=== design 1 ===
**Design 1: selected gate families**

(3 px per µm)
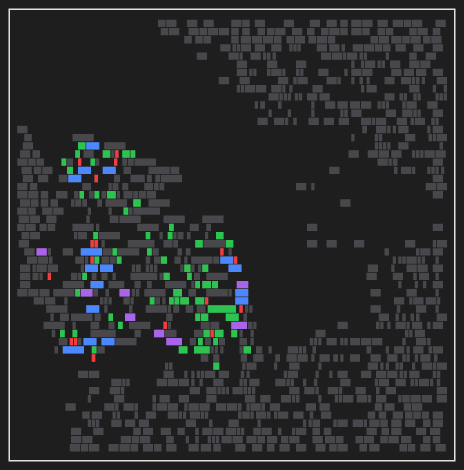
**Design 1: sequential cells colored by netlist name**

(3 px per µm)
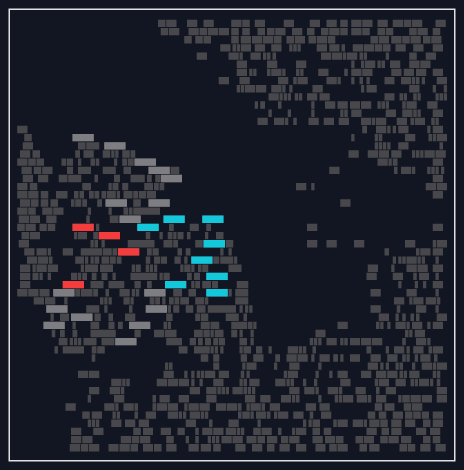
<file path="config.mk">
export PLATFORM = sky130hd
export DESIGN_NAME = tl_a_arbiter_2to1
export DESIGN_NICKNAME = d
export VERILOG_FILES = /design/src/rtl/tl_a_arbiter_2to1.sv
export SDC_FILE = /design/constraint.sdc
export NUM_CORES = 1
export LEC_CHECK = 0
export CORE_AREA = 2 2 146 148
export DETAILED_ROUTE_END_ITERATION = 6
export DIE_AREA = 0 0 148 150
export GPL_ROUTABILITY_DRIVEN = 0
export GPL_TIMING_DRIVEN = 0
export MAX_ROUTING_LAYER = met4
export SLEW_MARGIN = 10
export SYNTH_ARGS = -nofsm -noshare
export SYNTH_HDL_FRONTEND = slang
export SYNTH_SLANG_ARGS = --single-unit
</file>
<file path="constraint.sdc">
create_clock -name clock -period 5.7 [get_ports clock]
set_clock_uncertainty 0.15 [all_clocks]
set_input_delay 0.855 -clock clock [delete_from_list [all_inputs] [get_ports clock]]
set_output_delay 0.855 -clock clock [all_outputs]
set_load 0.005 [all_outputs]
</file>
<file path="src/rtl/tl_a_arbiter_2to1.sv">
// Two-client TL-UL A-channel arbiter: round-robin on message boundaries, locks
// for multi-beat Put bursts, caps per-client outstanding, routes D by source MSB.
module tl_a_arbiter_2to1 #(
  parameter int unsigned DATA_W  = 32,
  parameter int unsigned ADDR_W  = 32,
  parameter int unsigned SRC_W   = 2,
  parameter int unsigned MAX_OUT = 2
) (
  input  logic                  clock,
  input  logic                  reset,
  input  logic                  a0_valid,
  output logic                  a0_ready,
  input  logic [2:0]            a0_opcode,
  input  logic [2:0]            a0_param,
  input  logic [2:0]            a0_size,
  input  logic [SRC_W-1:0]      a0_source,
  input  logic [ADDR_W-1:0]     a0_address,
  input  logic [DATA_W/8-1:0]   a0_mask,
  input  logic [DATA_W-1:0]     a0_data,
  input  logic                  a1_valid,
  output logic                  a1_ready,
  input  logic [2:0]            a1_opcode,
  input  logic [2:0]            a1_param,
  input  logic [2:0]            a1_size,
  input  logic [SRC_W-1:0]      a1_source,
  input  logic [ADDR_W-1:0]     a1_address,
  input  logic [DATA_W/8-1:0]   a1_mask,
  input  logic [DATA_W-1:0]     a1_data,
  output logic                  out_a_valid,
  input  logic                  out_a_ready,
  output logic [2:0]            out_a_opcode,
  output logic [2:0]            out_a_param,
  output logic [2:0]            out_a_size,
  output logic [SRC_W:0]        out_a_source,
  output logic [ADDR_W-1:0]     out_a_address,
  output logic [DATA_W/8-1:0]   out_a_mask,
  output logic [DATA_W-1:0]     out_a_data,
  input  logic                  out_d_valid,
  output logic                  out_d_ready,
  input  logic [2:0]            out_d_opcode,
  input  logic [2:0]            out_d_size,
  input  logic [SRC_W:0]        out_d_source,
  input  logic                  out_d_denied,
  input  logic [DATA_W-1:0]     out_d_data,
  output logic                  d0_valid,
  input  logic                  d0_ready,
  output logic [2:0]            d0_opcode,
  output logic [2:0]            d0_size,
  output logic [SRC_W-1:0]      d0_source,
  output logic                  d0_denied,
  output logic [DATA_W-1:0]     d0_data,
  output logic                  d1_valid,
  input  logic                  d1_ready,
  output logic [2:0]            d1_opcode,
  output logic [2:0]            d1_size,
  output logic [SRC_W-1:0]      d1_source,
  output logic                  d1_denied,
  output logic [DATA_W-1:0]     d1_data,
  output logic                  err_unexpected_d
);

  localparam int unsigned BB      = DATA_W / 8;
  localparam int unsigned BB_LOG2 = $clog2(BB);
  localparam logic [3:0]  MAX_C   = 4'(MAX_OUT);

  typedef enum logic {ST_IDLE, ST_BURST} arb_state_e;

  arb_state_e  state_q, state_d;
  logic        lock_idx_q, lock_idx_d;
  logic        rr_ptr_q, rr_ptr_d;
  logic [7:0]  a_beats_left_q, a_beats_left_d;
  logic [7:0]  d_beats_left_q, d_beats_left_d;
  logic [3:0]  out_cnt0_q, out_cnt0_d;
  logic [3:0]  out_cnt1_q, out_cnt1_d;
  logic        err_q, err_d;

  logic        elig0, elig1, grant, a_avail, a_fire, a_last;
  logic [7:0]  a_beats, d_beats;
  logic        d_sel, d_fire, d_last;
  logic        inc0, inc1, dec0, dec1;

  function automatic logic [7:0] beats_of(input logic has_data, input logic [2:0] size);
    logic [8:0] bytes;
    bytes = 9'd1 << size;
    if (has_data && (bytes > 9'(BB))) return 8'(bytes >> BB_LOG2);
    return 8'd1;
  endfunction

  // Grant and handshake; eligibility only gates new messages, never a locked burst.
  always_comb begin
    elig0 = a0_valid && (out_cnt0_q < MAX_C);
    elig1 = a1_valid && (out_cnt1_q < MAX_C);
    grant   = 1'b0;
    a_avail = 1'b0;
    if (state_q == ST_BURST) begin
      grant   = lock_idx_q;
      a_avail = lock_idx_q ? a1_valid : a0_valid;
    end else begin
      grant   = (elig0 && elig1) ? rr_ptr_q : elig1;
      a_avail = elig0 || elig1;
    end

    out_a_valid   = a_avail && !reset;
    out_a_opcode  = grant ? a1_opcode  : a0_opcode;
    out_a_param   = grant ? a1_param   : a0_param;
    out_a_size    = grant ? a1_size    : a0_size;
    out_a_source  = {grant, (grant ? a1_source : a0_source)};
    out_a_address = grant ? a1_address : a0_address;
    out_a_mask    = grant ? a1_mask    : a0_mask;
    out_a_data    = grant ? a1_data    : a0_data;

    a0_ready = !reset && out_a_ready && !grant && ((state_q == ST_BURST) || a_avail);
    a1_ready = !reset && out_a_ready &&  grant && ((state_q == ST_BURST) || a_avail);

    a_fire  = out_a_valid && out_a_ready;
    a_beats = beats_of(out_a_opcode[2:1] == 2'b00, out_a_size);
    a_last  = (state_q == ST_IDLE) ? (a_beats == 8'd1) : (a_beats_left_q == 8'd1);
  end

  always_comb begin
    d_sel       = out_d_source[SRC_W];
    out_d_ready = !reset && (d_sel ? d1_ready : d0_ready);
    d0_valid    = !reset && out_d_valid && !d_sel;
    d1_valid    = !reset && out_d_valid &&  d_sel;
    d0_opcode   = out_d_opcode;
    d1_opcode   = out_d_opcode;
    d0_size     = out_d_size;
    d1_size     = out_d_size;
    d0_source   = out_d_source[SRC_W-1:0];
    d1_source   = out_d_source[SRC_W-1:0];
    d0_denied   = out_d_denied;
    d1_denied   = out_d_denied;
    d0_data     = out_d_data;
    d1_data     = out_d_data;

    d_fire  = out_d_valid && out_d_ready;
    d_beats = beats_of(out_d_opcode == 3'd1, out_d_size);
    // A zero counter means "first beat next"; the last beat is the one leaving zero behind.
    d_last  = (d_beats_left_q == 8'd0) ? (d_beats == 8'd1) : (d_beats_left_q == 8'd1);
  end

  always_comb begin
    state_d        = state_q;
    lock_idx_d     = lock_idx_q;
    rr_ptr_d       = rr_ptr_q;
    a_beats_left_d = a_beats_left_q;
    d_beats_left_d = d_beats_left_q;
    out_cnt0_d     = out_cnt0_q;
    out_cnt1_d     = out_cnt1_q;
    err_d          = err_q;

    if (a_fire) begin
      if (state_q == ST_IDLE) begin
        if (!a_last) begin
          state_d        = ST_BURST;
          lock_idx_d     = grant;
          a_beats_left_d = a_beats - 8'd1;
        end
      end else begin
        a_beats_left_d = a_beats_left_q - 8'd1;
        if (a_last) state_d = ST_IDLE;
      end
      if (a_last) rr_ptr_d = ~grant;
    end

    if (d_fire) begin
      d_beats_left_d = (d_beats_left_q == 8'd0) ? (d_beats - 8'd1) : (d_beats_left_q - 8'd1);
      if ((d_sel ? out_cnt1_q : out_cnt0_q) == 4'd0) err_d = 1'b1;
    end

    inc0 = a_fire && (state_q == ST_IDLE) && !grant;
    inc1 = a_fire && (state_q == ST_IDLE) &&  grant;
    dec0 = d_fire && d_last && !d_sel && (out_cnt0_q != 4'd0);
    dec1 = d_fire && d_last &&  d_sel && (out_cnt1_q != 4'd0);
    if (inc0 && !dec0) out_cnt0_d = out_cnt0_q + 4'd1;
    if (!inc0 && dec0) out_cnt0_d = out_cnt0_q - 4'd1;
    if (inc1 && !dec1) out_cnt1_d = out_cnt1_q + 4'd1;
    if (!inc1 && dec1) out_cnt1_d = out_cnt1_q - 4'd1;
  end

  always_ff @(posedge clock) begin
    if (reset) begin
      state_q        <= ST_IDLE;
      lock_idx_q     <= 1'b0;
      rr_ptr_q       <= 1'b0;
      a_beats_left_q <= '0;
      d_beats_left_q <= '0;
      out_cnt0_q     <= '0;
      out_cnt1_q     <= '0;
      err_q          <= 1'b0;
    end else begin
      state_q        <= state_d;
      lock_idx_q     <= lock_idx_d;
      rr_ptr_q       <= rr_ptr_d;
      a_beats_left_q <= a_beats_left_d;
      d_beats_left_q <= d_beats_left_d;
      out_cnt0_q     <= out_cnt0_d;
      out_cnt1_q     <= out_cnt1_d;
      err_q          <= err_d;
    end
  end

  assign err_unexpected_d = err_q;

endmodule

</file>
==> results_slide.txt <==
Flow Results at a Glance

Cells and area
  – Combinational share of cell area: 31.13%
  – Area delta synth->final: 103.4%
  – FILL cells: 2237
  – Layout cells sized above 1: 11.86%
  – Top flop regs: a_beats_left_q (8), d_beats_left_q (8)
  – ANT cells: 4
  – Non-filler cells, final: 1232
  – Logic area: between 2000 and 2500 µm²
  – NonClk Buf Share: 54.80%

Global route
  – Antenna violations before repair: 4

Clock network
  – Max clock buf depth: 2
  – Insertion Delay late pin: approximately 0.26 ns

Synth
  – XOR Share, Synth: 2.819%
  – Yosys top cell by instances: nand2_1

Timing
  – Cycle use final: between 80 and 90%
  – Setup TNS: 0 ns

Detailed routing
  – WL/cell: 16.32 µm

Min path
  – Hold Path Cell Cnt: 2

Setup path
  – Critical path class: in -> out

Outcome
  – Status: finished, final reports clean
About 'selected gate families' of design 1:
legend:
  red:
    family: inverters
    cells: 17
    most_used: inv_1
  purple:
    family: multiplexers
    cells: 8
    most_used: mux2i_1
  green:
    family: inverting AOI/OAI gates
    cells: 58
    most_used: a21oi_1
  blue:
    family: adder and majority cells
    cells: 16
    most_used: ha_1

About 'sequential cells colored by netlist name' of design 1:
legend:
  cyan:
    name_in_the_netlist: a_beats_left_q
    sequential_cells: 8
    where: center
  red:
    name_in_the_netlist: out_cnt0_q
    sequential_cells: 4
    where: west
not colored: 16


=== design 2 ===
<file path="src/rtl/prog_loader_if.sv">
// Instruction-memory write bus between the program loader and the CPU core.
// The loader drives it (master); the memory side only observes (slave).
interface prog_loader_if #(
    parameter int ADDR_W = 8
);
    logic              imem_we;
    logic [ADDR_W-1:0] imem_addr;
    logic [15:0]       imem_wdata;

    modport master (output imem_we, output imem_addr, output imem_wdata);
    modport slave  (input  imem_we, input  imem_addr, input  imem_wdata);
endinterface

</file>
<file path="src/rtl/prog_loader.sv">
// Host pin-strobed program loader: assembles low/high byte pairs into 16-bit
// words, writes them into instruction memory, and holds the CPU while loading.
module prog_loader #(
    parameter int ADDR_W      = 8,
    parameter int SYNC_STAGES = 2
) (
    input  logic                clk,
    input  logic                rst,
    input  logic                load_en_in,
    input  logic                strb_in,
    input  logic [7:0]          data_in,
    prog_loader_if.master       imem,
    output logic                cpu_hold,
    output logic                busy,
    output logic [ADDR_W:0]     words_loaded,
    output logic                overflow
);
    typedef enum logic [2:0] {IDLE, WAIT_LO, WAIT_HI, WRITE, DONE} state_e;

    state_e                 state_q, state_d;
    logic [SYNC_STAGES-1:0] ld_sync_q, strb_sync_q;
    logic                   strb_q;
    logic [ADDR_W-1:0]      addr_q, addr_d;
    logic [ADDR_W:0]        words_q, words_d;
    logic                   ovf_q, ovf_d;
    logic [7:0]             lo_q, lo_d, hi_q, hi_d;

    logic load_en_s, strb_s, strb_rise, full;

    assign load_en_s = ld_sync_q[SYNC_STAGES-1];
    assign strb_s    = strb_sync_q[SYNC_STAGES-1];
    assign strb_rise = strb_s & ~strb_q;
    // Word counter reaching 2^ADDR_W coincides with the address wrapping to 0.
    assign full      = words_q[ADDR_W];

    always_ff @(posedge clk) begin
        if (rst) begin
            state_q     <= IDLE;
            ld_sync_q   <= '0;
            strb_sync_q <= '0;
            strb_q      <= 1'b0;
            addr_q      <= '0;
            words_q     <= '0;
            ovf_q       <= 1'b0;
            lo_q        <= 8'h00;
            hi_q        <= 8'h00;
        end else begin
            state_q     <= state_d;
            ld_sync_q   <= {ld_sync_q[SYNC_STAGES-2:0], load_en_in};
            strb_sync_q <= {strb_sync_q[SYNC_STAGES-2:0], strb_in};
            strb_q      <= strb_s;
            addr_q      <= addr_d;
            words_q     <= words_d;
            ovf_q       <= ovf_d;
            lo_q        <= lo_d;
            hi_q        <= hi_d;
        end
    end

    always_comb begin
        state_d = state_q;
        addr_d  = addr_q;
        words_d = words_q;
        ovf_d   = ovf_q;
        lo_d    = lo_q;
        hi_d    = hi_q;
        case (state_q)
            IDLE: begin
                if (load_en_s) begin
                    state_d = WAIT_LO;
                    addr_d  = '0;
                    words_d = '0;
                    ovf_d   = 1'b0;
                end
            end
            WAIT_LO: begin
                // A strobe is honoured before a coincident session end.
                if (strb_rise) begin
                    if (!full) begin
                        lo_d    = data_in;
                        state_d = WAIT_HI;
                    end else begin
                        ovf_d = 1'b1;
                    end
                end else if (!load_en_s) begin
                    state_d = DONE;
                end
            end
            WAIT_HI: begin
                if (strb_rise) begin
                    hi_d    = data_in;
                    state_d = WRITE;
                end else if (!load_en_s) begin
                    hi_d    = 8'h00;
                    state_d = WRITE;
                end
            end
            WRITE: begin
                addr_d  = addr_q + 1'b1;
                words_d = words_q + 1'b1;
                state_d = load_en_s ? WAIT_LO : DONE;
            end
            DONE:    state_d = IDLE;
            default: state_d = IDLE;
        endcase
    end

    assign imem.imem_we    = (state_q == WRITE);
    assign imem.imem_addr  = addr_q;
    assign imem.imem_wdata = {hi_q, lo_q};
    assign busy            = (state_q != IDLE);
    assign cpu_hold        = busy;
    assign words_loaded    = words_q;
    assign overflow        = ovf_q;
endmodule
</file>
<file path="src/flat_wrapper.sv">
// flat-port wrapper written by rule: the top's interface ports become plain ports
module prog_loader_flat 
#(
    parameter int ADDR_W      = 8,
    parameter int SYNC_STAGES = 2
)
  (clk, rst, load_en_in, strb_in, data_in, cpu_hold, busy, words_loaded, overflow, imem_imem_we, imem_imem_addr, imem_imem_wdata);
  prog_loader_if #(.ADDR_W(ADDR_W)) imem_i ();
  input  logic clk;
  input  logic rst;
  input  logic load_en_in;
  input  logic strb_in;
  input  logic [7:0] data_in;
  output logic cpu_hold;
  output logic busy;
  output logic [ADDR_W:0] words_loaded;
  output logic overflow;
  output wire logic [$bits(imem_i.imem_we)-1:0] imem_imem_we;
  output wire logic [$bits(imem_i.imem_addr)-1:0] imem_imem_addr;
  output wire logic [$bits(imem_i.imem_wdata)-1:0] imem_imem_wdata;
  assign imem_imem_we = imem_i.imem_we;
  assign imem_imem_addr = imem_i.imem_addr;
  assign imem_imem_wdata = imem_i.imem_wdata;
  prog_loader #(.ADDR_W(ADDR_W), .SYNC_STAGES(SYNC_STAGES)) u_core (.clk(clk), .rst(rst), .load_en_in(load_en_in), .strb_in(strb_in), .data_in(data_in), .imem(imem_i), .cpu_hold(cpu_hold), .busy(busy), .words_loaded(words_loaded), .overflow(overflow));
endmodule
</file>
<file path="config.mk">
export PLATFORM = sky130hd
export DESIGN_NAME = prog_loader_flat
export DESIGN_NICKNAME = d
export VERILOG_FILES = /design/src/rtl/prog_loader_if.sv /design/src/rtl/prog_loader.sv /design/src/flat_wrapper.sv
export SDC_FILE = /design/constraint.sdc
export NUM_CORES = 1
export LEC_CHECK = 0
export CAP_MARGIN = 20
export CORE_UTILIZATION = 42
export DETAILED_ROUTE_END_ITERATION = 10
export PLACE_DENSITY = 0.74
export RECOVER_POWER = 50
export SYNTH_ARGS = -nofsm -noshare
export SYNTH_HDL_FRONTEND = slang
export SYNTH_SLANG_ARGS = --single-unit
</file>
<file path="constraint.sdc">
create_clock -name clk -period 1.2 [get_ports clk]
set_input_delay 0.36 -clock clk [delete_from_list [all_inputs] [get_ports clk]]
set_output_delay 0.36 -clock clk [all_outputs]
set_load 0.01 [all_outputs]
</file>
**Design 2: selected gate families**

(8 px per µm)
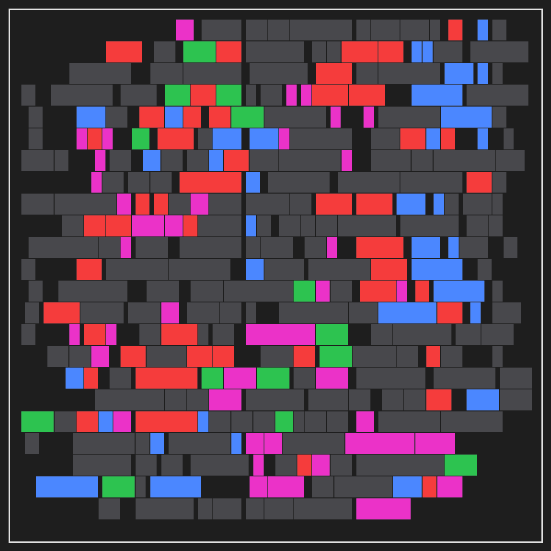
legend:
  green:
    family: AND and OR gates
    cells: 14
    most_used: and3_4
  red:
    family: inverting AOI/OAI gates
    cells: 47
    most_used: a21oi_2
    where: all over the die
  magenta:
    family: NOR gates
    cells: 39
    most_used: nor2_1
  blue:
    family: NAND gates
    cells: 35
    most_used: nand2_1
    where: all over the die

**Design 2: sequential cells colored by netlist name**

(8 px per µm)
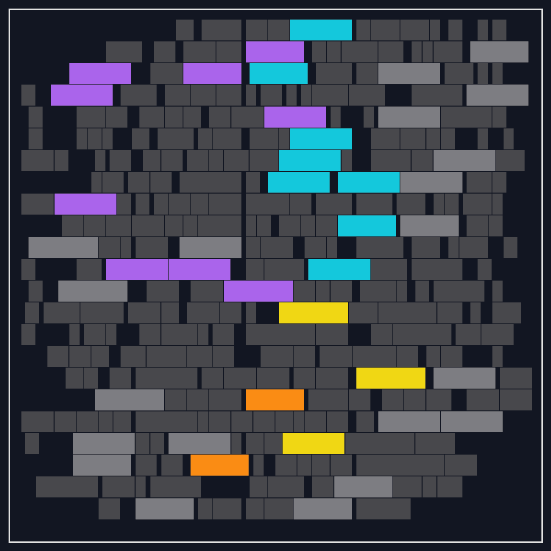
legend:
  purple:
    name_in_the_netlist: u_core.words_loaded
    sequential_cells: 9
  yellow:
    name_in_the_netlist: u_core.state_q
    sequential_cells: 3
  orange:
    name_in_the_netlist: u_core.ld_sync_q
    sequential_cells: 2
  cyan:
    name_in_the_netlist: u_core.hi_q
    sequential_cells: 8

**Design 2: zoomed window**

Window x 13 to 53, y 26 to 66 µm. Cells in gray, sequential cells in the stronger gray; small squares are vias.
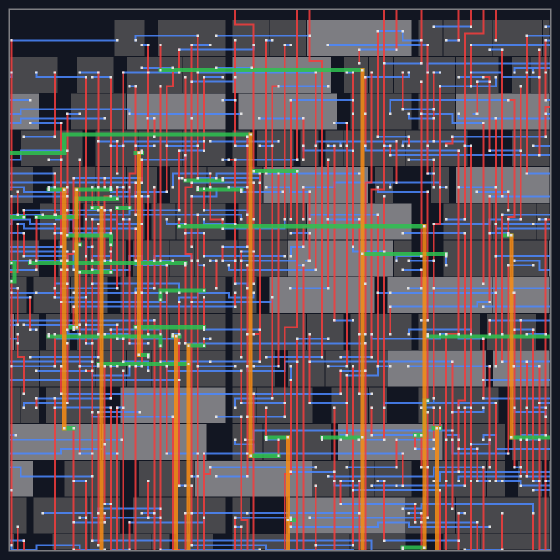
legend:
  blue:
    layer: met1
  orange:
    layer: met4
  red:
    layer: met2
  green:
    layer: met3
sequential cells in the window: 20
most frequent: buf_4 (19), dfxtp_2 (13)
netlist names of flops here include: u_core.hi_q (8), u_core.words_loaded (6), u_core.lo_q (4)
cells with their middle in the window: 128

==> results_slide.txt <==
Flow Results at a Glance

Outcome
  – Status: finished, violations left
  – Failing checks: setup timing

Detailed routing
  – WL/cell: 19.00 µm
  – Routed Antenna Nets: 0
  – Wire length on met3: 346 µm

Timing
  – Setup TNS: -7.151 ns
  – Setup ws final: -0.3563 ns
  – Final setup violation count: 34

Setup path
  – Reg2reg path depth: 8
  – Bufs and invs on worst path: 4
  – CP Max Fanout: 4

Clock network
  – CTS tree: yes
  – Root buffer selected by CTS: clkbuf_8
  – Resize count post-CTS: 211
  – Max clock buf depth: 2

Floorplanning
  – Die X: approximately 66 µm
  – Fp util: 43.57%

Cells and area
  – Layout cells sized above 1: 65.89%
  – Max reg flops: 9
  – Design area: ~3100 µm²
  – Most instantiated logic cell after routing: buf_4
  – Seq. cell area: between 800 and 900 µm²

Global route
  – GRT Total Usage: between 20% and 30%

Synth
  – Syn_nets: around 210
  – Post-synth seq share: 48.24%

Run
  – Tool warnings: 29

Power and ir drop
  – Clk network pwr share: 40.8%

=== design 3 ===
**Design 3: sequential cells colored by netlist name**

(4 px per µm)
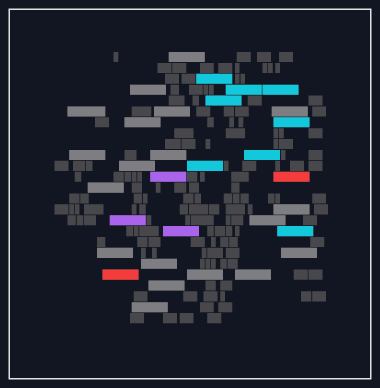
**Design 3: zoomed window**

Window x 25 to 65, y 44 to 84 µm. Cells in gray, sequential cells in the stronger gray; small squares are vias.
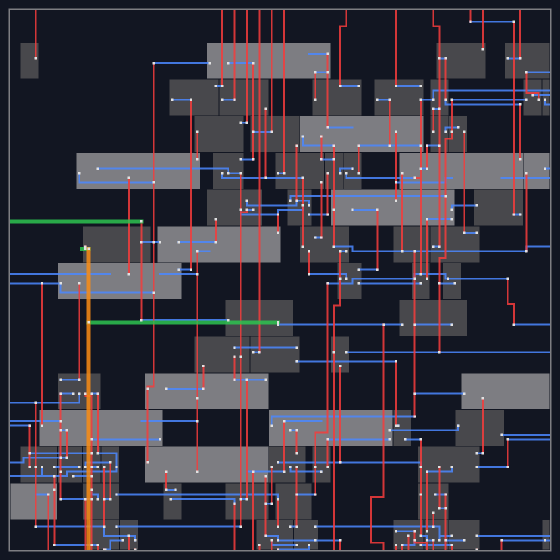
[src/rtl/alu_seq.sv]
// alu_seq: control sequencer for a 4-bit-core ALU performing one 8-bit op.
// It loads OP1/OP2 through the input shifter, then runs the low nibble pass
// and the high nibble pass, drives the result onto the external bus, and
// assembles the Z80 flag byte {S,Z,Y,H,X,PV,N,C}.
// Every control output is registered. Each output value is decoded from the
// next state, so it is valid for the whole cycle spent in that state.
module alu_seq (
   input  logic       clk,
   input  logic       nreset,
   input  logic       start,
   input  logic       abort,
   input  logic [2:0] op,
   input  logic       cf_in,
   output logic       ready,
   output logic [1:0] db_sel,
   output logic [2:0] bus_sel,
   output logic       alu_oe,
   output logic       alu_op1_sel_bus,
   output logic       alu_op2_sel_bus,
   output logic       alu_sel_op2_neg,
   output logic       alu_sel_op2_high,
   output logic       alu_op_low,
   output logic       alu_core_cf_in,
   output logic       alu_core_R,
   output logic       alu_core_S,
   output logic       alu_core_V,
   output logic       alu_parity_in,
   input  logic       alu_core_cf_out,
   input  logic       alu_parity_out,
   input  logic       alu_zero,
   input  logic       alu_sf_out,
   input  logic       alu_yf_out,
   input  logic       alu_xf_out,
   input  logic       alu_vf_out,
   output logic [7:0] flags,
   output logic       flags_we,
   output logic       done
);

   typedef enum logic [2:0] {
      S_IDLE, S_LDA, S_LDB, S_LOW, S_HIGH, S_RES
   } state_t;

   typedef enum logic [2:0] {
      OP_ADD, OP_ADC, OP_SUB, OP_SBC, OP_AND, OP_XOR, OP_OR, OP_CP
   } op_t;

   typedef enum logic [2:0] {
      BUS_HIGHZ, BUS_OP1, BUS_OP2, BUS_RES, BUS_SHIFT, BUS_BS
   } bus_t;

   typedef enum logic [1:0] {
      DB_NONE, DB_OPA, DB_OPB
   } db_t;

   // sequencer state and captured request
   state_t     state_q, state_d;
   op_t        op_q, op_d;
   logic       cf_q, cf_d;

   // partial results carried from the low pass into the high pass
   logic       hf_q, hf_d;
   logic       pf_q, pf_d;
   logic       zl_q, zl_d;

   logic [7:0] flags_q, flags_d;

   // registered control outputs
   logic       ready_q, ready_d;
   db_t        db_sel_q, db_sel_d;
   bus_t       bus_sel_q, bus_sel_d;
   logic       alu_oe_q, alu_oe_d;
   logic       op1_sel_q, op1_sel_d;
   logic       op2_sel_q, op2_sel_d;
   logic       neg_q, neg_d;
   logic       high_q, high_d;
   logic       op_low_q, op_low_d;
   logic       core_cf_q, core_cf_d;
   logic [2:0] rsv_q, rsv_d;
   logic       parity_in_q, parity_in_d;
   logic       flags_we_q, flags_we_d;
   logic       done_q, done_d;

   // op decode
   logic       sub_op;
   logic       logic_op;
   logic       cin;
   logic [2:0] rsv_op;

   // next state; request is captured on acceptance, abort overrides any advance
   always_comb begin
      state_d = state_q;
      op_d    = op_q;
      cf_d    = cf_q;
      case (state_q)
         S_IDLE: begin
            if (start) begin
               state_d = S_LDA;
               op_d    = op_t'(op);
               cf_d    = cf_in;
            end
         end
         S_LDA:   state_d = S_LDB;
         S_LDB:   state_d = S_LOW;
         S_LOW:   state_d = S_HIGH;
         S_HIGH:  state_d = S_RES;
         S_RES:   state_d = S_IDLE;
         default: state_d = S_IDLE;
      endcase
      if (abort && (state_q != S_IDLE)) begin
         state_d = S_IDLE;
      end
   end

   // decode the captured op into core function, operand negation and carry-in
   always_comb begin
      sub_op   = 1'b0;
      logic_op = 1'b0;
      cin      = 1'b0;
      rsv_op   = 3'b000;
      case (op_d)
         OP_ADD: cin = 1'b0;
         OP_ADC: cin = cf_d;
         OP_SUB: begin
            sub_op = 1'b1;
            cin    = 1'b1;
         end
         OP_SBC: begin
            sub_op = 1'b1;
            cin    = ~cf_d;
         end
         OP_AND: begin
            logic_op = 1'b1;
            rsv_op   = 3'b001;
         end
         OP_XOR: begin
            logic_op = 1'b1;
            rsv_op   = 3'b010;
         end
         OP_OR: begin
            logic_op = 1'b1;
            rsv_op   = 3'b011;
         end
         OP_CP: begin
            sub_op = 1'b1;
            cin    = 1'b1;
         end
         default: cin = 1'b0;
      endcase
   end

   // capture low-pass carry/parity/zero, then assemble flags at end of the high pass
   always_comb begin
      hf_d    = hf_q;
      pf_d    = pf_q;
      zl_d    = zl_q;
      flags_d = flags_q;
      if ((state_q == S_LOW) && (state_d == S_HIGH)) begin
         hf_d = alu_core_cf_out;
         pf_d = alu_parity_out;
         zl_d = alu_zero;
      end
      // flags are committed only when the op really proceeds to RES
      if ((state_q == S_HIGH) && (state_d == S_RES)) begin
         flags_d[7] = alu_sf_out;
         flags_d[6] = zl_q & alu_zero;
         flags_d[5] = alu_yf_out;
         flags_d[4] = logic_op ? (op_q == OP_AND) : (hf_q ^ sub_op);
         flags_d[3] = alu_xf_out;
         flags_d[2] = logic_op ? alu_parity_out : alu_vf_out;
         flags_d[1] = sub_op;
         flags_d[0] = logic_op ? 1'b0 : (alu_core_cf_out ^ sub_op);
      end
   end

   // control outputs for the state about to be entered
   always_comb begin
      ready_d     = 1'b0;
      db_sel_d    = DB_NONE;
      bus_sel_d   = BUS_HIGHZ;
      alu_oe_d    = 1'b0;
      op1_sel_d   = 1'b0;
      op2_sel_d   = 1'b0;
      neg_d       = 1'b0;
      high_d      = 1'b0;
      op_low_d    = 1'b0;
      core_cf_d   = 1'b0;
      rsv_d       = 3'b000;
      parity_in_d = 1'b0;
      flags_we_d  = 1'b0;
      done_d      = 1'b0;
      case (state_d)
         S_IDLE: ready_d = 1'b1;
         S_LDA: begin
            db_sel_d  = DB_OPA;
            bus_sel_d = BUS_SHIFT;
            op1_sel_d = 1'b1;
         end
         S_LDB: begin
            db_sel_d  = DB_OPB;
            bus_sel_d = BUS_SHIFT;
            op2_sel_d = 1'b1;
         end
         S_LOW: begin
            op_low_d    = 1'b1;
            neg_d       = sub_op;
            core_cf_d   = cin;
            rsv_d       = rsv_op;
            parity_in_d = 1'b0;
         end
         S_HIGH: begin
            high_d      = 1'b1;
            neg_d       = sub_op;
            core_cf_d   = hf_d;
            rsv_d       = rsv_op;
            parity_in_d = pf_d;
         end
         S_RES: begin
            bus_sel_d  = BUS_RES;
            alu_oe_d   = (op_d != OP_CP);
            flags_we_d = 1'b1;
            done_d     = 1'b1;
         end
         default: ready_d = 1'b1;
      endcase
   end

   // all sequencer state, datapath flag registers and control outputs
   always_ff @(posedge clk or negedge nreset) begin
      if (!nreset) begin
         state_q     <= S_IDLE;
         op_q        <= OP_ADD;
         cf_q        <= 1'b0;
         hf_q        <= 1'b0;
         pf_q        <= 1'b0;
         zl_q        <= 1'b0;
         flags_q     <= '0;
         ready_q     <= 1'b1;
         db_sel_q    <= DB_NONE;
         bus_sel_q   <= BUS_HIGHZ;
         alu_oe_q    <= 1'b0;
         op1_sel_q   <= 1'b0;
         op2_sel_q   <= 1'b0;
         neg_q       <= 1'b0;
         high_q      <= 1'b0;
         op_low_q    <= 1'b0;
         core_cf_q   <= 1'b0;
         rsv_q       <= '0;
         parity_in_q <= 1'b0;
         flags_we_q  <= 1'b0;
         done_q      <= 1'b0;
      end else begin
         state_q     <= state_d;
         op_q        <= op_d;
         cf_q        <= cf_d;
         hf_q        <= hf_d;
         pf_q        <= pf_d;
         zl_q        <= zl_d;
         flags_q     <= flags_d;
         ready_q     <= ready_d;
         db_sel_q    <= db_sel_d;
         bus_sel_q   <= bus_sel_d;
         alu_oe_q    <= alu_oe_d;
         op1_sel_q   <= op1_sel_d;
         op2_sel_q   <= op2_sel_d;
         neg_q       <= neg_d;
         high_q      <= high_d;
         op_low_q    <= op_low_d;
         core_cf_q   <= core_cf_d;
         rsv_q       <= rsv_d;
         parity_in_q <= parity_in_d;
         flags_we_q  <= flags_we_d;
         done_q      <= done_d;
      end
   end

   assign ready            = ready_q;
   assign db_sel           = db_sel_q;
   assign bus_sel          = bus_sel_q;
   assign alu_oe           = alu_oe_q;
   assign alu_op1_sel_bus  = op1_sel_q;
   assign alu_op2_sel_bus  = op2_sel_q;
   assign alu_sel_op2_neg  = neg_q;
   assign alu_sel_op2_high = high_q;
   assign alu_op_low       = op_low_q;
   assign alu_core_cf_in   = core_cf_q;
   assign alu_core_R       = rsv_q[2];
   assign alu_core_S       = rsv_q[1];
   assign alu_core_V       = rsv_q[0];
   assign alu_parity_in    = parity_in_q;
   assign flags            = flags_q;
   assign flags_we         = flags_we_q;
   assign done             = done_q;

endmodule
[config.mk]
export PLATFORM = sky130hd
export DESIGN_NAME = alu_seq
export DESIGN_NICKNAME = d
export VERILOG_FILES = /design/src/rtl/alu_seq.sv
export SDC_FILE = /design/constraint.sdc
export NUM_CORES = 1
export LEC_CHECK = 0
export CAP_MARGIN = 20
export CORE_AREA = 10 10 80 82
export CTS_BUF_LIST = sky130_fd_sc_hd__clkbuf_4 sky130_fd_sc_hd__clkbuf_8 sky130_fd_sc_hd__clkbuf_16
export CTS_CLUSTER_SIZE = 10
export DETAILED_ROUTE_END_ITERATION = 12
export DIE_AREA = 0 0 90 92
export MAX_ROUTING_LAYER = met4
export SLEW_MARGIN = 20
export SYNTH_ARGS = -nofsm -noshare
export SYNTH_HDL_FRONTEND = slang
export SYNTH_SLANG_ARGS = --single-unit
[constraint.sdc]
create_clock -name clk -period 3 [get_ports clk]
set_clock_uncertainty 0.2 [all_clocks]
set_input_delay 0.6 -clock clk [delete_from_list [all_inputs] [get_ports clk]]
set_output_delay 0.6 -clock clk [all_outputs]
set_load 0.05 [all_outputs]
==> results_slide.txt <==
Flow Results at a Glance

Detailed routing
  – DRT Pass-1 Iters: 4

Clock network
  – Max clock buf depth: 2
  – CTS tree: yes
  – Root buffer selected by CTS: clkbuf_8

Cells and area
  – ANT cells: 0
  – NumNets Final: 187
  – Area delta synth->final: 37.28%
  – Non-CTS inverters: 6

Timing
  – Fin crit period: 2.419 ns
  – Final setup violation count: 0

Synth
  – Post-synth regs: 32
  – Main area contributors: dfrtp_1, nand2_1, nor2_1
  – Mux share: 5.516%

Placed design
  – Buffers on Ports: ~40

Outcome
  – Status: finished, final reports clean

Global route
  – M1 GR Usage: between 8 and 9%

Setup path
  – Critical path class: in -> reg
## Picture notes: 'sequential cells colored by netlist name' of design 3
legend:
  cyan:
    name_in_the_netlist: flags
    sequential_cells: 8
  purple:
    name_in_the_netlist: op_q
    sequential_cells: 3
  red:
    name_in_the_netlist: bus_sel
    sequential_cells: 2
not colored: 19

## Picture notes: 'zoomed window' of design 3
legend:
  red:
    layer: met2
  orange:
    layer: met4
  green:
    layer: met3
  blue:
    layer: met1
cells with their middle in the window: 66
netlist names of flops here include: flags (5)
most frequent: clkdlybuf4s50_1 (13), dfrtp_1 (12), nand2_1 (11)
sequential cells in the window: 12


=== design 4 ===
**Design 4: selected gate families**

(3 px per µm)
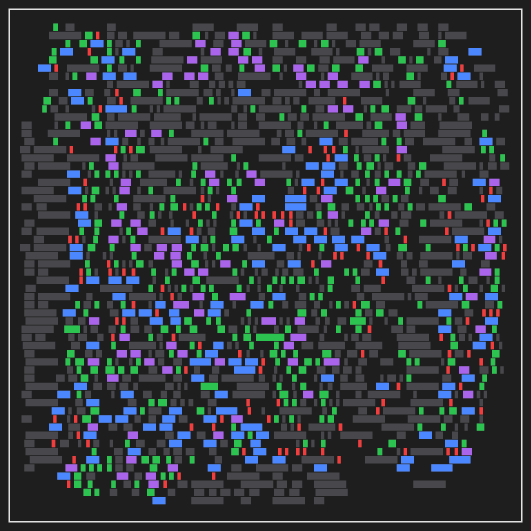
**Design 4: port wiring**

(3 px per µm)
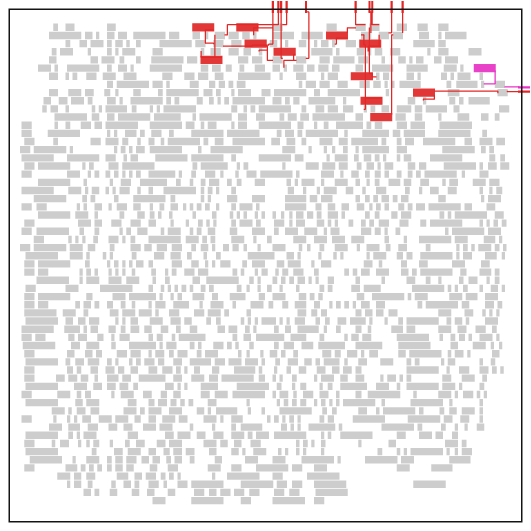
**Design 4: M2 wires**

(1.5 px per µm)
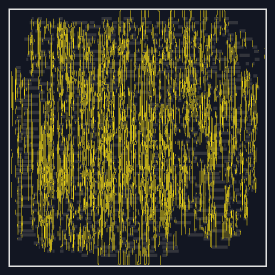
## src/rtl/line_drawer_core.sv

```systemverilog
// Bresenham line rasterizer: an FSM controller strobes a register/arithmetic
// datapath to emit one pixel per clock between two 11-bit endpoints.

module line_drawer_control (
    input  logic clk,
    input  logic reset,
    input  logic at_end,
    input  logic err_ge0,
    output logic load_reg,
    output logic prep_reg,
    output logic plot,
    output logic incr_x,
    output logic incr_y,
    output logic done
);
    typedef enum logic [1:0] {S_LOAD, S_DRAW, S_DONE} state_t;

    state_t state, state_next;

    always_ff @(posedge clk) begin
        if (reset) begin
            state <= S_LOAD;
            done  <= 1'b0;
        end else begin
            state <= state_next;
            if (state == S_DONE)
                done <= 1'b1;
        end
    end

    always_comb begin
        state_next = state;
        load_reg   = reset;
        prep_reg   = 1'b0;
        plot       = 1'b0;
        incr_x     = 1'b0;
        incr_y     = 1'b0;
        case (state)
            S_LOAD: begin
                prep_reg   = 1'b1;
                state_next = S_DRAW;
            end
            S_DRAW: begin
                plot = 1'b1;
                // The final pixel is plotted but the cursor is left in place.
                if (at_end) begin
                    state_next = S_DONE;
                end else begin
                    incr_x = 1'b1;
                    incr_y = err_ge0;
                end
            end
            S_DONE:  state_next = S_DONE;
            default: state_next = S_LOAD;
        endcase
    end
endmodule

module line_drawer_datapath (
    input  logic        clk,
    input  logic [10:0] x0,
    input  logic [10:0] y0,
    input  logic [10:0] x1,
    input  logic [10:0] y1,
    input  logic        load_reg,
    input  logic        prep_reg,
    input  logic        plot,
    input  logic        incr_x,
    input  logic        incr_y,
    output logic        at_end,
    output logic        err_ge0,
    output logic [10:0] x,
    output logic [10:0] y
);
    logic [10:0] ix0, iy0, ix1, iy1;
    logic [10:0] adx, ady;
    logic        steep;
    logic [10:0] sx0, sy0, sx1, sy1;
    logic [10:0] nx0, ny0, nx1, ny1;
    logic [10:0] dx_n, dy_n;
    logic signed [11:0] err_init;

    logic        steep_r, ystep_neg;
    logic [10:0] xend, deltax, deltay, cx, cy;
    logic signed [11:0] err_r, e_next;

    // Setup: fold the line into the shallow, left-to-right octant pair.
    always_comb begin
        adx   = (ix1 >= ix0) ? ix1 - ix0 : ix0 - ix1;
        ady   = (iy1 >= iy0) ? iy1 - iy0 : iy0 - iy1;
        steep = ady > adx;
        sx0   = steep ? iy0 : ix0;
        sy0   = steep ? ix0 : iy0;
        sx1   = steep ? iy1 : ix1;
        sy1   = steep ? ix1 : iy1;
        if (sx0 > sx1) begin
            nx0 = sx1; ny0 = sy1; nx1 = sx0; ny1 = sy0;
        end else begin
            nx0 = sx0; ny0 = sy0; nx1 = sx1; ny1 = sy1;
        end
        dx_n     = nx1 - nx0;
        dy_n     = (ny1 >= ny0) ? ny1 - ny0 : ny0 - ny1;
        err_init = -$signed({2'b00, dx_n[10:1]});
    end

    always_comb begin
        e_next  = err_r + $signed({1'b0, deltay});
        err_ge0 = ~e_next[11];
        at_end  = (cx == xend);
    end

    always_ff @(posedge clk) begin
        if (load_reg) begin
            ix0 <= x0;
            iy0 <= y0;
            ix1 <= x1;
            iy1 <= y1;
            x   <= 11'd0;
            y   <= 11'd0;
        end else begin
            if (prep_reg) begin
                steep_r   <= steep;
                xend      <= nx1;
                deltax    <= dx_n;
                deltay    <= dy_n;
                ystep_neg <= !(ny0 < ny1);
                err_r     <= err_init;
                cx        <= nx0;
                cy        <= ny0;
            end
            if (plot) begin
                x <= steep_r ? cy : cx;
                y <= steep_r ? cx : cy;
            end
            if (incr_x) begin
                cx <= cx + 11'd1;
                if (incr_y) begin
                    cy    <= ystep_neg ? cy - 11'd1 : cy + 11'd1;
                    err_r <= e_next - $signed({1'b0, deltax});
                end else begin
                    err_r <= e_next;
                end
            end
        end
    end
endmodule

module line_drawer_core (
    input  logic        clk,
    input  logic        reset,
    input  logic [10:0] x0,
    input  logic [10:0] y0,
    input  logic [10:0] x1,
    input  logic [10:0] y1,
    output logic [10:0] x,
    output logic [10:0] y,
    output logic        done
);
    logic load_reg, prep_reg, plot, incr_x, incr_y, at_end, err_ge0;

    line_drawer_control u_control (
        .clk      (clk),
        .reset    (reset),
        .at_end   (at_end),
        .err_ge0  (err_ge0),
        .load_reg (load_reg),
        .prep_reg (prep_reg),
        .plot     (plot),
        .incr_x   (incr_x),
        .incr_y   (incr_y),
        .done     (done)
    );

    line_drawer_datapath u_datapath (
        .clk      (clk),
        .x0       (x0),
        .y0       (y0),
        .x1       (x1),
        .y1       (y1),
        .load_reg (load_reg),
        .prep_reg (prep_reg),
        .plot     (plot),
        .incr_x   (incr_x),
        .incr_y   (incr_y),
        .at_end   (at_end),
        .err_ge0  (err_ge0),
        .x        (x),
        .y        (y)
    );
endmodule

```

## config.mk

```make
export PLATFORM = sky130hd
export DESIGN_NAME = line_drawer_core
export DESIGN_NICKNAME = d
export VERILOG_FILES = /design/src/rtl/line_drawer_core.sv
export SDC_FILE = /design/constraint.sdc
export NUM_CORES = 1
export LEC_CHECK = 0
export CELL_PAD_IN_SITES_DETAIL_PLACEMENT = 1
export CELL_PAD_IN_SITES_GLOBAL_PLACEMENT = 1
export CORE_MARGIN = 3
export CORE_UTILIZATION = 45
export DETAILED_ROUTE_END_ITERATION = 8
export GPL_ROUTABILITY_DRIVEN = 0
export PLACE_DENSITY_LB_ADDON = 0.15
export SYNTH_ARGS = -nofsm -noshare
export SYNTH_HDL_FRONTEND = slang
export SYNTH_HIERARCHICAL = 1
export SYNTH_SLANG_ARGS = --single-unit
```

## constraint.sdc

```tcl
create_clock -name clk -period 19.27 [get_ports clk]
set_input_delay 5.781 -clock clk [delete_from_list [all_inputs] [get_ports clk]]
set_output_delay 5.781 -clock clk [all_outputs]
set_load 0.05 [all_outputs]
```

==> results_slide.txt <==
Flow Results at a Glance

Synth
  – FFs w/ async S/R, synth: 0%
  – Post-synth EDFFs: 113
  – Cell Type Count: 71
  – Post-synth seq share: between 30% and 40%
  – YS chip area: 12150 µm²

Outcome
  – Status: finished, final reports clean

Timing
  – Slew headroom: 19.48%
  – Final setup violation count: 0
  – Pins Over Slew Limit: 0
  – Setup ws final: approximately 5.2 ns
  – Worst slew pin tran: 1.208 ns

Min path
  – HP Class: reg -> reg

Global route
  – Met2 usage: 43.15%
  – Largest net degree at the start of global routing: slightly above 70
  – Antenna violations before repair: 1

Detailed routing
  – DRT Pass-1 Iters: 5
  – Highest routed layer: met5

Cells and area
  – Non-filler cells, final: 1747

Floorplanning
  – Die height: 170.3 µm

Clock network
  – Resize count post-CTS: 0
  – CTS tree: yes

Setup path
  – Worst r2r dst: u_datapath/deltay[7]

Run
  – Max-Cap Viols: 0
Notes on 'selected gate families' of design 4 above:
legend:
  red:
    family: inverters
    cells: 130
    most_used: inv_1
  green:
    family: inverting AOI/OAI gates
    cells: 329
    most_used: a21oi_1
    where: all over the die
  blue:
    family: adder and majority cells
    cells: 136
    most_used: ha_1
    where: all over the die
  purple:
    family: multiplexers
    cells: 103
    most_used: mux2i_1

Notes on 'port wiring' of design 4 above:
legend:
  magenta:
    port: done
    bits: 1
    direction: output
    end_cells: 1
    buffers: 1
    wire: 13.1 µm
  red:
    port: y
    bits: 11
    direction: output
    end_cells: 11
    buffers: 11
    wire: 318 µm

Notes on 'M2 wires' of design 4 above:
nets with wire on the layer: 1356
main direction: vertical
share of all routed wire: 47%
longest straight run: 72.4 µm
wire length on this layer: 17900 µm


=== design 5 ===
--- config.mk ---
export PLATFORM = sky130hd
export DESIGN_NAME = conv_controller_flat
export DESIGN_NICKNAME = d
export VERILOG_FILES = /design/src/rtl/conv_controller_if.sv /design/src/rtl/conv_controller.sv /design/src/flat_wrapper.sv
export SDC_FILE = /design/constraint.sdc
export NUM_CORES = 1
export LEC_CHECK = 0
export CORE_UTILIZATION = 35
export CTS_CLUSTER_SIZE = 16
export DETAILED_ROUTE_END_ITERATION = 10
export GPL_TIMING_DRIVEN = 0
export PLACE_DENSITY = 0.82
export REMOVE_ABC_BUFFERS = 1
export SLEW_MARGIN = 10
export SYNTH_ARGS = -nofsm -noshare
export SYNTH_HDL_FRONTEND = slang
export SYNTH_SLANG_ARGS = --single-unit
--- constraint.sdc ---
create_clock -name clk -period 1.6 [get_ports clk]
set_clock_uncertainty 0.1 [all_clocks]
set_input_delay 0.16 -clock clk [delete_from_list [all_inputs] [get_ports clk]]
set_output_delay 0.16 -clock clk [all_outputs]
set_load 0.02 [all_outputs]
--- src/rtl/conv_controller_if.sv ---
// Handshake and datapath-control bundle between conv_controller and the 4x4 correlation datapath.
// master = controller side, slave = datapath side.
interface conv_controller_if;
  logic       start;
  logic       done;
  logic       filt_cout;
  logic       input_j_cout;
  logic       calc_done;
  logic       write_mem_cout;
  logic       table_cout;
  logic       it_ends;
  logic       mem_read;
  logic       mem_write;
  logic       x_sel;
  logic       y_sel;
  logic       z_sel;
  logic       x_en;
  logic       y_en;
  logic       z_en;
  logic [1:0] mem_in_sel;
  logic [1:0] input_i_sel;
  logic       filt_ld;
  logic       filt_count_en;
  logic       filt_row_sel;
  logic       input_en;
  logic       input_count_en;
  logic       shift_en;
  logic       in_count_en;
  logic       in_count_ld;
  logic       tab_count_ld;
  logic       count_13_en;
  logic       table_ld;
  logic       mac_ld;
  logic       mac_rst;
  logic       calc_count_en;
  logic       write_buf_ld;
  logic       wr_count_en;
  logic       wr_data_sel;

  modport master (
    input  start, filt_cout, input_j_cout, calc_done, write_mem_cout, table_cout, it_ends,
    output done, mem_read, mem_write, x_sel, y_sel, z_sel, x_en, y_en, z_en, mem_in_sel,
           input_i_sel, filt_ld, filt_count_en, filt_row_sel, input_en, input_count_en,
           shift_en, in_count_en, in_count_ld, tab_count_ld, count_13_en, table_ld, mac_ld,
           mac_rst, calc_count_en, write_buf_ld, wr_count_en, wr_data_sel
  );

  modport slave (
    output start, filt_cout, input_j_cout, calc_done, write_mem_cout, table_cout, it_ends,
    input  done, mem_read, mem_write, x_sel, y_sel, z_sel, x_en, y_en, z_en, mem_in_sel,
           input_i_sel, filt_ld, filt_count_en, filt_row_sel, input_en, input_count_en,
           shift_en, in_count_en, in_count_ld, tab_count_ld, count_13_en, table_ld, mac_ld,
           mac_rst, calc_count_en, write_buf_ld, wr_count_en, wr_data_sel
  );
endinterface

--- src/rtl/conv_controller.sv ---
// Moore sequencer for the 4x4 correlation datapath: loads filter and input rows, steps the
// window across 13 positions per row, writes results back and pulses done after 13 rows.
module conv_controller (
  input logic               clk,
  input logic               rst,
  conv_controller_if.master bus
);

  typedef enum logic [3:0] {
    StIdle, StInit, StLdFilt, StLdIn, StTabLd, StCalc, StWrBuf,
    StWrMem, StNextWin, StPart, StPad, StShift, StLdRow, StDone
  } state_e;

  state_e     state_q, state_d;
  logic [1:0] r_q, r_d;

  always_ff @(posedge clk or negedge rst) begin
    if (!rst) begin
      state_q <= StIdle;
      r_q     <= 2'd0;
    end else begin
      state_q <= state_d;
      r_q     <= r_d;
    end
  end

  always_comb begin
    state_d = state_q;
    r_d     = r_q;
    unique case (state_q)
      StIdle:    if (bus.start) state_d = StInit;
      StInit: begin
        r_d     = 2'd0;
        state_d = StLdFilt;
      end
      StLdFilt:  if (bus.filt_cout) state_d = StLdIn;
      StLdIn: begin
        // r tracks the buffer row; the 4th row's last word ends the initial load
        if (bus.input_j_cout) begin
          r_d = r_q + 2'd1;
          if (r_q == 2'd3) state_d = StTabLd;
        end
      end
      StTabLd:   state_d = StCalc;
      StCalc:    if (bus.calc_done) state_d = StWrBuf;
      StWrBuf: begin
        if (bus.table_cout)          state_d = StPart;
        else if (bus.write_mem_cout) state_d = StWrMem;
        else                         state_d = StNextWin;
      end
      StWrMem:   state_d = StNextWin;
      StNextWin: state_d = StTabLd;
      StPart:    state_d = StPad;
      StPad:     if (bus.write_mem_cout) state_d = bus.it_ends ? StDone : StShift;
      StShift:   state_d = StLdRow;
      StLdRow:   if (bus.input_j_cout) state_d = StTabLd;
      StDone:    state_d = StIdle;
      default:   state_d = StIdle;
    endcase
  end

  always_comb begin
    bus.done           = 1'b0;
    bus.mem_read       = 1'b0;
    bus.mem_write      = 1'b0;
    bus.x_sel          = 1'b0;
    bus.y_sel          = 1'b0;
    bus.z_sel          = 1'b0;
    bus.x_en           = 1'b0;
    bus.y_en           = 1'b0;
    bus.z_en           = 1'b0;
    bus.mem_in_sel     = 2'd0;
    bus.input_i_sel    = 2'd0;
    bus.filt_ld        = 1'b0;
    bus.filt_count_en  = 1'b0;
    bus.filt_row_sel   = 1'b0;
    bus.input_en       = 1'b0;
    bus.input_count_en = 1'b0;
    bus.shift_en       = 1'b0;
    bus.in_count_en    = 1'b0;
    bus.in_count_ld    = 1'b0;
    bus.tab_count_ld   = 1'b0;
    bus.count_13_en    = 1'b0;
    bus.table_ld       = 1'b0;
    bus.mac_ld         = 1'b0;
    bus.mac_rst        = 1'b0;
    bus.calc_count_en  = 1'b0;
    bus.write_buf_ld   = 1'b0;
    bus.wr_count_en    = 1'b0;
    bus.wr_data_sel    = 1'b0;
    unique case (state_q)
      StInit: begin
        bus.x_sel        = 1'b1;
        bus.y_sel        = 1'b1;
        bus.z_sel        = 1'b1;
        bus.x_en         = 1'b1;
        bus.y_en         = 1'b1;
        bus.z_en         = 1'b1;
        bus.tab_count_ld = 1'b1;
        bus.in_count_ld  = 1'b1;
        bus.mac_rst      = 1'b1;
      end
      StLdFilt: begin
        bus.mem_read      = 1'b1;
        bus.mem_in_sel    = 2'd0;
        bus.filt_ld       = 1'b1;
        bus.filt_count_en = 1'b1;
        bus.x_en          = 1'b1;
      end
      StLdIn, StLdRow: begin
        bus.mem_read       = 1'b1;
        bus.mem_in_sel     = 2'd1;
        bus.input_en       = 1'b1;
        bus.input_count_en = 1'b1;
        bus.y_en           = 1'b1;
        bus.input_i_sel    = (state_q == StLdRow) ? 2'd3 : r_q;
      end
      StTabLd: begin
        bus.table_ld = 1'b1;
        bus.mac_rst  = 1'b1;
      end
      StCalc: begin
        bus.mac_ld        = 1'b1;
        bus.calc_count_en = 1'b1;
        bus.filt_row_sel  = 1'b1;
      end
      StWrBuf: begin
        bus.write_buf_ld = 1'b1;
        bus.wr_count_en  = 1'b1;
      end
      StWrMem, StPart: begin
        bus.mem_write   = 1'b1;
        bus.mem_in_sel  = 2'd2;
        bus.wr_data_sel = (state_q == StPart);
        bus.z_en        = 1'b1;
      end
      StNextWin: bus.count_13_en = 1'b1;
      // Pad only advances the write column so the next row starts at column 0
      StPad:     bus.wr_count_en = 1'b1;
      StShift: begin
        bus.shift_en     = 1'b1;
        bus.in_count_en  = 1'b1;
        bus.count_13_en  = 1'b1;
        bus.tab_count_ld = 1'b1;
      end
      StDone:    bus.done = 1'b1;
      default:   ;
    endcase
  end

endmodule

--- src/flat_wrapper.sv ---
// flat-port wrapper written by rule: the top's interface ports become plain ports
module conv_controller_flat 
  (clk, rst, bus_start, bus_filt_cout, bus_input_j_cout, bus_calc_done, bus_write_mem_cout, bus_table_cout, bus_it_ends, bus_done, bus_mem_read, bus_mem_write, bus_x_sel, bus_y_sel, bus_z_sel, bus_x_en, bus_y_en, bus_z_en, bus_mem_in_sel, bus_input_i_sel, bus_filt_ld, bus_filt_count_en, bus_filt_row_sel, bus_input_en, bus_input_count_en, bus_shift_en, bus_in_count_en, bus_in_count_ld, bus_tab_count_ld, bus_count_13_en, bus_table_ld, bus_mac_ld, bus_mac_rst, bus_calc_count_en, bus_write_buf_ld, bus_wr_count_en, bus_wr_data_sel);
  conv_controller_if bus_i ();
  input logic clk;
  input logic rst;
  input wire logic [$bits(bus_i.start)-1:0] bus_start;
  input wire logic [$bits(bus_i.filt_cout)-1:0] bus_filt_cout;
  input wire logic [$bits(bus_i.input_j_cout)-1:0] bus_input_j_cout;
  input wire logic [$bits(bus_i.calc_done)-1:0] bus_calc_done;
  input wire logic [$bits(bus_i.write_mem_cout)-1:0] bus_write_mem_cout;
  input wire logic [$bits(bus_i.table_cout)-1:0] bus_table_cout;
  input wire logic [$bits(bus_i.it_ends)-1:0] bus_it_ends;
  output wire logic [$bits(bus_i.done)-1:0] bus_done;
  output wire logic [$bits(bus_i.mem_read)-1:0] bus_mem_read;
  output wire logic [$bits(bus_i.mem_write)-1:0] bus_mem_write;
  output wire logic [$bits(bus_i.x_sel)-1:0] bus_x_sel;
  output wire logic [$bits(bus_i.y_sel)-1:0] bus_y_sel;
  output wire logic [$bits(bus_i.z_sel)-1:0] bus_z_sel;
  output wire logic [$bits(bus_i.x_en)-1:0] bus_x_en;
  output wire logic [$bits(bus_i.y_en)-1:0] bus_y_en;
  output wire logic [$bits(bus_i.z_en)-1:0] bus_z_en;
  output wire logic [$bits(bus_i.mem_in_sel)-1:0] bus_mem_in_sel;
  output wire logic [$bits(bus_i.input_i_sel)-1:0] bus_input_i_sel;
  output wire logic [$bits(bus_i.filt_ld)-1:0] bus_filt_ld;
  output wire logic [$bits(bus_i.filt_count_en)-1:0] bus_filt_count_en;
  output wire logic [$bits(bus_i.filt_row_sel)-1:0] bus_filt_row_sel;
  output wire logic [$bits(bus_i.input_en)-1:0] bus_input_en;
  output wire logic [$bits(bus_i.input_count_en)-1:0] bus_input_count_en;
  output wire logic [$bits(bus_i.shift_en)-1:0] bus_shift_en;
  output wire logic [$bits(bus_i.in_count_en)-1:0] bus_in_count_en;
  output wire logic [$bits(bus_i.in_count_ld)-1:0] bus_in_count_ld;
  output wire logic [$bits(bus_i.tab_count_ld)-1:0] bus_tab_count_ld;
  output wire logic [$bits(bus_i.count_13_en)-1:0] bus_count_13_en;
  output wire logic [$bits(bus_i.table_ld)-1:0] bus_table_ld;
  output wire logic [$bits(bus_i.mac_ld)-1:0] bus_mac_ld;
  output wire logic [$bits(bus_i.mac_rst)-1:0] bus_mac_rst;
  output wire logic [$bits(bus_i.calc_count_en)-1:0] bus_calc_count_en;
  output wire logic [$bits(bus_i.write_buf_ld)-1:0] bus_write_buf_ld;
  output wire logic [$bits(bus_i.wr_count_en)-1:0] bus_wr_count_en;
  output wire logic [$bits(bus_i.wr_data_sel)-1:0] bus_wr_data_sel;
  assign bus_i.start = bus_start;
  assign bus_i.filt_cout = bus_filt_cout;
  assign bus_i.input_j_cout = bus_input_j_cout;
  assign bus_i.calc_done = bus_calc_done;
  assign bus_i.write_mem_cout = bus_write_mem_cout;
  assign bus_i.table_cout = bus_table_cout;
  assign bus_i.it_ends = bus_it_ends;
  assign bus_done = bus_i.done;
  assign bus_mem_read = bus_i.mem_read;
  assign bus_mem_write = bus_i.mem_write;
  assign bus_x_sel = bus_i.x_sel;
  assign bus_y_sel = bus_i.y_sel;
  assign bus_z_sel = bus_i.z_sel;
  assign bus_x_en = bus_i.x_en;
  assign bus_y_en = bus_i.y_en;
  assign bus_z_en = bus_i.z_en;
  assign bus_mem_in_sel = bus_i.mem_in_sel;
  assign bus_input_i_sel = bus_i.input_i_sel;
  assign bus_filt_ld = bus_i.filt_ld;
  assign bus_filt_count_en = bus_i.filt_count_en;
  assign bus_filt_row_sel = bus_i.filt_row_sel;
  assign bus_input_en = bus_i.input_en;
  assign bus_input_count_en = bus_i.input_count_en;
  assign bus_shift_en = bus_i.shift_en;
  assign bus_in_count_en = bus_i.in_count_en;
  assign bus_in_count_ld = bus_i.in_count_ld;
  assign bus_tab_count_ld = bus_i.tab_count_ld;
  assign bus_count_13_en = bus_i.count_13_en;
  assign bus_table_ld = bus_i.table_ld;
  assign bus_mac_ld = bus_i.mac_ld;
  assign bus_mac_rst = bus_i.mac_rst;
  assign bus_calc_count_en = bus_i.calc_count_en;
  assign bus_write_buf_ld = bus_i.write_buf_ld;
  assign bus_wr_count_en = bus_i.wr_count_en;
  assign bus_wr_data_sel = bus_i.wr_data_sel;
  conv_controller u_core (.clk(clk), .rst(rst), .bus(bus_i));
endmodule
**Design 5: port wiring**

(10 px per µm)
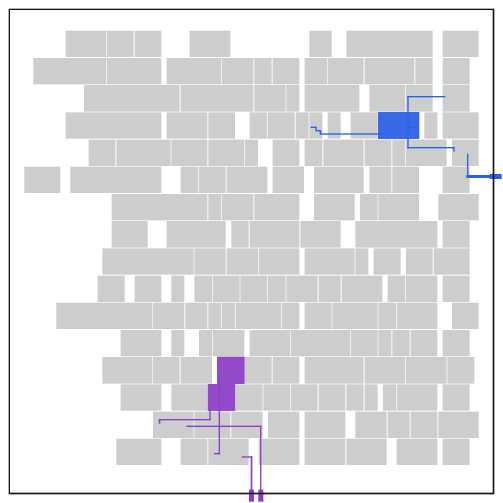
legend:
  blue:
    port: bus_filt_row_sel
    bits: 1
    direction: output
    end_cells: 1
    buffers: 1
    wire: 27.0 µm
  purple:
    port: bus_input_i_sel
    bits: 2
    direction: output
    end_cells: 2
    buffers: 2
    wire: 32.5 µm

==> results_slide.txt <==
Flow Results at a Glance

Setup path
  – Crit path max-delay family: flip-flops
  – Setup crit end: u_core.state_q[1]

Global route
  – M1 GR Usage: 23.53%
  – GRT Total Usage: 21.96%
  – GR peak layer: met2

Cells and area
  – Combinational Gates: 71
  – Non-filler cells, final: about 190

Placed design
  – Placed cell count: 148

Floorplanning
  – Rows: 16

Synth
  – Post-synth seq share: between 20% and 30%
  – AND-OR/OR-AND share of the synthesized area: 26.04%
  – Post-synth regs: 6
  – Mux share: 5.509%

Power and ir drop
  – Clk. pwr: 0.000135 W
  – Power, Total: around 0.0038 W

Clock network
  – Cts hold-fix bufs: 0
  – CTS tree: yes
  – Clk slew on worst S/H paths: 0.05 ns

Timing
  – Setup ws final: -0.2828 ns
  – Final count of hold timing violations: 0
  – Final setup violation count: 28
  – Cycle use final: 117.7%

Detailed routing
  – Highest routed layer: met4
  – Routed via count: 1060
  – Post-route DRC: 0

Outcome
  – Status: finished, violations left
  – Failing checks: setup timing
**Design 5: selected gate families**

(10 px per µm)
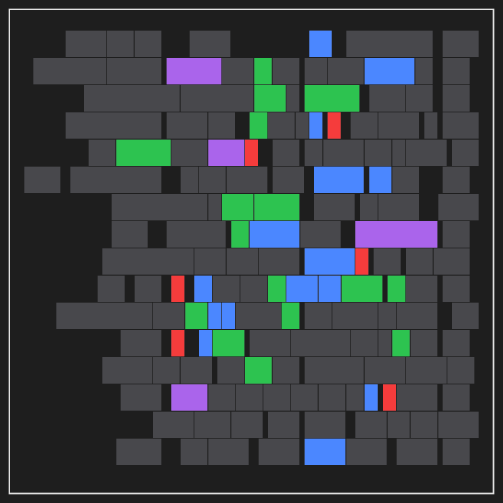
legend:
  red:
    family: inverters
    cells: 6
    most_used: inv_1
  purple:
    family: multiplexers
    cells: 4
    most_used: mux2i_1
  green:
    family: inverting AOI/OAI gates
    cells: 16
    most_used: a21oi_1
  blue:
    family: NAND gates
    cells: 15
    most_used: nand2_1


=== design 6 ===
==> src/rtl/if_stage.sv <==
// rtl/if_stage.sv - instruction fetch stage with single outstanding request and delayed branch redirect
//
// Purpose: fetches one instruction word at a time from instruction memory
// and presents it to decode. Exactly one memory request is outstanding at any
// time. A taken branch consumed by decode is honoured after the delay-slot
// instruction (pc+4) has been fetched.
//
// Ports:
//   clk                      clock, all state updates on rising edge
//   rst                      asynchronous active-low reset
//   inst_req_o               fetch request to instruction memory
//   inst_addr_o              word-aligned fetch address (0 when not requesting)
//   inst_gnt_i               memory accepts the request this cycle
//   inst_rvalid_i            read data valid this cycle
//   inst_rdata_i             fetched instruction word
//   pc_o                     address of inst_o
//   inst_o                   instruction to decode, 0 (NOP) when not valid
//   inst_valid_o             inst_o/pc_o hold a live instruction
//   stall_i                  decode cannot consume this cycle
//   branch_flag_i            consumed instruction is a taken branch/jump
//   branch_target_address_i  redirect target for branch_flag_i

module if_stage #(
  parameter logic [31:0] RESET_PC = 32'h00000000
) (
  input  logic        clk,
  input  logic        rst,
  output logic        inst_req_o,
  output logic [31:0] inst_addr_o,
  input  logic        inst_gnt_i,
  input  logic        inst_rvalid_i,
  input  logic [31:0] inst_rdata_i,
  output logic [31:0] pc_o,
  output logic [31:0] inst_o,
  output logic        inst_valid_o,
  input  logic        stall_i,
  input  logic        branch_flag_i,
  input  logic [31:0] branch_target_address_i
);

  typedef enum logic [1:0] {
    S_IDLE  = 2'd0,
    S_REQ   = 2'd1,
    S_WAIT  = 2'd2,
    S_VALID = 2'd3
  } state_t;

  state_t      state;
  state_t      next_state;

  logic [31:0] fetch_pc;
  logic        redirect_pending;
  logic [31:0] saved_target;

  logic        consume;
  logic        capture;
  logic [31:0] target_aligned;
  logic [31:0] seq_pc;

  // Decode takes the held instruction only when not stalled; data is only
  // accepted while waiting, so early/late rvalid is dropped by construction.
  assign consume        = (state == S_VALID) && !stall_i;
  assign capture        = (state == S_WAIT) && inst_rvalid_i;
  assign target_aligned = branch_target_address_i & 32'hFFFF_FFFC;
  assign seq_pc         = fetch_pc + 32'd4;

  always_ff @(posedge clk or negedge rst) begin
    if (!rst) begin
      state <= S_IDLE;
    end else begin
      state <= next_state;
    end
  end

  always_comb begin
    next_state  = state;
    inst_req_o  = 1'b0;
    inst_addr_o = 32'h0;
    case (state)
      S_IDLE: begin
        next_state = S_REQ;
      end
      S_REQ: begin
        inst_req_o  = 1'b1;
        inst_addr_o = fetch_pc;
        if (inst_gnt_i) begin
          next_state = S_WAIT;
        end
      end
      S_WAIT: begin
        if (inst_rvalid_i) begin
          next_state = S_VALID;
        end
      end
      S_VALID: begin
        if (!stall_i) begin
          next_state = S_REQ;
        end
      end
      default: begin
        next_state = S_IDLE;
      end
    endcase
  end

  always_ff @(posedge clk or negedge rst) begin
    if (!rst) begin
      fetch_pc         <= RESET_PC;
      redirect_pending <= 1'b0;
      saved_target     <= 32'h0;
      pc_o             <= 32'h0;
      inst_o           <= 32'h0;
      inst_valid_o     <= 1'b0;
    end else begin
      if (capture) begin
        inst_o       <= inst_rdata_i;
        pc_o         <= fetch_pc;
        inst_valid_o <= 1'b1;
      end
      if (consume) begin
        inst_o       <= 32'h0;
        inst_valid_o <= 1'b0;
        // A pending redirect means the instruction just consumed was the
        // delay slot, so the next fetch goes to the remembered target.
        if (redirect_pending) begin
          fetch_pc <= saved_target;
        end else begin
          fetch_pc <= seq_pc;
        end
        // A branch sitting in a delay slot replaces the target but keeps
        // pending set, so its own delay slot (the old target) runs first.
        if (branch_flag_i) begin
          redirect_pending <= 1'b1;
          saved_target     <= target_aligned;
        end else begin
          redirect_pending <= 1'b0;
        end
      end
    end
  end

endmodule
==> config.mk <==
export PLATFORM = sky130hd
export DESIGN_NAME = if_stage
export DESIGN_NICKNAME = d
export VERILOG_FILES = /design/src/rtl/if_stage.sv
export SDC_FILE = /design/constraint.sdc
export NUM_CORES = 1
export LEC_CHECK = 0
export CORE_MARGIN = 10
export CORE_UTILIZATION = 43
export CTS_CLUSTER_DIAMETER = 30
export DETAILED_ROUTE_END_ITERATION = 10
export GPL_ROUTABILITY_DRIVEN = 0
export GPL_TIMING_DRIVEN = 1
export MAX_ROUTING_LAYER = met4
export PLACE_DENSITY = 0.72
export SYNTH_ARGS = -nofsm -noshare
export SYNTH_HDL_FRONTEND = slang
export SYNTH_SLANG_ARGS = --single-unit
==> constraint.sdc <==
create_clock -name clk -period 1.75 [get_ports clk]
set_input_delay 0.35 -clock clk [delete_from_list [all_inputs] [get_ports clk]]
set_output_delay 0.35 -clock clk [all_outputs]
set_load 0.05 [all_outputs]
**Design 6: zoomed window**

Window x 49 to 89, y 76 to 116 µm. Cells in gray, sequential cells in the stronger gray; small squares are vias.
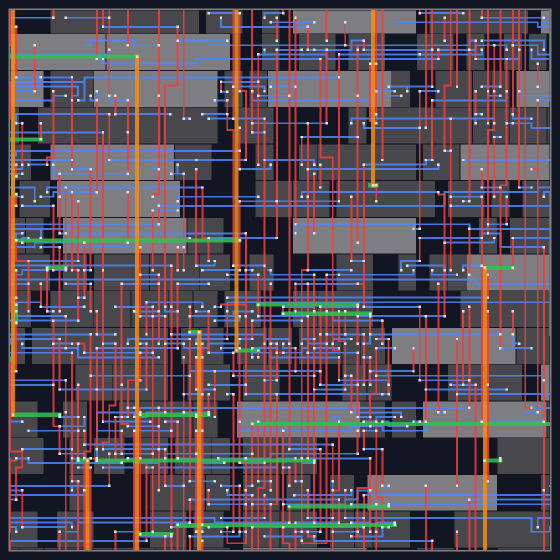
legend:
  red:
    layer: met2
  green:
    layer: met3
  blue:
    layer: met1
  orange:
    layer: met4
sequential cells in the window: 15
cells with their middle in the window: 126
most frequent: nand2_1 (22), buf_4 (20), dfrtp_1 (14)
netlist names of flops here include: fetch_pc (7), pc_o (5), saved_target (3)

==> results_slide.txt <==
Flow Results at a Glance

Cells and area
  – Combinational share of cell area: a little under 30%
  – Area-dominant class: registers
  – Logic area: 2703 µm²
  – Clock network area share: 7.306%

Synth
  – XOR Share, Synth: 0%
  – Main area contributors: dfrtp_1, nand2_1, mux2_2
  – AND-OR/OR-AND share of the synthesized area: 11.87%
  – Yosys Instances: around 630
  – Post-Syn Area: 5916 µm²

Timing
  – Setup ws final: -0.1686 ns
  – Fin crit period: 1.919 ns
  – Final setup violation count: 31

Detailed routing
  – Final WL: 18850 µm
  – Highest routed layer: met4

Setup path
  – Setup crit end: inst_addr_o[20]
  – Critical path class: reg -> out

Global route
  – Number of global-route vias before repair: 5424
  – Met3 usage: 5.135%
  – GRT Total Usage: 19.94%

Power and ir drop
  – Sequential share of power: 26.1%
  – Clk network pwr share: 20.2%
  – Power, Total: approximately 0.020 W
  – Sequential cell power: 0.00514 W

Floorplanning
  – Rows: 42

Clock network
  – CTS Buf Count: 17

Outcome
  – Status: finished, violations left
  – Failing checks: setup timing
**Design 6: selected gate families**

(3 px per µm)
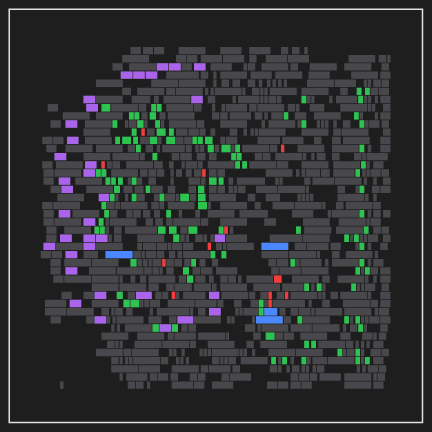
legend:
  green:
    family: inverting AOI/OAI gates
    cells: 109
    most_used: a21oi_1
  red:
    family: inverters
    cells: 12
    most_used: inv_1
  blue:
    family: adder and majority cells
    cells: 4
    most_used: ha_4
  purple:
    family: multiplexers
    cells: 35
    most_used: mux2_2


=== design 7 ===
**Design 7: selected gate families**

(6 px per µm)
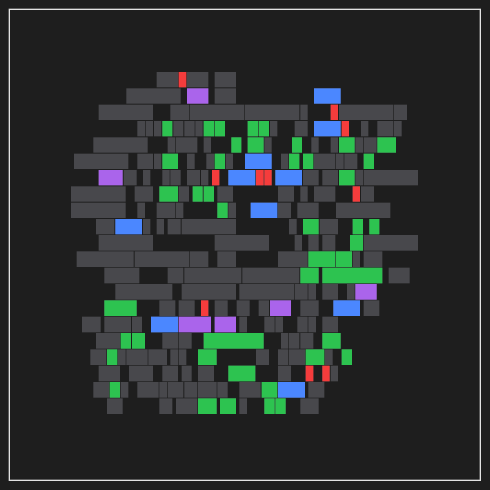
**Design 7: zoomed window**

Window x 19 to 59, y 35 to 75 µm. Cells in gray, sequential cells in the stronger gray; small squares are vias.
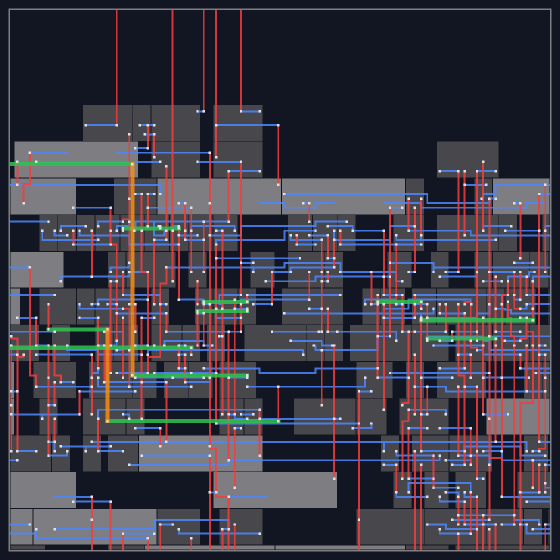
**Design 7: M2 wires**

(4 px per µm)
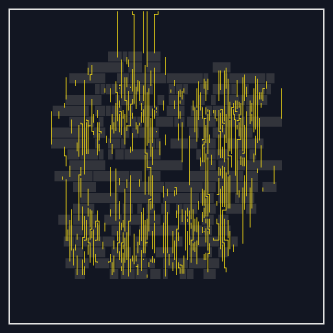
<file path="config.mk">
export PLATFORM = sky130hd
export DESIGN_NAME = bounce_generator
export DESIGN_NICKNAME = d
export VERILOG_FILES = /design/src/rtl/bounce_generator.sv
export SDC_FILE = /design/constraint.sdc
export NUM_CORES = 1
export LEC_CHECK = 0
export ABC_CLOCK_PERIOD_IN_PS = 4600
export CORE_MARGIN = 10
export CORE_UTILIZATION = 55
export CTS_CLUSTER_SIZE = 14
export DETAILED_ROUTE_END_ITERATION = 7
export MAX_ROUTING_LAYER = met4
export PLACE_DENSITY = 0.78
export SKIP_LAST_GASP = 1
export SLEW_MARGIN = 20
export SYNTH_ARGS = -nofsm -noshare
export SYNTH_HDL_FRONTEND = slang
export SYNTH_SLANG_ARGS = --single-unit
</file>
<file path="constraint.sdc">
create_clock -name clk -period 4.6 [get_ports clk]
set_clock_uncertainty 0.05 [all_clocks]
set_input_delay 0.69 -clock clk [delete_from_list [all_inputs] [get_ports clk]]
set_output_delay 0.69 -clock clk [all_outputs]
set_load 0.1 [all_outputs]
</file>
<file path="src/rtl/bounce_generator.sv">
// bounce_generator
//   Turns a clean level request into a switch-like bouncing signal: after an
//   accepted start the output goes to the target level, then alternates
//   target / !target for 2*BOUNCE_COUNT phases, lands on target, holds it for
//   SETTLE_WAIT cycles and emits a one-cycle settled pulse.
//
//   Phase width W = 1 + (lfsr % MAX_GLITCH), sampled at each phase start from
//   an 8-bit Fibonacci LFSR (x^8+x^6+x^5+x^4+1) that free-runs every cycle.
//
//   Build option: define BOUNCE_GEN_FIXED_WIDTH_EN to make every phase
//   exactly MAX_GLITCH cycles wide. The LFSR is then removed and LFSR_SEED
//   is unused.
module bounce_generator #(
    parameter int unsigned BOUNCE_COUNT = 4,
    parameter int unsigned MAX_GLITCH   = 3,
    parameter int unsigned SETTLE_WAIT  = 8,
    parameter logic [7:0]  LFSR_SEED    = 8'hA5
) (
    input  logic clk,
    input  logic reset_n,
    input  logic start,
    input  logic target,
    output logic noisysignal,
    output logic busy,
    output logic settled
);

    // Counters must hold max(MAX_GLITCH, SETTLE_WAIT, 2*BOUNCE_COUNT).
    localparam int unsigned MAX_A = (MAX_GLITCH > SETTLE_WAIT) ? MAX_GLITCH : SETTLE_WAIT;
    localparam int unsigned MAX_V = (MAX_A > 2 * BOUNCE_COUNT) ? MAX_A : 2 * BOUNCE_COUNT;
    localparam int unsigned CW    = $clog2(MAX_V + 1);

    localparam logic [CW-1:0] SETTLE_LOAD = CW'(SETTLE_WAIT - 1);
    localparam logic [CW-1:0] LAST_PHASE  = (BOUNCE_COUNT > 0) ? CW'(2 * BOUNCE_COUNT - 1) : '0;
    localparam logic [CW-1:0] CNT_ONE     = CW'(1);

    if (MAX_GLITCH < 1) begin : g_bad_max_glitch
        $error("bounce_generator: MAX_GLITCH must be >= 1");
    end
    if (SETTLE_WAIT < 1) begin : g_bad_settle_wait
        $error("bounce_generator: SETTLE_WAIT must be >= 1");
    end

    typedef enum logic [1:0] {
        S_IDLE,
        S_BOUNCE,
        S_SETTLE
    } state_t;

    state_t        r_state;
    state_t        w_state_nxt;
    logic          r_noisy;
    logic          w_noisy_nxt;
    logic          r_busy;
    logic          w_busy_nxt;
    logic          r_settled;
    logic          w_settled_nxt;
    logic          r_target;
    logic          w_target_nxt;
    logic [CW-1:0] r_cnt;
    logic [CW-1:0] w_cnt_nxt;
    logic [CW-1:0] r_phase;
    logic [CW-1:0] w_phase_nxt;
    logic [CW-1:0] w_wm1;          // width of the phase starting at this edge, minus one

`ifdef BOUNCE_GEN_FIXED_WIDTH_EN
    assign w_wm1 = CW'(MAX_GLITCH - 1);
`else
    if (LFSR_SEED == 8'h00) begin : g_bad_seed
        $error("bounce_generator: LFSR_SEED must be non-zero");
    end

    logic [7:0] r_lfsr;
    logic       w_lfsr_fb;

    assign w_lfsr_fb = r_lfsr[7] ^ r_lfsr[5] ^ r_lfsr[4] ^ r_lfsr[3];

    // Free-running pseudo-random source for glitch widths, shifts every cycle.
    always_ff @(posedge clk or negedge reset_n) begin
        if (!reset_n) begin
            r_lfsr <= LFSR_SEED;
        end else begin
            r_lfsr <= {r_lfsr[6:0], w_lfsr_fb};
        end
    end

    assign w_wm1 = CW'({24'd0, r_lfsr} % MAX_GLITCH);
`endif

    // Next-state and next-output decode for the IDLE/BOUNCE/SETTLE sequence.
    always_comb begin
        w_state_nxt   = r_state;
        w_noisy_nxt   = r_noisy;
        w_busy_nxt    = r_busy;
        w_settled_nxt = 1'b0;
        w_target_nxt  = r_target;
        w_cnt_nxt     = r_cnt;
        w_phase_nxt   = r_phase;

        case (r_state)
            S_IDLE: begin
                w_busy_nxt = 1'b0;
                if (start) begin
                    if (target != r_noisy) begin
                        w_target_nxt = target;
                        w_noisy_nxt  = target;
                        w_busy_nxt   = 1'b1;
                        w_phase_nxt  = '0;
                        if (BOUNCE_COUNT == 0) begin
                            w_state_nxt = S_SETTLE;
                            w_cnt_nxt   = SETTLE_LOAD;
                        end else begin
                            w_state_nxt = S_BOUNCE;
                            w_cnt_nxt   = w_wm1;
                        end
                    end else begin
                        // Already at the requested level: report settled at once.
                        w_settled_nxt = 1'b1;
                    end
                end
            end

            S_BOUNCE: begin
                if (r_cnt == '0) begin
                    if (r_phase == LAST_PHASE) begin
                        w_noisy_nxt = r_target;
                        w_state_nxt = S_SETTLE;
                        w_cnt_nxt   = SETTLE_LOAD;
                    end else begin
                        w_noisy_nxt = ~r_noisy;
                        w_phase_nxt = r_phase + CNT_ONE;
                        w_cnt_nxt   = w_wm1;
                    end
                end else begin
                    w_cnt_nxt = r_cnt - CNT_ONE;
                end
            end

            S_SETTLE: begin
                if (r_cnt == '0) begin
                    w_settled_nxt = 1'b1;
                    w_busy_nxt    = 1'b0;
                    w_state_nxt   = S_IDLE;
                end else begin
                    w_cnt_nxt = r_cnt - CNT_ONE;
                end
            end

            default: begin
                w_state_nxt = S_IDLE;
                w_busy_nxt  = 1'b0;
            end
        endcase
    end

    // State and registered outputs; reset aborts any sequence immediately.
    always_ff @(posedge clk or negedge reset_n) begin
        if (!reset_n) begin
            r_state   <= S_IDLE;
            r_noisy   <= 1'b0;
            r_busy    <= 1'b0;
            r_settled <= 1'b0;
            r_target  <= 1'b0;
            r_cnt     <= '0;
            r_phase   <= '0;
        end else begin
            r_state   <= w_state_nxt;
            r_noisy   <= w_noisy_nxt;
            r_busy    <= w_busy_nxt;
            r_settled <= w_settled_nxt;
            r_target  <= w_target_nxt;
            r_cnt     <= w_cnt_nxt;
            r_phase   <= w_phase_nxt;
        end
    end

    assign noisysignal = r_noisy;
    assign busy        = r_busy;
    assign settled     = r_settled;

endmodule

</file>
==> results_slide.txt <==
Flow Results at a Glance

Cells and area
  – Clock buffers: 4
  – Post-layout util: 60.96%
  – Design area: 2018 µm²
  – Flop share of the area: between 20 and 30%
  – Top Layout Cells: nor2_1, nand2_1, dfrtp_1, o21ai_0, nand3_1
  – Top flop regs: r_lfsr (8), r_cnt (4), r_phase (4)
  – Area-dominant class: multi-input combinational cells

Timing
  – Cycle use final: approximately 95%
  – Setup TNS: 0 ns
  – RSZ-0062 raised after global routing: false
  – Slew headroom: between 30% and 40%

Power and ir drop
  – Clk network pwr share: about 11%
  – Clk. pwr: between 0.0001 and 0.00015 W
  – Comb power: 0.000548 W
  – Switch Pwr: approximately 0.00046 W

Clock network
  – Max clock buf depth: 2

Global route
  – Total grt overflow: 0
  – Number of global-route vias before repair: about 1500

Detailed routing
  – Post-route DRC: 0
  – Final WL: 3700 µm

Outcome
  – Status: finished, final reports clean

Placed design
  – Cell Area, Placed: ~2000 µm²

Synth
  – Post-Syn Area: 1867 µm²
About 'selected gate families' of design 7:
legend:
  purple:
    family: multiplexers
    cells: 6
    most_used: mux2i_1
  green:
    family: inverting AOI/OAI gates
    cells: 44
    most_used: o21ai_0
  blue:
    family: adder and majority cells
    cells: 10
    most_used: ha_1
  red:
    family: inverters
    cells: 10
    most_used: inv_1

About 'zoomed window' of design 7:
legend:
  blue:
    layer: met1
  orange:
    layer: met4
  green:
    layer: met3
  red:
    layer: met2
most frequent: nand2_1 (16), nor2_1 (15), dfrtp_1 (9)
cells with their middle in the window: 110
netlist names of flops here include: r_lfsr (2), r_state (2)
sequential cells in the window: 9

About 'M2 wires' of design 7:
nets with wire on the layer: 195
longest straight run: 23.5 µm
main direction: vertical
wire length on this layer: 1720 µm
share of all routed wire: 46%


=== design 8 ===
**Design 8: selected gate families**

(3 px per µm)
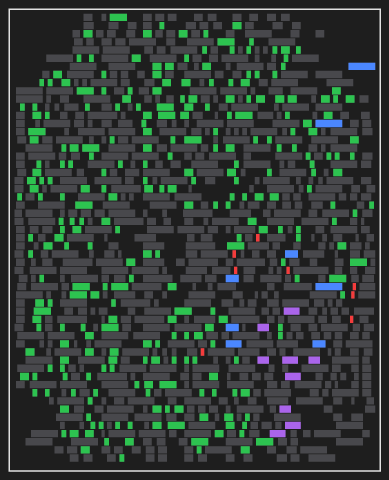
**Design 8: track usage over the die**

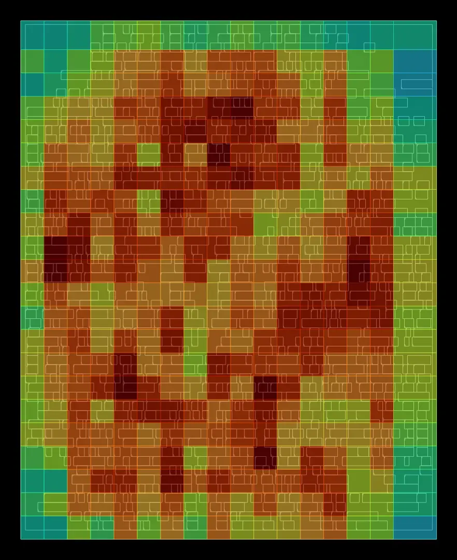
===== src/rtl/sync_fifo_row_packer.sv =====
// sync_fifo_row_packer
// Packs WWIDTH-bit SPI words MSB-first into one DWIDTH-bit row and pushes
// each completed row into the sync FIFO write port (wr_en/wdata/full).
//
// Optional feature macro: ROW_TAG_CHK_EN
//   When defined, the low byte of every pushed row is checked against a
//   running expected tag, and the sticky tag_err output is added.
//
// Handshake: a word is taken on any cycle where word_vld && word_rdy.
// word_rdy is high only in COLLECT. A word offered while word_rdy=0 is
// dropped and sets the sticky ovf flag. wr_en is a single-cycle write
// strobe, issued only while full=0. There is no back-pressure on wr_en
// beyond full.
module sync_fifo_row_packer #(
  parameter int DWIDTH = 136,
  parameter int WWIDTH = 16
) (
  input  logic              clk,
  input  logic              rst_n,
  input  logic              word_vld,
  input  logic [WWIDTH-1:0] word_data,
  output logic              word_rdy,
  input  logic              row_clr,
  input  logic              full,
  output logic              wr_en,
  output logic [DWIDTH-1:0] wdata,
  output logic [3:0]        word_idx,
  output logic [7:0]        row_cnt,
  output logic              ovf,
`ifdef ROW_TAG_CHK_EN
  output logic              tag_err,
`endif
  output logic [1:0]        dbg_state
);

  localparam int NWORDS = (DWIDTH + WWIDTH - 1) / WWIDTH;
  // Bits the final word contributes to the bottom of the row.
  localparam int LASTW = DWIDTH - (NWORDS - 1) * WWIDTH;
  localparam logic [3:0] LAST_IDX = 4'(NWORDS - 1);

  typedef enum logic [1:0] {
    ST_COLLECT = 2'd0,
    ST_PUSH    = 2'd1,
    ST_WAIT    = 2'd2
  } state_e;

  state_e              state_q, state_d;
  logic [3:0]          word_idx_q, word_idx_d;
  logic [DWIDTH-1:0]   wdata_q, wdata_d;
  logic [7:0]          row_cnt_q, row_cnt_d;
  logic                ovf_q, ovf_d;

  assign word_rdy  = (state_q == ST_COLLECT);
  assign wdata     = wdata_q;
  assign word_idx  = word_idx_q;
  assign row_cnt   = row_cnt_q;
  assign ovf       = ovf_q;
  assign dbg_state = state_q;

  // Register all packer state; async reset returns to an empty COLLECT.
  always_ff @(posedge clk or negedge rst_n) begin
    if (!rst_n) begin
      state_q    <= ST_COLLECT;
      word_idx_q <= 4'd0;
      wdata_q    <= '0;
      row_cnt_q  <= 8'd0;
      ovf_q      <= 1'b0;
    end else begin
      state_q    <= state_d;
      word_idx_q <= word_idx_d;
      wdata_q    <= wdata_d;
      row_cnt_q  <= row_cnt_d;
      ovf_q      <= ovf_d;
    end
  end

  // Next-state, word packing and the FIFO write strobe.
  always_comb begin
    state_d    = state_q;
    word_idx_d = word_idx_q;
    wdata_d    = wdata_q;
    row_cnt_d  = row_cnt_q;
    ovf_d      = ovf_q;
    wr_en      = 1'b0;

    if (row_clr) begin
      // Abort wins over everything: drop the row (partial or pending) and
      // clear the whole row register so no stale bits survive.
      state_d    = ST_COLLECT;
      word_idx_d = 4'd0;
      wdata_d    = '0;
      ovf_d      = 1'b0;
    end else begin
      if (word_vld && !word_rdy) begin
        ovf_d = 1'b1;
      end
      case (state_q)
        ST_COLLECT: begin
          if (word_vld) begin
            for (int k = 0; k < NWORDS - 1; k++) begin
              if (word_idx_q == 4'(k)) begin
                wdata_d[DWIDTH-1-k*WWIDTH -: WWIDTH] = word_data;
              end
            end
            if (word_idx_q == LAST_IDX) begin
              // Only the low LASTW bits of the final word are kept.
              wdata_d[LASTW-1:0] = word_data[LASTW-1:0];
              word_idx_d         = 4'd0;
              state_d            = ST_PUSH;
            end else begin
              word_idx_d = word_idx_q + 4'd1;
            end
          end
        end
        ST_PUSH, ST_WAIT: begin
          if (!full) begin
            wr_en     = 1'b1;
            row_cnt_d = row_cnt_q + 8'd1;
            state_d   = ST_COLLECT;
          end else begin
            state_d = ST_WAIT;
          end
        end
        default: state_d = ST_COLLECT;
      endcase
    end
  end

`ifdef ROW_TAG_CHK_EN
  logic [7:0] exp_tag_q;
  logic       tag_err_q;

  assign tag_err = tag_err_q;

  // Track the expected row tag and latch any mismatch seen on a push.
  always_ff @(posedge clk or negedge rst_n) begin
    if (!rst_n) begin
      exp_tag_q <= 8'd0;
      tag_err_q <= 1'b0;
    end else begin
      if (wr_en) begin
        exp_tag_q <= wdata_q[7:0] + 8'd1;
      end
      if (row_clr) begin
        tag_err_q <= 1'b0;
      end else if (wr_en && (wdata_q[7:0] != exp_tag_q)) begin
        tag_err_q <= 1'b1;
      end
    end
  end
`endif

endmodule


===== config.mk =====
export PLATFORM = sky130hd
export DESIGN_NAME = sync_fifo_row_packer
export DESIGN_NICKNAME = d
export VERILOG_FILES = /design/src/rtl/sync_fifo_row_packer.sv
export SDC_FILE = /design/constraint.sdc
export NUM_CORES = 1
export LEC_CHECK = 0
export CAP_MARGIN = 10
export CELL_PAD_IN_SITES_DETAIL_PLACEMENT = 1
export CELL_PAD_IN_SITES_GLOBAL_PLACEMENT = 1
export CORE_ASPECT_RATIO = 1.25
export CORE_UTILIZATION = 37
export DETAILED_ROUTE_END_ITERATION = 10
export GPL_TIMING_DRIVEN = 1
export PLACE_DENSITY = 0.89
export RECOVER_POWER = 100
export SETUP_SLACK_MARGIN = 0.5
export SLEW_MARGIN = 15
export SYNTH_ARGS = -nofsm -noshare
export SYNTH_HDL_FRONTEND = slang
export SYNTH_SLANG_ARGS = --single-unit

===== constraint.sdc =====
create_clock -name clk -period 2.1 [get_ports clk]
set_input_delay 0.42 -clock clk [delete_from_list [all_inputs] [get_ports clk]]
set_output_delay 0.42 -clock clk [all_outputs]
set_load 0.005 [all_outputs]

==> results_slide.txt <==
Flow Results at a Glance

Detailed routing
  – Wire length on met3: 2137 µm
  – Met1 WL: between 10000 and 15000 µm
  – DRT Pass-1 Iters: 5
  – Highest routed layer: met4

Setup path
  – Setup crit end: wdata[29]

Outcome
  – Status: finished, violations left
  – Failing checks: setup timing

Power and ir drop
  – Clk network pwr share: a little over two fifths
  – Comb power frac: roughly 14%

Floorplanning
  – Die height: about 150 µm

Synth
  – AND-OR/OR-AND share of the synthesized area: 19.94%
  – Most used flip-flop cell: dfrtp_1

Timing
  – Final setup violation count: 1
  – Cycle use final: 100.5%
  – Worst slew pin tran: 0.9833 ns
  – Setup ws final: -0.01020 ns

Cells and area
  – Seq cells: 151
## Picture notes: 'selected gate families' of design 8
legend:
  green:
    family: inverting AOI/OAI gates
    cells: 266
    most_used: a21oi_1
    where: all over the die
  blue:
    family: adder and majority cells
    cells: 8
    most_used: ha_1
  purple:
    family: multiplexers
    cells: 9
    most_used: mux2_4
    where: south-east
  red:
    family: inverters
    cells: 8
    most_used: inv_1

## Picture notes: 'track usage over the die' of design 8
GRT Total Usage: 32.57%
met3 usage: 7.201%


=== design 9 ===
$ cat src/rtl/mem_arbiter_pkg.sv
// mem_arbiter_pkg: types, constants and decode helpers shared by the
// memory arbiter and its lane aligner.
//   arb_state_e       arbiter FSM states
//   F3_*              RISC-V load/store funct3 encodings
//   STRB_*            unshifted byte-lane strobes
//   access_bad()      misaligned or undefined access decode
//   store_strb()      unshifted strobe for a store funct3
package mem_arbiter_pkg;

   typedef enum logic [2:0] {
      StIdle,
      StIfRd,
      StDRd,
      StRmwRd,
      StDWr
   } arb_state_e;

   localparam logic [2:0] F3_LB  = 3'b000;
   localparam logic [2:0] F3_LH  = 3'b001;
   localparam logic [2:0] F3_LW  = 3'b010;
   localparam logic [2:0] F3_LBU = 3'b100;
   localparam logic [2:0] F3_LHU = 3'b101;
   localparam logic [2:0] F3_SB  = 3'b000;
   localparam logic [2:0] F3_SH  = 3'b001;
   localparam logic [2:0] F3_SW  = 3'b010;

   localparam logic [3:0] STRB_B = 4'b0001;
   localparam logic [3:0] STRB_H = 4'b0011;
   localparam logic [3:0] STRB_W = 4'b1111;

   // Undefined encodings are reported like misalignment. Stores have no
   // unsigned forms, so 100/101 with we=1 are undefined too.
   function automatic logic access_bad(input logic       we,
                                       input logic [2:0] funct3,
                                       input logic [1:0] off);
      logic bad;
      bad = 1'b1;
      if (we) begin
         case (funct3)
            F3_SB:   bad = 1'b0;
            F3_SH:   bad = off[0];
            F3_SW:   bad = (off != 2'b00);
            default: bad = 1'b1;
         endcase
      end else begin
         case (funct3)
            F3_LB, F3_LBU: bad = 1'b0;
            F3_LH, F3_LHU: bad = off[0];
            F3_LW:         bad = (off != 2'b00);
            default:       bad = 1'b1;
         endcase
      end
      return bad;
   endfunction

   function automatic logic [3:0] store_strb(input logic [2:0] funct3);
      logic [3:0] s;
      case (funct3)
         F3_SB:   s = STRB_B;
         F3_SH:   s = STRB_H;
         default: s = STRB_W;
      endcase
      return s;
   endfunction

endpackage

$ cat src/rtl/mem_lane_align.sv
// mem_lane_align: combinational byte-lane shifting shared by loads and stores.
//   off_i    byte offset within the word (addr[1:0])
//   strb_i   unshifted lane strobe for the store size
//   wdata_i  LSB-justified store data
//   rdata_i  word read from memory
//   load_o   rdata_i shifted right so the addressed byte sits in [7:0]
//   store_o  wdata_i shifted left into the addressed lanes
//   strb_o   strb_i shifted left into the addressed lanes
//   merge_o  rdata_i with the strobed lanes replaced by store_o
module mem_lane_align (
   input  logic [1:0]  off_i,
   input  logic [3:0]  strb_i,
   input  logic [31:0] wdata_i,
   input  logic [31:0] rdata_i,
   output logic [31:0] load_o,
   output logic [31:0] store_o,
   output logic [3:0]  strb_o,
   output logic [31:0] merge_o
);

   logic [4:0] shamt;

   assign shamt   = {off_i, 3'b000};
   assign load_o  = rdata_i >> shamt;
   assign store_o = wdata_i << shamt;
   assign strb_o  = strb_i << off_i;

   always_comb begin
      merge_o = rdata_i;
      for (int b = 0; b < 4; b++) begin
         if (strb_o[b]) begin
            merge_o[8*b +: 8] = store_o[8*b +: 8];
         end
      end
   end

endmodule

$ cat src/rtl/mem_arbiter.sv
// mem_arbiter: arbitrates one single-port memory between instruction fetch
// and the MEM stage. Data wins in IDLE unless fetch has been passed over
// STARVE_LIMIT consecutive times. One access is outstanding at a time.
//
// Ports:
//   clk, rst                  clock, synchronous active-high reset
//   if_req/if_addr            fetch request and word address
//   if_ready/if_rdata         fetch completion pulse and data
//   d_req/d_we/d_funct3       data request, direction, access size
//   d_addr/d_wdata            data byte address and store data
//   d_ready/d_rdata/d_err     data completion pulse, load data, misalignment
//   mem_en/mem_we/mem_addr    memory command
//   mem_wstrb/mem_wdata       memory write lanes and data
//   mem_rdata                 memory read data, one cycle after a read
//   stall                     some request is pending and not acknowledged
//
// Build option: define MEM_ARB_RMW_EN to perform sub-word stores as a full
// read-modify-write (read, merged full-word write, ready) instead of a
// single byte-strobed write.
module mem_arbiter
   import mem_arbiter_pkg::*;
#(
   parameter int unsigned STARVE_LIMIT = 4
) (
   input  logic        clk,
   input  logic        rst,
   input  logic        if_req,
   input  logic [31:0] if_addr,
   output logic        if_ready,
   output logic [31:0] if_rdata,
   input  logic        d_req,
   input  logic        d_we,
   input  logic [2:0]  d_funct3,
   input  logic [31:0] d_addr,
   input  logic [31:0] d_wdata,
   output logic        d_ready,
   output logic [31:0] d_rdata,
   output logic        d_err,
   output logic        mem_en,
   output logic        mem_we,
   output logic [31:0] mem_addr,
   output logic [3:0]  mem_wstrb,
   output logic [31:0] mem_wdata,
   input  logic [31:0] mem_rdata,
   output logic        stall
);

   localparam int unsigned CntW = $clog2(STARVE_LIMIT + 2);

   arb_state_e      state_q, state_d;
   logic [CntW-1:0] starve_q, starve_d;
   logic            err_q, err_d;

   logic        d_bad;
   logic        fetch_wins;
   logic        grant_if, grant_d;
   logic [31:0] load_data, store_data, merge_data;
   logic [3:0]  lane_strb;
   logic        unused_bits;

   assign d_bad      = access_bad(d_we, d_funct3, d_addr[1:0]);
   assign fetch_wins = if_req && (!d_req || (starve_q == CntW'(STARVE_LIMIT)));

`ifdef MEM_ARB_RMW_EN
   logic d_sub;
   assign d_sub       = (d_funct3 != F3_SW);
   assign unused_bits = ^{if_addr[1:0], lane_strb};
`else
   assign unused_bits = ^if_addr[1:0];
`endif

   mem_lane_align u_align (
      .off_i   (d_addr[1:0]),
      .strb_i  (store_strb(d_funct3)),
      .wdata_i (d_wdata),
      .rdata_i (mem_rdata),
      .load_o  (load_data),
      .store_o (store_data),
      .strb_o  (lane_strb),
      .merge_o (merge_data)
   );

   always_comb begin
      state_d   = state_q;
      starve_d  = starve_q;
      err_d     = err_q;
      grant_if  = 1'b0;
      grant_d   = 1'b0;
      if_ready  = 1'b0;
      if_rdata  = '0;
      d_ready   = 1'b0;
      d_rdata   = '0;
      d_err     = 1'b0;
      mem_en    = 1'b0;
      mem_we    = 1'b0;
      mem_addr  = '0;
      mem_wstrb = '0;
      mem_wdata = '0;

      unique case (state_q)
         StIdle: begin
            if (fetch_wins) begin
               grant_if = 1'b1;
               mem_en   = 1'b1;
               mem_addr = {if_addr[31:2], 2'b00};
               state_d  = StIfRd;
            end else if (d_req) begin
               grant_d = 1'b1;
               err_d   = d_bad;
               if (d_bad) begin
                  // Answered with an error, the memory is never touched.
                  state_d = StDWr;
               end else if (!d_we) begin
                  mem_en   = 1'b1;
                  mem_addr = {d_addr[31:2], 2'b00};
                  state_d  = StDRd;
`ifdef MEM_ARB_RMW_EN
               end else if (d_sub) begin
                  mem_en   = 1'b1;
                  mem_addr = {d_addr[31:2], 2'b00};
                  state_d  = StRmwRd;
               end else begin
                  mem_en    = 1'b1;
                  mem_we    = 1'b1;
                  mem_addr  = {d_addr[31:2], 2'b00};
                  mem_wstrb = STRB_W;
                  mem_wdata = store_data;
                  state_d   = StDWr;
               end
`else
               end else begin
                  mem_en    = 1'b1;
                  mem_we    = 1'b1;
                  mem_addr  = {d_addr[31:2], 2'b00};
                  mem_wstrb = lane_strb;
                  mem_wdata = store_data;
                  state_d   = StDWr;
               end
`endif
            end
         end
         StIfRd: begin
            if_ready = 1'b1;
            if_rdata = mem_rdata;
            state_d  = StIdle;
         end
         StDRd: begin
            d_ready = 1'b1;
            d_rdata = load_data;
            state_d = StIdle;
         end
         StRmwRd: begin
            // Old word is on mem_rdata; write it back with the new lanes.
            mem_en    = 1'b1;
            mem_we    = 1'b1;
            mem_addr  = {d_addr[31:2], 2'b00};
            mem_wstrb = STRB_W;
            mem_wdata = merge_data;
            state_d   = StDWr;
         end
         StDWr: begin
            d_ready = 1'b1;
            d_err   = err_q;
            state_d = StIdle;
         end
         default: state_d = StIdle;
      endcase

      if (!if_req || grant_if) begin
         starve_d = '0;
      end else if (grant_d) begin
         starve_d = starve_q + 1'b1;
      end

      stall = (if_req && !if_ready) || (d_req && !d_ready);

      // Reset aborts whatever is in flight: no pulses, no memory command.
      if (rst) begin
         if_ready  = 1'b0;
         if_rdata  = '0;
         d_ready   = 1'b0;
         d_rdata   = '0;
         d_err     = 1'b0;
         mem_en    = 1'b0;
         mem_we    = 1'b0;
         mem_addr  = '0;
         mem_wstrb = '0;
         mem_wdata = '0;
         stall     = 1'b0;
      end
   end

   always_ff @(posedge clk) begin
      if (rst) begin
         state_q  <= StIdle;
         starve_q <= '0;
         err_q    <= 1'b0;
      end else begin
         state_q  <= state_d;
         starve_q <= starve_d;
         err_q    <= err_d;
      end
   end

endmodule

$ cat config.mk
export PLATFORM = sky130hd
export DESIGN_NAME = mem_arbiter
export DESIGN_NICKNAME = d
export VERILOG_FILES = /design/src/rtl/mem_arbiter_pkg.sv /design/src/rtl/mem_lane_align.sv /design/src/rtl/mem_arbiter.sv
export SDC_FILE = /design/constraint.sdc
export NUM_CORES = 1
export LEC_CHECK = 0
export CAP_MARGIN = 20
export CORE_ASPECT_RATIO = 0.6
export CORE_MARGIN = 10
export CORE_UTILIZATION = 33
export DETAILED_ROUTE_END_ITERATION = 7
export PLACE_DENSITY = 0.89
export SYNTH_ARGS = -nofsm -noshare
export SYNTH_HDL_FRONTEND = slang
export SYNTH_SLANG_ARGS = --single-unit
$ cat constraint.sdc
create_clock -name clk -period 2.95 [get_ports clk]
set_input_delay 0.295 -clock clk [delete_from_list [all_inputs] [get_ports clk]]
set_output_delay 0.295 -clock clk [all_outputs]
set_load 0.02 [all_outputs]
**Design 9: selected gate families**

(3 px per µm)
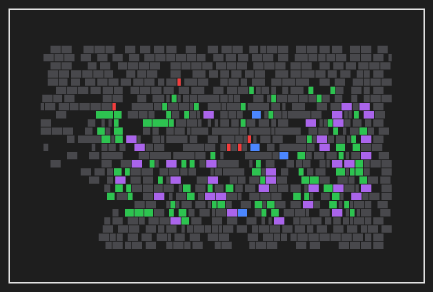
legend:
  green:
    family: inverting AOI/OAI gates
    cells: 79
    most_used: a21oi_1
  blue:
    family: XOR/XNOR gates
    cells: 4
    where: center
  purple:
    family: multiplexers
    cells: 36
    most_used: mux2i_1
  red:
    family: inverters
    cells: 5
    most_used: inv_1
    where: center

**Design 9: M2 wires**

(2 px per µm)
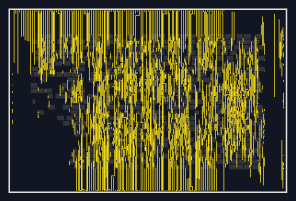
longest straight run: 42.0 µm
share of all routed wire: 52%
wire length on this layer: 9060 µm
nets with wire on the layer: 696

**Design 9: port wiring**

(3 px per µm)
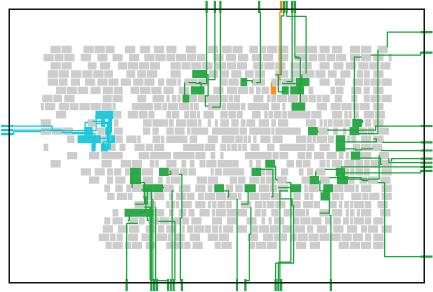
legend:
  orange:
    port: mem_we
    bits: 1
    direction: output
    end_cells: 1
    buffers: 1
    wire: 25.6 µm
  cyan:
    port: d_funct3
    bits: 3
    direction: input
    end_cells: 9
    buffers: 4
    wire: 151 µm
  green:
    port: mem_wdata
    bits: 32
    direction: output
    end_cells: 32
    buffers: 32
    wire: 1150 µm

==> results_slide.txt <==
Flow Results at a Glance

Outcome
  – Status: finished, final reports clean

Min path
  – End of the worst hold path: starve_q[2]
  – Hold Path Cell Cnt: 2

Setup path
  – Crit end category: output port
  – Startpoint Class: input port
  – Crit path max-delay family: buffers and inverters
  – Peak per-stage delay on the critical path: between 0.6 and 0.7 ns
  – Slowest stage cell on the critical path: clkdlybuf4s50_1
  – Crit path DAT: 2.59 ns
  – Bufs and invs on worst path: 4
  – WP data required: 2.65 ns

Synth
  – Post-synth EDFFs: 0
  – XOR Share, Synth: approximately 1.3%
  – Post-synth seq share: 5.098%
  – Adder Share, Synth: 0.9103%

Power and ir drop
  – Sequential cell power: 0.000106 W
  – Switching part of the total: 37.11%
  – Switch Pwr: 0.0003580 W
  – Largest Pwr Group: combinational cells

Placed design
  – Cell Area, Placed: approximately 5600 µm²

Detailed routing
  – WL/cell: between 20 and 25 µm

Cells and area
  – Top Layout Cells: clkdlybuf4s50_1, nor2_1, and2_1, a22o_1, mux2i_1
  – NonClk Buf Share: 51.66%

Timing
  – Pins Over Slew Limit: 0
  – Setup ws final: 0.06162 ns
  – Cycle use final: 97.91%
  – Final count of hold timing violations: 0

Floorplanning
  – Fp util: 34.46%
  – Tap cells: ~110

=== design 10 ===
### src/rtl/prime_range_scanner.sv
// prime_range_scanner
//
// Walks every value of an inclusive range [lo, hi] and tests each one for
// primality by repeated trial division. It uses a restoring divider that
// produces one quotient bit per cycle. Primes leave in ascending order on a
// valid/ready stream.
//
// Ports:
//   clk          rising-edge clock
//   rst          synchronous, active-high reset
//   start        one-cycle scan request, only honoured while idle
//   lo, hi       inclusive bounds, captured when start is accepted
//   prime_out    current prime, meaningful only while prime_valid is high
//   prime_valid  prime_out holds a prime waiting to be accepted
//   prime_ready  downstream takes prime_out when high together with prime_valid
//   busy         high in every state except idle
//   done         one-cycle pulse at the end of a scan
//   prime_count  primes handed off in the current or most recent scan
module prime_range_scanner #(
  parameter int WIDTH = 8
) (
  input  logic             clk,
  input  logic             rst,
  input  logic             start,
  input  logic [WIDTH-1:0] lo,
  input  logic [WIDTH-1:0] hi,
  output logic [WIDTH-1:0] prime_out,
  output logic             prime_valid,
  input  logic             prime_ready,
  output logic             busy,
  output logic             done,
  output logic [WIDTH-1:0] prime_count
);

  typedef enum logic [2:0] {
    S_IDLE, S_LOAD, S_DIV, S_CHECK, S_EMIT, S_NEXT, S_DONE
  } state_t;

  localparam int               DIV_LAST_I = WIDTH - 1;
  localparam logic [WIDTH-1:0] DIV_LAST   = DIV_LAST_I[WIDTH-1:0];
  localparam logic [WIDTH-1:0] ONE        = {{(WIDTH-1){1'b0}}, 1'b1};
  localparam logic [WIDTH-1:0] TWO        = ONE << 1;

  state_t state, state_nx;

  logic [WIDTH-1:0]   hi_q;
  logic [WIDTH-1:0]   cur;
  logic [WIDTH-1:0]   d;
  logic [WIDTH-1:0]   dividend;
  logic [WIDTH-1:0]   div_cnt;
  logic [WIDTH-1:0]   count_q;
  // One extra bit so the shifted partial remainder cannot overflow.
  logic [WIDTH:0]     rem;
  logic [WIDTH:0]     trial;
  logic [2*WIDTH-1:0] d_plus;
  logic [2*WIDTH-1:0] d_plus_sq;
  logic               rem_zero;
  logic               sq_exceeds;
  logic               cur_small;
  logic               cur_2_3;
  logic               div_last;

  // Shared datapath decisions.
  // The divisor bound is tested as (d+1)^2 > cur at double width, so no
  // square root is needed and the product cannot overflow.
  always_comb begin
    trial      = {rem[WIDTH-1:0], dividend[WIDTH-1]};
    d_plus     = {{WIDTH{1'b0}}, d} + {{(2*WIDTH-1){1'b0}}, 1'b1};
    d_plus_sq  = d_plus * d_plus;
    sq_exceeds = d_plus_sq > {{WIDTH{1'b0}}, cur};
    rem_zero   = (rem == '0);
    cur_small  = (cur[WIDTH-1:1] == '0);
    cur_2_3    = (cur[WIDTH-1:2] == '0) && cur[1];
    div_last   = (div_cnt == DIV_LAST);
  end

  // State register.
  always_ff @(posedge clk) begin
    if (rst) state <= S_IDLE;
    else     state <= state_nx;
  end

  // Next-state logic.
  always_comb begin
    state_nx = state;
    case (state)
      S_IDLE:  if (start) state_nx = (lo <= hi) ? S_LOAD : S_DONE;
      S_LOAD: begin
        if      (cur_small) state_nx = S_NEXT;
        else if (cur_2_3)   state_nx = S_EMIT;
        else                state_nx = S_DIV;
      end
      S_DIV:   if (div_last) state_nx = S_CHECK;
      S_CHECK: begin
        if      (rem_zero)   state_nx = S_NEXT;
        else if (sq_exceeds) state_nx = S_EMIT;
        else                 state_nx = S_DIV;
      end
      S_EMIT:  if (prime_ready) state_nx = S_NEXT;
      S_NEXT:  state_nx = (cur == hi_q) ? S_DONE : S_LOAD;
      S_DONE:  state_nx = S_IDLE;
      default: state_nx = S_IDLE;
    endcase
  end

  // Datapath registers.
  // Entering a division always reloads the dividend from cur and clears the
  // remainder. Both LOAD and the CHECK-to-DIV path do this.
  // NEXT compares cur with hi before incrementing, so a top-of-range hi never
  // wraps cur back to zero.
  always_ff @(posedge clk) begin
    if (rst) begin
      hi_q     <= '0;
      cur      <= '0;
      d        <= '0;
      dividend <= '0;
      div_cnt  <= '0;
      rem      <= '0;
      count_q  <= '0;
    end else begin
      case (state)
        S_IDLE: begin
          if (start) begin
            count_q <= '0;
            if (lo <= hi) begin
              cur  <= lo;
              hi_q <= hi;
            end
          end
        end
        S_LOAD: begin
          d        <= TWO;
          rem      <= '0;
          dividend <= cur;
          div_cnt  <= '0;
        end
        S_DIV: begin
          rem      <= (trial >= {1'b0, d}) ? (trial - {1'b0, d}) : trial;
          dividend <= dividend << 1;
          div_cnt  <= div_cnt + ONE;
        end
        S_CHECK: begin
          if (!rem_zero && !sq_exceeds) begin
            d        <= d + ONE;
            rem      <= '0;
            dividend <= cur;
            div_cnt  <= '0;
          end
        end
        S_EMIT:  if (prime_ready) count_q <= count_q + ONE;
        S_NEXT:  if (cur != hi_q) cur <= cur + ONE;
        default: ;
      endcase
    end
  end

  // Moore outputs decoded from the registered state.
  always_comb begin
    prime_valid = (state == S_EMIT);
    prime_out   = (state == S_EMIT) ? cur : '0;
    busy        = (state != S_IDLE);
    done        = (state == S_DONE);
    prime_count = count_q;
  end

endmodule
### config.mk
export PLATFORM = sky130hd
export DESIGN_NAME = prime_range_scanner
export DESIGN_NICKNAME = d
export VERILOG_FILES = /design/src/rtl/prime_range_scanner.sv
export SDC_FILE = /design/constraint.sdc
export NUM_CORES = 1
export LEC_CHECK = 0
export CAP_MARGIN = 40
export CORE_MARGIN = 1
export CORE_UTILIZATION = 45
export CTS_CLUSTER_DIAMETER = 120
export CTS_CLUSTER_SIZE = 10
export DETAILED_ROUTE_END_ITERATION = 16
export HOLD_SLACK_MARGIN = 0.12
export PLACE_DENSITY = 0.69
export SYNTH_ARGS = -nofsm -noshare
export SYNTH_HDL_FRONTEND = slang
export SYNTH_SLANG_ARGS = --single-unit
export TNS_END_PERCENT = 10
### constraint.sdc
create_clock -name clk -period 8.25 [get_ports clk]
set_input_delay 0.825 -clock clk [delete_from_list [all_inputs] [get_ports clk]]
set_output_delay 0.825 -clock clk [all_outputs]
set_load 0.01 [all_outputs]
==> results_slide.txt <==
Flow Results at a Glance

Clock network
  – CTS tree: yes
  – Insertion Delay late pin: approximately 0.33 ns
  – Clk slew on worst S/H paths: 0.06 ns
  – H-tree levels: 3

Cells and area
  – Max reg flops: 9
  – Clock buffers: 9
  – Area-dominant class: multi-input combinational cells
  – Non-CTS inverters: 104

Synth
  – Leading area contributor after synthesis: dfxtp_1
  – Post-Syn Area: 6136 µm²
  – Cell Type Count: 68
  – Most used flip-flop cell: dfxtp_1
  – Cells after Synth: 781
  – XOR Share, Synth: 4.282%
  – AND-OR/OR-AND share of the synthesized area: 21.31%

Timing
  – RSZ-0062 raised after global routing: false
  – Slew headroom: 43.11%

Setup path
  – WP data required: 8.51 ns
  – Crit path DAT: 7.13 ns

Outcome
  – Status: finished, final reports clean

Floorplanning
  – Fp util: 46.15%

Power and ir drop
  – Sequential share of power: 29.4%
  – Max VDD drop: ~170 µV
**Design 10: track usage over the die**

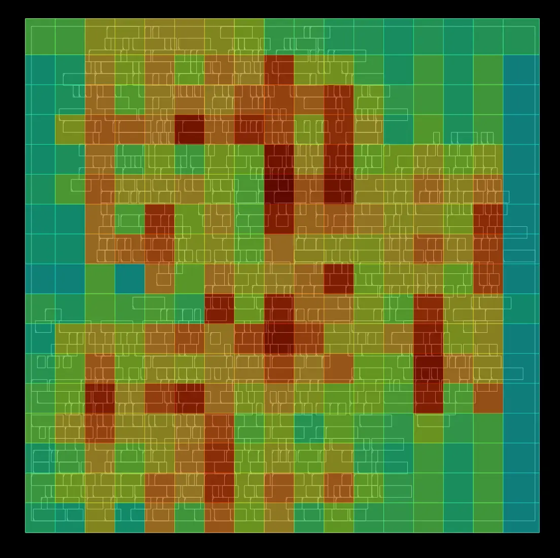
met2 usage: 33.74%
M1 GR Usage: 30.41%
post-layout util: 52.04%
met3 usage: 4.440%
WL/cell: 14.89 µm


=== design 11 ===
==> src/rtl/decode_issue_queue_pkg.sv <==
`default_nettype none
// ============================================================================
// Module   : decode_issue_queue_pkg
// Brief    : Shared types and constants for the Decode -> Issue queue.
//            Defines the decoded-bundle layout, its field offsets, the
//            bundle width and the default queue depth / discard count.
// Revision : 1.0 - initial release
// ============================================================================
package decode_issue_queue_pkg;

  // Decoded-instruction bundle; the last field sits at bit 0.
  typedef struct packed {
    logic [21:0] spare;        // reserved for future decode fields
    logic [31:0] imm;          // extended immediate
    logic        selalushift;
    logic        selimregb;
    logic [2:0]  aluop;
    logic        unsig;
    logic [1:0]  shiftop;
    logic        readmem;
    logic        writemem;
    logic        imedext;
    logic        selwsource;
    logic [4:0]  regdest;
    logic        writereg;
    logic        writeov;
    logic        selregdest;
    logic [5:0]  op;
    logic [5:0]  funct;
    logic [4:0]  addra;
    logic [4:0]  addrb;
  } decode_bundle_t;

  localparam int DECODE_BUNDLE_W = $bits(decode_bundle_t);

  // Bit offset (LSB) of each field within a flattened bundle.
  localparam int OFF_ADDRB       = 0;
  localparam int OFF_ADDRA       = 5;
  localparam int OFF_FUNCT       = 10;
  localparam int OFF_OP          = 16;
  localparam int OFF_SELREGDEST  = 22;
  localparam int OFF_WRITEOV     = 23;
  localparam int OFF_WRITEREG    = 24;
  localparam int OFF_REGDEST     = 25;
  localparam int OFF_SELWSOURCE  = 30;
  localparam int OFF_IMEDEXT     = 31;
  localparam int OFF_WRITEMEM    = 32;
  localparam int OFF_READMEM     = 33;
  localparam int OFF_SHIFTOP     = 34;
  localparam int OFF_UNSIG       = 36;
  localparam int OFF_ALUOP       = 37;
  localparam int OFF_SELIMREGB   = 40;
  localparam int OFF_SELALUSHIFT = 41;
  localparam int OFF_IMM         = 42;
  localparam int OFF_SPARE       = 74;

  // Queue defaults.
  localparam int DEFAULT_DEPTH   = 4;
  localparam int DEFAULT_DISCARD = 1;

  // Discard counter width; covers DISCARD values 0..15.
  localparam int DISC_CNT_W      = 4;

endpackage : decode_issue_queue_pkg
`default_nettype wire

==> src/rtl/decode_queue_ptr.sv <==
`default_nettype none
// ============================================================================
// Module   : decode_queue_ptr
// Brief    : Head/tail/occupancy and post-flush discard controller for the
//            decode issue queue. Produces handshake outputs and the storage
//            write strobe; holds no payload.
// Revision : 1.0 - initial release
// ============================================================================
module decode_queue_ptr
  import decode_issue_queue_pkg::*;
#(
  parameter int DEPTH   = DEFAULT_DEPTH,
  parameter int DISCARD = DEFAULT_DISCARD,
  parameter int PTR_W   = $clog2(DEPTH),
  parameter int CNT_W   = $clog2(DEPTH) + 1
) (
  input  logic             clock,
  input  logic             reset,
  input  logic             enq_valid,
  output logic             enq_ready,
  output logic             deq_valid,
  input  logic             deq_ready,
  input  logic             flush,
  output logic             write_en,
  output logic [PTR_W-1:0] head,
  output logic [PTR_W-1:0] tail,
  output logic [CNT_W-1:0] count,
  output logic             discarding
);

  logic [DISC_CNT_W-1:0] disc_cnt;
  logic                  enq_fire;
  logic                  deq_fire;
  logic                  store;
  logic                  drop;

  // Handshake and fire decode; a flush cycle suppresses both sides.
  always_comb begin
    enq_ready  = (count != CNT_W'(DEPTH));
    deq_valid  = (count != '0) && !flush;
    enq_fire   = enq_valid && enq_ready && !flush;
    deq_fire   = deq_valid && deq_ready;
    store      = enq_fire && (disc_cnt == '0);
    drop       = enq_fire && (disc_cnt != '0);
    write_en   = store;
    discarding = (disc_cnt != '0);
  end

  // Pointer, occupancy and discard-counter state; flush empties and reloads.
  always_ff @(posedge clock or negedge reset) begin
    if (!reset) begin
      head     <= '0;
      tail     <= '0;
      count    <= '0;
      disc_cnt <= '0;
    end else if (flush) begin
      head     <= '0;
      tail     <= '0;
      count    <= '0;
      disc_cnt <= DISC_CNT_W'(DISCARD);
    end else begin
      if (store) begin
        tail <= tail + 1'b1;
      end
      if (deq_fire) begin
        head <= head + 1'b1;
      end
      case ({store, deq_fire})
        2'b10:   count <= count + 1'b1;
        2'b01:   count <= count - 1'b1;
        default: count <= count;
      endcase
      if (drop) begin
        disc_cnt <= disc_cnt - 1'b1;
      end
    end
  end

endmodule : decode_queue_ptr
`default_nettype wire

==> src/rtl/decode_issue_queue.sv <==
`default_nettype none
// ============================================================================
// Module   : decode_issue_queue
// Brief    : DEPTH-entry valid/ready buffer between Decode and Issue. A
//            redirect flush empties the queue and then drops the next
//            DISCARD accepted bundles (branch-shadow discard).
// Revision : 1.0 - initial release
// ============================================================================
module decode_issue_queue
  import decode_issue_queue_pkg::*;
#(
  parameter int WIDTH   = DECODE_BUNDLE_W,
  parameter int DEPTH   = DEFAULT_DEPTH,
  parameter int DISCARD = DEFAULT_DISCARD
) (
  input  logic                     clock,
  input  logic                     reset,
  input  logic                     enq_valid,
  input  logic [WIDTH-1:0]         enq_data,
  output logic                     enq_ready,
  output logic                     deq_valid,
  output logic [WIDTH-1:0]         deq_data,
  input  logic                     deq_ready,
  input  logic                     flush,
  output logic [$clog2(DEPTH):0]   count,
  output logic                     discarding
);

  localparam int PTR_W = $clog2(DEPTH);
  localparam int CNT_W = PTR_W + 1;

  logic [WIDTH-1:0] storage [DEPTH];
  logic [PTR_W-1:0] head;
  logic [PTR_W-1:0] tail;
  logic             write_en;

  decode_queue_ptr #(
    .DEPTH   (DEPTH),
    .DISCARD (DISCARD),
    .PTR_W   (PTR_W),
    .CNT_W   (CNT_W)
  ) u_ptr (
    .clock      (clock),
    .reset      (reset),
    .enq_valid  (enq_valid),
    .enq_ready  (enq_ready),
    .deq_valid  (deq_valid),
    .deq_ready  (deq_ready),
    .flush      (flush),
    .write_en   (write_en),
    .head       (head),
    .tail       (tail),
    .count      (count),
    .discarding (discarding)
  );

  // Payload storage; deliberately not reset, validity lives in the controller.
  always_ff @(posedge clock) begin
    if (write_en) begin
      storage[tail] <= enq_data;
    end
  end

  // Zero-latency head read.
  always_comb begin
    deq_data = storage[head];
  end

endmodule : decode_issue_queue
`default_nettype wire

==> config.mk <==
export PLATFORM = sky130hd
export DESIGN_NAME = decode_issue_queue
export DESIGN_NICKNAME = d
export VERILOG_FILES = /design/src/rtl/decode_issue_queue_pkg.sv /design/src/rtl/decode_queue_ptr.sv /design/src/rtl/decode_issue_queue.sv
export SDC_FILE = /design/constraint.sdc
export NUM_CORES = 1
export LEC_CHECK = 0
export CORE_AREA = 3 3 184 186
export DETAILED_ROUTE_END_ITERATION = 10
export DIE_AREA = 0 0 187 189
export PLACE_DENSITY = 0.7
export SLEW_MARGIN = 15
export SYNTH_ARGS = -nofsm -noshare
export SYNTH_HDL_FRONTEND = slang
export SYNTH_SLANG_ARGS = --single-unit
export TNS_END_PERCENT = 5
==> constraint.sdc <==
create_clock -name clock -period 4.4 [get_ports clock]
set_input_delay 0.88 -clock clock [delete_from_list [all_inputs] [get_ports clock]]
set_output_delay 0.88 -clock clock [all_outputs]
set_load 0.02 [all_outputs]
**Design 11: M2 wires**

(1.5 px per µm)
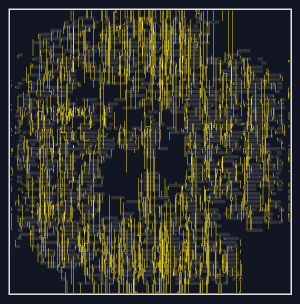
wire length on this layer: 13000 µm
nets with wire on the layer: 848
longest straight run: 79.2 µm
main direction: vertical
share of all routed wire: 49%

**Design 11: selected gate families**

(2 px per µm)
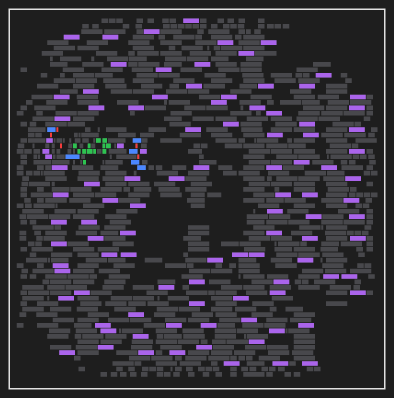
legend:
  green:
    family: inverting AOI/OAI gates
    cells: 12
    most_used: o21ai_0
  red:
    family: inverters
    cells: 5
    most_used: inv_1
  blue:
    family: adder and majority cells
    cells: 6
    most_used: ha_1
  purple:
    family: multiplexers
    cells: 101
    most_used: mux4_2
    where: all over the die

==> results_slide.txt <==
Flow Results at a Glance

Setup path
  – Startpoint Class: flop
  – Worst r2r dst: storage[0][66]
  – Peak per-stage delay on the critical path: 0.60 ns

Cells and area
  – Max reg flops: 384
  – ANT cells: 1

Global route
  – Largest net degree at the start of global routing: 97

Detailed routing
  – Final WL: 26900 µm
  – Highest routed layer: met5
  – DRT Pass-1 Iters: 5

Min path
  – HP Class: reg -> reg

Timing
  – Final count of hold timing violations: 0

Outcome
  – Status: finished, final reports clean

Floorplanning
  – Fp util: approximately 45%

Placed design
  – Buffers on Ports: 202

Power and ir drop
  – Leak: 5.775 nW

=== design 12 ===
--- src/rtl/spi_responder_pkg.sv ---
// Shared definitions for the SPI mode-0 responder.
//   state_e           : frame FSM encoding (IDLE / ACTIVE).
//   FILL_BYTE_DEFAULT : byte shifted out on MISO when nothing is buffered.
package spi_responder_pkg;

  typedef enum logic [0:0] {
    ST_IDLE   = 1'b0,
    ST_ACTIVE = 1'b1
  } state_e;

  localparam logic [7:0] FILL_BYTE_DEFAULT = 8'hFF;

endpackage

--- src/rtl/spi_responder_shift.sv ---
// Receive/transmit shift registers and bit counter of the SPI responder.
//   clk_i, rst_i  : system clock, asynchronous active-high reset
//   start_i       : frame start, clears the bit counter
//   rise_i        : qualified SCK rising-edge pulse (sample MOSI)
//   fall_i        : qualified SCK falling-edge pulse (advance MISO)
//   sdi_i         : synchronized MOSI
//   load_i        : load load_data_i into the transmit shifter
//   load_data_i   : next transmit byte (buffered byte or fill byte)
//   byte_done_o   : combinational, this rise completes a byte
//   bit_cnt_o     : bits received in the current byte
//   tx_msb_o      : current MISO bit
//   rx_data_o     : last completed receive byte
//   rx_valid_o    : one-cycle pulse with each completed byte
module spi_responder_shift (
  input  logic       clk_i,
  input  logic       rst_i,
  input  logic       start_i,
  input  logic       rise_i,
  input  logic       fall_i,
  input  logic       sdi_i,
  input  logic       load_i,
  input  logic [7:0] load_data_i,
  output logic       byte_done_o,
  output logic [2:0] bit_cnt_o,
  output logic       tx_msb_o,
  output logic [7:0] rx_data_o,
  output logic       rx_valid_o
);

  logic [2:0] bit_cnt_q;
  logic [7:0] rx_shift_q;
  logic [7:0] tx_shift_q;

  assign byte_done_o = rise_i && (bit_cnt_q == 3'd7);
  assign bit_cnt_o   = bit_cnt_q;
  assign tx_msb_o    = tx_shift_q[7];

  always_ff @(posedge clk_i or posedge rst_i) begin
    if (rst_i) begin
      bit_cnt_q  <= 3'd0;
      rx_shift_q <= 8'h00;
      rx_data_o  <= 8'h00;
      rx_valid_o <= 1'b0;
    end else begin
      rx_valid_o <= 1'b0;
      if (start_i) begin
        // A partial byte from an aborted frame is dropped here; its stale
        // bits in rx_shift_q are pushed out by the next eight samples.
        bit_cnt_q <= 3'd0;
      end else if (rise_i) begin
        rx_shift_q <= {rx_shift_q[6:0], sdi_i};
        bit_cnt_q  <= bit_cnt_q + 3'd1;
        if (bit_cnt_q == 3'd7) begin
          rx_data_o  <= {rx_shift_q[6:0], sdi_i};
          rx_valid_o <= 1'b1;
        end
      end
    end
  end

  // The fall that follows the 8th rise sees bit_cnt == 0 and is ignored,
  // so the MSB of the freshly loaded byte stays on MISO for the next rise.
  always_ff @(posedge clk_i or posedge rst_i) begin
    if (rst_i) begin
      tx_shift_q <= 8'h00;
    end else if (load_i) begin
      tx_shift_q <= load_data_i;
    end else if (fall_i && (bit_cnt_q != 3'd0)) begin
      tx_shift_q <= {tx_shift_q[6:0], 1'b0};
    end
  end

endmodule

--- src/rtl/spi_responder_sync.sv ---
// Multi-stage flip-flop synchronizer for one asynchronous input bit.
//   clk_i, rst_i : system clock, asynchronous active-high reset
//   d_i          : asynchronous input
//   q_o          : input resynchronized to clk_i (Stages cycles of latency)
// ResetValue sets the level the chain holds during reset, so the
// downstream logic sees the pin's idle level and no spurious edge.
module spi_responder_sync #(
  parameter int unsigned Stages     = 2,
  parameter logic        ResetValue = 1'b0
) (
  input  logic clk_i,
  input  logic rst_i,
  input  logic d_i,
  output logic q_o
);

  logic [Stages-1:0] chain_q;

  always_ff @(posedge clk_i or posedge rst_i) begin
    if (rst_i) begin
      chain_q <= {Stages{ResetValue}};
    end else begin
      chain_q <= {chain_q[Stages-2:0], d_i};
    end
  end

  assign q_o = chain_q[Stages-1];

endmodule

--- src/rtl/spi_responder.sv ---
// SPI mode-0 responder (single data lane), system-clock oversampled.
//   clk_i, rst_i         : system clock, asynchronous active-high reset
//   spi_sck_i/csb_i/sdi_i: asynchronous SPI pins from the host
//   spi_sdo_o            : MISO, 0 outside a frame
//   spi_sdo_en_o         : MISO output enable (high during a frame)
//   rx_data_o/rx_valid_o : received byte and its one-cycle pulse
//   tx_data_i/tx_valid_i/tx_ready_o : one-entry transmit buffer write port
//   tx_underrun_o        : pulse when the fill byte is loaded
//   frame_abort_o        : pulse when CSB rises mid-byte
//   active_o             : frame in progress (FSM state == ACTIVE)
//
// tx handshake: a byte is accepted on every clk_i edge where tx_valid_i
// and tx_ready_o are both high; tx_ready_o is high exactly when the buffer
// is empty and does not depend on tx_valid_i.
module spi_responder
  import spi_responder_pkg::*;
#(
  parameter int unsigned SyncStages = 2,
  parameter logic [7:0]  FillByte   = FILL_BYTE_DEFAULT
) (
  input  logic       clk_i,
  input  logic       rst_i,
  input  logic       spi_sck_i,
  input  logic       spi_csb_i,
  input  logic       spi_sdi_i,
  output logic       spi_sdo_o,
  output logic       spi_sdo_en_o,
  output logic [7:0] rx_data_o,
  output logic       rx_valid_o,
  input  logic [7:0] tx_data_i,
  input  logic       tx_valid_i,
  output logic       tx_ready_o,
  output logic       tx_underrun_o,
  output logic       frame_abort_o,
  output logic       active_o
);

  logic   sck_s, csb_s, sdi_s;
  logic   sck_q;
  logic   sck_rise, sck_fall;
  state_e state_q, state_d;
  logic   frame_start, frame_stop;
  logic   rise_en, fall_en;
  logic   byte_done, load;
  logic [2:0] bit_cnt;
  logic [7:0] load_data;
  logic   tx_msb;
  logic   buf_valid_q;
  logic [7:0] buf_data_q;
  logic   underrun_q, abort_q;

  spi_responder_sync #(.Stages(SyncStages), .ResetValue(1'b0)) u_sync_sck (
    .clk_i(clk_i), .rst_i(rst_i), .d_i(spi_sck_i), .q_o(sck_s)
  );
  spi_responder_sync #(.Stages(SyncStages), .ResetValue(1'b1)) u_sync_csb (
    .clk_i(clk_i), .rst_i(rst_i), .d_i(spi_csb_i), .q_o(csb_s)
  );
  spi_responder_sync #(.Stages(SyncStages), .ResetValue(1'b0)) u_sync_sdi (
    .clk_i(clk_i), .rst_i(rst_i), .d_i(spi_sdi_i), .q_o(sdi_s)
  );

  always_ff @(posedge clk_i or posedge rst_i) begin
    if (rst_i) sck_q <= 1'b0;
    else       sck_q <= sck_s;
  end

  assign sck_rise = sck_s & ~sck_q;
  assign sck_fall = ~sck_s & sck_q;

  always_comb begin
    state_d     = state_q;
    frame_start = 1'b0;
    frame_stop  = 1'b0;
    case (state_q)
      ST_IDLE: begin
        if (!csb_s) begin
          state_d     = ST_ACTIVE;
          frame_start = 1'b1;
        end
      end
      ST_ACTIVE: begin
        if (csb_s) begin
          state_d    = ST_IDLE;
          frame_stop = 1'b1;
        end
      end
      default: state_d = ST_IDLE;
    endcase
  end

  always_ff @(posedge clk_i or posedge rst_i) begin
    if (rst_i) state_q <= ST_IDLE;
    else       state_q <= state_d;
  end

  // CSB deassertion wins over an SCK edge seen in the same cycle.
  assign rise_en = (state_q == ST_ACTIVE) && !csb_s && sck_rise;
  assign fall_en = (state_q == ST_ACTIVE) && !csb_s && sck_fall;

  assign load      = frame_start | byte_done;
  assign load_data = buf_valid_q ? buf_data_q : FillByte;

  spi_responder_shift u_shift (
    .clk_i       (clk_i),
    .rst_i       (rst_i),
    .start_i     (frame_start),
    .rise_i      (rise_en),
    .fall_i      (fall_en),
    .sdi_i       (sdi_s),
    .load_i      (load),
    .load_data_i (load_data),
    .byte_done_o (byte_done),
    .bit_cnt_o   (bit_cnt),
    .tx_msb_o    (tx_msb),
    .rx_data_o   (rx_data_o),
    .rx_valid_o  (rx_valid_o)
  );

  // No bypass: a write landing in the same cycle as a load from an empty
  // buffer is kept for the next load while the fill byte goes out now.
  always_ff @(posedge clk_i or posedge rst_i) begin
    if (rst_i) begin
      buf_valid_q <= 1'b0;
      buf_data_q  <= 8'h00;
    end else begin
      if (load && buf_valid_q) begin
        buf_valid_q <= 1'b0;
      end
      if (tx_valid_i && !buf_valid_q) begin
        buf_valid_q <= 1'b1;
        buf_data_q  <= tx_data_i;
      end
    end
  end

  always_ff @(posedge clk_i or posedge rst_i) begin
    if (rst_i) begin
      underrun_q <= 1'b0;
      abort_q    <= 1'b0;
    end else begin
      underrun_q <= load && !buf_valid_q;
      abort_q    <= frame_stop && (bit_cnt != 3'd0);
    end
  end

  assign tx_ready_o    = ~buf_valid_q;
  assign tx_underrun_o = underrun_q;
  assign frame_abort_o = abort_q;
  assign active_o      = (state_q == ST_ACTIVE);
  assign spi_sdo_en_o  = active_o;
  assign spi_sdo_o     = active_o & tx_msb;

endmodule
--- config.mk ---
export PLATFORM = sky130hd
export DESIGN_NAME = spi_responder
export DESIGN_NICKNAME = d
export VERILOG_FILES = /design/src/rtl/spi_responder_pkg.sv /design/src/rtl/spi_responder_shift.sv /design/src/rtl/spi_responder_sync.sv /design/src/rtl/spi_responder.sv
export SDC_FILE = /design/constraint.sdc
export NUM_CORES = 1
export LEC_CHECK = 0
export CAP_MARGIN = 40
export CORE_MARGIN = 1
export CORE_UTILIZATION = 28
export DETAILED_ROUTE_END_ITERATION = 10
export PLACE_DENSITY = 0.57
export SYNTH_ARGS = -nofsm -noshare
export SYNTH_HDL_FRONTEND = slang
export SYNTH_HIERARCHICAL = 1
export SYNTH_SLANG_ARGS = --single-unit
--- constraint.sdc ---
create_clock -name clk_i -period 3.4 [get_ports clk_i]
set_clock_uncertainty 0.05 [all_clocks]
set_input_delay 0.68 -clock clk_i [delete_from_list [all_inputs] [get_ports clk_i]]
set_output_delay 0.68 -clock clk_i [all_outputs]
set_load 0.03 [all_outputs]
**Design 12: selected gate families**

(6 px per µm)
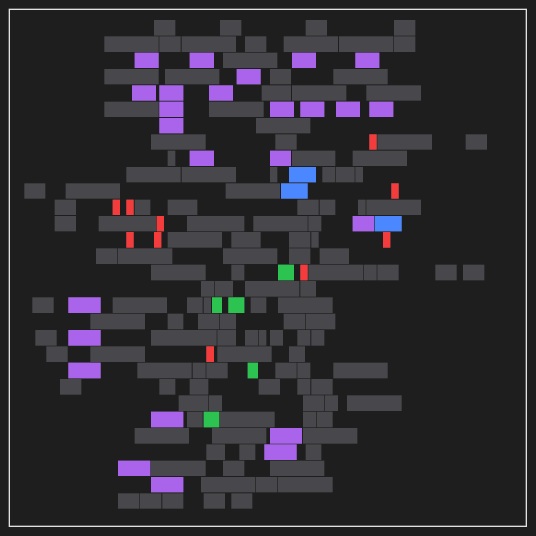
legend:
  green:
    family: inverting AOI/OAI gates
    cells: 5
    where: center
  red:
    family: inverters
    cells: 10
    most_used: inv_1
  purple:
    family: multiplexers
    cells: 25
    most_used: mux2_2
  blue:
    family: adder and majority cells
    cells: 3
    most_used: ha_1

==> results_slide.txt <==
Flow Results at a Glance

Timing
  – RSZ-0062 raised after global routing: false

Synth
  – AND-OR/OR-AND share of the synthesized area: 5.647%
  – Synth logic family: multiplexers
  – Post-synth EDFFs: 0
  – Mux share: between 10% and 20%
  – XOR Share, Synth: less than 1%
  – Simple-Gate Area Share: 13.52%
  – Yosys top cell by instances: dfrtp_1

Min path
  – Hold Path Cell Cnt: 0

Setup path
  – Reg2reg start: active_o
  – Flop2flop setup slack: 1.22 ns
  – Reg2reg path depth: 8
  – Peak per-stage delay on the critical path: 0.69 ns

Cells and area
  – Design area: 2465 µm²
  – Non-CTS inverters: 10
  – Combinational share of cell area: approximately 30%

Clock network
  – H-tree levels: 2
  – Root buffer selected by CTS: clkbuf_8
  – Insertion Delay late pin: around 0.30 ns

Placed design
  – GPL Wtd Cong: roughly 0.75

Power and ir drop
  – Sequential cell power: 0.000689 W
  – Max VDD drop: 173.5 µV

Global route
  – GRT Total Usage: 10.12%
  – First-pass GRT wire length: between 5000 and 6000 µm

Floorplanning
  – Die height: about 86 µm

Outcome
  – Status: finished, final reports clean

Detailed routing
  – Routed Antenna Nets: 0
  – Wire length on met3: ~140 µm

=== design 13 ===
<file path="src/rtl/tx_pkg.sv">
// Shared types and defaults for the TX word serializer.
package tx_pkg;

    localparam int unsigned TX_DATA_W = 8;

    typedef enum logic [2:0] {
        IDLE,
        WAIT_RDY,
        READ,
        LOAD,
        SHIFT,
        PARITY,
        NEXT,
        DONE
    } tx_ser_state_e;

endpackage

</file>
<file path="src/rtl/tx_word_serializer_if.sv">
// Buffer read port, serial link and control signals of the TX word serializer.
interface tx_word_serializer_if
    import tx_pkg::*;
#(
    parameter int unsigned DATA_W = TX_DATA_W,
    parameter int unsigned ADDR_W = 2
);

    logic              start;
    logic              abort;
    logic [ADDR_W-1:0] last_addr;
    logic              rx_ready;
    logic              mem_rd_en;
    logic [ADDR_W-1:0] mem_addr;
    logic [DATA_W-1:0] mem_rd_data;
    logic              tx_data;
    logic              tx_valid;
    logic              tx_last;
    logic              busy;
    logic              tx_finish;

    modport master (
        input  start, abort, last_addr, rx_ready, mem_rd_data,
        output mem_rd_en, mem_addr, tx_data, tx_valid, tx_last, busy, tx_finish
    );

    modport slave (
        output start, abort, last_addr, rx_ready, mem_rd_data,
        input  mem_rd_en, mem_addr, tx_data, tx_valid, tx_last, busy, tx_finish
    );

endinterface

</file>
<file path="src/rtl/tx_shift_reg.sv">
// Parallel-load shift register with a latched parity bit for one word.
module tx_shift_reg
    import tx_pkg::*;
#(
    parameter int unsigned DATA_W     = TX_DATA_W,
    parameter bit          MSB_FIRST  = 1'b0,
    parameter bit          PARITY_ODD = 1'b0
) (
    input  logic              clk,
    input  logic              rst,
    input  logic              clr,
    input  logic              load,
    input  logic              shift,
    input  logic [DATA_W-1:0] din,
    output logic              sout,
    output logic              parity_out
);

    logic [DATA_W-1:0] sreg_q;
    logic              parity_q;

    always_ff @(posedge clk) begin
        if (rst || clr) begin
            sreg_q   <= '0;
            parity_q <= 1'b0;
        end else if (load) begin
            sreg_q   <= din;
            parity_q <= (^din) ^ PARITY_ODD;
        end else if (shift) begin
            sreg_q <= MSB_FIRST ? {sreg_q[DATA_W-2:0], 1'b0} : {1'b0, sreg_q[DATA_W-1:1]};
        end
    end

    assign sout       = MSB_FIRST ? sreg_q[DATA_W-1] : sreg_q[0];
    assign parity_out = parity_q;

endmodule

</file>
<file path="src/rtl/tx_word_serializer.sv">
// Reads words 0..last_addr from a synchronous buffer and sends each one bit-serially,
// optionally followed by a parity bit, one word per receiver-ready handshake.
module tx_word_serializer
    import tx_pkg::*;
#(
    parameter int unsigned DATA_W     = TX_DATA_W,
    parameter int unsigned ADDR_W     = 2,
    parameter bit          PARITY_EN  = 1'b0,
    parameter bit          PARITY_ODD = 1'b0,
    parameter bit          MSB_FIRST  = 1'b0
) (
    input logic                  clk,
    input logic                  rst,
    tx_word_serializer_if.master bus
);

    localparam int unsigned      CNT_W    = $clog2(DATA_W + 1);
    localparam logic [CNT_W-1:0] LAST_BIT = CNT_W'(DATA_W - 1);

    tx_ser_state_e     state_q;
    logic [ADDR_W-1:0] addr_q;
    logic [ADDR_W-1:0] last_addr_q;
    logic [CNT_W-1:0]  bit_cnt_q;
    logic [CNT_W-1:0]  bit_cnt_inc;
    logic              mem_rd_en_q;
    logic              tx_valid_q;
    logic              tx_last_q;
    logic              busy_q;
    logic              tx_finish_q;
    logic              sout;
    logic              parity_out;
    logic              sr_load;
    logic              sr_shift;

    assign bit_cnt_inc = bit_cnt_q + 1'b1;
    assign sr_load     = (state_q == LOAD);
    assign sr_shift    = (state_q == SHIFT);

    tx_shift_reg #(
        .DATA_W     (DATA_W),
        .MSB_FIRST  (MSB_FIRST),
        .PARITY_ODD (PARITY_ODD)
    ) u_shift_reg (
        .clk        (clk),
        .rst        (rst),
        .clr        (bus.abort),
        .load       (sr_load),
        .shift      (sr_shift),
        .din        (bus.mem_rd_data),
        .sout       (sout),
        .parity_out (parity_out)
    );

    // Outputs are registered alongside the state so each one reflects the state being entered.
    always_ff @(posedge clk) begin
        if (rst || bus.abort) begin
            state_q     <= IDLE;
            addr_q      <= '0;
            bit_cnt_q   <= '0;
            mem_rd_en_q <= 1'b0;
            tx_valid_q  <= 1'b0;
            tx_last_q   <= 1'b0;
            busy_q      <= 1'b0;
            tx_finish_q <= 1'b0;
            if (rst) begin
                last_addr_q <= '0;
            end
        end else begin
            mem_rd_en_q <= 1'b0;
            tx_valid_q  <= 1'b0;
            tx_last_q   <= 1'b0;
            tx_finish_q <= 1'b0;
            case (state_q)
                IDLE: begin
                    if (bus.start) begin
                        state_q     <= WAIT_RDY;
                        last_addr_q <= bus.last_addr;
                        addr_q      <= '0;
                        busy_q      <= 1'b1;
                    end
                end
                WAIT_RDY: begin
                    if (bus.rx_ready) begin
                        state_q     <= READ;
                        mem_rd_en_q <= 1'b1;
                    end
                end
                READ: begin
                    state_q <= LOAD;
                end
                LOAD: begin
                    state_q    <= SHIFT;
                    bit_cnt_q  <= '0;
                    tx_valid_q <= 1'b1;
                end
                SHIFT: begin
                    bit_cnt_q <= bit_cnt_inc;
                    if (bit_cnt_q == LAST_BIT) begin
                        if (PARITY_EN) begin
                            state_q    <= PARITY;
                            tx_valid_q <= 1'b1;
                            tx_last_q  <= 1'b1;
                        end else begin
                            state_q <= NEXT;
                        end
                    end else begin
                        tx_valid_q <= 1'b1;
                        tx_last_q  <= !PARITY_EN && (bit_cnt_inc == LAST_BIT);
                    end
                end
                PARITY: begin
                    state_q <= NEXT;
                end
                NEXT: begin
                    // Compare before incrementing so a full-range transfer never wraps.
                    if (addr_q == last_addr_q) begin
                        state_q     <= DONE;
                        tx_finish_q <= 1'b1;
                    end else begin
                        addr_q  <= addr_q + 1'b1;
                        state_q <= WAIT_RDY;
                    end
                end
                DONE: begin
                    state_q <= IDLE;
                    busy_q  <= 1'b0;
                end
                default: begin
                    state_q <= IDLE;
                    busy_q  <= 1'b0;
                end
            endcase
        end
    end

    assign bus.mem_rd_en = mem_rd_en_q;
    assign bus.mem_addr  = addr_q;
    assign bus.tx_valid  = tx_valid_q;
    assign bus.tx_last   = tx_last_q;
    assign bus.busy      = busy_q;
    assign bus.tx_finish = tx_finish_q;
    assign bus.tx_data   = tx_valid_q & ((state_q == PARITY) ? parity_out : sout);

endmodule

</file>
<file path="src/flat_wrapper.sv">
// flat-port wrapper written by rule: the top's interface ports become plain ports
module tx_word_serializer_flat import tx_pkg::*;
#(
    parameter int unsigned DATA_W     = TX_DATA_W,
    parameter int unsigned ADDR_W     = 2,
    parameter bit          PARITY_EN  = 1'b0,
    parameter bit          PARITY_ODD = 1'b0,
    parameter bit          MSB_FIRST  = 1'b0
)
  (clk, rst, bus_start, bus_abort, bus_last_addr, bus_rx_ready, bus_mem_rd_data, bus_mem_rd_en, bus_mem_addr, bus_tx_data, bus_tx_valid, bus_tx_last, bus_busy, bus_tx_finish);
  tx_word_serializer_if #(.DATA_W(DATA_W), .ADDR_W(ADDR_W)) bus_i ();
  input logic clk;
  input logic rst;
  input wire logic [$bits(bus_i.start)-1:0] bus_start;
  input wire logic [$bits(bus_i.abort)-1:0] bus_abort;
  input wire logic [$bits(bus_i.last_addr)-1:0] bus_last_addr;
  input wire logic [$bits(bus_i.rx_ready)-1:0] bus_rx_ready;
  input wire logic [$bits(bus_i.mem_rd_data)-1:0] bus_mem_rd_data;
  output wire logic [$bits(bus_i.mem_rd_en)-1:0] bus_mem_rd_en;
  output wire logic [$bits(bus_i.mem_addr)-1:0] bus_mem_addr;
  output wire logic [$bits(bus_i.tx_data)-1:0] bus_tx_data;
  output wire logic [$bits(bus_i.tx_valid)-1:0] bus_tx_valid;
  output wire logic [$bits(bus_i.tx_last)-1:0] bus_tx_last;
  output wire logic [$bits(bus_i.busy)-1:0] bus_busy;
  output wire logic [$bits(bus_i.tx_finish)-1:0] bus_tx_finish;
  assign bus_i.start = bus_start;
  assign bus_i.abort = bus_abort;
  assign bus_i.last_addr = bus_last_addr;
  assign bus_i.rx_ready = bus_rx_ready;
  assign bus_i.mem_rd_data = bus_mem_rd_data;
  assign bus_mem_rd_en = bus_i.mem_rd_en;
  assign bus_mem_addr = bus_i.mem_addr;
  assign bus_tx_data = bus_i.tx_data;
  assign bus_tx_valid = bus_i.tx_valid;
  assign bus_tx_last = bus_i.tx_last;
  assign bus_busy = bus_i.busy;
  assign bus_tx_finish = bus_i.tx_finish;
  tx_word_serializer #(.DATA_W(DATA_W), .ADDR_W(ADDR_W), .PARITY_EN(PARITY_EN), .PARITY_ODD(PARITY_ODD), .MSB_FIRST(MSB_FIRST)) u_core (.clk(clk), .rst(rst), .bus(bus_i));
endmodule
</file>
<file path="config.mk">
export PLATFORM = sky130hd
export DESIGN_NAME = tx_word_serializer_flat
export DESIGN_NICKNAME = d
export VERILOG_FILES = /design/src/rtl/tx_pkg.sv /design/src/rtl/tx_word_serializer_if.sv /design/src/rtl/tx_shift_reg.sv /design/src/rtl/tx_word_serializer.sv /design/src/flat_wrapper.sv
export SDC_FILE = /design/constraint.sdc
export NUM_CORES = 1
export LEC_CHECK = 0
export CAP_MARGIN = 20
export CORE_ASPECT_RATIO = 0.7
export CORE_MARGIN = 2
export CORE_UTILIZATION = 25
export CTS_CLUSTER_SIZE = 8
export DETAILED_ROUTE_END_ITERATION = 8
export PLACE_DENSITY_LB_ADDON = 0.15
export SLEW_MARGIN = 30
export SYNTH_ARGS = -nofsm -noshare
export SYNTH_HDL_FRONTEND = slang
export SYNTH_SLANG_ARGS = --single-unit
</file>
<file path="constraint.sdc">
create_clock -name clk -period 1.2 [get_ports clk]
set_input_delay 0.24 -clock clk [delete_from_list [all_inputs] [get_ports clk]]
set_output_delay 0.24 -clock clk [all_outputs]
set_load 0.02 [all_outputs]
</file>
==> results_slide.txt <==
Flow Results at a Glance

Outcome
  – Status: finished, violations left
  – Failing checks: setup timing

Clock network
  – Max clock buf depth: 2

Timing
  – Setup ws final: -0.2098 ns
  – Pins Over Slew Limit: 0
  – Final setup violation count: 20

Cells and area
  – NonClk Buf Share: 25.97%
  – Clock network area share: 2.253%
  – Top Layout Cells: buf_4, dfxtp_1, clkdlybuf4s50_1, nand2_1, a21oi_1
  – Design area: roughly 2000 µm²

Power and ir drop
  – Max VDD drop: about 570 µV
  – Sequential cell power: approximately 0.00086 W

Placed design
  – Pre-CTS setup slack: -0.3660 ns

Detailed routing
  – DRT Pass-1 Iters: 5
  – Routed Antenna Nets: 0

Setup path
  – Stages on the worst setup path: 4
  – Setup crit end: bus_tx_data

Synth
  – Most used flip-flop cell: dfxtp_1

Floorplanning
  – Rows: 21
**Design 13: zoomed window**

Window x 25 to 65, y 24 to 64 µm. Cells in gray, sequential cells in the stronger gray; small squares are vias.
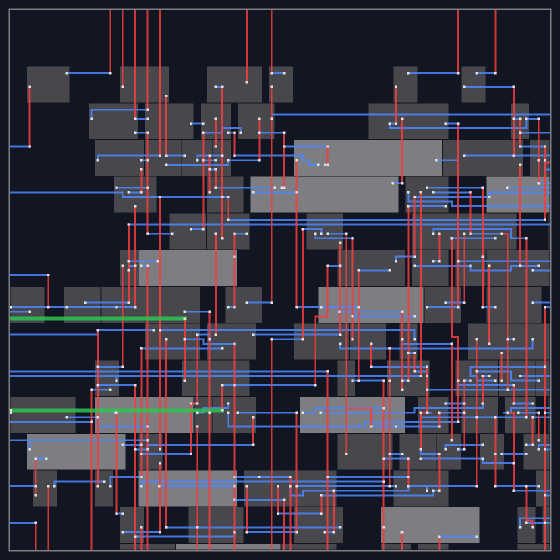
legend:
  red:
    layer: met2
  blue:
    layer: met1
  green:
    layer: met3
sequential cells in the window: 10
most frequent: buf_4 (12), buf_6 (5), dfxtp_1 (5)
cells with their middle in the window: 78
netlist names of flops here include: u_core.u_shift_reg.sreg_q (3), u_core.last_addr_q (2), u_core.state_q (2)

**Design 13: selected gate families**

(4 px per µm)
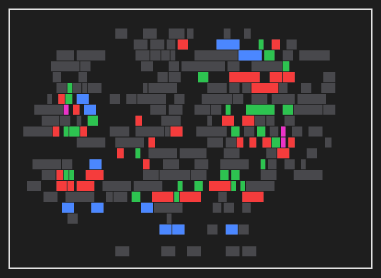
legend:
  magenta:
    family: inverters
    cells: 3
    most_used: inv_1
  blue:
    family: XOR/XNOR gates
    cells: 11
    most_used: xnor2_1
  red:
    family: inverting AOI/OAI gates
    cells: 31
    most_used: a21oi_1
  green:
    family: NAND gates
    cells: 27
    most_used: nand2_1


=== design 14 ===
**Design 14: selected gate families**

(4 px per µm)
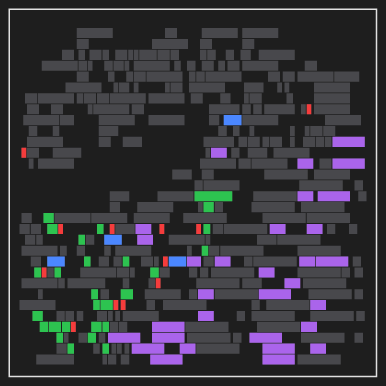
<file path="config.mk">
export PLATFORM = sky130hd
export DESIGN_NAME = ad9228_fifo_drain_arbiter
export DESIGN_NICKNAME = d
export VERILOG_FILES = /design/src/rtl/ad9228_fifo_drain_arbiter.sv
export SDC_FILE = /design/constraint.sdc
export NUM_CORES = 1
export LEC_CHECK = 0
export CAP_MARGIN = 20
export CORE_MARGIN = 2
export CORE_UTILIZATION = 50
export CTS_CLUSTER_SIZE = 8
export DETAILED_ROUTE_END_ITERATION = 16
export DONT_BUFFER_PORTS = 1
export PLACE_DENSITY = 0.71
export SYNTH_ARGS = -nofsm -noshare
export SYNTH_HDL_FRONTEND = slang
export SYNTH_SLANG_ARGS = --single-unit
</file>
<file path="constraint.sdc">
create_clock -name clk -period 3 [get_ports clk]
set_input_delay 0.6 -clock clk [delete_from_list [all_inputs] [get_ports clk]]
set_output_delay 0.6 -clock clk [all_outputs]
set_load 0.02 [all_outputs]
</file>
<file path="src/rtl/ad9228_fifo_drain_arbiter.sv">
// Round-robin drain scheduler for the per-channel AD9228 capture FIFOs.
// Grants one channel at a time for bursts of up to BURST_LEN words, issues its
// read strobe and merges the returned words into one channel-tagged stream
// through a 2-entry output buffer.
module ad9228_fifo_drain_arbiter #(
    parameter  int NUM_CH     = 4,
    parameter  int DATA_WIDTH = 12,
    parameter  int BURST_LEN  = 16,
    localparam int CH_W       = $clog2(NUM_CH)
) (
    input  logic                         clk,
    input  logic                         rst,
    input  logic                         enable,
    input  logic [NUM_CH-1:0]            ch_mask,
    input  logic [NUM_CH-1:0]            fifo_not_empty,
    input  logic [NUM_CH*DATA_WIDTH-1:0] fifo_dout,
    output logic [NUM_CH-1:0]            fifo_rd_en,
    output logic [DATA_WIDTH-1:0]        m_tdata,
    output logic [CH_W-1:0]              m_tuser,
    output logic                         m_tvalid,
    input  logic                         m_tready,
    output logic                         busy,
    output logic [31:0]                  word_count
);

    localparam int BC_W = $clog2(BURST_LEN + 1);

    typedef enum logic {IDLE, GRANT} state_t;

    state_t                state;
    logic [CH_W-1:0]       gnt_ch;
    logic [CH_W-1:0]       rr_ptr;
    logic [BC_W-1:0]       burst_cnt;
    logic                  inflight;
    logic [CH_W-1:0]       inflight_ch;
    logic [1:0]            buf_cnt;
    logic [DATA_WIDTH-1:0] buf_data [2];
    logic [CH_W-1:0]       buf_tag  [2];

    logic [NUM_CH-1:0]     eligible;
    logic [CH_W-1:0]       pick;
    logic [1:0]            occ;
    logic                  has_space;
    logic                  rd_go;
    logic                  push;
    logic                  pop;
    logic [DATA_WIDTH-1:0] new_data;

    // First eligible channel searching upward from ptr+1, wrapping; the
    // nearest candidate is evaluated last so it wins.
    function automatic logic [CH_W-1:0] rr_pick(input logic [NUM_CH-1:0] elig,
                                                input logic [CH_W-1:0]   ptr);
        logic [CH_W-1:0] sel;
        int              idx;
        sel = ptr;
        for (int k = NUM_CH; k >= 1; k--) begin
            idx = (int'(ptr) + k) % NUM_CH;
            if (elig[idx]) sel = CH_W'(idx);
        end
        return sel;
    endfunction

    assign eligible = {NUM_CH{enable}} & ch_mask & fifo_not_empty;
    assign pick     = rr_pick(eligible, rr_ptr);
    assign pop      = (buf_cnt != 2'd0) & m_tready;
    assign push     = inflight;
    assign new_data = fifo_dout[int'(inflight_ch)*DATA_WIDTH +: DATA_WIDTH];

    // Words already committed (buffered + in flight) less the one leaving this
    // cycle must leave a slot free, so the buffer can never overflow.
    assign occ       = buf_cnt + {1'b0, inflight};
    assign has_space = (occ - {1'b0, pop}) <= 2'd1;
    assign rd_go     = (state == GRANT) & eligible[gnt_ch] & has_space;

    // Read strobe for the granted channel only.
    always_comb begin
        fifo_rd_en = '0;
        if (rd_go) fifo_rd_en[gnt_ch] = 1'b1;
    end

    // Grant FSM: pick in IDLE, read in GRANT until burst done or channel ineligible.
    always_ff @(posedge clk or posedge rst) begin
        if (rst) begin
            state     <= IDLE;
            gnt_ch    <= '0;
            rr_ptr    <= CH_W'(NUM_CH - 1);
            burst_cnt <= '0;
        end else begin
            case (state)
                IDLE: begin
                    if (|eligible) begin
                        gnt_ch    <= pick;
                        rr_ptr    <= pick;
                        burst_cnt <= '0;
                        state     <= GRANT;
                    end
                end
                GRANT: begin
                    if (!eligible[gnt_ch]) begin
                        state <= IDLE;
                    end else if (rd_go) begin
                        burst_cnt <= burst_cnt + BC_W'(1);
                        if (burst_cnt == BC_W'(BURST_LEN - 1)) state <= IDLE;
                    end
                end
                default: state <= IDLE;
            endcase
        end
    end

    // Track the read issued last cycle and the channel it belongs to.
    always_ff @(posedge clk or posedge rst) begin
        if (rst) begin
            inflight    <= 1'b0;
            inflight_ch <= '0;
        end else begin
            inflight <= rd_go;
            if (rd_go) inflight_ch <= gnt_ch;
        end
    end

    // Output buffer occupancy and accepted-word counter.
    always_ff @(posedge clk or posedge rst) begin
        if (rst) begin
            buf_cnt    <= 2'd0;
            word_count <= 32'd0;
        end else begin
            buf_cnt <= buf_cnt + {1'b0, push} - {1'b0, pop};
            if (pop) word_count <= word_count + 32'd1;
        end
    end

    // Buffer storage, FIFO ordered with entry 0 as head; contents are only
    // meaningful under buf_cnt so they carry no reset.
    always_ff @(posedge clk) begin
        if (pop) begin
            if (push && buf_cnt == 2'd1) begin
                buf_data[0] <= new_data;
                buf_tag[0]  <= inflight_ch;
            end else begin
                buf_data[0] <= buf_data[1];
                buf_tag[0]  <= buf_tag[1];
            end
            if (push && buf_cnt == 2'd2) begin
                buf_data[1] <= new_data;
                buf_tag[1]  <= inflight_ch;
            end
        end else if (push) begin
            if (buf_cnt == 2'd0) begin
                buf_data[0] <= new_data;
                buf_tag[0]  <= inflight_ch;
            end else begin
                buf_data[1] <= new_data;
                buf_tag[1]  <= inflight_ch;
            end
        end
    end

    assign m_tvalid = (buf_cnt != 2'd0);
    assign m_tdata  = m_tvalid ? buf_data[0] : '0;
    assign m_tuser  = m_tvalid ? buf_tag[0]  : '0;
    assign busy     = (state == GRANT) | inflight | (buf_cnt != 2'd0);

endmodule
</file>
==> results_slide.txt <==
Flow Results at a Glance

Cells and area
  – Clock buffers: 9
  – Non-filler cells, final: 419
  – Area delta synth->final: 8.900%
  – NonClk Buf Share: roughly 1.9%
  – ANT cells: 0
  – Seq. cell area: 2019 µm²

Floorplanning
  – Die X: 91.45 µm
  – Ports: 112

Timing
  – Worst Clk Skew: 0.01455 ns

Clock network
  – CTS Buf Count: 9
  – Root buffer selected by CTS: clkbuf_8

Synth
  – Cells after Synth: 306

Power and ir drop
  – Comb power frac: 19.8%
  – Comb power: 0.000539 W

Outcome
  – Status: finished, final reports clean
## Picture notes: 'selected gate families' of design 14
legend:
  green:
    family: inverting AOI/OAI gates
    cells: 27
    most_used: o21ai_0
  blue:
    family: adder and majority cells
    cells: 4
    most_used: ha_1
  purple:
    family: multiplexers
    cells: 31
    most_used: mux2_2
  red:
    family: inverters
    cells: 12
    most_used: inv_1


=== design 15 ===
**Design 15: selected gate families**

(4 px per µm)
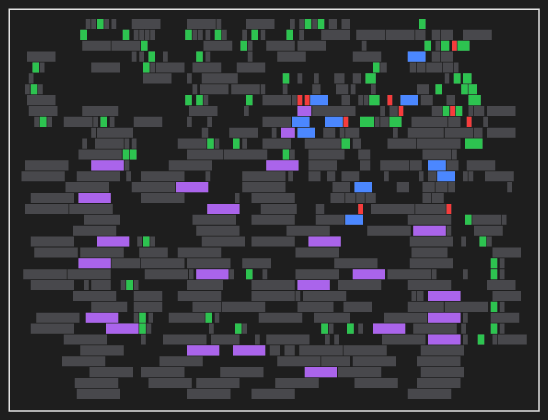
**Design 15: M2 wires**

(2 px per µm)
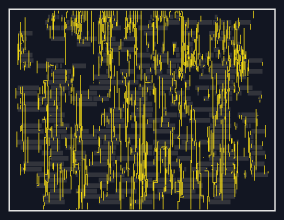
**Design 15: zoomed window**

Window x 46 to 86, y 50 to 90 µm. Cells in gray, sequential cells in the stronger gray; small squares are vias.
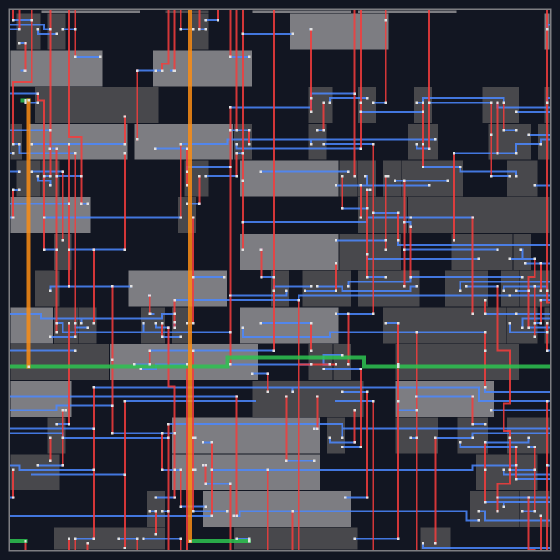
### src/rtl/r5fp_int_div_sqrt_issuer.sv
// rtl/r5fp_int_div_sqrt_issuer.sv - tagged div/sqrt request queue and single-op issuer
// Requests are queued, issued one at a time over strobe/done, and returned through a result register.

module r5fp_issuer_req_fifo #(
  parameter int DW    = 8,
  parameter int DEPTH = 4
) (
  input  logic          clk,
  input  logic          reset,
  input  logic          push,
  input  logic [DW-1:0] push_data,
  output logic          in_ready,
  input  logic          pop,
  output logic [DW-1:0] head,
  output logic          empty
);
  localparam int AW = $clog2(DEPTH);
  localparam int PW = AW + 1;

  logic [DW-1:0] mem [DEPTH];
  logic [PW-1:0] wr_ptr, rd_ptr, wr_ptr_d, rd_ptr_d;
  logic          do_push, do_pop, full_d;

  assign do_push  = push & in_ready;
  assign do_pop   = pop & ~empty;
  assign empty    = (wr_ptr == rd_ptr);
  assign head     = mem[rd_ptr[AW-1:0]];
  assign wr_ptr_d = wr_ptr + PW'(do_push);
  assign rd_ptr_d = rd_ptr + PW'(do_pop);
  // in_ready is registered from the post-update pointers, so a pop never frees a slot in the same cycle
  assign full_d   = (wr_ptr_d[PW-1] != rd_ptr_d[PW-1]) &&
                    (wr_ptr_d[AW-1:0] == rd_ptr_d[AW-1:0]);

  always_ff @(posedge clk) begin
    if (reset) begin
      wr_ptr   <= '0;
      rd_ptr   <= '0;
      in_ready <= 1'b0;
    end else begin
      wr_ptr   <= wr_ptr_d;
      rd_ptr   <= rd_ptr_d;
      in_ready <= ~full_d;
    end
  end

  always_ff @(posedge clk) begin
    if (do_push) mem[wr_ptr[AW-1:0]] <= push_data;
  end
endmodule

module r5fp_int_div_sqrt_issuer #(
  parameter int W       = 8,
  parameter int DEPTH   = 4,
  parameter int TAG_W   = 4,
  parameter int TIMEOUT = 64
) (
  input  logic             clk,
  input  logic             reset,
  input  logic             req_valid_i,
  output logic             req_ready_o,
  input  logic             req_is_div_i,
  input  logic [W-1:0]     req_D_i,
  input  logic [W-1:0]     req_N_i,
  input  logic [TAG_W-1:0] req_tag_i,
  output logic [W-1:0]     dsq_D_o,
  output logic [W-1:0]     dsq_N_o,
  output logic             dsq_is_div_o,
  output logic             dsq_strobe_o,
  input  logic             dsq_ready_i,
  input  logic             dsq_done_i,
  input  logic [W-1:0]     dsq_quo_i,
  input  logic [W-1:0]     dsq_rem_i,
  output logic             res_valid_o,
  input  logic             res_ready_i,
  output logic [W-1:0]     res_quo_o,
  output logic [W-1:0]     res_rem_o,
  output logic             res_is_div_o,
  output logic [TAG_W-1:0] res_tag_o,
  output logic             busy_o,
  output logic             err_timeout_o
);
  localparam int EW = 1 + 2 * W + TAG_W;
  localparam int CW = $clog2(TIMEOUT + 1);
  localparam logic [CW-1:0] TIMEOUT_C = CW'(TIMEOUT);

  typedef enum logic [1:0] {IDLE, ISSUE, WAIT} state_t;

  state_t           state, state_d;
  logic             pop, fifo_empty, done_in_wait;
  logic [EW-1:0]    head;
  logic [TAG_W-1:0] tag_q;
  logic [CW-1:0]    cnt, cnt_d;

  r5fp_issuer_req_fifo #(.DW(EW), .DEPTH(DEPTH)) u_fifo (
    .clk       (clk),
    .reset     (reset),
    .push      (req_valid_i),
    .push_data ({req_is_div_i, req_D_i, req_N_i, req_tag_i}),
    .in_ready  (req_ready_o),
    .pop       (pop),
    .head      (head),
    .empty     (fifo_empty)
  );

  always_ff @(posedge clk) begin
    if (reset) begin
      state <= IDLE;
      cnt   <= '0;
    end else begin
      state <= state_d;
      cnt   <= cnt_d;
    end
  end

  always_comb begin
    state_d      = state;
    pop          = 1'b0;
    dsq_strobe_o = 1'b0;
    done_in_wait = 1'b0;
    cnt_d        = cnt;
    case (state)
      IDLE: begin
        // holding off while a result is unread guarantees the next done has somewhere to land
        if (!fifo_empty && !res_valid_o) begin
          pop     = 1'b1;
          state_d = ISSUE;
        end
      end
      ISSUE: begin
        if (dsq_ready_i) begin
          dsq_strobe_o = 1'b1;
          cnt_d        = CW'(1);
          state_d      = WAIT;
        end
      end
      WAIT: begin
        if (dsq_done_i) begin
          done_in_wait = 1'b1;
          cnt_d        = '0;
          state_d      = IDLE;
        end else if (cnt != TIMEOUT_C) begin
          cnt_d = cnt + CW'(1);
        end
      end
      default: state_d = IDLE;
    endcase
  end

  always_ff @(posedge clk) begin
    if (reset) begin
      dsq_is_div_o <= 1'b0;
      dsq_D_o      <= '0;
      dsq_N_o      <= '0;
      tag_q        <= '0;
    end else if (pop) begin
      {dsq_is_div_o, dsq_D_o, dsq_N_o, tag_q} <= head;
    end
  end

  always_ff @(posedge clk) begin
    if (reset) begin
      res_valid_o  <= 1'b0;
      res_quo_o    <= '0;
      res_rem_o    <= '0;
      res_is_div_o <= 1'b0;
      res_tag_o    <= '0;
    end else if (done_in_wait) begin
      res_valid_o  <= 1'b1;
      res_quo_o    <= dsq_quo_i;
      res_rem_o    <= dsq_rem_i;
      res_is_div_o <= dsq_is_div_o;
      res_tag_o    <= tag_q;
    end else if (res_valid_o && res_ready_i) begin
      res_valid_o <= 1'b0;
    end
  end

  // set on the edge the counter becomes TIMEOUT, so the flag shows in the same cycle as that count
  always_ff @(posedge clk) begin
    if (reset) begin
      err_timeout_o <= 1'b0;
    end else if (state != IDLE && cnt_d == TIMEOUT_C) begin
      err_timeout_o <= 1'b1;
    end
  end

  assign busy_o = (state != IDLE) || !fifo_empty;
endmodule

### config.mk
export PLATFORM = sky130hd
export DESIGN_NAME = r5fp_int_div_sqrt_issuer
export DESIGN_NICKNAME = d
export VERILOG_FILES = /design/src/rtl/r5fp_int_div_sqrt_issuer.sv
export SDC_FILE = /design/constraint.sdc
export NUM_CORES = 1
export LEC_CHECK = 0
export CAP_MARGIN = 5
export CORE_ASPECT_RATIO = 0.75
export CORE_MARGIN = 2
export CORE_UTILIZATION = 45
export DETAILED_ROUTE_END_ITERATION = 7
export DONT_BUFFER_PORTS = 1
export PLACE_DENSITY_LB_ADDON = 0.08
export REMOVE_ABC_BUFFERS = 1
export SYNTH_ARGS = -nofsm -noshare
export SYNTH_HDL_FRONTEND = slang
export SYNTH_SLANG_ARGS = --single-unit
### constraint.sdc
create_clock -name clk -period 6.6 [get_ports clk]
set_input_delay 1.32 -clock clk [delete_from_list [all_inputs] [get_ports clk]]
set_output_delay 1.32 -clock clk [all_outputs]
set_load 0.005 [all_outputs]
==> results_slide.txt <==
Flow Results at a Glance

Power and ir drop
  – Clk. pwr: between 0.0008 and 0.0009 W
  – Max VDD drop: 192.6 µV
  – Sequential cell power: 0.00111 W
  – Comb power: ~0.00041 W

Global route
  – Largest net degree at the start of global routing: 60
  – Met2 usage: 25.00%
  – Antenna violations before repair: 0

Cells and area
  – Post-layout util: just over 50%
  – Layout cells sized above 1: between 10 and 15%
  – Max reg flops: around 84
  – Top Layout Cells: nand2_1, edfxtp_1, dfxtp_1, a21oi_1, mux4_2
  – ANT cells: 0
  – FILL cells: about 1000
  – Logic area: 1704 µm²

Floorplanning
  – Rows: 35

Detailed routing
  – WL/cell: between 15 and 20 µm
  – DRT iter0 DRCs: 197

Setup path
  – Bufs and invs on worst path: 1
  – Reg2reg start: u_fifo.rd_ptr[0]

Synth
  – Adder Share, Synth: 2.260%
  – Most used flip-flop cell: edfxtp_1
  – Leading area contributor after synthesis: edfxtp_1

Placed design
  – DPL Wire Length: 6487 µm

Outcome
  – Status: finished, final reports clean
About 'selected gate families' of design 15:
legend:
  purple:
    family: multiplexers
    cells: 23
    most_used: mux4_2
  red:
    family: inverters
    cells: 10
    most_used: inv_1
  green:
    family: inverting AOI/OAI gates
    cells: 62
    most_used: a21oi_1
    where: all over the die
  blue:
    family: adder and majority cells
    cells: 10
    most_used: ha_1

About 'M2 wires' of design 15:
wire length on this layer: 4810 µm
nets with wire on the layer: 383
main direction: vertical
longest straight run: 52.4 µm
share of all routed wire: 46%

About 'zoomed window' of design 15:
legend:
  green:
    layer: met3
  red:
    layer: met2
  orange:
    layer: met4
  blue:
    layer: met1
netlist names of flops here include: u_fifo.mem (4), res_tag_o (3), tag_q (3)
sequential cells in the window: 15
most frequent: nand2_1 (18), dfxtp_1 (11), a21oi_1 (7)
cells with their middle in the window: 74


=== design 16 ===
--- config.mk ---
export PLATFORM = sky130hd
export DESIGN_NAME = cpu_step_ctrl
export DESIGN_NICKNAME = d
export VERILOG_FILES = /design/src/rtl/cpu_step_ctrl.sv
export SDC_FILE = /design/constraint.sdc
export NUM_CORES = 1
export LEC_CHECK = 0
export CORE_MARGIN = 3
export CORE_UTILIZATION = 40
export DETAILED_ROUTE_END_ITERATION = 6
export GPL_TIMING_DRIVEN = 0
export PLACE_DENSITY = 0.71
export SETUP_SLACK_MARGIN = 0.02
export SLEW_MARGIN = 20
export SYNTH_ARGS = -nofsm -noshare
export SYNTH_HDL_FRONTEND = slang
export SYNTH_SLANG_ARGS = --single-unit
--- constraint.sdc ---
create_clock -name clk -period 3.53 [get_ports clk]
set_clock_uncertainty 0.05 [all_clocks]
set_input_delay 0.706 -clock clk [delete_from_list [all_inputs] [get_ports clk]]
set_output_delay 0.706 -clock clk [all_outputs]
set_load 0.02 [all_outputs]
--- src/rtl/cpu_step_ctrl.sv ---
`default_nettype none
// ============================================================================
//  Module   : cpu_step_ctrl
//  Brief    : Run/step controller issuing the pipeline clock enable (cpu_en)
//             for single step, divided free run, fixed bursts and breakpoints.
//  Revision : 1.0  initial release
// ============================================================================
module cpu_step_ctrl #(
   parameter int RUN_DIV   = 50_000_000,
   parameter int BURST_LEN = 16,
   parameter int DIV_W     = 26
) (
   input  logic        clk,
   input  logic        rst_n,
   input  logic        step_p,
   input  logic        run_p,
   input  logic        burst_p,
   input  logic        halt_req,
   input  logic [31:0] pc_in,
   input  logic [31:0] bp_addr,
   input  logic        bp_en,
   output logic        cpu_en,
   output logic [1:0]  mode,
   output logic        halted,
   output logic        bp_hit,
   output logic [31:0] cyc_cnt
);

   localparam int               c_REM_W   = $clog2(BURST_LEN + 1);
   localparam logic [DIV_W-1:0] c_DIV_MAX = DIV_W'(RUN_DIV - 1);
   localparam logic [c_REM_W-1:0] c_BURST = c_REM_W'(BURST_LEN);

   typedef enum logic [1:0] {
      S_HALT  = 2'b00,
      S_STEP  = 2'b01,
      S_RUN   = 2'b10,
      S_BURST = 2'b11
   } state_t;

   state_t               r_state, w_state_nxt;
   logic [DIV_W-1:0]     r_presc, w_presc_nxt, w_cnt;
   logic [c_REM_W-1:0]   r_rem, w_rem_nxt, w_rem_cur;
   logic                 r_skip, w_skip_nxt, w_skip_cur;
   logic                 r_cpu_en, w_en_nxt;
   logic                 r_bp_hit, w_bp_nxt;
   logic                 r_halted;
   logic [31:0]          r_cyc_cnt;
   logic                 w_tick, w_exit, w_burst, w_wrap;

   always_comb begin
      w_state_nxt = r_state;
      w_presc_nxt = '0;
      w_rem_nxt   = r_rem;
      w_skip_nxt  = r_skip;
      w_en_nxt    = 1'b0;
      w_bp_nxt    = 1'b0;
      w_tick      = 1'b0;
      w_exit      = 1'b0;
      w_burst     = 1'b0;
      w_wrap      = 1'b0;
      w_cnt       = r_presc;
      w_skip_cur  = r_skip;
      w_rem_cur   = r_rem;

      case (r_state)
         S_HALT: begin
            if (!halt_req) begin
               if (run_p) begin
                  w_state_nxt = S_RUN;
                  w_exit      = 1'b1;
               end else if (burst_p) begin
                  w_state_nxt = S_BURST;
                  w_exit      = 1'b1;
                  w_burst     = 1'b1;
                  w_rem_cur   = c_BURST;
                  w_rem_nxt   = c_BURST;
               end else if (step_p) begin
                  w_state_nxt = S_STEP;
                  w_en_nxt    = 1'b1;
                  w_skip_nxt  = 1'b1;
               end
            end
         end
         S_STEP: w_state_nxt = S_HALT;
         S_RUN: begin
            if (halt_req || run_p) w_state_nxt = S_HALT;
            else                   w_tick      = 1'b1;
         end
         S_BURST: begin
            w_burst = 1'b1;
            // remaining==0 means the final enable is on cpu_en right now
            if (halt_req || run_p || r_rem == '0) begin
               w_state_nxt = S_HALT;
               w_rem_nxt   = '0;
            end else begin
               w_tick = 1'b1;
            end
         end
         default: w_state_nxt = S_HALT;
      endcase

      // The exit cycle itself counts as prescaler tick 0
      if (w_exit) begin
         w_cnt      = '0;
         w_skip_cur = 1'b1;
      end

      if (w_tick || w_exit) begin
         w_wrap      = (w_cnt == c_DIV_MAX);
         w_skip_nxt  = w_skip_cur;
         w_presc_nxt = w_wrap ? '0 : w_cnt + DIV_W'(1);
         if (w_wrap) begin
            if (bp_en && (pc_in == bp_addr) && !w_skip_cur) begin
               w_state_nxt = S_HALT;
               w_bp_nxt    = 1'b1;
               w_presc_nxt = '0;
               w_rem_nxt   = '0;
            end else begin
               w_en_nxt   = 1'b1;
               w_skip_nxt = 1'b0;
               if (w_burst) w_rem_nxt = w_rem_cur - c_REM_W'(1);
            end
         end
      end
   end

   always_ff @(posedge clk or negedge rst_n) begin
      if (!rst_n) begin
         r_state   <= S_HALT;
         r_presc   <= '0;
         r_rem     <= '0;
         r_skip    <= 1'b0;
         r_cpu_en  <= 1'b0;
         r_bp_hit  <= 1'b0;
         r_halted  <= 1'b1;
         r_cyc_cnt <= '0;
      end else begin
         r_state   <= w_state_nxt;
         r_presc   <= w_presc_nxt;
         r_rem     <= w_rem_nxt;
         r_skip    <= w_skip_nxt;
         r_cpu_en  <= w_en_nxt;
         r_bp_hit  <= w_bp_nxt;
         r_halted  <= (w_state_nxt == S_HALT);
         if (w_en_nxt) r_cyc_cnt <= r_cyc_cnt + 32'd1;
      end
   end

   assign cpu_en  = r_cpu_en;
   assign mode    = r_state;
   assign halted  = r_halted;
   assign bp_hit  = r_bp_hit;
   assign cyc_cnt = r_cyc_cnt;

endmodule
`default_nettype wire

==> results_slide.txt <==
Flow Results at a Glance

Outcome
  – Status: finished, final reports clean

Setup path
  – Reg2reg path depth: 14

Detailed routing
  – DRT Pass-1 Iters: 6

Power and ir drop
  – Leak: 2.384 nW
  – Max VDD drop: 322.6 µV
  – Power Density: 390.5 nW/µm²

Timing
  – Cycle use final: 96.33%
  – Max Fclk: 0.2941 GHz

Synth
  – Cells after Synth: 420
  – YS chip area: 3970 µm²
  – AND-OR/OR-AND share of the synthesized area: 7.532%
  – Yosys top cell by instances: dfrtp_1
  – Mux share: 0%

Floorplanning
  – Tap cells: 129

Cells and area
  – Logic area: 2177 µm²
  – Layout cells sized above 1: 11.29%
  – Non-filler cells, final: about 690
  – Combinational Gates: 321

Global route
  – First-pass GRT wire length: 17170 µm
**Design 16: track usage over the die**

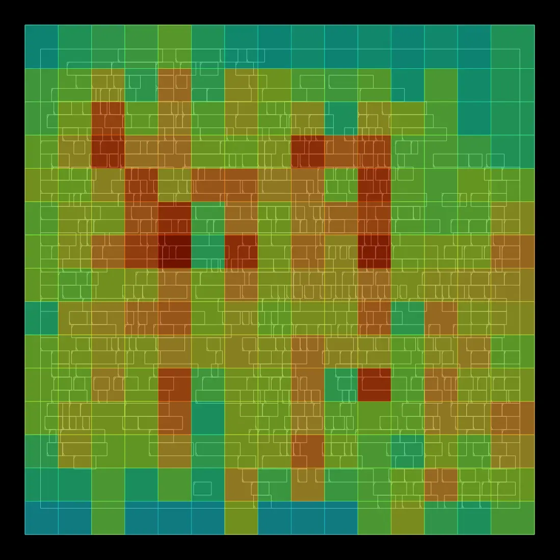
WL/cell: 15.62 µm
met3 usage: 5.695%
GRT Total Usage: 18.99%
M1 GR Usage: 24.44%
post-layout util: 59.70%

**Design 16: zoomed window**

Window x 33 to 73, y 54 to 94 µm. Cells in gray, sequential cells in the stronger gray; small squares are vias.
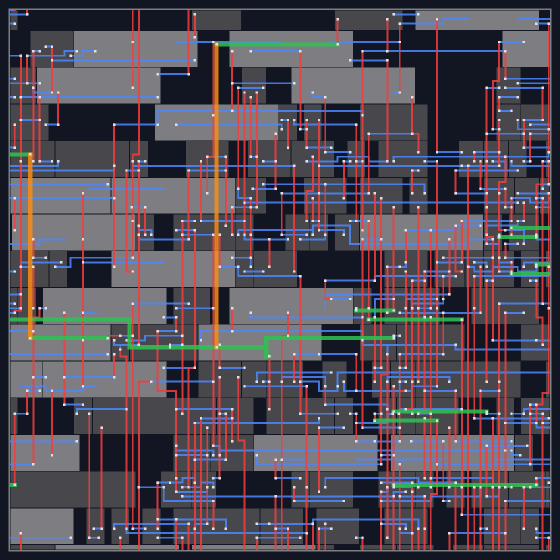
legend:
  green:
    layer: met3
  red:
    layer: met2
  blue:
    layer: met1
  orange:
    layer: met4
cells with their middle in the window: 117
most frequent: dfrtp_1 (20), nor2_1 (17), nand2_1 (12)
sequential cells in the window: 20
netlist names of flops here include: r_presc (13), cyc_cnt (7)

**Design 16: selected gate families**

(4 px per µm)
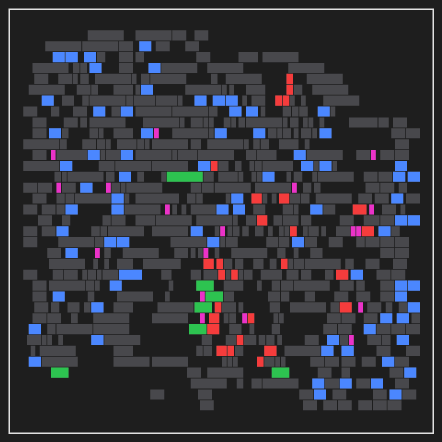
legend:
  red:
    family: inverting AOI/OAI gates
    cells: 27
    most_used: a21oi_1
  green:
    family: adder and majority cells
    cells: 7
    most_used: ha_1
  blue:
    family: XOR/XNOR gates
    cells: 78
    most_used: xor2_1
  magenta:
    family: inverters
    cells: 18
    most_used: inv_1


=== design 17 ===
`config.mk`:
```
export PLATFORM = sky130hd
export DESIGN_NAME = matrix_result_serializer_flat
export DESIGN_NICKNAME = d
export VERILOG_FILES = /design/src/rtl/mat_pkg.sv /design/src/rtl/matrix_result_serializer_if.sv /design/src/rtl/mat_elem_mux.sv /design/src/rtl/matrix_result_serializer.sv /design/src/flat_wrapper.sv
export SDC_FILE = /design/constraint.sdc
export NUM_CORES = 1
export LEC_CHECK = 0
export ABC_AREA = 1
export ABC_CLOCK_PERIOD_IN_PS = 2700
export CAP_MARGIN = 0
export CELL_PAD_IN_SITES_DETAIL_PLACEMENT = 0
export CELL_PAD_IN_SITES_GLOBAL_PLACEMENT = 1
export CORE_MARGIN = 5
export CORE_UTILIZATION = 44
export CTS_CLUSTER_SIZE = 20
export DETAILED_ROUTE_END_ITERATION = 8
export HOLD_SLACK_MARGIN = 0.02
export PLACE_DENSITY_LB_ADDON = 0.1
export SYNTH_ARGS = -nofsm -noshare
export SYNTH_HDL_FRONTEND = slang
export SYNTH_SLANG_ARGS = --single-unit
```
`constraint.sdc`:
```
create_clock -name clk -period 2.7 [get_ports clk]
set_clock_uncertainty 0.05 [all_clocks]
set_input_delay 0.54 -clock clk [delete_from_list [all_inputs] [get_ports clk]]
set_output_delay 0.54 -clock clk [all_outputs]
set_load 0.02 [all_outputs]
```
`src/rtl/mat_pkg.sv`:
```
// Shared definitions for the matrix result serializer: default geometry,
// FSM state encoding, traversal order encoding and element offset helper.
package mat_pkg;

  localparam int MAT_DIM    = 4;
  localparam int MAT_ELEM_W = 32;

  typedef enum logic {
    IDLE = 1'b0,
    SEND = 1'b1
  } state_t;

  localparam logic ROW_MAJOR = 1'b0;
  localparam logic COL_MAJOR = 1'b1;

  // Bit offset of element (r,c) inside the flattened matrix bus.
  function automatic int elem_idx(input int r, input int c,
                                  input int dim = MAT_DIM,
                                  input int elem_w = MAT_ELEM_W);
    return (r * dim + c) * elem_w;
  endfunction

endpackage

```
`src/rtl/matrix_result_serializer_if.sv`:
```
// Capture side (wide matrix in) and stream side (one element per beat out)
// of the serializer. The serializer uses the slave view; the environment
// that supplies matrices and consumes beats uses the master view.
interface matrix_result_serializer_if
  import mat_pkg::*;
#(
  parameter int DIM    = MAT_DIM,
  parameter int ELEM_W = MAT_ELEM_W,
  parameter int IDX_W  = $clog2(MAT_DIM)
) ();

  logic                      in_valid;
  logic                      in_ready;
  logic [DIM*DIM*ELEM_W-1:0] in_matrix;
  logic                      in_order;
  logic                      out_valid;
  logic                      out_ready;
  logic [ELEM_W-1:0]         out_data;
  logic [IDX_W-1:0]          out_row;
  logic [IDX_W-1:0]          out_col;
  logic                      out_last;
  logic                      busy;

  modport slave (
    input  in_valid, in_matrix, in_order, out_ready,
    output in_ready, out_valid, out_data, out_row, out_col, out_last, busy
  );

  modport master (
    output in_valid, in_matrix, in_order, out_ready,
    input  in_ready, out_valid, out_data, out_row, out_col, out_last, busy
  );

endinterface

```
`src/rtl/mat_elem_mux.sv`:
```
// Selects one element of the held matrix by row/column index.
module mat_elem_mux
  import mat_pkg::*;
#(
  parameter int DIM    = MAT_DIM,
  parameter int ELEM_W = MAT_ELEM_W,
  parameter int IDX_W  = $clog2(MAT_DIM)
) (
  input  logic [DIM*DIM*ELEM_W-1:0] matrix_i,
  input  logic [IDX_W-1:0]          row_i,
  input  logic [IDX_W-1:0]          col_i,
  output logic [ELEM_W-1:0]         elem_o
);

  // Pure part-select; values pass through untouched.
  always_comb begin
    elem_o = matrix_i[elem_idx(int'(row_i), int'(col_i), DIM, ELEM_W) +: ELEM_W];
  end

endmodule

```
`src/rtl/matrix_result_serializer.sv`:
```
// Holds one DIM x DIM product matrix and streams it out one element per
// accepted beat, row- or column-major, with row/col tags and a last flag.
// The last-beat transfer can capture the next matrix in the same cycle so
// consecutive matrices stream with no bubble.
module matrix_result_serializer
  import mat_pkg::*;
#(
  parameter int DIM    = MAT_DIM,
  parameter int ELEM_W = MAT_ELEM_W,
  parameter int IDX_W  = $clog2(MAT_DIM)
) (
  input logic                    clk,
  input logic                    reset,
  matrix_result_serializer_if.slave bus
);

  localparam int                 CNT_W  = $clog2(DIM * DIM);
  localparam logic [CNT_W-1:0]   LAST_K = CNT_W'(DIM * DIM - 1);
  localparam logic [CNT_W-1:0]   K_ONE  = CNT_W'(1);

  state_t                    state_q;
  logic [CNT_W-1:0]          k_q;
  logic                      order_q;
  logic [DIM*DIM*ELEM_W-1:0] buf_q;

  logic [IDX_W-1:0]          row;
  logic [IDX_W-1:0]          col;
  logic [ELEM_W-1:0]         elem;
  logic                      last;
  logic                      xfer;
  logic                      accept;

  // Beat index to (row,col) for the order captured with the matrix.
  always_comb begin
    row = IDX_W'(int'(k_q) / DIM);
    col = IDX_W'(int'(k_q) % DIM);
    if (order_q == COL_MAJOR) begin
      row = IDX_W'(int'(k_q) % DIM);
      col = IDX_W'(int'(k_q) / DIM);
    end
  end

  mat_elem_mux #(
    .DIM    (DIM),
    .ELEM_W (ELEM_W),
    .IDX_W  (IDX_W)
  ) u_elem_mux (
    .matrix_i (buf_q),
    .row_i    (row),
    .col_i    (col),
    .elem_o   (elem)
  );

  assign last   = (k_q == LAST_K);
  assign xfer   = (state_q == SEND) && bus.out_ready;
  // in_ready is gated by reset so nothing appears accepted during reset.
  assign accept = reset && ((state_q == IDLE) || (xfer && last));

  assign bus.in_ready  = accept;
  assign bus.out_valid = (state_q == SEND);
  assign bus.busy      = (state_q == SEND);
  assign bus.out_data  = (state_q == SEND) ? elem : '0;
  assign bus.out_row   = row;
  assign bus.out_col   = col;
  assign bus.out_last  = (state_q == SEND) && last;

  // Capture / drain FSM with beat counter; the counter returns to 0 on exit
  // so idle row/col tags read 0.
  always_ff @(posedge clk or negedge reset) begin
    if (!reset) begin
      state_q <= IDLE;
      k_q     <= '0;
      order_q <= ROW_MAJOR;
      buf_q   <= '0;
    end else begin
      case (state_q)
        IDLE: begin
          if (bus.in_valid) begin
            buf_q   <= bus.in_matrix;
            order_q <= bus.in_order;
            k_q     <= '0;
            state_q <= SEND;
          end
        end
        SEND: begin
          if (xfer) begin
            if (last) begin
              k_q <= '0;
              if (bus.in_valid) begin
                buf_q   <= bus.in_matrix;
                order_q <= bus.in_order;
              end else begin
                state_q <= IDLE;
              end
            end else begin
              k_q <= k_q + K_ONE;
            end
          end
        end
        default: state_q <= IDLE;
      endcase
    end
  end

endmodule

```
`src/flat_wrapper.sv`:
```
// flat-port wrapper written by rule: the top's interface ports become plain ports
module matrix_result_serializer_flat import mat_pkg::*;
#(
  parameter int DIM    = MAT_DIM,
  parameter int ELEM_W = MAT_ELEM_W,
  parameter int IDX_W  = $clog2(MAT_DIM)
)
  (clk, reset, bus_in_valid, bus_in_matrix, bus_in_order, bus_out_ready, bus_in_ready, bus_out_valid, bus_out_data, bus_out_row, bus_out_col, bus_out_last, bus_busy);
  matrix_result_serializer_if #(.DIM(DIM), .ELEM_W(ELEM_W), .IDX_W(IDX_W)) bus_i ();
  input logic clk;
  input logic reset;
  input wire logic [$bits(bus_i.in_valid)-1:0] bus_in_valid;
  input wire logic [$bits(bus_i.in_matrix)-1:0] bus_in_matrix;
  input wire logic [$bits(bus_i.in_order)-1:0] bus_in_order;
  input wire logic [$bits(bus_i.out_ready)-1:0] bus_out_ready;
  output wire logic [$bits(bus_i.in_ready)-1:0] bus_in_ready;
  output wire logic [$bits(bus_i.out_valid)-1:0] bus_out_valid;
  output wire logic [$bits(bus_i.out_data)-1:0] bus_out_data;
  output wire logic [$bits(bus_i.out_row)-1:0] bus_out_row;
  output wire logic [$bits(bus_i.out_col)-1:0] bus_out_col;
  output wire logic [$bits(bus_i.out_last)-1:0] bus_out_last;
  output wire logic [$bits(bus_i.busy)-1:0] bus_busy;
  assign bus_i.in_valid = bus_in_valid;
  assign bus_i.in_matrix = bus_in_matrix;
  assign bus_i.in_order = bus_in_order;
  assign bus_i.out_ready = bus_out_ready;
  assign bus_in_ready = bus_i.in_ready;
  assign bus_out_valid = bus_i.out_valid;
  assign bus_out_data = bus_i.out_data;
  assign bus_out_row = bus_i.out_row;
  assign bus_out_col = bus_i.out_col;
  assign bus_out_last = bus_i.out_last;
  assign bus_busy = bus_i.busy;
  matrix_result_serializer #(.DIM(DIM), .ELEM_W(ELEM_W), .IDX_W(IDX_W)) u_core (.clk(clk), .reset(reset), .bus(bus_i));
endmodule
```
==> results_slide.txt <==
Flow Results at a Glance

Floorplanning
  – Die height: about 260 µm
  – Ports: between 500 and 600
  – Tap cells: 790

Setup path
  – WP data required: 2.11 ns
  – Crit path DAT: 2.55 ns
  – Worst r2r dst: u_core.buf_q[8]

Timing
  – Final setup violation count: 32
  – Setup TNS: -11.82 ns
  – Setup ws final: -0.4436 ns

Global route
  – Antenna violations before repair: 26
  – Largest net degree at the start of global routing: 167

Synth
  – Post-synth top cells: dfrtp_1, nand3_1, nand2_1, mux2_4, nor2_1
  – AND-OR/OR-AND share of the synthesized area: 0.7987%
  – Syn Area/Cell: 11.53 µm²

Clock network
  – Max clock buf depth: 3

Cells and area
  – Seq. cell area: around 13000 µm²
  – Seq cells: between 500 and 600
  – ANT cells: 16
  – Clock network area share: 4.884%

Detailed routing
  – DRT iter0 DRCs: 1678

Outcome
  – Failing checks: setup timing
  – Status: finished, violations left
**Design 17: M2 wires**

(1 px per µm)
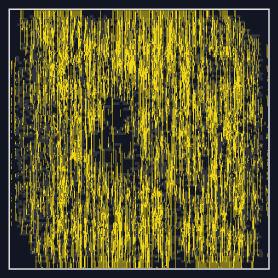
share of all routed wire: 48%
wire length on this layer: 47.8 mm

**Design 17: track usage over the die**

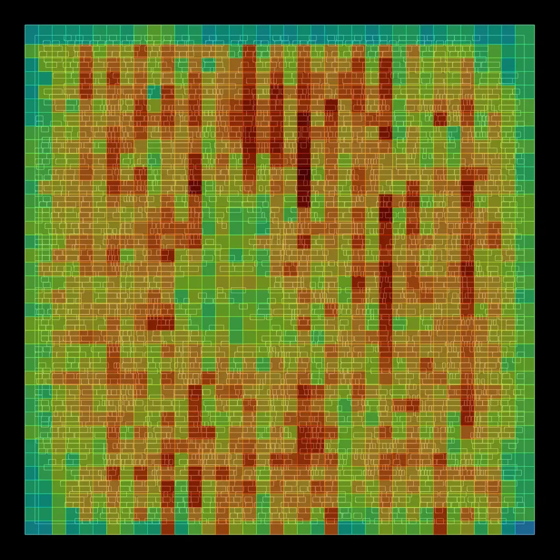
post-layout util: 64.37%
M1 GR Usage: 39.15%

**Design 17: zoomed window**

Window x 109 to 149, y 161 to 201 µm. Cells in gray, sequential cells in the stronger gray; small squares are vias.
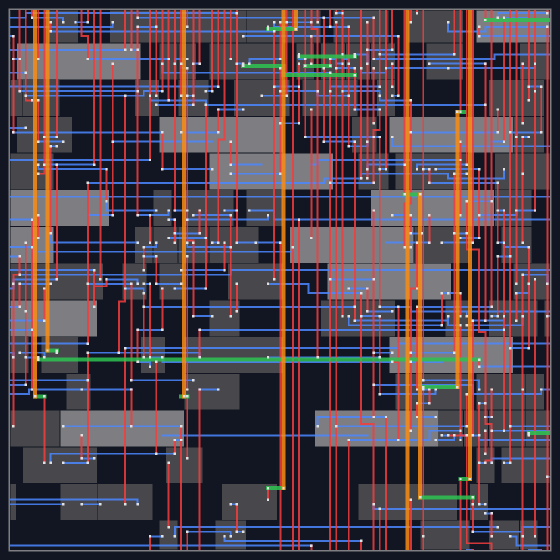
legend:
  orange:
    layer: met4
  blue:
    layer: met1
  red:
    layer: met2
  green:
    layer: met3
most frequent: dfrtp_1 (13), nand3_1 (12)
netlist names of flops here include: u_core.buf_q (13)
cells with their middle in the window: 87
sequential cells in the window: 13


=== design 18 ===
**Design 18: selected gate families**

(8 px per µm)
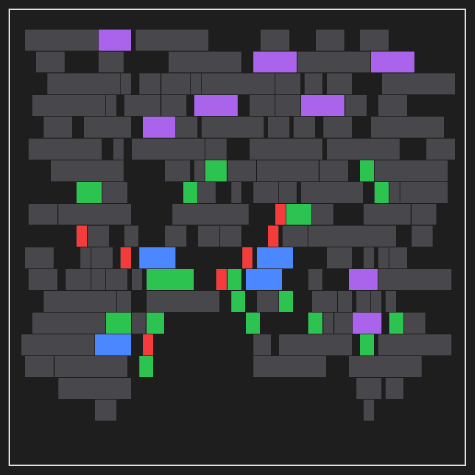
**Design 18: track usage over the die**

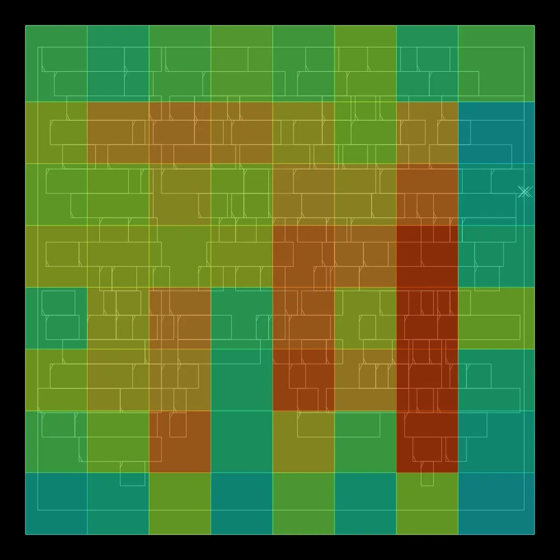
[src/rtl/rgmii_inband_status_decoder_if.sv]
// GMII-side receive bus and committed in-band status bundle
// for rgmii_inband_status_decoder.
interface rgmii_inband_status_decoder_if;
  logic [7:0] gmii_rxd;
  logic       gmii_rx_dv;
  logic       gmii_rx_er;
  logic       inband_link_status;
  logic [1:0] inband_clock_speed;
  logic       inband_duplex_status;
  logic       status_change;

  modport master (
    output gmii_rxd, gmii_rx_dv, gmii_rx_er,
    input  inband_link_status, inband_clock_speed,
    input  inband_duplex_status, status_change
  );

  modport slave (
    input  gmii_rxd, gmii_rx_dv, gmii_rx_er,
    output inband_link_status, inband_clock_speed,
    output inband_duplex_status, status_change
  );
endinterface

[src/rtl/rgmii_inband_status_decoder.sv]
// RGMII in-band status decode with IFG qualify and debounce.
// Optional macro INBAND_NIBBLE_CHECK_EN: require rxd[7:4]==rxd[3:0].
module rgmii_inband_status_decoder #(
  parameter int STABLE_CNT = 4,
  parameter int IFG_SKIP   = 2
) (
  input logic rx_mac_aclk,
  input logic sys_rst,
  rgmii_inband_status_decoder_if.slave gmii
);

  localparam logic [7:0] STC  = 8'(STABLE_CNT);
  localparam logic [3:0] SKIP = 4'(IFG_SKIP);

  logic [7:0] s1_rxd;
  logic       s1_dv;
  logic       s1_er;
  logic [3:0] ifg_cnt;
  logic [7:0] stable_cnt;
  logic [3:0] cand;
  logic       cand_ok;
  logic [3:0] stat;
  logic       chg;

  logic       busy;
  logic       qual;
  logic [3:0] smp;
  logic       smp_ok;
  logic       match;
  logic [7:0] nxt_cnt;
  logic       reach;

  always_comb begin
    busy = s1_dv | s1_er;
    qual = !busy && (ifg_cnt >= SKIP);
    smp  = s1_rxd[3:0];
`ifdef INBAND_NIBBLE_CHECK_EN
    smp_ok = (smp[2:1] != 2'b11) &&
             (s1_rxd[7:4] == s1_rxd[3:0]);
`else
    smp_ok = (smp[2:1] != 2'b11);
`endif
    match = cand_ok && (cand == smp);
    if (!match)
      nxt_cnt = 8'd1;
    else if (stable_cnt == STC)
      nxt_cnt = STC;
    else
      nxt_cnt = stable_cnt + 8'd1;
    // a saturated count seeing the same value must not re-commit
    reach = qual && smp_ok && (nxt_cnt == STC) &&
            (!match || (stable_cnt != STC));
  end

  always_ff @(posedge rx_mac_aclk or posedge sys_rst) begin
    if (sys_rst) begin
      s1_rxd     <= 8'h00;
      s1_dv      <= 1'b0;
      s1_er      <= 1'b0;
      ifg_cnt    <= 4'd0;
      stable_cnt <= 8'd0;
      cand       <= 4'd0;
      cand_ok    <= 1'b0;
      stat       <= 4'd0;
      chg        <= 1'b0;
    end else begin
      s1_rxd <= gmii.gmii_rxd;
      s1_dv  <= gmii.gmii_rx_dv;
      s1_er  <= gmii.gmii_rx_er;
      if (busy)
        ifg_cnt <= 4'd0;
      else if (ifg_cnt != 4'hF)
        ifg_cnt <= ifg_cnt + 4'd1;
      if (qual) begin
        if (!smp_ok) begin
          stable_cnt <= 8'd0;
          cand_ok    <= 1'b0;
        end else begin
          cand       <= smp;
          cand_ok    <= 1'b1;
          stable_cnt <= nxt_cnt;
        end
      end
      chg <= 1'b0;
      if (reach && (stat != smp)) begin
        stat <= smp;
        chg  <= 1'b1;
      end
    end
  end

  assign gmii.inband_link_status   = stat[0];
  assign gmii.inband_clock_speed   = stat[2:1];
  assign gmii.inband_duplex_status = stat[3];
  assign gmii.status_change        = chg;

endmodule

[src/flat_wrapper.sv]
// flat-port wrapper written by rule: the top's interface ports become plain ports
module rgmii_inband_status_decoder_flat 
#(
  parameter int STABLE_CNT = 4,
  parameter int IFG_SKIP   = 2
)
  (rx_mac_aclk, sys_rst, gmii_gmii_rxd, gmii_gmii_rx_dv, gmii_gmii_rx_er, gmii_inband_link_status, gmii_inband_clock_speed, gmii_inband_duplex_status, gmii_status_change);
  rgmii_inband_status_decoder_if gmii_i ();
  input logic rx_mac_aclk;
  input logic sys_rst;
  input wire logic [$bits(gmii_i.gmii_rxd)-1:0] gmii_gmii_rxd;
  input wire logic [$bits(gmii_i.gmii_rx_dv)-1:0] gmii_gmii_rx_dv;
  input wire logic [$bits(gmii_i.gmii_rx_er)-1:0] gmii_gmii_rx_er;
  output wire logic [$bits(gmii_i.inband_link_status)-1:0] gmii_inband_link_status;
  output wire logic [$bits(gmii_i.inband_clock_speed)-1:0] gmii_inband_clock_speed;
  output wire logic [$bits(gmii_i.inband_duplex_status)-1:0] gmii_inband_duplex_status;
  output wire logic [$bits(gmii_i.status_change)-1:0] gmii_status_change;
  assign gmii_i.gmii_rxd = gmii_gmii_rxd;
  assign gmii_i.gmii_rx_dv = gmii_gmii_rx_dv;
  assign gmii_i.gmii_rx_er = gmii_gmii_rx_er;
  assign gmii_inband_link_status = gmii_i.inband_link_status;
  assign gmii_inband_clock_speed = gmii_i.inband_clock_speed;
  assign gmii_inband_duplex_status = gmii_i.inband_duplex_status;
  assign gmii_status_change = gmii_i.status_change;
  rgmii_inband_status_decoder #(.STABLE_CNT(STABLE_CNT), .IFG_SKIP(IFG_SKIP)) u_core (.rx_mac_aclk(rx_mac_aclk), .sys_rst(sys_rst), .gmii(gmii_i));
endmodule
[config.mk]
export PLATFORM = sky130hd
export DESIGN_NAME = rgmii_inband_status_decoder_flat
export DESIGN_NICKNAME = d
export VERILOG_FILES = /design/src/rtl/rgmii_inband_status_decoder_if.sv /design/src/rtl/rgmii_inband_status_decoder.sv /design/src/flat_wrapper.sv
export SDC_FILE = /design/constraint.sdc
export NUM_CORES = 1
export LEC_CHECK = 0
export CAP_MARGIN = 0
export CORE_UTILIZATION = 49
export CTS_CLUSTER_DIAMETER = 80
export CTS_CLUSTER_SIZE = 28
export DETAILED_ROUTE_END_ITERATION = 8
export GPL_TIMING_DRIVEN = 1
export PLACE_DENSITY_LB_ADDON = 0.3
export SLEW_MARGIN = 5
export SYNTH_ARGS = -nofsm -noshare
export SYNTH_HDL_FRONTEND = slang
export SYNTH_SLANG_ARGS = --single-unit
[constraint.sdc]
create_clock -name rx_mac_aclk -period 2.22 [get_ports rx_mac_aclk]
set_clock_uncertainty 0.2 [all_clocks]
set_input_delay 0.444 -clock rx_mac_aclk [delete_from_list [all_inputs] [get_ports rx_mac_aclk]]
set_output_delay 0.444 -clock rx_mac_aclk [all_outputs]
set_load 0.01 [all_outputs]
==> results_slide.txt <==
Flow Results at a Glance

Setup path
  – Crit path max-delay family: simple AND/OR/NAND/NOR gates
  – Bufs and invs on worst path: 0

Global route
  – Number of global-route vias before repair: 1020

Cells and area
  – Most instantiated logic cell after routing: dfrtp_1
  – Buffers excl. clock: 23
  – Combinational share of cell area: between 40% and 50%

Timing
  – Max Fclk: 0.4768 GHz
  – Cycle use final: 94.47%

Outcome
  – Status: finished, violations left
  – Failing checks: DRC

Power and ir drop
  – Comb power: 0.000151 W
  – Clk. pwr: 0.000334 W

Detailed routing
  – Post-route DRC: 3

Run
  – Tool warnings: 32

Floorplanning
  – Die height: 56.82 µm
Notes on 'selected gate families' of design 18 above:
legend:
  purple:
    family: multiplexers
    cells: 8
    most_used: mux2_4
  red:
    family: inverters
    cells: 7
    most_used: inv_1
    where: center
  blue:
    family: adder and majority cells
    cells: 4
    most_used: ha_1
    where: center
  green:
    family: inverting AOI/OAI gates
    cells: 17
    most_used: o21ai_0

Notes on 'track usage over the die' of design 18 above:
GR peak layer: met2
WL/cell: 14.38 µm
met2 usage: 31.12%


=== design 19 ===
**Design 19: zoomed window**

Window x 64 to 104, y 97 to 137 µm. Cells in gray, sequential cells in the stronger gray; small squares are vias.
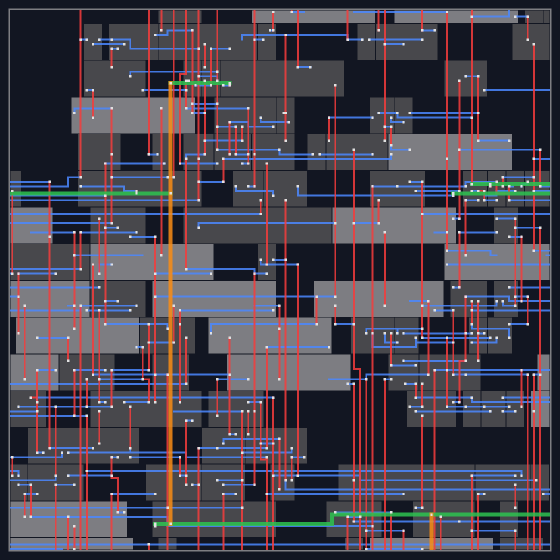
**Design 19: track usage over the die**

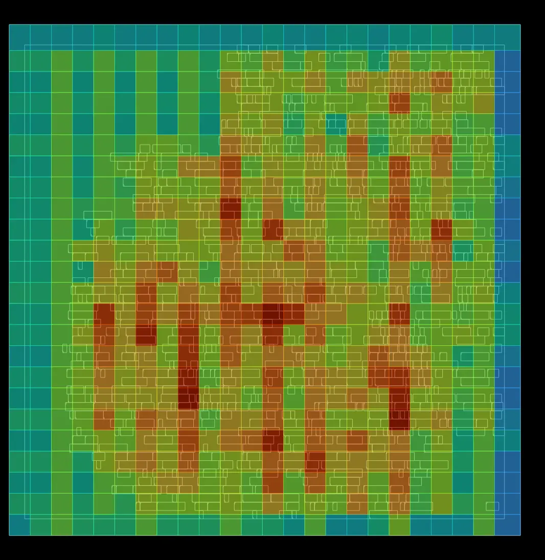
==> src/rtl/taiko_pkg.sv <==
// Shared constants, encodings and types for the do/ka note judge.
package taiko_pkg;

  localparam int unsigned DEPTH = 8;
  localparam int unsigned XW    = 10;
  localparam int unsigned PW    = $clog2(DEPTH);
  localparam int unsigned CW    = PW + 1;

  localparam logic [XW-1:0] SPAWN_X   = XW'(640);
  localparam logic [XW-1:0] HIT_X     = XW'(100);
  localparam logic [XW-1:0] SPEED     = XW'(4);
  localparam logic [XW-1:0] GREAT_WIN = XW'(8);
  localparam logic [XW-1:0] GOOD_WIN  = XW'(20);
  localparam logic [XW-1:0] EXPIRE_X  = HIT_X - GOOD_WIN;

  localparam logic [1:0] JUDGE_GREAT = 2'b01;
  localparam logic [1:0] JUDGE_GOOD  = 2'b10;
  localparam logic [1:0] JUDGE_MISS  = 2'b11;

  localparam logic NOTE_DO = 1'b0;
  localparam logic NOTE_KA = 1'b1;

  localparam logic [15:0] SCORE_GREAT = 16'd300;
  localparam logic [15:0] SCORE_GOOD  = 16'd100;

  typedef enum logic [1:0] {
    IDLE   = 2'd0,
    MOVE   = 2'd1,
    EXPIRE = 2'd2
  } state_e;

  typedef struct packed {
    logic [XW-1:0] x;
    logic          ka;
  } note_t;

  function automatic logic [XW-1:0] abs_diff(input logic [XW-1:0] a, input logic [XW-1:0] b);
    return (a >= b) ? (a - b) : (b - a);
  endfunction

endpackage

==> src/rtl/note_queue.sv <==
// Circular note store: tail push, head pop, plus one indexed read/modify port for the scroller.
module note_queue
  import taiko_pkg::*;
(
  input  logic          clk,
  input  logic          rst,
  input  logic          push,
  input  logic [XW-1:0] push_x,
  input  logic          push_ka,
  input  logic          pop,
  input  logic [PW-1:0] walk_idx,
  input  logic          walk_we,
  input  logic [XW-1:0] walk_wx,
  output logic [XW-1:0] walk_x_c,
  output logic [XW-1:0] head_x_c,
  output logic          head_ka_c,
  output logic [PW-1:0] head_idx,
  output logic [CW-1:0] count,
  output logic          full_c,
  output logic          empty_c
);

  note_t [DEPTH-1:0] mem_q, mem_d;
  logic  [PW-1:0]    head_q, head_d;
  logic  [PW-1:0]    tail_q, tail_d;
  logic  [CW-1:0]    count_q, count_d;
  logic              push_ok, pop_ok;

  assign empty_c   = (count_q == '0);
  assign full_c    = (count_q == CW'(DEPTH));
  assign head_x_c  = mem_q[head_q].x;
  assign head_ka_c = mem_q[head_q].ka;
  assign walk_x_c  = mem_q[walk_idx].x;
  assign head_idx  = head_q;
  assign count     = count_q;

  // A pop frees a slot in the same cycle, so a push into a full queue survives a concurrent pop.
  assign pop_ok  = pop && !empty_c;
  assign push_ok = push && (!full_c || pop_ok);

  always_comb begin
    mem_d   = mem_q;
    head_d  = head_q;
    tail_d  = tail_q;
    count_d = count_q;
    if (walk_we) begin
      mem_d[walk_idx].x = walk_wx;
    end
    if (push_ok) begin
      mem_d[tail_q].x  = push_x;
      mem_d[tail_q].ka = push_ka;
      tail_d           = tail_q + PW'(1);
    end
    if (pop_ok) begin
      head_d = head_q + PW'(1);
    end
    count_d = count_q + CW'(push_ok) - CW'(pop_ok);
  end

  always_ff @(posedge clk or negedge rst) begin
    if (!rst) begin
      mem_q   <= '0;
      head_q  <= '0;
      tail_q  <= '0;
      count_q <= '0;
    end else begin
      mem_q   <= mem_d;
      head_q  <= head_d;
      tail_q  <= tail_d;
      count_q <= count_d;
    end
  end

endmodule

==> src/rtl/note_judge.sv <==
// Note scroller and hit judge: spawns, scrolls and expires notes, judges do/ka hits, keeps combo/score.
// Build option NOTE_AUTOPLAY_EN: ignore player hits and auto-hit every note at the GREAT window.
module note_judge
  import taiko_pkg::*;
(
  input  logic          clk,
  input  logic          rst,
  input  logic          vsync,
  input  logic [1:0]    request,
  input  logic          hit_do,
  input  logic          hit_ka,
  output logic          head_valid,
  output logic [XW-1:0] head_x,
  output logic          head_ka,
  output logic [CW-1:0] note_count,
  output logic          judge_valid,
  output logic [1:0]    judge_res,
  output logic [7:0]    combo,
  output logic [15:0]   score,
  output logic          overflow
);

  state_e        state_q, state_d;
  logic [PW-1:0] walk_idx_q, walk_idx_d;
  logic [CW-1:0] walk_cnt_q, walk_cnt_d;
  logic [CW-1:0] walk_lim_q, walk_lim_d;
  logic          pend_do_q, pend_do_d;
  logic          pend_ka_q, pend_ka_d;
  logic          judge_valid_q, judge_valid_d;
  logic [1:0]    judge_res_q, judge_res_d;
  logic [7:0]    combo_q, combo_d;
  logic [15:0]   score_q, score_d;
  logic          overflow_q, overflow_d;
  logic          head_valid_q, head_valid_d;
  logic [XW-1:0] head_x_q, head_x_d;
  logic          head_ka_q, head_ka_d;
  logic [CW-1:0] note_count_q, note_count_d;

  logic          spawn_c, spawn_ka_c;
  logic          pop_c, walk_we_c;
  logic [XW-1:0] walk_wx_c, walk_x_c;
  logic [XW-1:0] q_head_x_c;
  logic          q_head_ka_c, q_full_c, q_empty_c;
  logic [PW-1:0] q_head_idx;
  logic [CW-1:0] q_count;
  logic [XW-1:0] dist_c;
  logic          in_win_c;
  logic          hit_any_c, hit_ka_sel_c;
  logic [15:0]   score_inc_c;
  logic [16:0]   score_sum_c;

  // request==2'b11 resolves to a do note.
  assign spawn_c    = |request;
  assign spawn_ka_c = request[0] ? NOTE_DO : NOTE_KA;

  assign dist_c   = abs_diff(q_head_x_c, HIT_X);
  assign in_win_c = !q_empty_c && (dist_c <= GOOD_WIN);

  note_queue u_queue (
    .clk      (clk),
    .rst      (rst),
    .push     (spawn_c),
    .push_x   (SPAWN_X),
    .push_ka  (spawn_ka_c),
    .pop      (pop_c),
    .walk_idx (walk_idx_q),
    .walk_we  (walk_we_c),
    .walk_wx  (walk_wx_c),
    .walk_x_c (walk_x_c),
    .head_x_c (q_head_x_c),
    .head_ka_c(q_head_ka_c),
    .head_idx (q_head_idx),
    .count    (q_count),
    .full_c   (q_full_c),
    .empty_c  (q_empty_c)
  );

`ifdef NOTE_AUTOPLAY_EN
  logic unused_hits_c;
  assign unused_hits_c = hit_do ^ hit_ka;
`endif

  always_comb begin
    state_d       = state_q;
    walk_idx_d    = walk_idx_q;
    walk_cnt_d    = walk_cnt_q;
    walk_lim_d    = walk_lim_q;
    pend_do_d     = pend_do_q;
    pend_ka_d     = pend_ka_q;
    judge_valid_d = 1'b0;
    judge_res_d   = judge_res_q;
    combo_d       = combo_q;
    score_d       = score_q;
    overflow_d    = overflow_q;
    pop_c         = 1'b0;
    walk_we_c     = 1'b0;
    walk_wx_c     = (walk_x_c < SPEED) ? '0 : (walk_x_c - SPEED);
    hit_any_c     = 1'b0;
    hit_ka_sel_c  = NOTE_DO;
    score_inc_c   = '0;
    score_sum_c   = '0;

`ifndef NOTE_AUTOPLAY_EN
    pend_do_d = pend_do_q | hit_do;
    pend_ka_d = pend_ka_q | hit_ka;
`endif

    case (state_q)
      IDLE: begin
`ifdef NOTE_AUTOPLAY_EN
        hit_any_c    = !q_empty_c && (dist_c <= GREAT_WIN);
        hit_ka_sel_c = q_head_ka_c;
`else
        // One pending hit per cycle, do first; a hit outside the window is simply dropped.
        if (pend_do_d) begin
          pend_do_d    = 1'b0;
          hit_any_c    = 1'b1;
          hit_ka_sel_c = NOTE_DO;
        end else if (pend_ka_d) begin
          pend_ka_d    = 1'b0;
          hit_any_c    = 1'b1;
          hit_ka_sel_c = NOTE_KA;
        end
`endif
        if (hit_any_c && in_win_c) begin
          pop_c         = 1'b1;
          judge_valid_d = 1'b1;
          if (hit_ka_sel_c != q_head_ka_c) begin
            judge_res_d = JUDGE_MISS;
          end else if (dist_c <= GREAT_WIN) begin
            judge_res_d = JUDGE_GREAT;
          end else begin
            judge_res_d = JUDGE_GOOD;
          end
        end
        // Snapshot excludes a head popped in this same cycle.
        if (vsync) begin
          state_d    = MOVE;
          walk_idx_d = q_head_idx + PW'(pop_c);
          walk_cnt_d = '0;
          walk_lim_d = q_count - CW'(pop_c);
        end
      end
      MOVE: begin
        if (walk_cnt_q == walk_lim_q) begin
          state_d = EXPIRE;
        end else begin
          walk_we_c  = 1'b1;
          walk_idx_d = walk_idx_q + PW'(1);
          walk_cnt_d = walk_cnt_q + CW'(1);
        end
      end
      EXPIRE: begin
        if (!q_empty_c && (q_head_x_c < EXPIRE_X)) begin
          pop_c         = 1'b1;
          judge_valid_d = 1'b1;
          judge_res_d   = JUDGE_MISS;
        end
        state_d = IDLE;
      end
      default: state_d = IDLE;
    endcase

    if (judge_valid_d) begin
      if (judge_res_d == JUDGE_GREAT) begin
        score_inc_c = SCORE_GREAT;
      end else if (judge_res_d == JUDGE_GOOD) begin
        score_inc_c = SCORE_GOOD;
      end
      score_sum_c = {1'b0, score_q} + {1'b0, score_inc_c};
      score_d     = score_sum_c[16] ? 16'hFFFF : score_sum_c[15:0];
      if (judge_res_d == JUDGE_MISS) begin
        combo_d = '0;
      end else if (combo_q != 8'hFF) begin
        combo_d = combo_q + 8'd1;
      end
    end

    if (spawn_c && q_full_c && !pop_c) begin
      overflow_d = 1'b1;
    end

    head_valid_d = !q_empty_c;
    head_x_d     = q_empty_c ? '0 : q_head_x_c;
    head_ka_d    = q_empty_c ? 1'b0 : q_head_ka_c;
    note_count_d = q_count;
  end

  always_ff @(posedge clk or negedge rst) begin
    if (!rst) begin
      state_q       <= IDLE;
      walk_idx_q    <= '0;
      walk_cnt_q    <= '0;
      walk_lim_q    <= '0;
      pend_do_q     <= 1'b0;
      pend_ka_q     <= 1'b0;
      judge_valid_q <= 1'b0;
      judge_res_q   <= '0;
      combo_q       <= '0;
      score_q       <= '0;
      overflow_q    <= 1'b0;
      head_valid_q  <= 1'b0;
      head_x_q      <= '0;
      head_ka_q     <= 1'b0;
      note_count_q  <= '0;
    end else begin
      state_q       <= state_d;
      walk_idx_q    <= walk_idx_d;
      walk_cnt_q    <= walk_cnt_d;
      walk_lim_q    <= walk_lim_d;
      pend_do_q     <= pend_do_d;
      pend_ka_q     <= pend_ka_d;
      judge_valid_q <= judge_valid_d;
      judge_res_q   <= judge_res_d;
      combo_q       <= combo_d;
      score_q       <= score_d;
      overflow_q    <= overflow_d;
      head_valid_q  <= head_valid_d;
      head_x_q      <= head_x_d;
      head_ka_q     <= head_ka_d;
      note_count_q  <= note_count_d;
    end
  end

  assign head_valid  = head_valid_q;
  assign head_x      = head_x_q;
  assign head_ka     = head_ka_q;
  assign note_count  = note_count_q;
  assign judge_valid = judge_valid_q;
  assign judge_res   = judge_res_q;
  assign combo       = combo_q;
  assign score       = score_q;
  assign overflow    = overflow_q;

endmodule
==> config.mk <==
export PLATFORM = sky130hd
export DESIGN_NAME = note_judge
export DESIGN_NICKNAME = d
export VERILOG_FILES = /design/src/rtl/taiko_pkg.sv /design/src/rtl/note_queue.sv /design/src/rtl/note_judge.sv
export SDC_FILE = /design/constraint.sdc
export NUM_CORES = 1
export LEC_CHECK = 0
export CAP_MARGIN = 30
export CORE_MARGIN = 5
export CORE_UTILIZATION = 40
export CTS_BUF_LIST = sky130_fd_sc_hd__clkbuf_8 sky130_fd_sc_hd__clkbuf_16
export CTS_CLUSTER_DIAMETER = 80
export DETAILED_ROUTE_END_ITERATION = 8
export PLACE_DENSITY = 0.58
export SETUP_SLACK_MARGIN = 0.02
export SLEW_MARGIN = 5
export SYNTH_ARGS = -nofsm -noshare
export SYNTH_HDL_FRONTEND = slang
export SYNTH_HIERARCHICAL = 1
export SYNTH_SLANG_ARGS = --single-unit
==> constraint.sdc <==
create_clock -name clk -period 16.55 [get_ports clk]
set_input_delay 1.655 -clock clk [delete_from_list [all_inputs] [get_ports clk]]
set_output_delay 1.655 -clock clk [all_outputs]
set_load 0.1 [all_outputs]
==> results_slide.txt <==
Flow Results at a Glance

Placed design
  – Buffers on Ports: 50

Synth
  – Adder Share, Synth: between 3 and 4%
  – Area leader share: around 40%
  – Syn Area/Cell: around 13 µm²

Cells and area
  – Clock network area share: 5.052%
  – Flop share of the area: 33.84%
  – Combinational Gates: 633
  – Area delta synth->final: 16.83%

Detailed routing
  – Vias per std cell: between 5 and 6
  – Highest routed layer: met4

Outcome
  – Status: finished, final reports clean

Setup path
  – Critical path class: reg -> reg
  – WP data required: 16.87 ns

Run
  – Max-Cap Viols: 0

Timing
  – Slew headroom: 32.62%
  – Final count of hold timing violations: 0
Notes on 'zoomed window' of design 19 above:
legend:
  green:
    layer: met3
  blue:
    layer: met1
  red:
    layer: met2
  orange:
    layer: met4
most frequent: mux2_2 (11), dfrtp_1 (11)
cells with their middle in the window: 80
sequential cells in the window: 12
netlist names of flops here include: u_queue/mem_q (5), u_queue/head_idx (2), walk_cnt_q (2)

Notes on 'track usage over the die' of design 19 above:
M1 GR Usage: 23.70%
GR peak layer: met2
post-layout util: 47.46%


=== design 20 ===
===== config.mk =====
export PLATFORM = sky130hd
export DESIGN_NAME = tlc_conflict_monitor
export DESIGN_NICKNAME = d
export VERILOG_FILES = /design/src/rtl/tlc_pkg.sv /design/src/rtl/tlc_flash_gen.sv /design/src/rtl/tlc_conflict_monitor.sv
export SDC_FILE = /design/constraint.sdc
export NUM_CORES = 1
export LEC_CHECK = 0
export CORE_MARGIN = 1
export CORE_UTILIZATION = 57
export CTS_CLUSTER_DIAMETER = 40
export CTS_CLUSTER_SIZE = 25
export DETAILED_ROUTE_END_ITERATION = 12
export PLACE_DENSITY = 0.79
export SLEW_MARGIN = 0
export SYNTH_ARGS = -nofsm -noshare
export SYNTH_HDL_FRONTEND = slang
export SYNTH_SLANG_ARGS = --single-unit

===== constraint.sdc =====
create_clock -name clk -period 2.1 [get_ports clk]
set_input_delay 0.315 -clock clk [delete_from_list [all_inputs] [get_ports clk]]
set_output_delay 0.315 -clock clk [all_outputs]
set_load 0.02 [all_outputs]

===== src/rtl/tlc_pkg.sv =====
// Shared lamp encodings, fault codes and monitor state for the traffic-light
// controller and its downstream conflict monitor.
package tlc_pkg;

  localparam logic [2:0] LAMP_GRN = 3'b001;
  localparam logic [2:0] LAMP_YEL = 3'b010;
  localparam logic [2:0] LAMP_RED = 3'b100;
  localparam logic [2:0] LAMP_OFF = 3'b000;

  localparam logic [2:0] FC_NONE  = 3'd0;
  localparam logic [2:0] FC_GRN   = 3'd1;
  localparam logic [2:0] FC_ILL   = 3'd2;
  localparam logic [2:0] FC_SKIP  = 3'd3;
  localparam logic [2:0] FC_SHORT = 3'd4;
  localparam logic [2:0] FC_WDOG  = 3'd5;

  typedef enum logic {
    MON = 1'b0,
    FLT = 1'b1
  } tlc_state_e;

  function automatic logic is_onehot3(input logic [2:0] c);
    return (c == LAMP_GRN) || (c == LAMP_YEL) || (c == LAMP_RED);
  endfunction

endpackage


===== src/rtl/tlc_flash_gen.sv =====
// Flash phase generator: phase_on holds for FLASH_HALF cycles, then toggles.
// restart forces a fresh "on" half-period starting on the next cycle.
module tlc_flash_gen #(
  parameter int FLASH_HALF = 4
) (
  input  logic clk,
  input  logic rst,
  input  logic restart,
  output logic phase_on
);
  localparam int CW = $clog2(FLASH_HALF) + 1;

  logic [CW-1:0] cnt_d, cnt_q;
  logic          phase_d, phase_q;

  always_comb begin
    cnt_d   = cnt_q;
    phase_d = phase_q;
    if (restart) begin
      cnt_d   = '0;
      phase_d = 1'b1;
    end else if (cnt_q >= CW'(FLASH_HALF - 1)) begin
      cnt_d   = '0;
      phase_d = !phase_q;
    end else begin
      cnt_d = cnt_q + CW'(1);
    end
  end

  always_ff @(posedge clk) begin
    if (!rst) begin
      cnt_q   <= '0;
      phase_q <= 1'b1;
    end else begin
      cnt_q   <= cnt_d;
      phase_q <= phase_d;
    end
  end

  assign phase_on = phase_q;

endmodule


===== src/rtl/tlc_conflict_monitor.sv =====
// Safety monitor between the traffic-light controller and the lamp drivers:
// forwards lamp codes with one register, latches faults and forces flashing red.
module tlc_conflict_monitor
  import tlc_pkg::*;
#(
  parameter int FILT       = 2,
  parameter int MIN_Y      = 3,
  parameter int MAX_HOLD   = 20,
  parameter int FLASH_HALF = 4
) (
  input  logic       clk,
  input  logic       rst,
  input  logic [2:0] north,
  input  logic [2:0] east,
  input  logic [2:0] south,
  input  logic [2:0] west,
  input  logic       fault_clr,
  output logic [2:0] north_lamp,
  output logic [2:0] east_lamp,
  output logic [2:0] south_lamp,
  output logic [2:0] west_lamp,
  output logic       fault,
  output logic [2:0] fault_code,
  output logic       flash
);
  localparam int FW = $clog2(FILT) + 1;
  localparam int YW = $clog2(MIN_Y) + 1;
  localparam int WW = $clog2(MAX_HOLD) + 1;

  function automatic logic [FW-1:0] sat_f(input logic [FW-1:0] v);
    return (v == '1) ? v : v + FW'(1);
  endfunction

  function automatic logic [YW-1:0] sat_y(input logic [YW-1:0] v);
    return (v == '1) ? v : v + YW'(1);
  endfunction

  function automatic logic [WW-1:0] sat_w(input logic [WW-1:0] v);
    return (v == '1) ? v : v + WW'(1);
  endfunction

  logic [3:0][2:0] in_p0_d, in_p0_q, prev_p1_q, lamps;
  logic            vld_p0_q;
  logic [FW-1:0]   filt_d [4];
  logic [FW-1:0]   filt_q [4];
  logic [YW-1:0]   ycnt_d [4];
  logic [YW-1:0]   ycnt_q [4];
  logic [WW-1:0]   wd_d, wd_q;
  logic [3:0]      grn, ill_hit, skip_hit, short_hit;
  logic            same, wd_hit, conflict;
  logic [2:0]      det_code, code_d, code_q;
  tlc_state_e      state_d, state_q;
  logic            restart, phase_on;

  assign in_p0_d = {west, south, east, north};

  // Stage p0 -> p1: per-approach checks on the registered sample vs. the one before it
  for (genvar i = 0; i < 4; i++) begin : g_appr
    logic ill;
    assign ill          = !is_onehot3(in_p0_q[i]);
    assign grn[i]       = (in_p0_q[i] == LAMP_GRN);
    assign ill_hit[i]   = ill && (filt_q[i] >= FW'(FILT - 1));
    assign skip_hit[i]  = (prev_p1_q[i] == LAMP_GRN) && (in_p0_q[i] == LAMP_RED);
    assign short_hit[i] = (prev_p1_q[i] == LAMP_YEL) && (in_p0_q[i] == LAMP_RED)
                          && (ycnt_q[i] < YW'(MIN_Y));

    always_comb begin
      filt_d[i] = filt_q[i];
      ycnt_d[i] = ycnt_q[i];
      if (vld_p0_q) begin
        filt_d[i] = ill ? sat_f(filt_q[i]) : '0;
        if (in_p0_q[i] != LAMP_YEL)        ycnt_d[i] = '0;
        else if (prev_p1_q[i] == LAMP_YEL) ycnt_d[i] = sat_y(ycnt_q[i]);
        else                               ycnt_d[i] = YW'(1);
      end
    end
  end

  // wd_q counts unchanged sample pairs, so MAX_HOLD equal samples = MAX_HOLD-1 pairs
  assign same     = (in_p0_q == prev_p1_q);
  assign wd_hit   = same && (wd_q >= WW'(MAX_HOLD - 2));
  assign conflict = (grn & (grn - 4'd1)) != 4'd0;
  assign wd_d     = !vld_p0_q ? wd_q : (same ? sat_w(wd_q) : '0);

  always_comb begin
    det_code = FC_NONE;
    if (vld_p0_q) begin
      if (conflict)        det_code = FC_GRN;
      else if (|ill_hit)   det_code = FC_ILL;
      else if (|skip_hit)  det_code = FC_SKIP;
      else if (|short_hit) det_code = FC_SHORT;
      else if (wd_hit)     det_code = FC_WDOG;
    end
  end

  always_comb begin
    state_d = state_q;
    code_d  = code_q;
    restart = 1'b0;
    case (state_q)
      MON: if (det_code != FC_NONE) begin
        state_d = FLT;
        code_d  = det_code;
        restart = 1'b1;
      end
      FLT: if (fault_clr && (det_code == FC_NONE)) begin
        state_d = MON;
        code_d  = FC_NONE;
      end
      default: state_d = MON;
    endcase
  end

  always_ff @(posedge clk) begin
    if (!rst) begin
      in_p0_q   <= {4{LAMP_RED}};
      prev_p1_q <= {4{LAMP_RED}};
      vld_p0_q  <= 1'b0;
      wd_q      <= '0;
      state_q   <= MON;
      code_q    <= FC_NONE;
      for (int i = 0; i < 4; i++) begin
        filt_q[i] <= '0;
        ycnt_q[i] <= '0;
      end
    end else begin
      in_p0_q   <= in_p0_d;
      prev_p1_q <= in_p0_q;
      vld_p0_q  <= 1'b1;
      wd_q      <= wd_d;
      state_q   <= state_d;
      code_q    <= code_d;
      for (int i = 0; i < 4; i++) begin
        filt_q[i] <= filt_d[i];
        ycnt_q[i] <= ycnt_d[i];
      end
    end
  end

  tlc_flash_gen #(.FLASH_HALF(FLASH_HALF)) u_flash (
    .clk      (clk),
    .rst      (rst),
    .restart  (restart),
    .phase_on (phase_on)
  );

  always_comb begin
    lamps = in_p0_q;
    if (state_q == FLT) lamps = {4{phase_on ? LAMP_RED : LAMP_OFF}};
  end

  assign north_lamp = lamps[0];
  assign east_lamp  = lamps[1];
  assign south_lamp = lamps[2];
  assign west_lamp  = lamps[3];
  assign fault      = (state_q == FLT);
  assign flash      = (state_q == FLT);
  assign fault_code = code_q;

endmodule


**Design 20: zoomed window**

Window x 18 to 58, y 34 to 74 µm. Cells in gray, sequential cells in the stronger gray; small squares are vias.
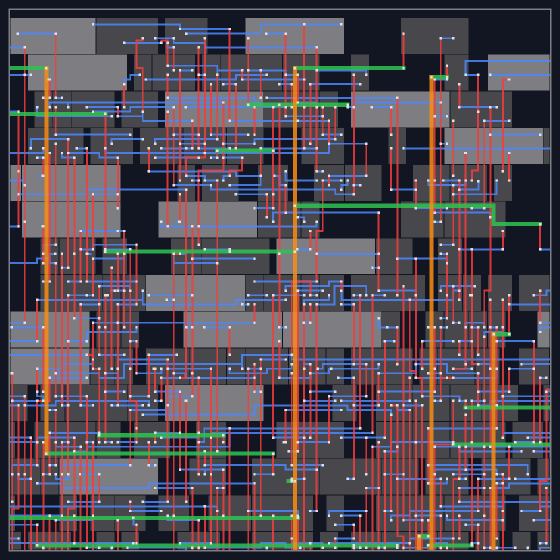
legend:
  green:
    layer: met3
  red:
    layer: met2
  blue:
    layer: met1
  orange:
    layer: met4
most frequent: dfxtp_1 (18), nor2_1 (17), buf_4 (10)
netlist names of flops here include: wd_q (6), ycnt_q (6), prev_p1_q (3)
cells with their middle in the window: 140
sequential cells in the window: 18

**Design 20: track usage over the die**

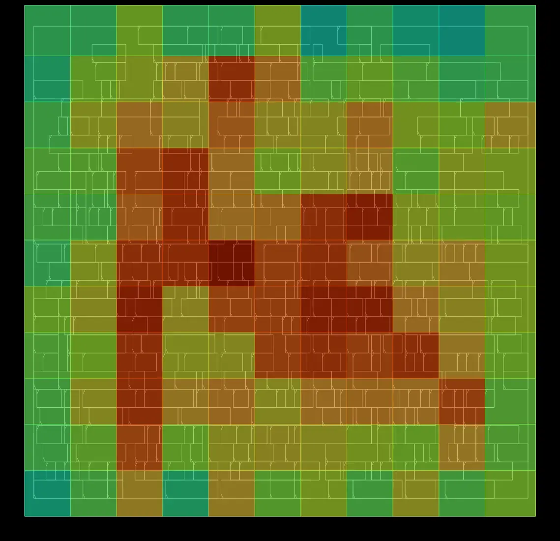
GR peak layer: met2
M1 GR Usage: 30.07%
met2 usage: 45.32%
WL/cell: 15.19 µm

==> results_slide.txt <==
Flow Results at a Glance

Clock network
  – CTS tree: yes

Synth
  – Simple-Gate Area Share: 24.55%

Outcome
  – Status: finished, final reports clean

Setup path
  – Slowest stage cell on the critical path: a222oi_1
  – Crit path max-delay family: AND-OR/OR-AND gates

Timing
  – Pins Over Slew Limit: 0
  – Worst Clk Skew: 0.004411 ns
  – Slew headroom: 69.50%

Detailed routing
  – Highest routed layer: met4
  – Vias per std cell: 5.760

Cells and area
  – Post-layout util: 75.75%

Placed design
  – Placed cell count: 461

Global route
  – Met3 usage: 8.024%

Floorplanning
  – Die height: 76.58 µm
  – Fp util: 60.54%

=== design 21 ===
==> src/rtl/ps2_direction_decoder.sv <==
// PS/2 keyboard receiver that turns arrow/WASD make and break codes into
// a held direction code plus one-cycle press and frame-error strobes.
//
// Ports:
//   clock, resetN    system clock, asynchronous active-low reset
//   ps2_clk, ps2_dat raw keyboard lines, asynchronous to clock
//   keyboard_input   held direction: 0 none, 1 up, 2 down, 3 left, 4 right
//   key_pressed      one-cycle strobe on a new direction press
//   frame_error      one-cycle strobe on parity, stop-bit or timeout failure
module ps2_direction_decoder #(
    parameter int TIMEOUT_CYCLES = 50000
) (
    input  logic       clock,
    input  logic       resetN,
    input  logic       ps2_clk,
    input  logic       ps2_dat,
    output logic [2:0] keyboard_input,
    output logic       key_pressed,
    output logic       frame_error
);

    localparam int TW = $clog2(TIMEOUT_CYCLES + 1);
    localparam logic [TW-1:0] TMAX = TW'(TIMEOUT_CYCLES);

    typedef enum logic [1:0] {
        RX_IDLE,
        RX_DATA,
        RX_PARITY,
        RX_STOP
    } rx_state_t;

    typedef enum logic [1:0] {
        DEC_NORMAL,
        DEC_EXT,
        DEC_BRK,
        DEC_EXT_BRK
    } dec_state_t;

    logic clk_meta, clk_sync, clk_prev;
    logic dat_meta, dat_sync, dat_smp;
    logic fall;

    rx_state_t  rx_state, rx_next;
    dec_state_t dec_state, dec_next;

    logic [2:0]    bit_cnt;
    logic [7:0]    shreg;
    logic          par_ok;
    logic [TW-1:0] tcnt;

    logic       timeout;
    logic       byte_valid;
    logic       rx_err;
    logic       is_make;
    logic       is_brk;
    logic       use_ext;
    logic [2:0] dir;

    function automatic logic [2:0] ext_dir(input logic [7:0] code);
        case (code)
            8'h75:   return 3'd1;
            8'h72:   return 3'd2;
            8'h6B:   return 3'd3;
            8'h74:   return 3'd4;
            default: return 3'd0;
        endcase
    endfunction

    function automatic logic [2:0] plain_dir(input logic [7:0] code);
        case (code)
            8'h1D:   return 3'd1;
            8'h1B:   return 3'd2;
            8'h1C:   return 3'd3;
            8'h23:   return 3'd4;
            default: return 3'd0;
        endcase
    endfunction

    // Data is delayed alongside the clock so dat_smp lines up with fall.
    always_ff @(posedge clock or negedge resetN) begin
        if (!resetN) begin
            clk_meta <= 1'b1;
            clk_sync <= 1'b1;
            clk_prev <= 1'b1;
            dat_meta <= 1'b1;
            dat_sync <= 1'b1;
            dat_smp  <= 1'b1;
            fall     <= 1'b0;
        end else begin
            clk_meta <= ps2_clk;
            clk_sync <= clk_meta;
            clk_prev <= clk_sync;
            dat_meta <= ps2_dat;
            dat_sync <= dat_meta;
            dat_smp  <= dat_sync;
            fall     <= clk_prev & ~clk_sync;
        end
    end

    // An edge arriving on the expiry cycle wins over the timeout.
    assign timeout = (rx_state != RX_IDLE) && (tcnt == TMAX) && !fall;

    always_comb begin
        rx_next    = rx_state;
        byte_valid = 1'b0;
        rx_err     = 1'b0;
        if (timeout) begin
            rx_next = RX_IDLE;
            rx_err  = 1'b1;
        end else if (fall) begin
            unique case (rx_state)
                RX_IDLE: begin
                    if (!dat_smp)
                        rx_next = RX_DATA;
                end
                RX_DATA: begin
                    if (bit_cnt == 3'd7)
                        rx_next = RX_PARITY;
                end
                RX_PARITY: begin
                    rx_next = RX_STOP;
                end
                RX_STOP: begin
                    rx_next = RX_IDLE;
                    if (par_ok && dat_smp)
                        byte_valid = 1'b1;
                    else
                        rx_err = 1'b1;
                end
                default: rx_next = RX_IDLE;
            endcase
        end
    end

    always_ff @(posedge clock or negedge resetN) begin
        if (!resetN) begin
            rx_state <= RX_IDLE;
            bit_cnt  <= '0;
            shreg    <= '0;
            par_ok   <= 1'b0;
            tcnt     <= '0;
        end else begin
            rx_state <= rx_next;
            if (rx_state == RX_IDLE || fall)
                tcnt <= '0;
            else if (tcnt != TMAX)
                tcnt <= tcnt + 1'b1;
            if (fall) begin
                unique case (rx_state)
                    RX_IDLE: begin
                        bit_cnt <= '0;
                        shreg   <= '0;
                    end
                    RX_DATA: begin
                        shreg[bit_cnt] <= dat_smp;
                        bit_cnt        <= bit_cnt + 3'd1;
                    end
                    RX_PARITY: par_ok <= ^{shreg, dat_smp};
                    default: ;
                endcase
            end
        end
    end

    always_comb begin
        dec_next = dec_state;
        is_make  = 1'b0;
        is_brk   = 1'b0;
        use_ext  = 1'b0;
        if (rx_err) begin
            dec_next = DEC_NORMAL;
        end else if (byte_valid) begin
            unique case (dec_state)
                DEC_NORMAL: begin
                    if (shreg == 8'hE0)
                        dec_next = DEC_EXT;
                    else if (shreg == 8'hF0)
                        dec_next = DEC_BRK;
                    else
                        is_make = 1'b1;
                end
                DEC_EXT: begin
                    if (shreg == 8'hF0) begin
                        dec_next = DEC_EXT_BRK;
                    end else begin
                        is_make  = 1'b1;
                        use_ext  = 1'b1;
                        dec_next = DEC_NORMAL;
                    end
                end
                DEC_BRK: begin
                    is_brk   = 1'b1;
                    dec_next = DEC_NORMAL;
                end
                DEC_EXT_BRK: begin
                    is_brk   = 1'b1;
                    use_ext  = 1'b1;
                    dec_next = DEC_NORMAL;
                end
                default: dec_next = DEC_NORMAL;
            endcase
        end
    end

    assign dir = use_ext ? ext_dir(shreg) : plain_dir(shreg);

    // Repeats of the held key and breaks of other keys leave the output alone.
    always_ff @(posedge clock or negedge resetN) begin
        if (!resetN) begin
            dec_state      <= DEC_NORMAL;
            keyboard_input <= 3'd0;
            key_pressed    <= 1'b0;
        end else begin
            dec_state   <= dec_next;
            key_pressed <= 1'b0;
            if (is_make && dir != 3'd0 && dir != keyboard_input) begin
                keyboard_input <= dir;
                key_pressed    <= 1'b1;
            end else if (is_brk && dir != 3'd0 && dir == keyboard_input) begin
                keyboard_input <= 3'd0;
            end
        end
    end

    assign frame_error = rx_err;

endmodule
==> config.mk <==
export PLATFORM = sky130hd
export DESIGN_NAME = ps2_direction_decoder
export DESIGN_NICKNAME = d
export VERILOG_FILES = /design/src/rtl/ps2_direction_decoder.sv
export SDC_FILE = /design/constraint.sdc
export NUM_CORES = 1
export LEC_CHECK = 0
export ABC_AREA = 1
export CORE_AREA = 2 2 70 72
export CTS_CLUSTER_SIZE = 10
export DETAILED_ROUTE_END_ITERATION = 10
export DIE_AREA = 0 0 72 74
export GPL_ROUTABILITY_DRIVEN = 0
export GPL_TIMING_DRIVEN = 0
export PLACE_DENSITY_LB_ADDON = 0.08
export SYNTH_ARGS = -nofsm -noshare
export SYNTH_HDL_FRONTEND = slang
export SYNTH_SLANG_ARGS = --single-unit
==> constraint.sdc <==
create_clock -name clock -period 5.15 [get_ports clock]
set_clock_uncertainty 0.05 [all_clocks]
set_input_delay 0.7725 -clock clock [delete_from_list [all_inputs] [get_ports clock]]
set_output_delay 0.7725 -clock clock [all_outputs]
set_load 0.02 [all_outputs]
**Design 21: selected gate families**

(6 px per µm)
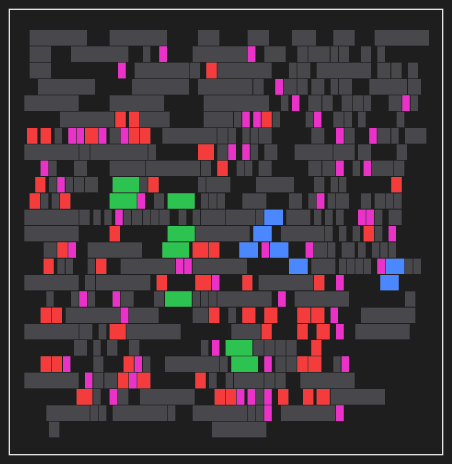
legend:
  blue:
    family: XOR/XNOR gates
    cells: 7
    most_used: xnor2_1
  red:
    family: inverting AOI/OAI gates
    cells: 53
    most_used: a21oi_1
  green:
    family: adder and majority cells
    cells: 8
    most_used: ha_1
  magenta:
    family: inverters
    cells: 54
    most_used: inv_1
    where: all over the die

**Design 21: track usage over the die**

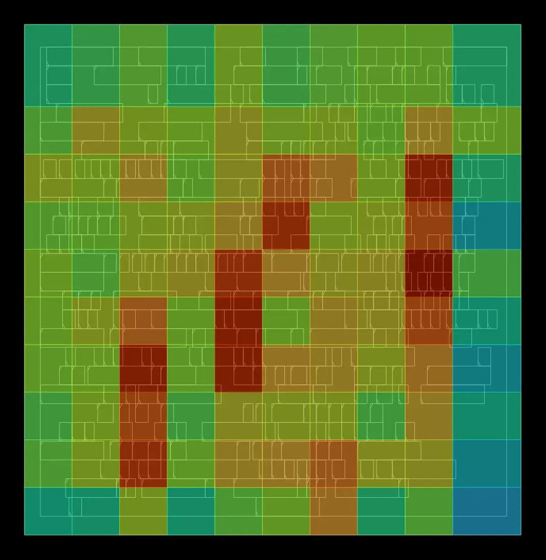
WL/cell: 12.60 µm
met2 usage: 41.15%
M1 GR Usage: 29.09%

==> results_slide.txt <==
Flow Results at a Glance

Clock network
  – Max clock buf depth: 2
  – H-tree levels: 2
  – # Post-CTS Setup Buffers: 0
  – Insertion Delay late pin: 0.30 ns
  – Cts hold-fix bufs: 0

Synth
  – Cell Type Count: 33
  – Mux share: less than 1%
  – Yosys Instances: ~340
  – Post-synth regs: between 40 and 50

Detailed routing
  – Routed via count: 2269

Outcome
  – Status: finished, final reports clean

Global route
  – Met3 usage: 4.472%

Timing
  – Slew headroom: 56.32%

Cells and area
  – Clock buffers: 6
  – Seq cells: about 43
  – Flop share of the area: 36.77%

Power and ir drop
  – Power, Total: ~0.001 W

Floorplanning
  – Die X: a little over 70 µm

=== design 22 ===
$ cat src/rtl/seq_detect_sched_if.sv
// Serial lane stream bundle for seq_detect_sched: per-lane offer/grant plus detect pulse.
interface seq_detect_sched_if #(
    parameter int NCH = 4
) ();
    localparam int LW = $clog2(NCH);

    logic [NCH-1:0] in_valid;
    logic [NCH-1:0] in_bit;
    logic [NCH-1:0] in_ready;
    logic           det_valid;
    logic [LW-1:0]  det_lane;

    // Source / consumer side
    modport master (
        output in_valid, in_bit,
        input  in_ready, det_valid, det_lane
    );

    // Scheduler side
    modport slave (
        input  in_valid, in_bit,
        output in_ready, det_valid, det_lane
    );
endinterface

$ cat src/rtl/seq_detect_sched.sv
// Time-multiplexed sequence detector: one matching datapath shared round-robin across
// NCH serial lanes, with per-lane shift history, fill level and saturating match count.
// Optional feature macro SEQ_DETECT_SCHED_OVERLAP_EN: when defined, a match keeps its
// history so a suffix can start the next match; otherwise lane history is flushed.
module seq_detect_sched #(
    parameter int              NCH     = 4,
    parameter int              PAT_W   = 4,
    parameter int              CNT_W   = 8,
    parameter logic [PAT_W-1:0] RST_PAT = 'b1011
) (
    input  logic                     clock,
    input  logic                     reset_n,
    seq_detect_sched_if.slave        bus,
    input  logic                     cfg_we,
    input  logic [PAT_W-1:0]         cfg_pattern,
    input  logic [$clog2(NCH)-1:0]   rd_lane,
    output logic [CNT_W-1:0]         rd_count
);
    localparam int LW = $clog2(NCH);
    localparam int FW = $clog2(PAT_W + 1);

    logic [PAT_W-1:0]            pat;
    logic [LW-1:0]               ptr;
    logic [NCH-1:0][PAT_W-1:0]   hist;
    logic [NCH-1:0][FW-1:0]      fill;
    logic [NCH-1:0][CNT_W-1:0]   cnt;

    logic                        found;
    logic                        xfer;
    logic [LW-1:0]               gidx;
    logic [LW-1:0]               idx;
    logic [PAT_W-1:0]            hist_n;
    logic [FW-1:0]               fill_n;
    logic                        match;
    logic [CNT_W-1:0]            rd_sel;

    // Round-robin search starting at ptr; first valid lane wins
    always_comb begin
        found = 1'b0;
        gidx  = '0;
        idx   = '0;
        for (int i = 0; i < NCH; i++) begin
            idx = LW'((int'(ptr) + i) % NCH);
            if (!found && bus.in_valid[idx]) begin
                found = 1'b1;
                gidx  = idx;
            end
        end
    end

    // Grant is suppressed during config writes and reset so no bit is consumed then
    assign xfer         = found & ~cfg_we & reset_n;
    assign bus.in_ready = xfer ? (NCH'(1) << gidx) : '0;

    // Shared datapath: next history/fill of the granted lane and the match decision
    always_comb begin
        hist_n = {hist[gidx][PAT_W-2:0], bus.in_bit[gidx]};
        fill_n = (fill[gidx] == FW'(PAT_W)) ? fill[gidx] : fill[gidx] + FW'(1);
        match  = xfer && (fill_n == FW'(PAT_W)) && (hist_n == pat);
        rd_sel = (int'(rd_lane) < NCH) ? cnt[rd_lane] : '0;
    end

    // State update: config flush has priority over any transfer
    always_ff @(posedge clock or negedge reset_n) begin
        if (!reset_n) begin
            pat           <= RST_PAT;
            ptr           <= '0;
            hist          <= '0;
            fill          <= '0;
            cnt           <= '0;
            bus.det_valid <= 1'b0;
            bus.det_lane  <= '0;
            rd_count      <= '0;
        end else begin
            // Read sees the counter before any increment on this edge
            rd_count <= rd_sel;
            if (cfg_we) begin
                pat           <= cfg_pattern;
                ptr           <= '0;
                hist          <= '0;
                fill          <= '0;
                cnt           <= '0;
                bus.det_valid <= 1'b0;
            end else begin
                bus.det_valid <= match;
                if (xfer) begin
                    ptr <= (gidx == LW'(NCH - 1)) ? '0 : gidx + LW'(1);
                    if (match) begin
                        bus.det_lane <= gidx;
                        if (!(&cnt[gidx]))
                            cnt[gidx] <= cnt[gidx] + CNT_W'(1);
`ifdef SEQ_DETECT_SCHED_OVERLAP_EN
                        hist[gidx] <= hist_n;
                        fill[gidx] <= FW'(PAT_W);
`else
                        hist[gidx] <= '0;
                        fill[gidx] <= '0;
`endif
                    end else begin
                        hist[gidx] <= hist_n;
                        fill[gidx] <= fill_n;
                    end
                end
            end
        end
    end
endmodule

$ cat src/flat_wrapper.sv
// flat-port wrapper written by rule: the top's interface ports become plain ports
module seq_detect_sched_flat 
#(
    parameter int              NCH     = 4,
    parameter int              PAT_W   = 4,
    parameter int              CNT_W   = 8,
    parameter logic [PAT_W-1:0] RST_PAT = 'b1011
)
  (clock, reset_n, cfg_we, cfg_pattern, rd_lane, rd_count, bus_in_valid, bus_in_bit, bus_in_ready, bus_det_valid, bus_det_lane);
  seq_detect_sched_if #(.NCH(NCH)) bus_i ();
  input  logic clock;
  input  logic reset_n;
  input  logic cfg_we;
  input  logic [PAT_W-1:0] cfg_pattern;
  input  logic [$clog2(NCH)-1:0] rd_lane;
  output logic [CNT_W-1:0] rd_count;
  input wire logic [$bits(bus_i.in_valid)-1:0] bus_in_valid;
  input wire logic [$bits(bus_i.in_bit)-1:0] bus_in_bit;
  output wire logic [$bits(bus_i.in_ready)-1:0] bus_in_ready;
  output wire logic [$bits(bus_i.det_valid)-1:0] bus_det_valid;
  output wire logic [$bits(bus_i.det_lane)-1:0] bus_det_lane;
  assign bus_i.in_valid = bus_in_valid;
  assign bus_i.in_bit = bus_in_bit;
  assign bus_in_ready = bus_i.in_ready;
  assign bus_det_valid = bus_i.det_valid;
  assign bus_det_lane = bus_i.det_lane;
  seq_detect_sched #(.NCH(NCH), .PAT_W(PAT_W), .CNT_W(CNT_W), .RST_PAT(RST_PAT)) u_core (.clock(clock), .reset_n(reset_n), .bus(bus_i), .cfg_we(cfg_we), .cfg_pattern(cfg_pattern), .rd_lane(rd_lane), .rd_count(rd_count));
endmodule
$ cat config.mk
export PLATFORM = sky130hd
export DESIGN_NAME = seq_detect_sched_flat
export DESIGN_NICKNAME = d
export VERILOG_FILES = /design/src/rtl/seq_detect_sched_if.sv /design/src/rtl/seq_detect_sched.sv /design/src/flat_wrapper.sv
export SDC_FILE = /design/constraint.sdc
export NUM_CORES = 1
export LEC_CHECK = 0
export CAP_MARGIN = 40
export CORE_ASPECT_RATIO = 0.7
export CORE_UTILIZATION = 63
export CTS_BUF_LIST = sky130_fd_sc_hd__clkbuf_16
export DETAILED_ROUTE_END_ITERATION = 6
export GPL_ROUTABILITY_DRIVEN = 0
export GPL_TIMING_DRIVEN = 0
export PLACE_DENSITY = 0.87
export SYNTH_ARGS = -nofsm -noshare
export SYNTH_HDL_FRONTEND = slang
export SYNTH_SLANG_ARGS = --single-unit
$ cat constraint.sdc
create_clock -name clock -period 12.5 [get_ports clock]
set_clock_uncertainty 0.1 [all_clocks]
set_input_delay 3.75 -clock clock [delete_from_list [all_inputs] [get_ports clock]]
set_output_delay 3.75 -clock clock [all_outputs]
set_load 0.005 [all_outputs]
**Design 22: M2 wires**

(3 px per µm)
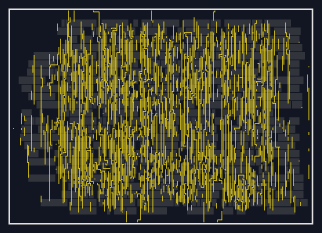
main direction: vertical
nets with wire on the layer: 435
longest straight run: 29.9 µm

==> results_slide.txt <==
Flow Results at a Glance

Outcome
  – Status: finished, final reports clean

Power and ir drop
  – Leak: 2.082 nW
  – Largest Pwr Group: the clock network

Timing
  – Fin crit period: approximately 11 ns
  – Max Fclk: 0.09217 GHz
  – Slew headroom: 38.82%

Cells and area
  – Layout cells sized above 1: 14.08%
  – NonClk Buf Share: under 10%
  – Clock network area share: a little under 6%
  – Clock buffers: 9

Setup path
  – Reg2reg path depth: 20

Clock network
  – Cts hold-fix bufs: 0
  – CTS tree: yes

Detailed routing
  – Met2 wire len: 5292 µm

Min path
  – Hold Path Cell Cnt: 2

Synth
  – Post-synth regs: roughly 73
  – Cell Type Count: 60

Global route
  – First-pass GRT wire length: between 15000 and 20000 µm

=== design 23 ===
**Design 23: selected gate families**

(2 px per µm)
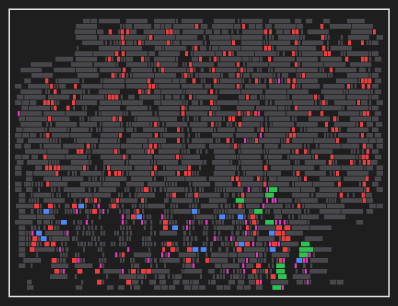
**Design 23: sequential cells colored by netlist name**

(2 px per µm)
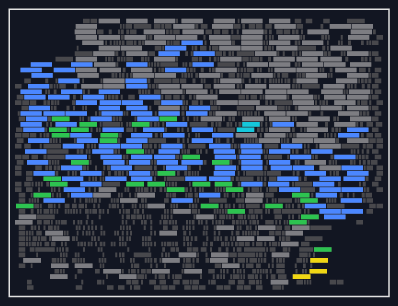
**Design 23: M2 wires**

(1.5 px per µm)
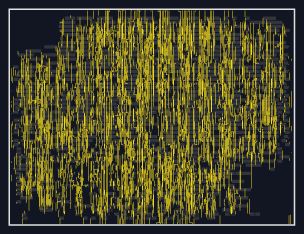
**src/rtl/inst_fetch_queue.sv**
```systemverilog
// Instruction fetch front end: owns the fetch PC, issues one outstanding req/ack fetch at a time,
// and buffers returned words with their PCs in a small FIFO drained over valid/ready.
module inst_fetch_queue #(
    parameter int unsigned DEPTH    = 4,
    parameter logic [31:0] RESET_PC = 32'h0000_0000
) (
    input  logic                     clk,
    input  logic                     rst,
    output logic                     imem_req,
    output logic [31:0]              imem_addr,
    input  logic                     imem_ack,
    input  logic [31:0]              imem_rdata,
    input  logic                     redirect,
    input  logic [31:0]              redirect_pc,
    output logic                     inst_valid,
    output logic [31:0]              inst,
    output logic [31:0]              inst_pc,
    input  logic                     inst_ready,
    output logic [$clog2(DEPTH):0]   count
);

    localparam int unsigned PTR_W = $clog2(DEPTH);
    localparam int unsigned CNT_W = PTR_W + 1;
    localparam logic [CNT_W-1:0] DEPTH_CNT = CNT_W'(DEPTH);

    typedef enum logic [1:0] {StIdle, StReq, StDrop} state_e;

    state_e             state_q, state_d;
    logic [31:0]        fpc_q, fpc_d;
    logic [31:0]        addr_q, addr_d;
    logic [PTR_W-1:0]   rd_ptr_q, rd_ptr_d;
    logic [PTR_W-1:0]   wr_ptr_q, wr_ptr_d;
    logic [CNT_W-1:0]   count_q, count_d;
    logic [CNT_W-1:0]   count_next;
    logic               push, pop;

    logic [31:0]        inst_mem_q [DEPTH];
    logic [31:0]        pc_mem_q   [DEPTH];

    assign imem_req   = (state_q != StIdle);
    assign imem_addr  = addr_q;
    assign count      = count_q;
    assign inst_valid = (count_q != '0);
    assign inst       = inst_valid ? inst_mem_q[rd_ptr_q] : 32'h0;
    assign inst_pc    = inst_valid ? pc_mem_q[rd_ptr_q]   : 32'h0;

    // Redirect suppresses both push and pop: the queue is being discarded anyway.
    assign push       = (state_q == StReq) && imem_ack && !redirect;
    assign pop        = inst_valid && inst_ready && !redirect;
    assign count_next = count_q + CNT_W'(push) - CNT_W'(pop);

    always_comb begin
        state_d  = state_q;
        fpc_d    = fpc_q;
        addr_d   = addr_q;
        rd_ptr_d = rd_ptr_q;
        wr_ptr_d = wr_ptr_q;
        count_d  = count_next;

        if (push) wr_ptr_d = wr_ptr_q + PTR_W'(1);
        if (pop)  rd_ptr_d = rd_ptr_q + PTR_W'(1);

        if (redirect) begin
            count_d  = '0;
            rd_ptr_d = '0;
            wr_ptr_d = '0;
            fpc_d    = redirect_pc;
            unique case (state_q)
                StIdle: begin
                    state_d = StReq;
                    addr_d  = redirect_pc;
                end
                StReq, StDrop: begin
                    // A request still in flight must be retired before the new PC is issued.
                    if (imem_ack) begin
                        state_d = StReq;
                        addr_d  = redirect_pc;
                    end else begin
                        state_d = StDrop;
                    end
                end
                default: state_d = StIdle;
            endcase
        end else begin
            unique case (state_q)
                StIdle: begin
                    if (count_next < DEPTH_CNT) begin
                        state_d = StReq;
                        addr_d  = fpc_q;
                    end
                end
                StReq: begin
                    if (imem_ack) begin
                        fpc_d = fpc_q + 32'd4;
                        if (count_next < DEPTH_CNT) begin
                            addr_d = fpc_q + 32'd4;
                        end else begin
                            state_d = StIdle;
                        end
                    end
                end
                StDrop: begin
                    if (imem_ack) begin
                        state_d = StReq;
                        addr_d  = fpc_q;
                    end
                end
                default: state_d = StIdle;
            endcase
        end
    end

    always_ff @(posedge clk or negedge rst) begin
        if (!rst) begin
            state_q  <= StIdle;
            fpc_q    <= RESET_PC;
            addr_q   <= RESET_PC;
            rd_ptr_q <= '0;
            wr_ptr_q <= '0;
            count_q  <= '0;
        end else begin
            state_q  <= state_d;
            fpc_q    <= fpc_d;
            addr_q   <= addr_d;
            rd_ptr_q <= rd_ptr_d;
            wr_ptr_q <= wr_ptr_d;
            count_q  <= count_d;
        end
    end

    // Storage needs no reset; the head outputs are masked by inst_valid.
    always_ff @(posedge clk) begin
        if (push) begin
            inst_mem_q[wr_ptr_q] <= imem_rdata;
            pc_mem_q[wr_ptr_q]   <= addr_q;
        end
    end

endmodule

```
**config.mk**
```make
export PLATFORM = sky130hd
export DESIGN_NAME = inst_fetch_queue
export DESIGN_NICKNAME = d
export VERILOG_FILES = /design/src/rtl/inst_fetch_queue.sv
export SDC_FILE = /design/constraint.sdc
export NUM_CORES = 1
export LEC_CHECK = 0
export ABC_AREA = 1
export CORE_ASPECT_RATIO = 0.75
export CORE_MARGIN = 2
export CORE_UTILIZATION = 56
export CTS_CLUSTER_SIZE = 16
export DETAILED_ROUTE_END_ITERATION = 8
export GPL_TIMING_DRIVEN = 0
export PLACE_DENSITY = 0.83
export SYNTH_ARGS = -nofsm -noshare
export SYNTH_HDL_FRONTEND = slang
export SYNTH_SLANG_ARGS = --single-unit
```
**constraint.sdc**
```tcl
create_clock -name clk -period 4.8 [get_ports clk]
set_input_delay 0.48 -clock clk [delete_from_list [all_inputs] [get_ports clk]]
set_output_delay 0.48 -clock clk [all_outputs]
set_load 0.01 [all_outputs]
```
==> results_slide.txt <==
Flow Results at a Glance

Placed design
  – GPL Wtd Cong: between 0.9 and 1

Synth
  – Yosys synthesis warning count: 0
  – Post-Syn Area: 14400 µm²
  – Simple-Gate Area Share: between 10% and 20%
  – Most used flip-flop cell: edfxtp_1
  – Post-synth regs: roughly 330

Setup path
  – Peak per-stage delay on the critical path: 0.46 ns
  – Crit path launch: state_q[1]
  – Crit-path cells: inv_1 > ha_1 > nand2_1 > nor2_4 > clkinv_1 > ha_1 > inv_1 > ha_1 > inv_1 > fa_1 > xor2_1 > nand3_1 > nand4_1 > buf_2 > nand2_1 > nand2_1

Floorplanning
  – Tap cells: 338
  – Die area: 27020 µm²
  – Core box area: 25090 µm²

Timing
  – RSZ-0062 raised after global routing: false
  – Slew headroom: 55.29%

Power and ir drop
  – Leak: 6.789 nW
  – Sequential cell power: approximately 0.004 W

Min path
  – End of the worst hold path: fpc_q[8]

Outcome
  – Status: finished, final reports clean

Clock network
  – Number of clock sinks: 329

Cells and area
  – Non-filler cells, final: 2000
About 'selected gate families' of design 23:
legend:
  blue:
    family: XOR/XNOR gates
    cells: 16
    most_used: xor2_1
  red:
    family: inverting AOI/OAI gates
    cells: 257
    most_used: o21ai_0
    where: all over the die
  magenta:
    family: inverters
    cells: 60
    most_used: inv_1
  green:
    family: adder and majority cells
    cells: 12
    most_used: ha_1

About 'sequential cells colored by netlist name' of design 23:
legend:
  blue:
    name_in_the_netlist: pc_mem_q
    sequential_cells: 128
  cyan:
    name_in_the_netlist: rd_ptr_q
    sequential_cells: 2
  yellow:
    name_in_the_netlist: count
    sequential_cells: 3
  green:
    name_in_the_netlist: imem_addr
    sequential_cells: 32
not colored: 164

About 'M2 wires' of design 23:
wire length on this layer: 18400 µm
nets with wire on the layer: 1412



==> screenshots <==
Sequential cells colored by netlist name.
(a)
(3 px per µm)
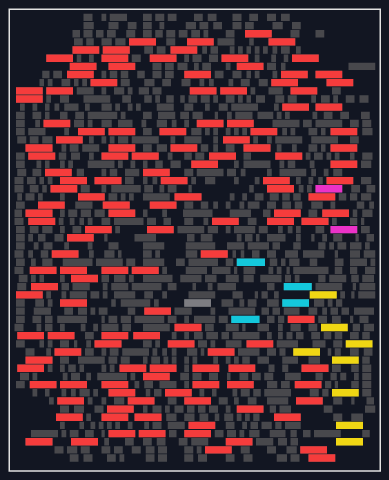
(b)
(4 px per µm)
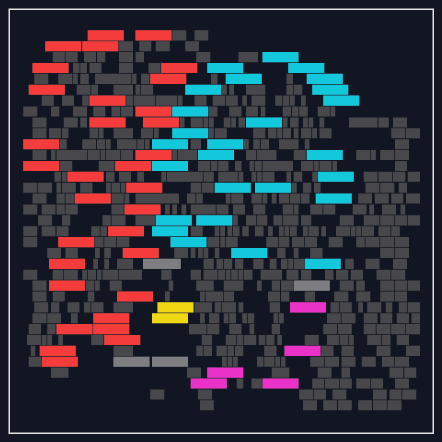
(c)
(4 px per µm)
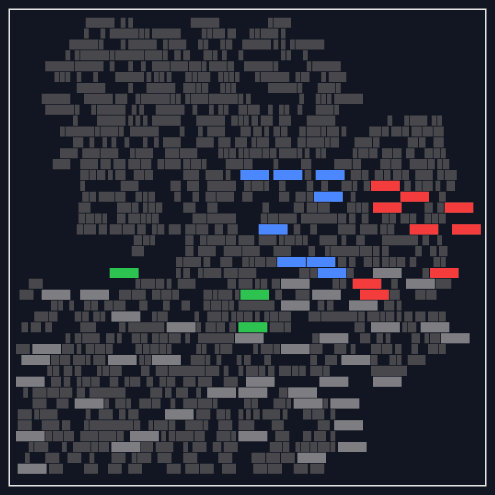
(d)
(6 px per µm)
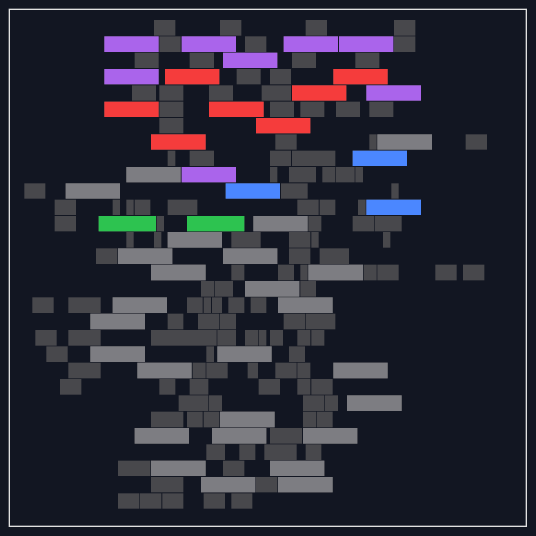
(e)
(6 px per µm)
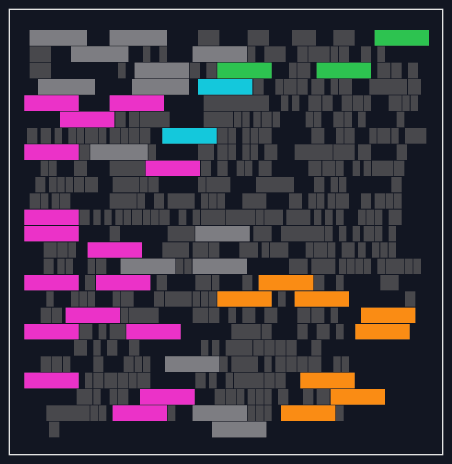
(f)
(3 px per µm)
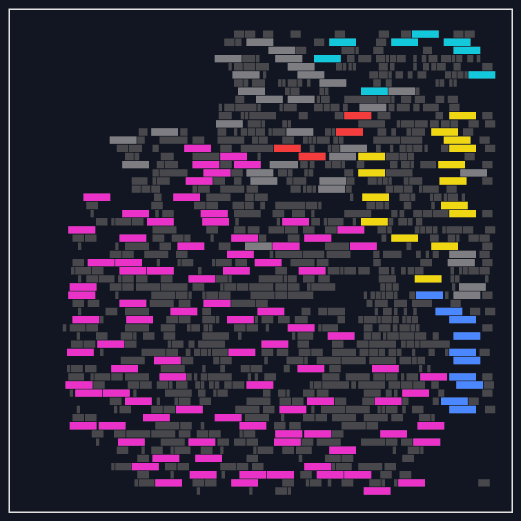
Of these, smallest die: (e)
(b): design 16
(c): design 10
(a): design 8
(d): design 12
(f): design 19
(e): design 21


## Gallery

Zoomed window.
picture 1
Window x 30 to 70, y 30 to 70 µm. Cells in gray, sequential cells in the stronger gray; small squares are vias.
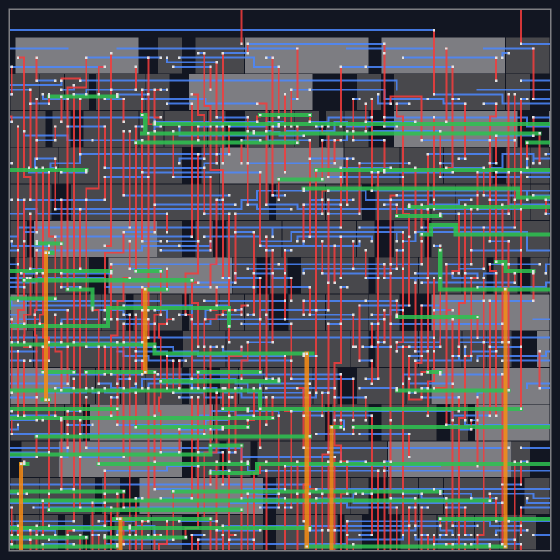
picture 2
Window x 75 to 115, y 80 to 120 µm. Cells in gray, sequential cells in the stronger gray; small squares are vias.
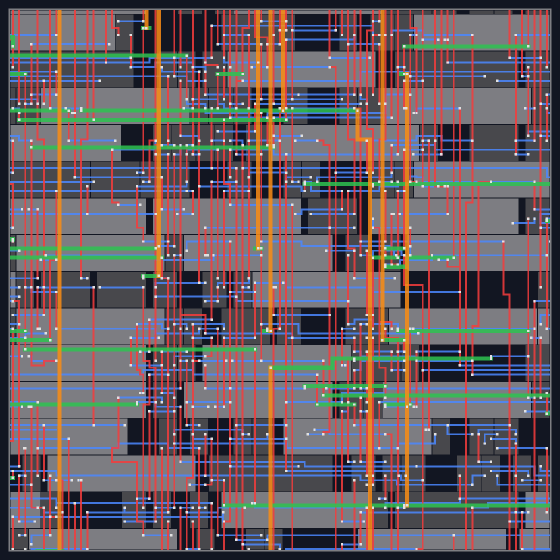
picture 3
Window x 26 to 66, y 44 to 84 µm. Cells in gray, sequential cells in the stronger gray; small squares are vias.
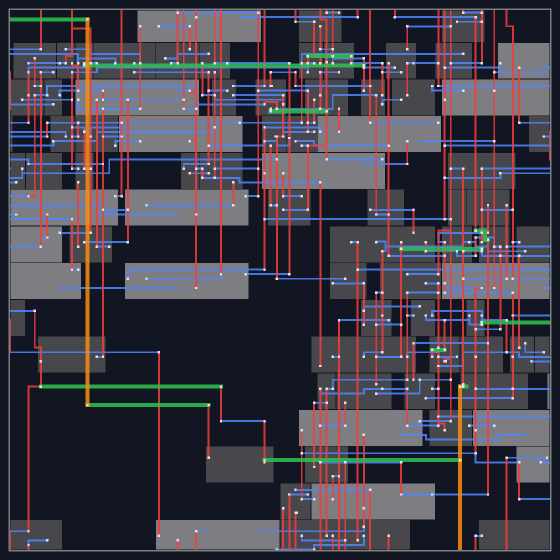
picture 4
Window x 54 to 94, y 85 to 125 µm. Cells in gray, sequential cells in the stronger gray; small squares are vias.
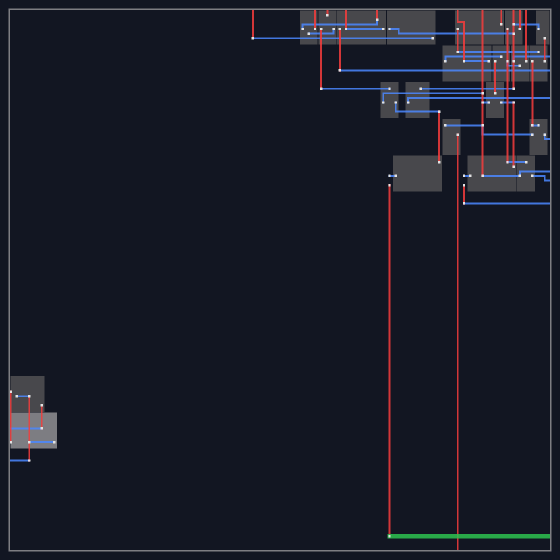
picture 5
Window x 23 to 63, y 40 to 80 µm. Cells in gray, sequential cells in the stronger gray; small squares are vias.
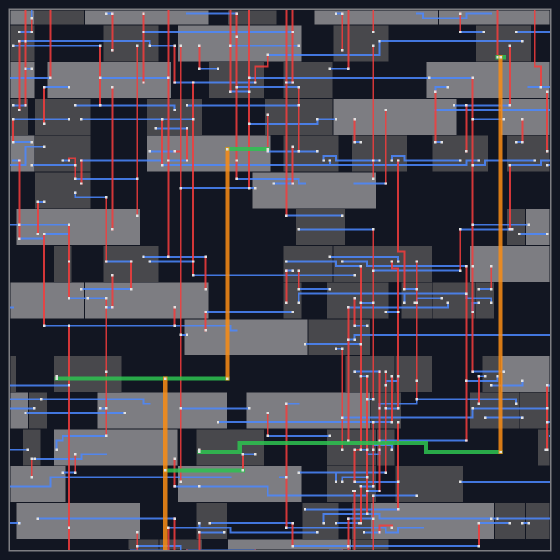
picture 6
Window x 39 to 79, y 63 to 103 µm. Cells in gray, sequential cells in the stronger gray; small squares are vias.
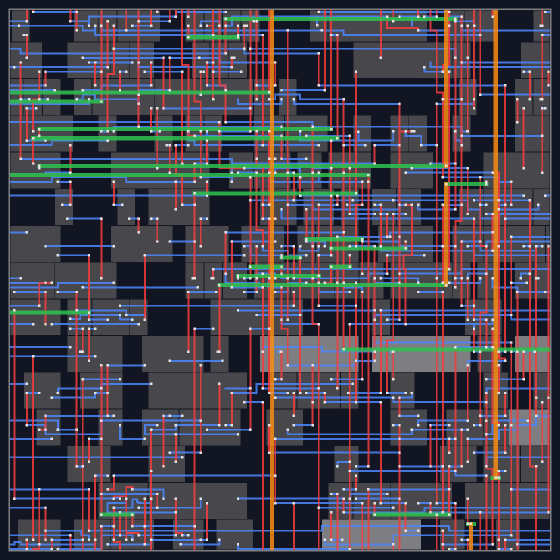
Design 22 is picture 1.
Design 1 is picture 4.
Design 12 is picture 5.
Design 14 is picture 3.
Design 23 is picture 2.
Design 10 is picture 6.

Power is estimated from default activity; no workload was simulated.
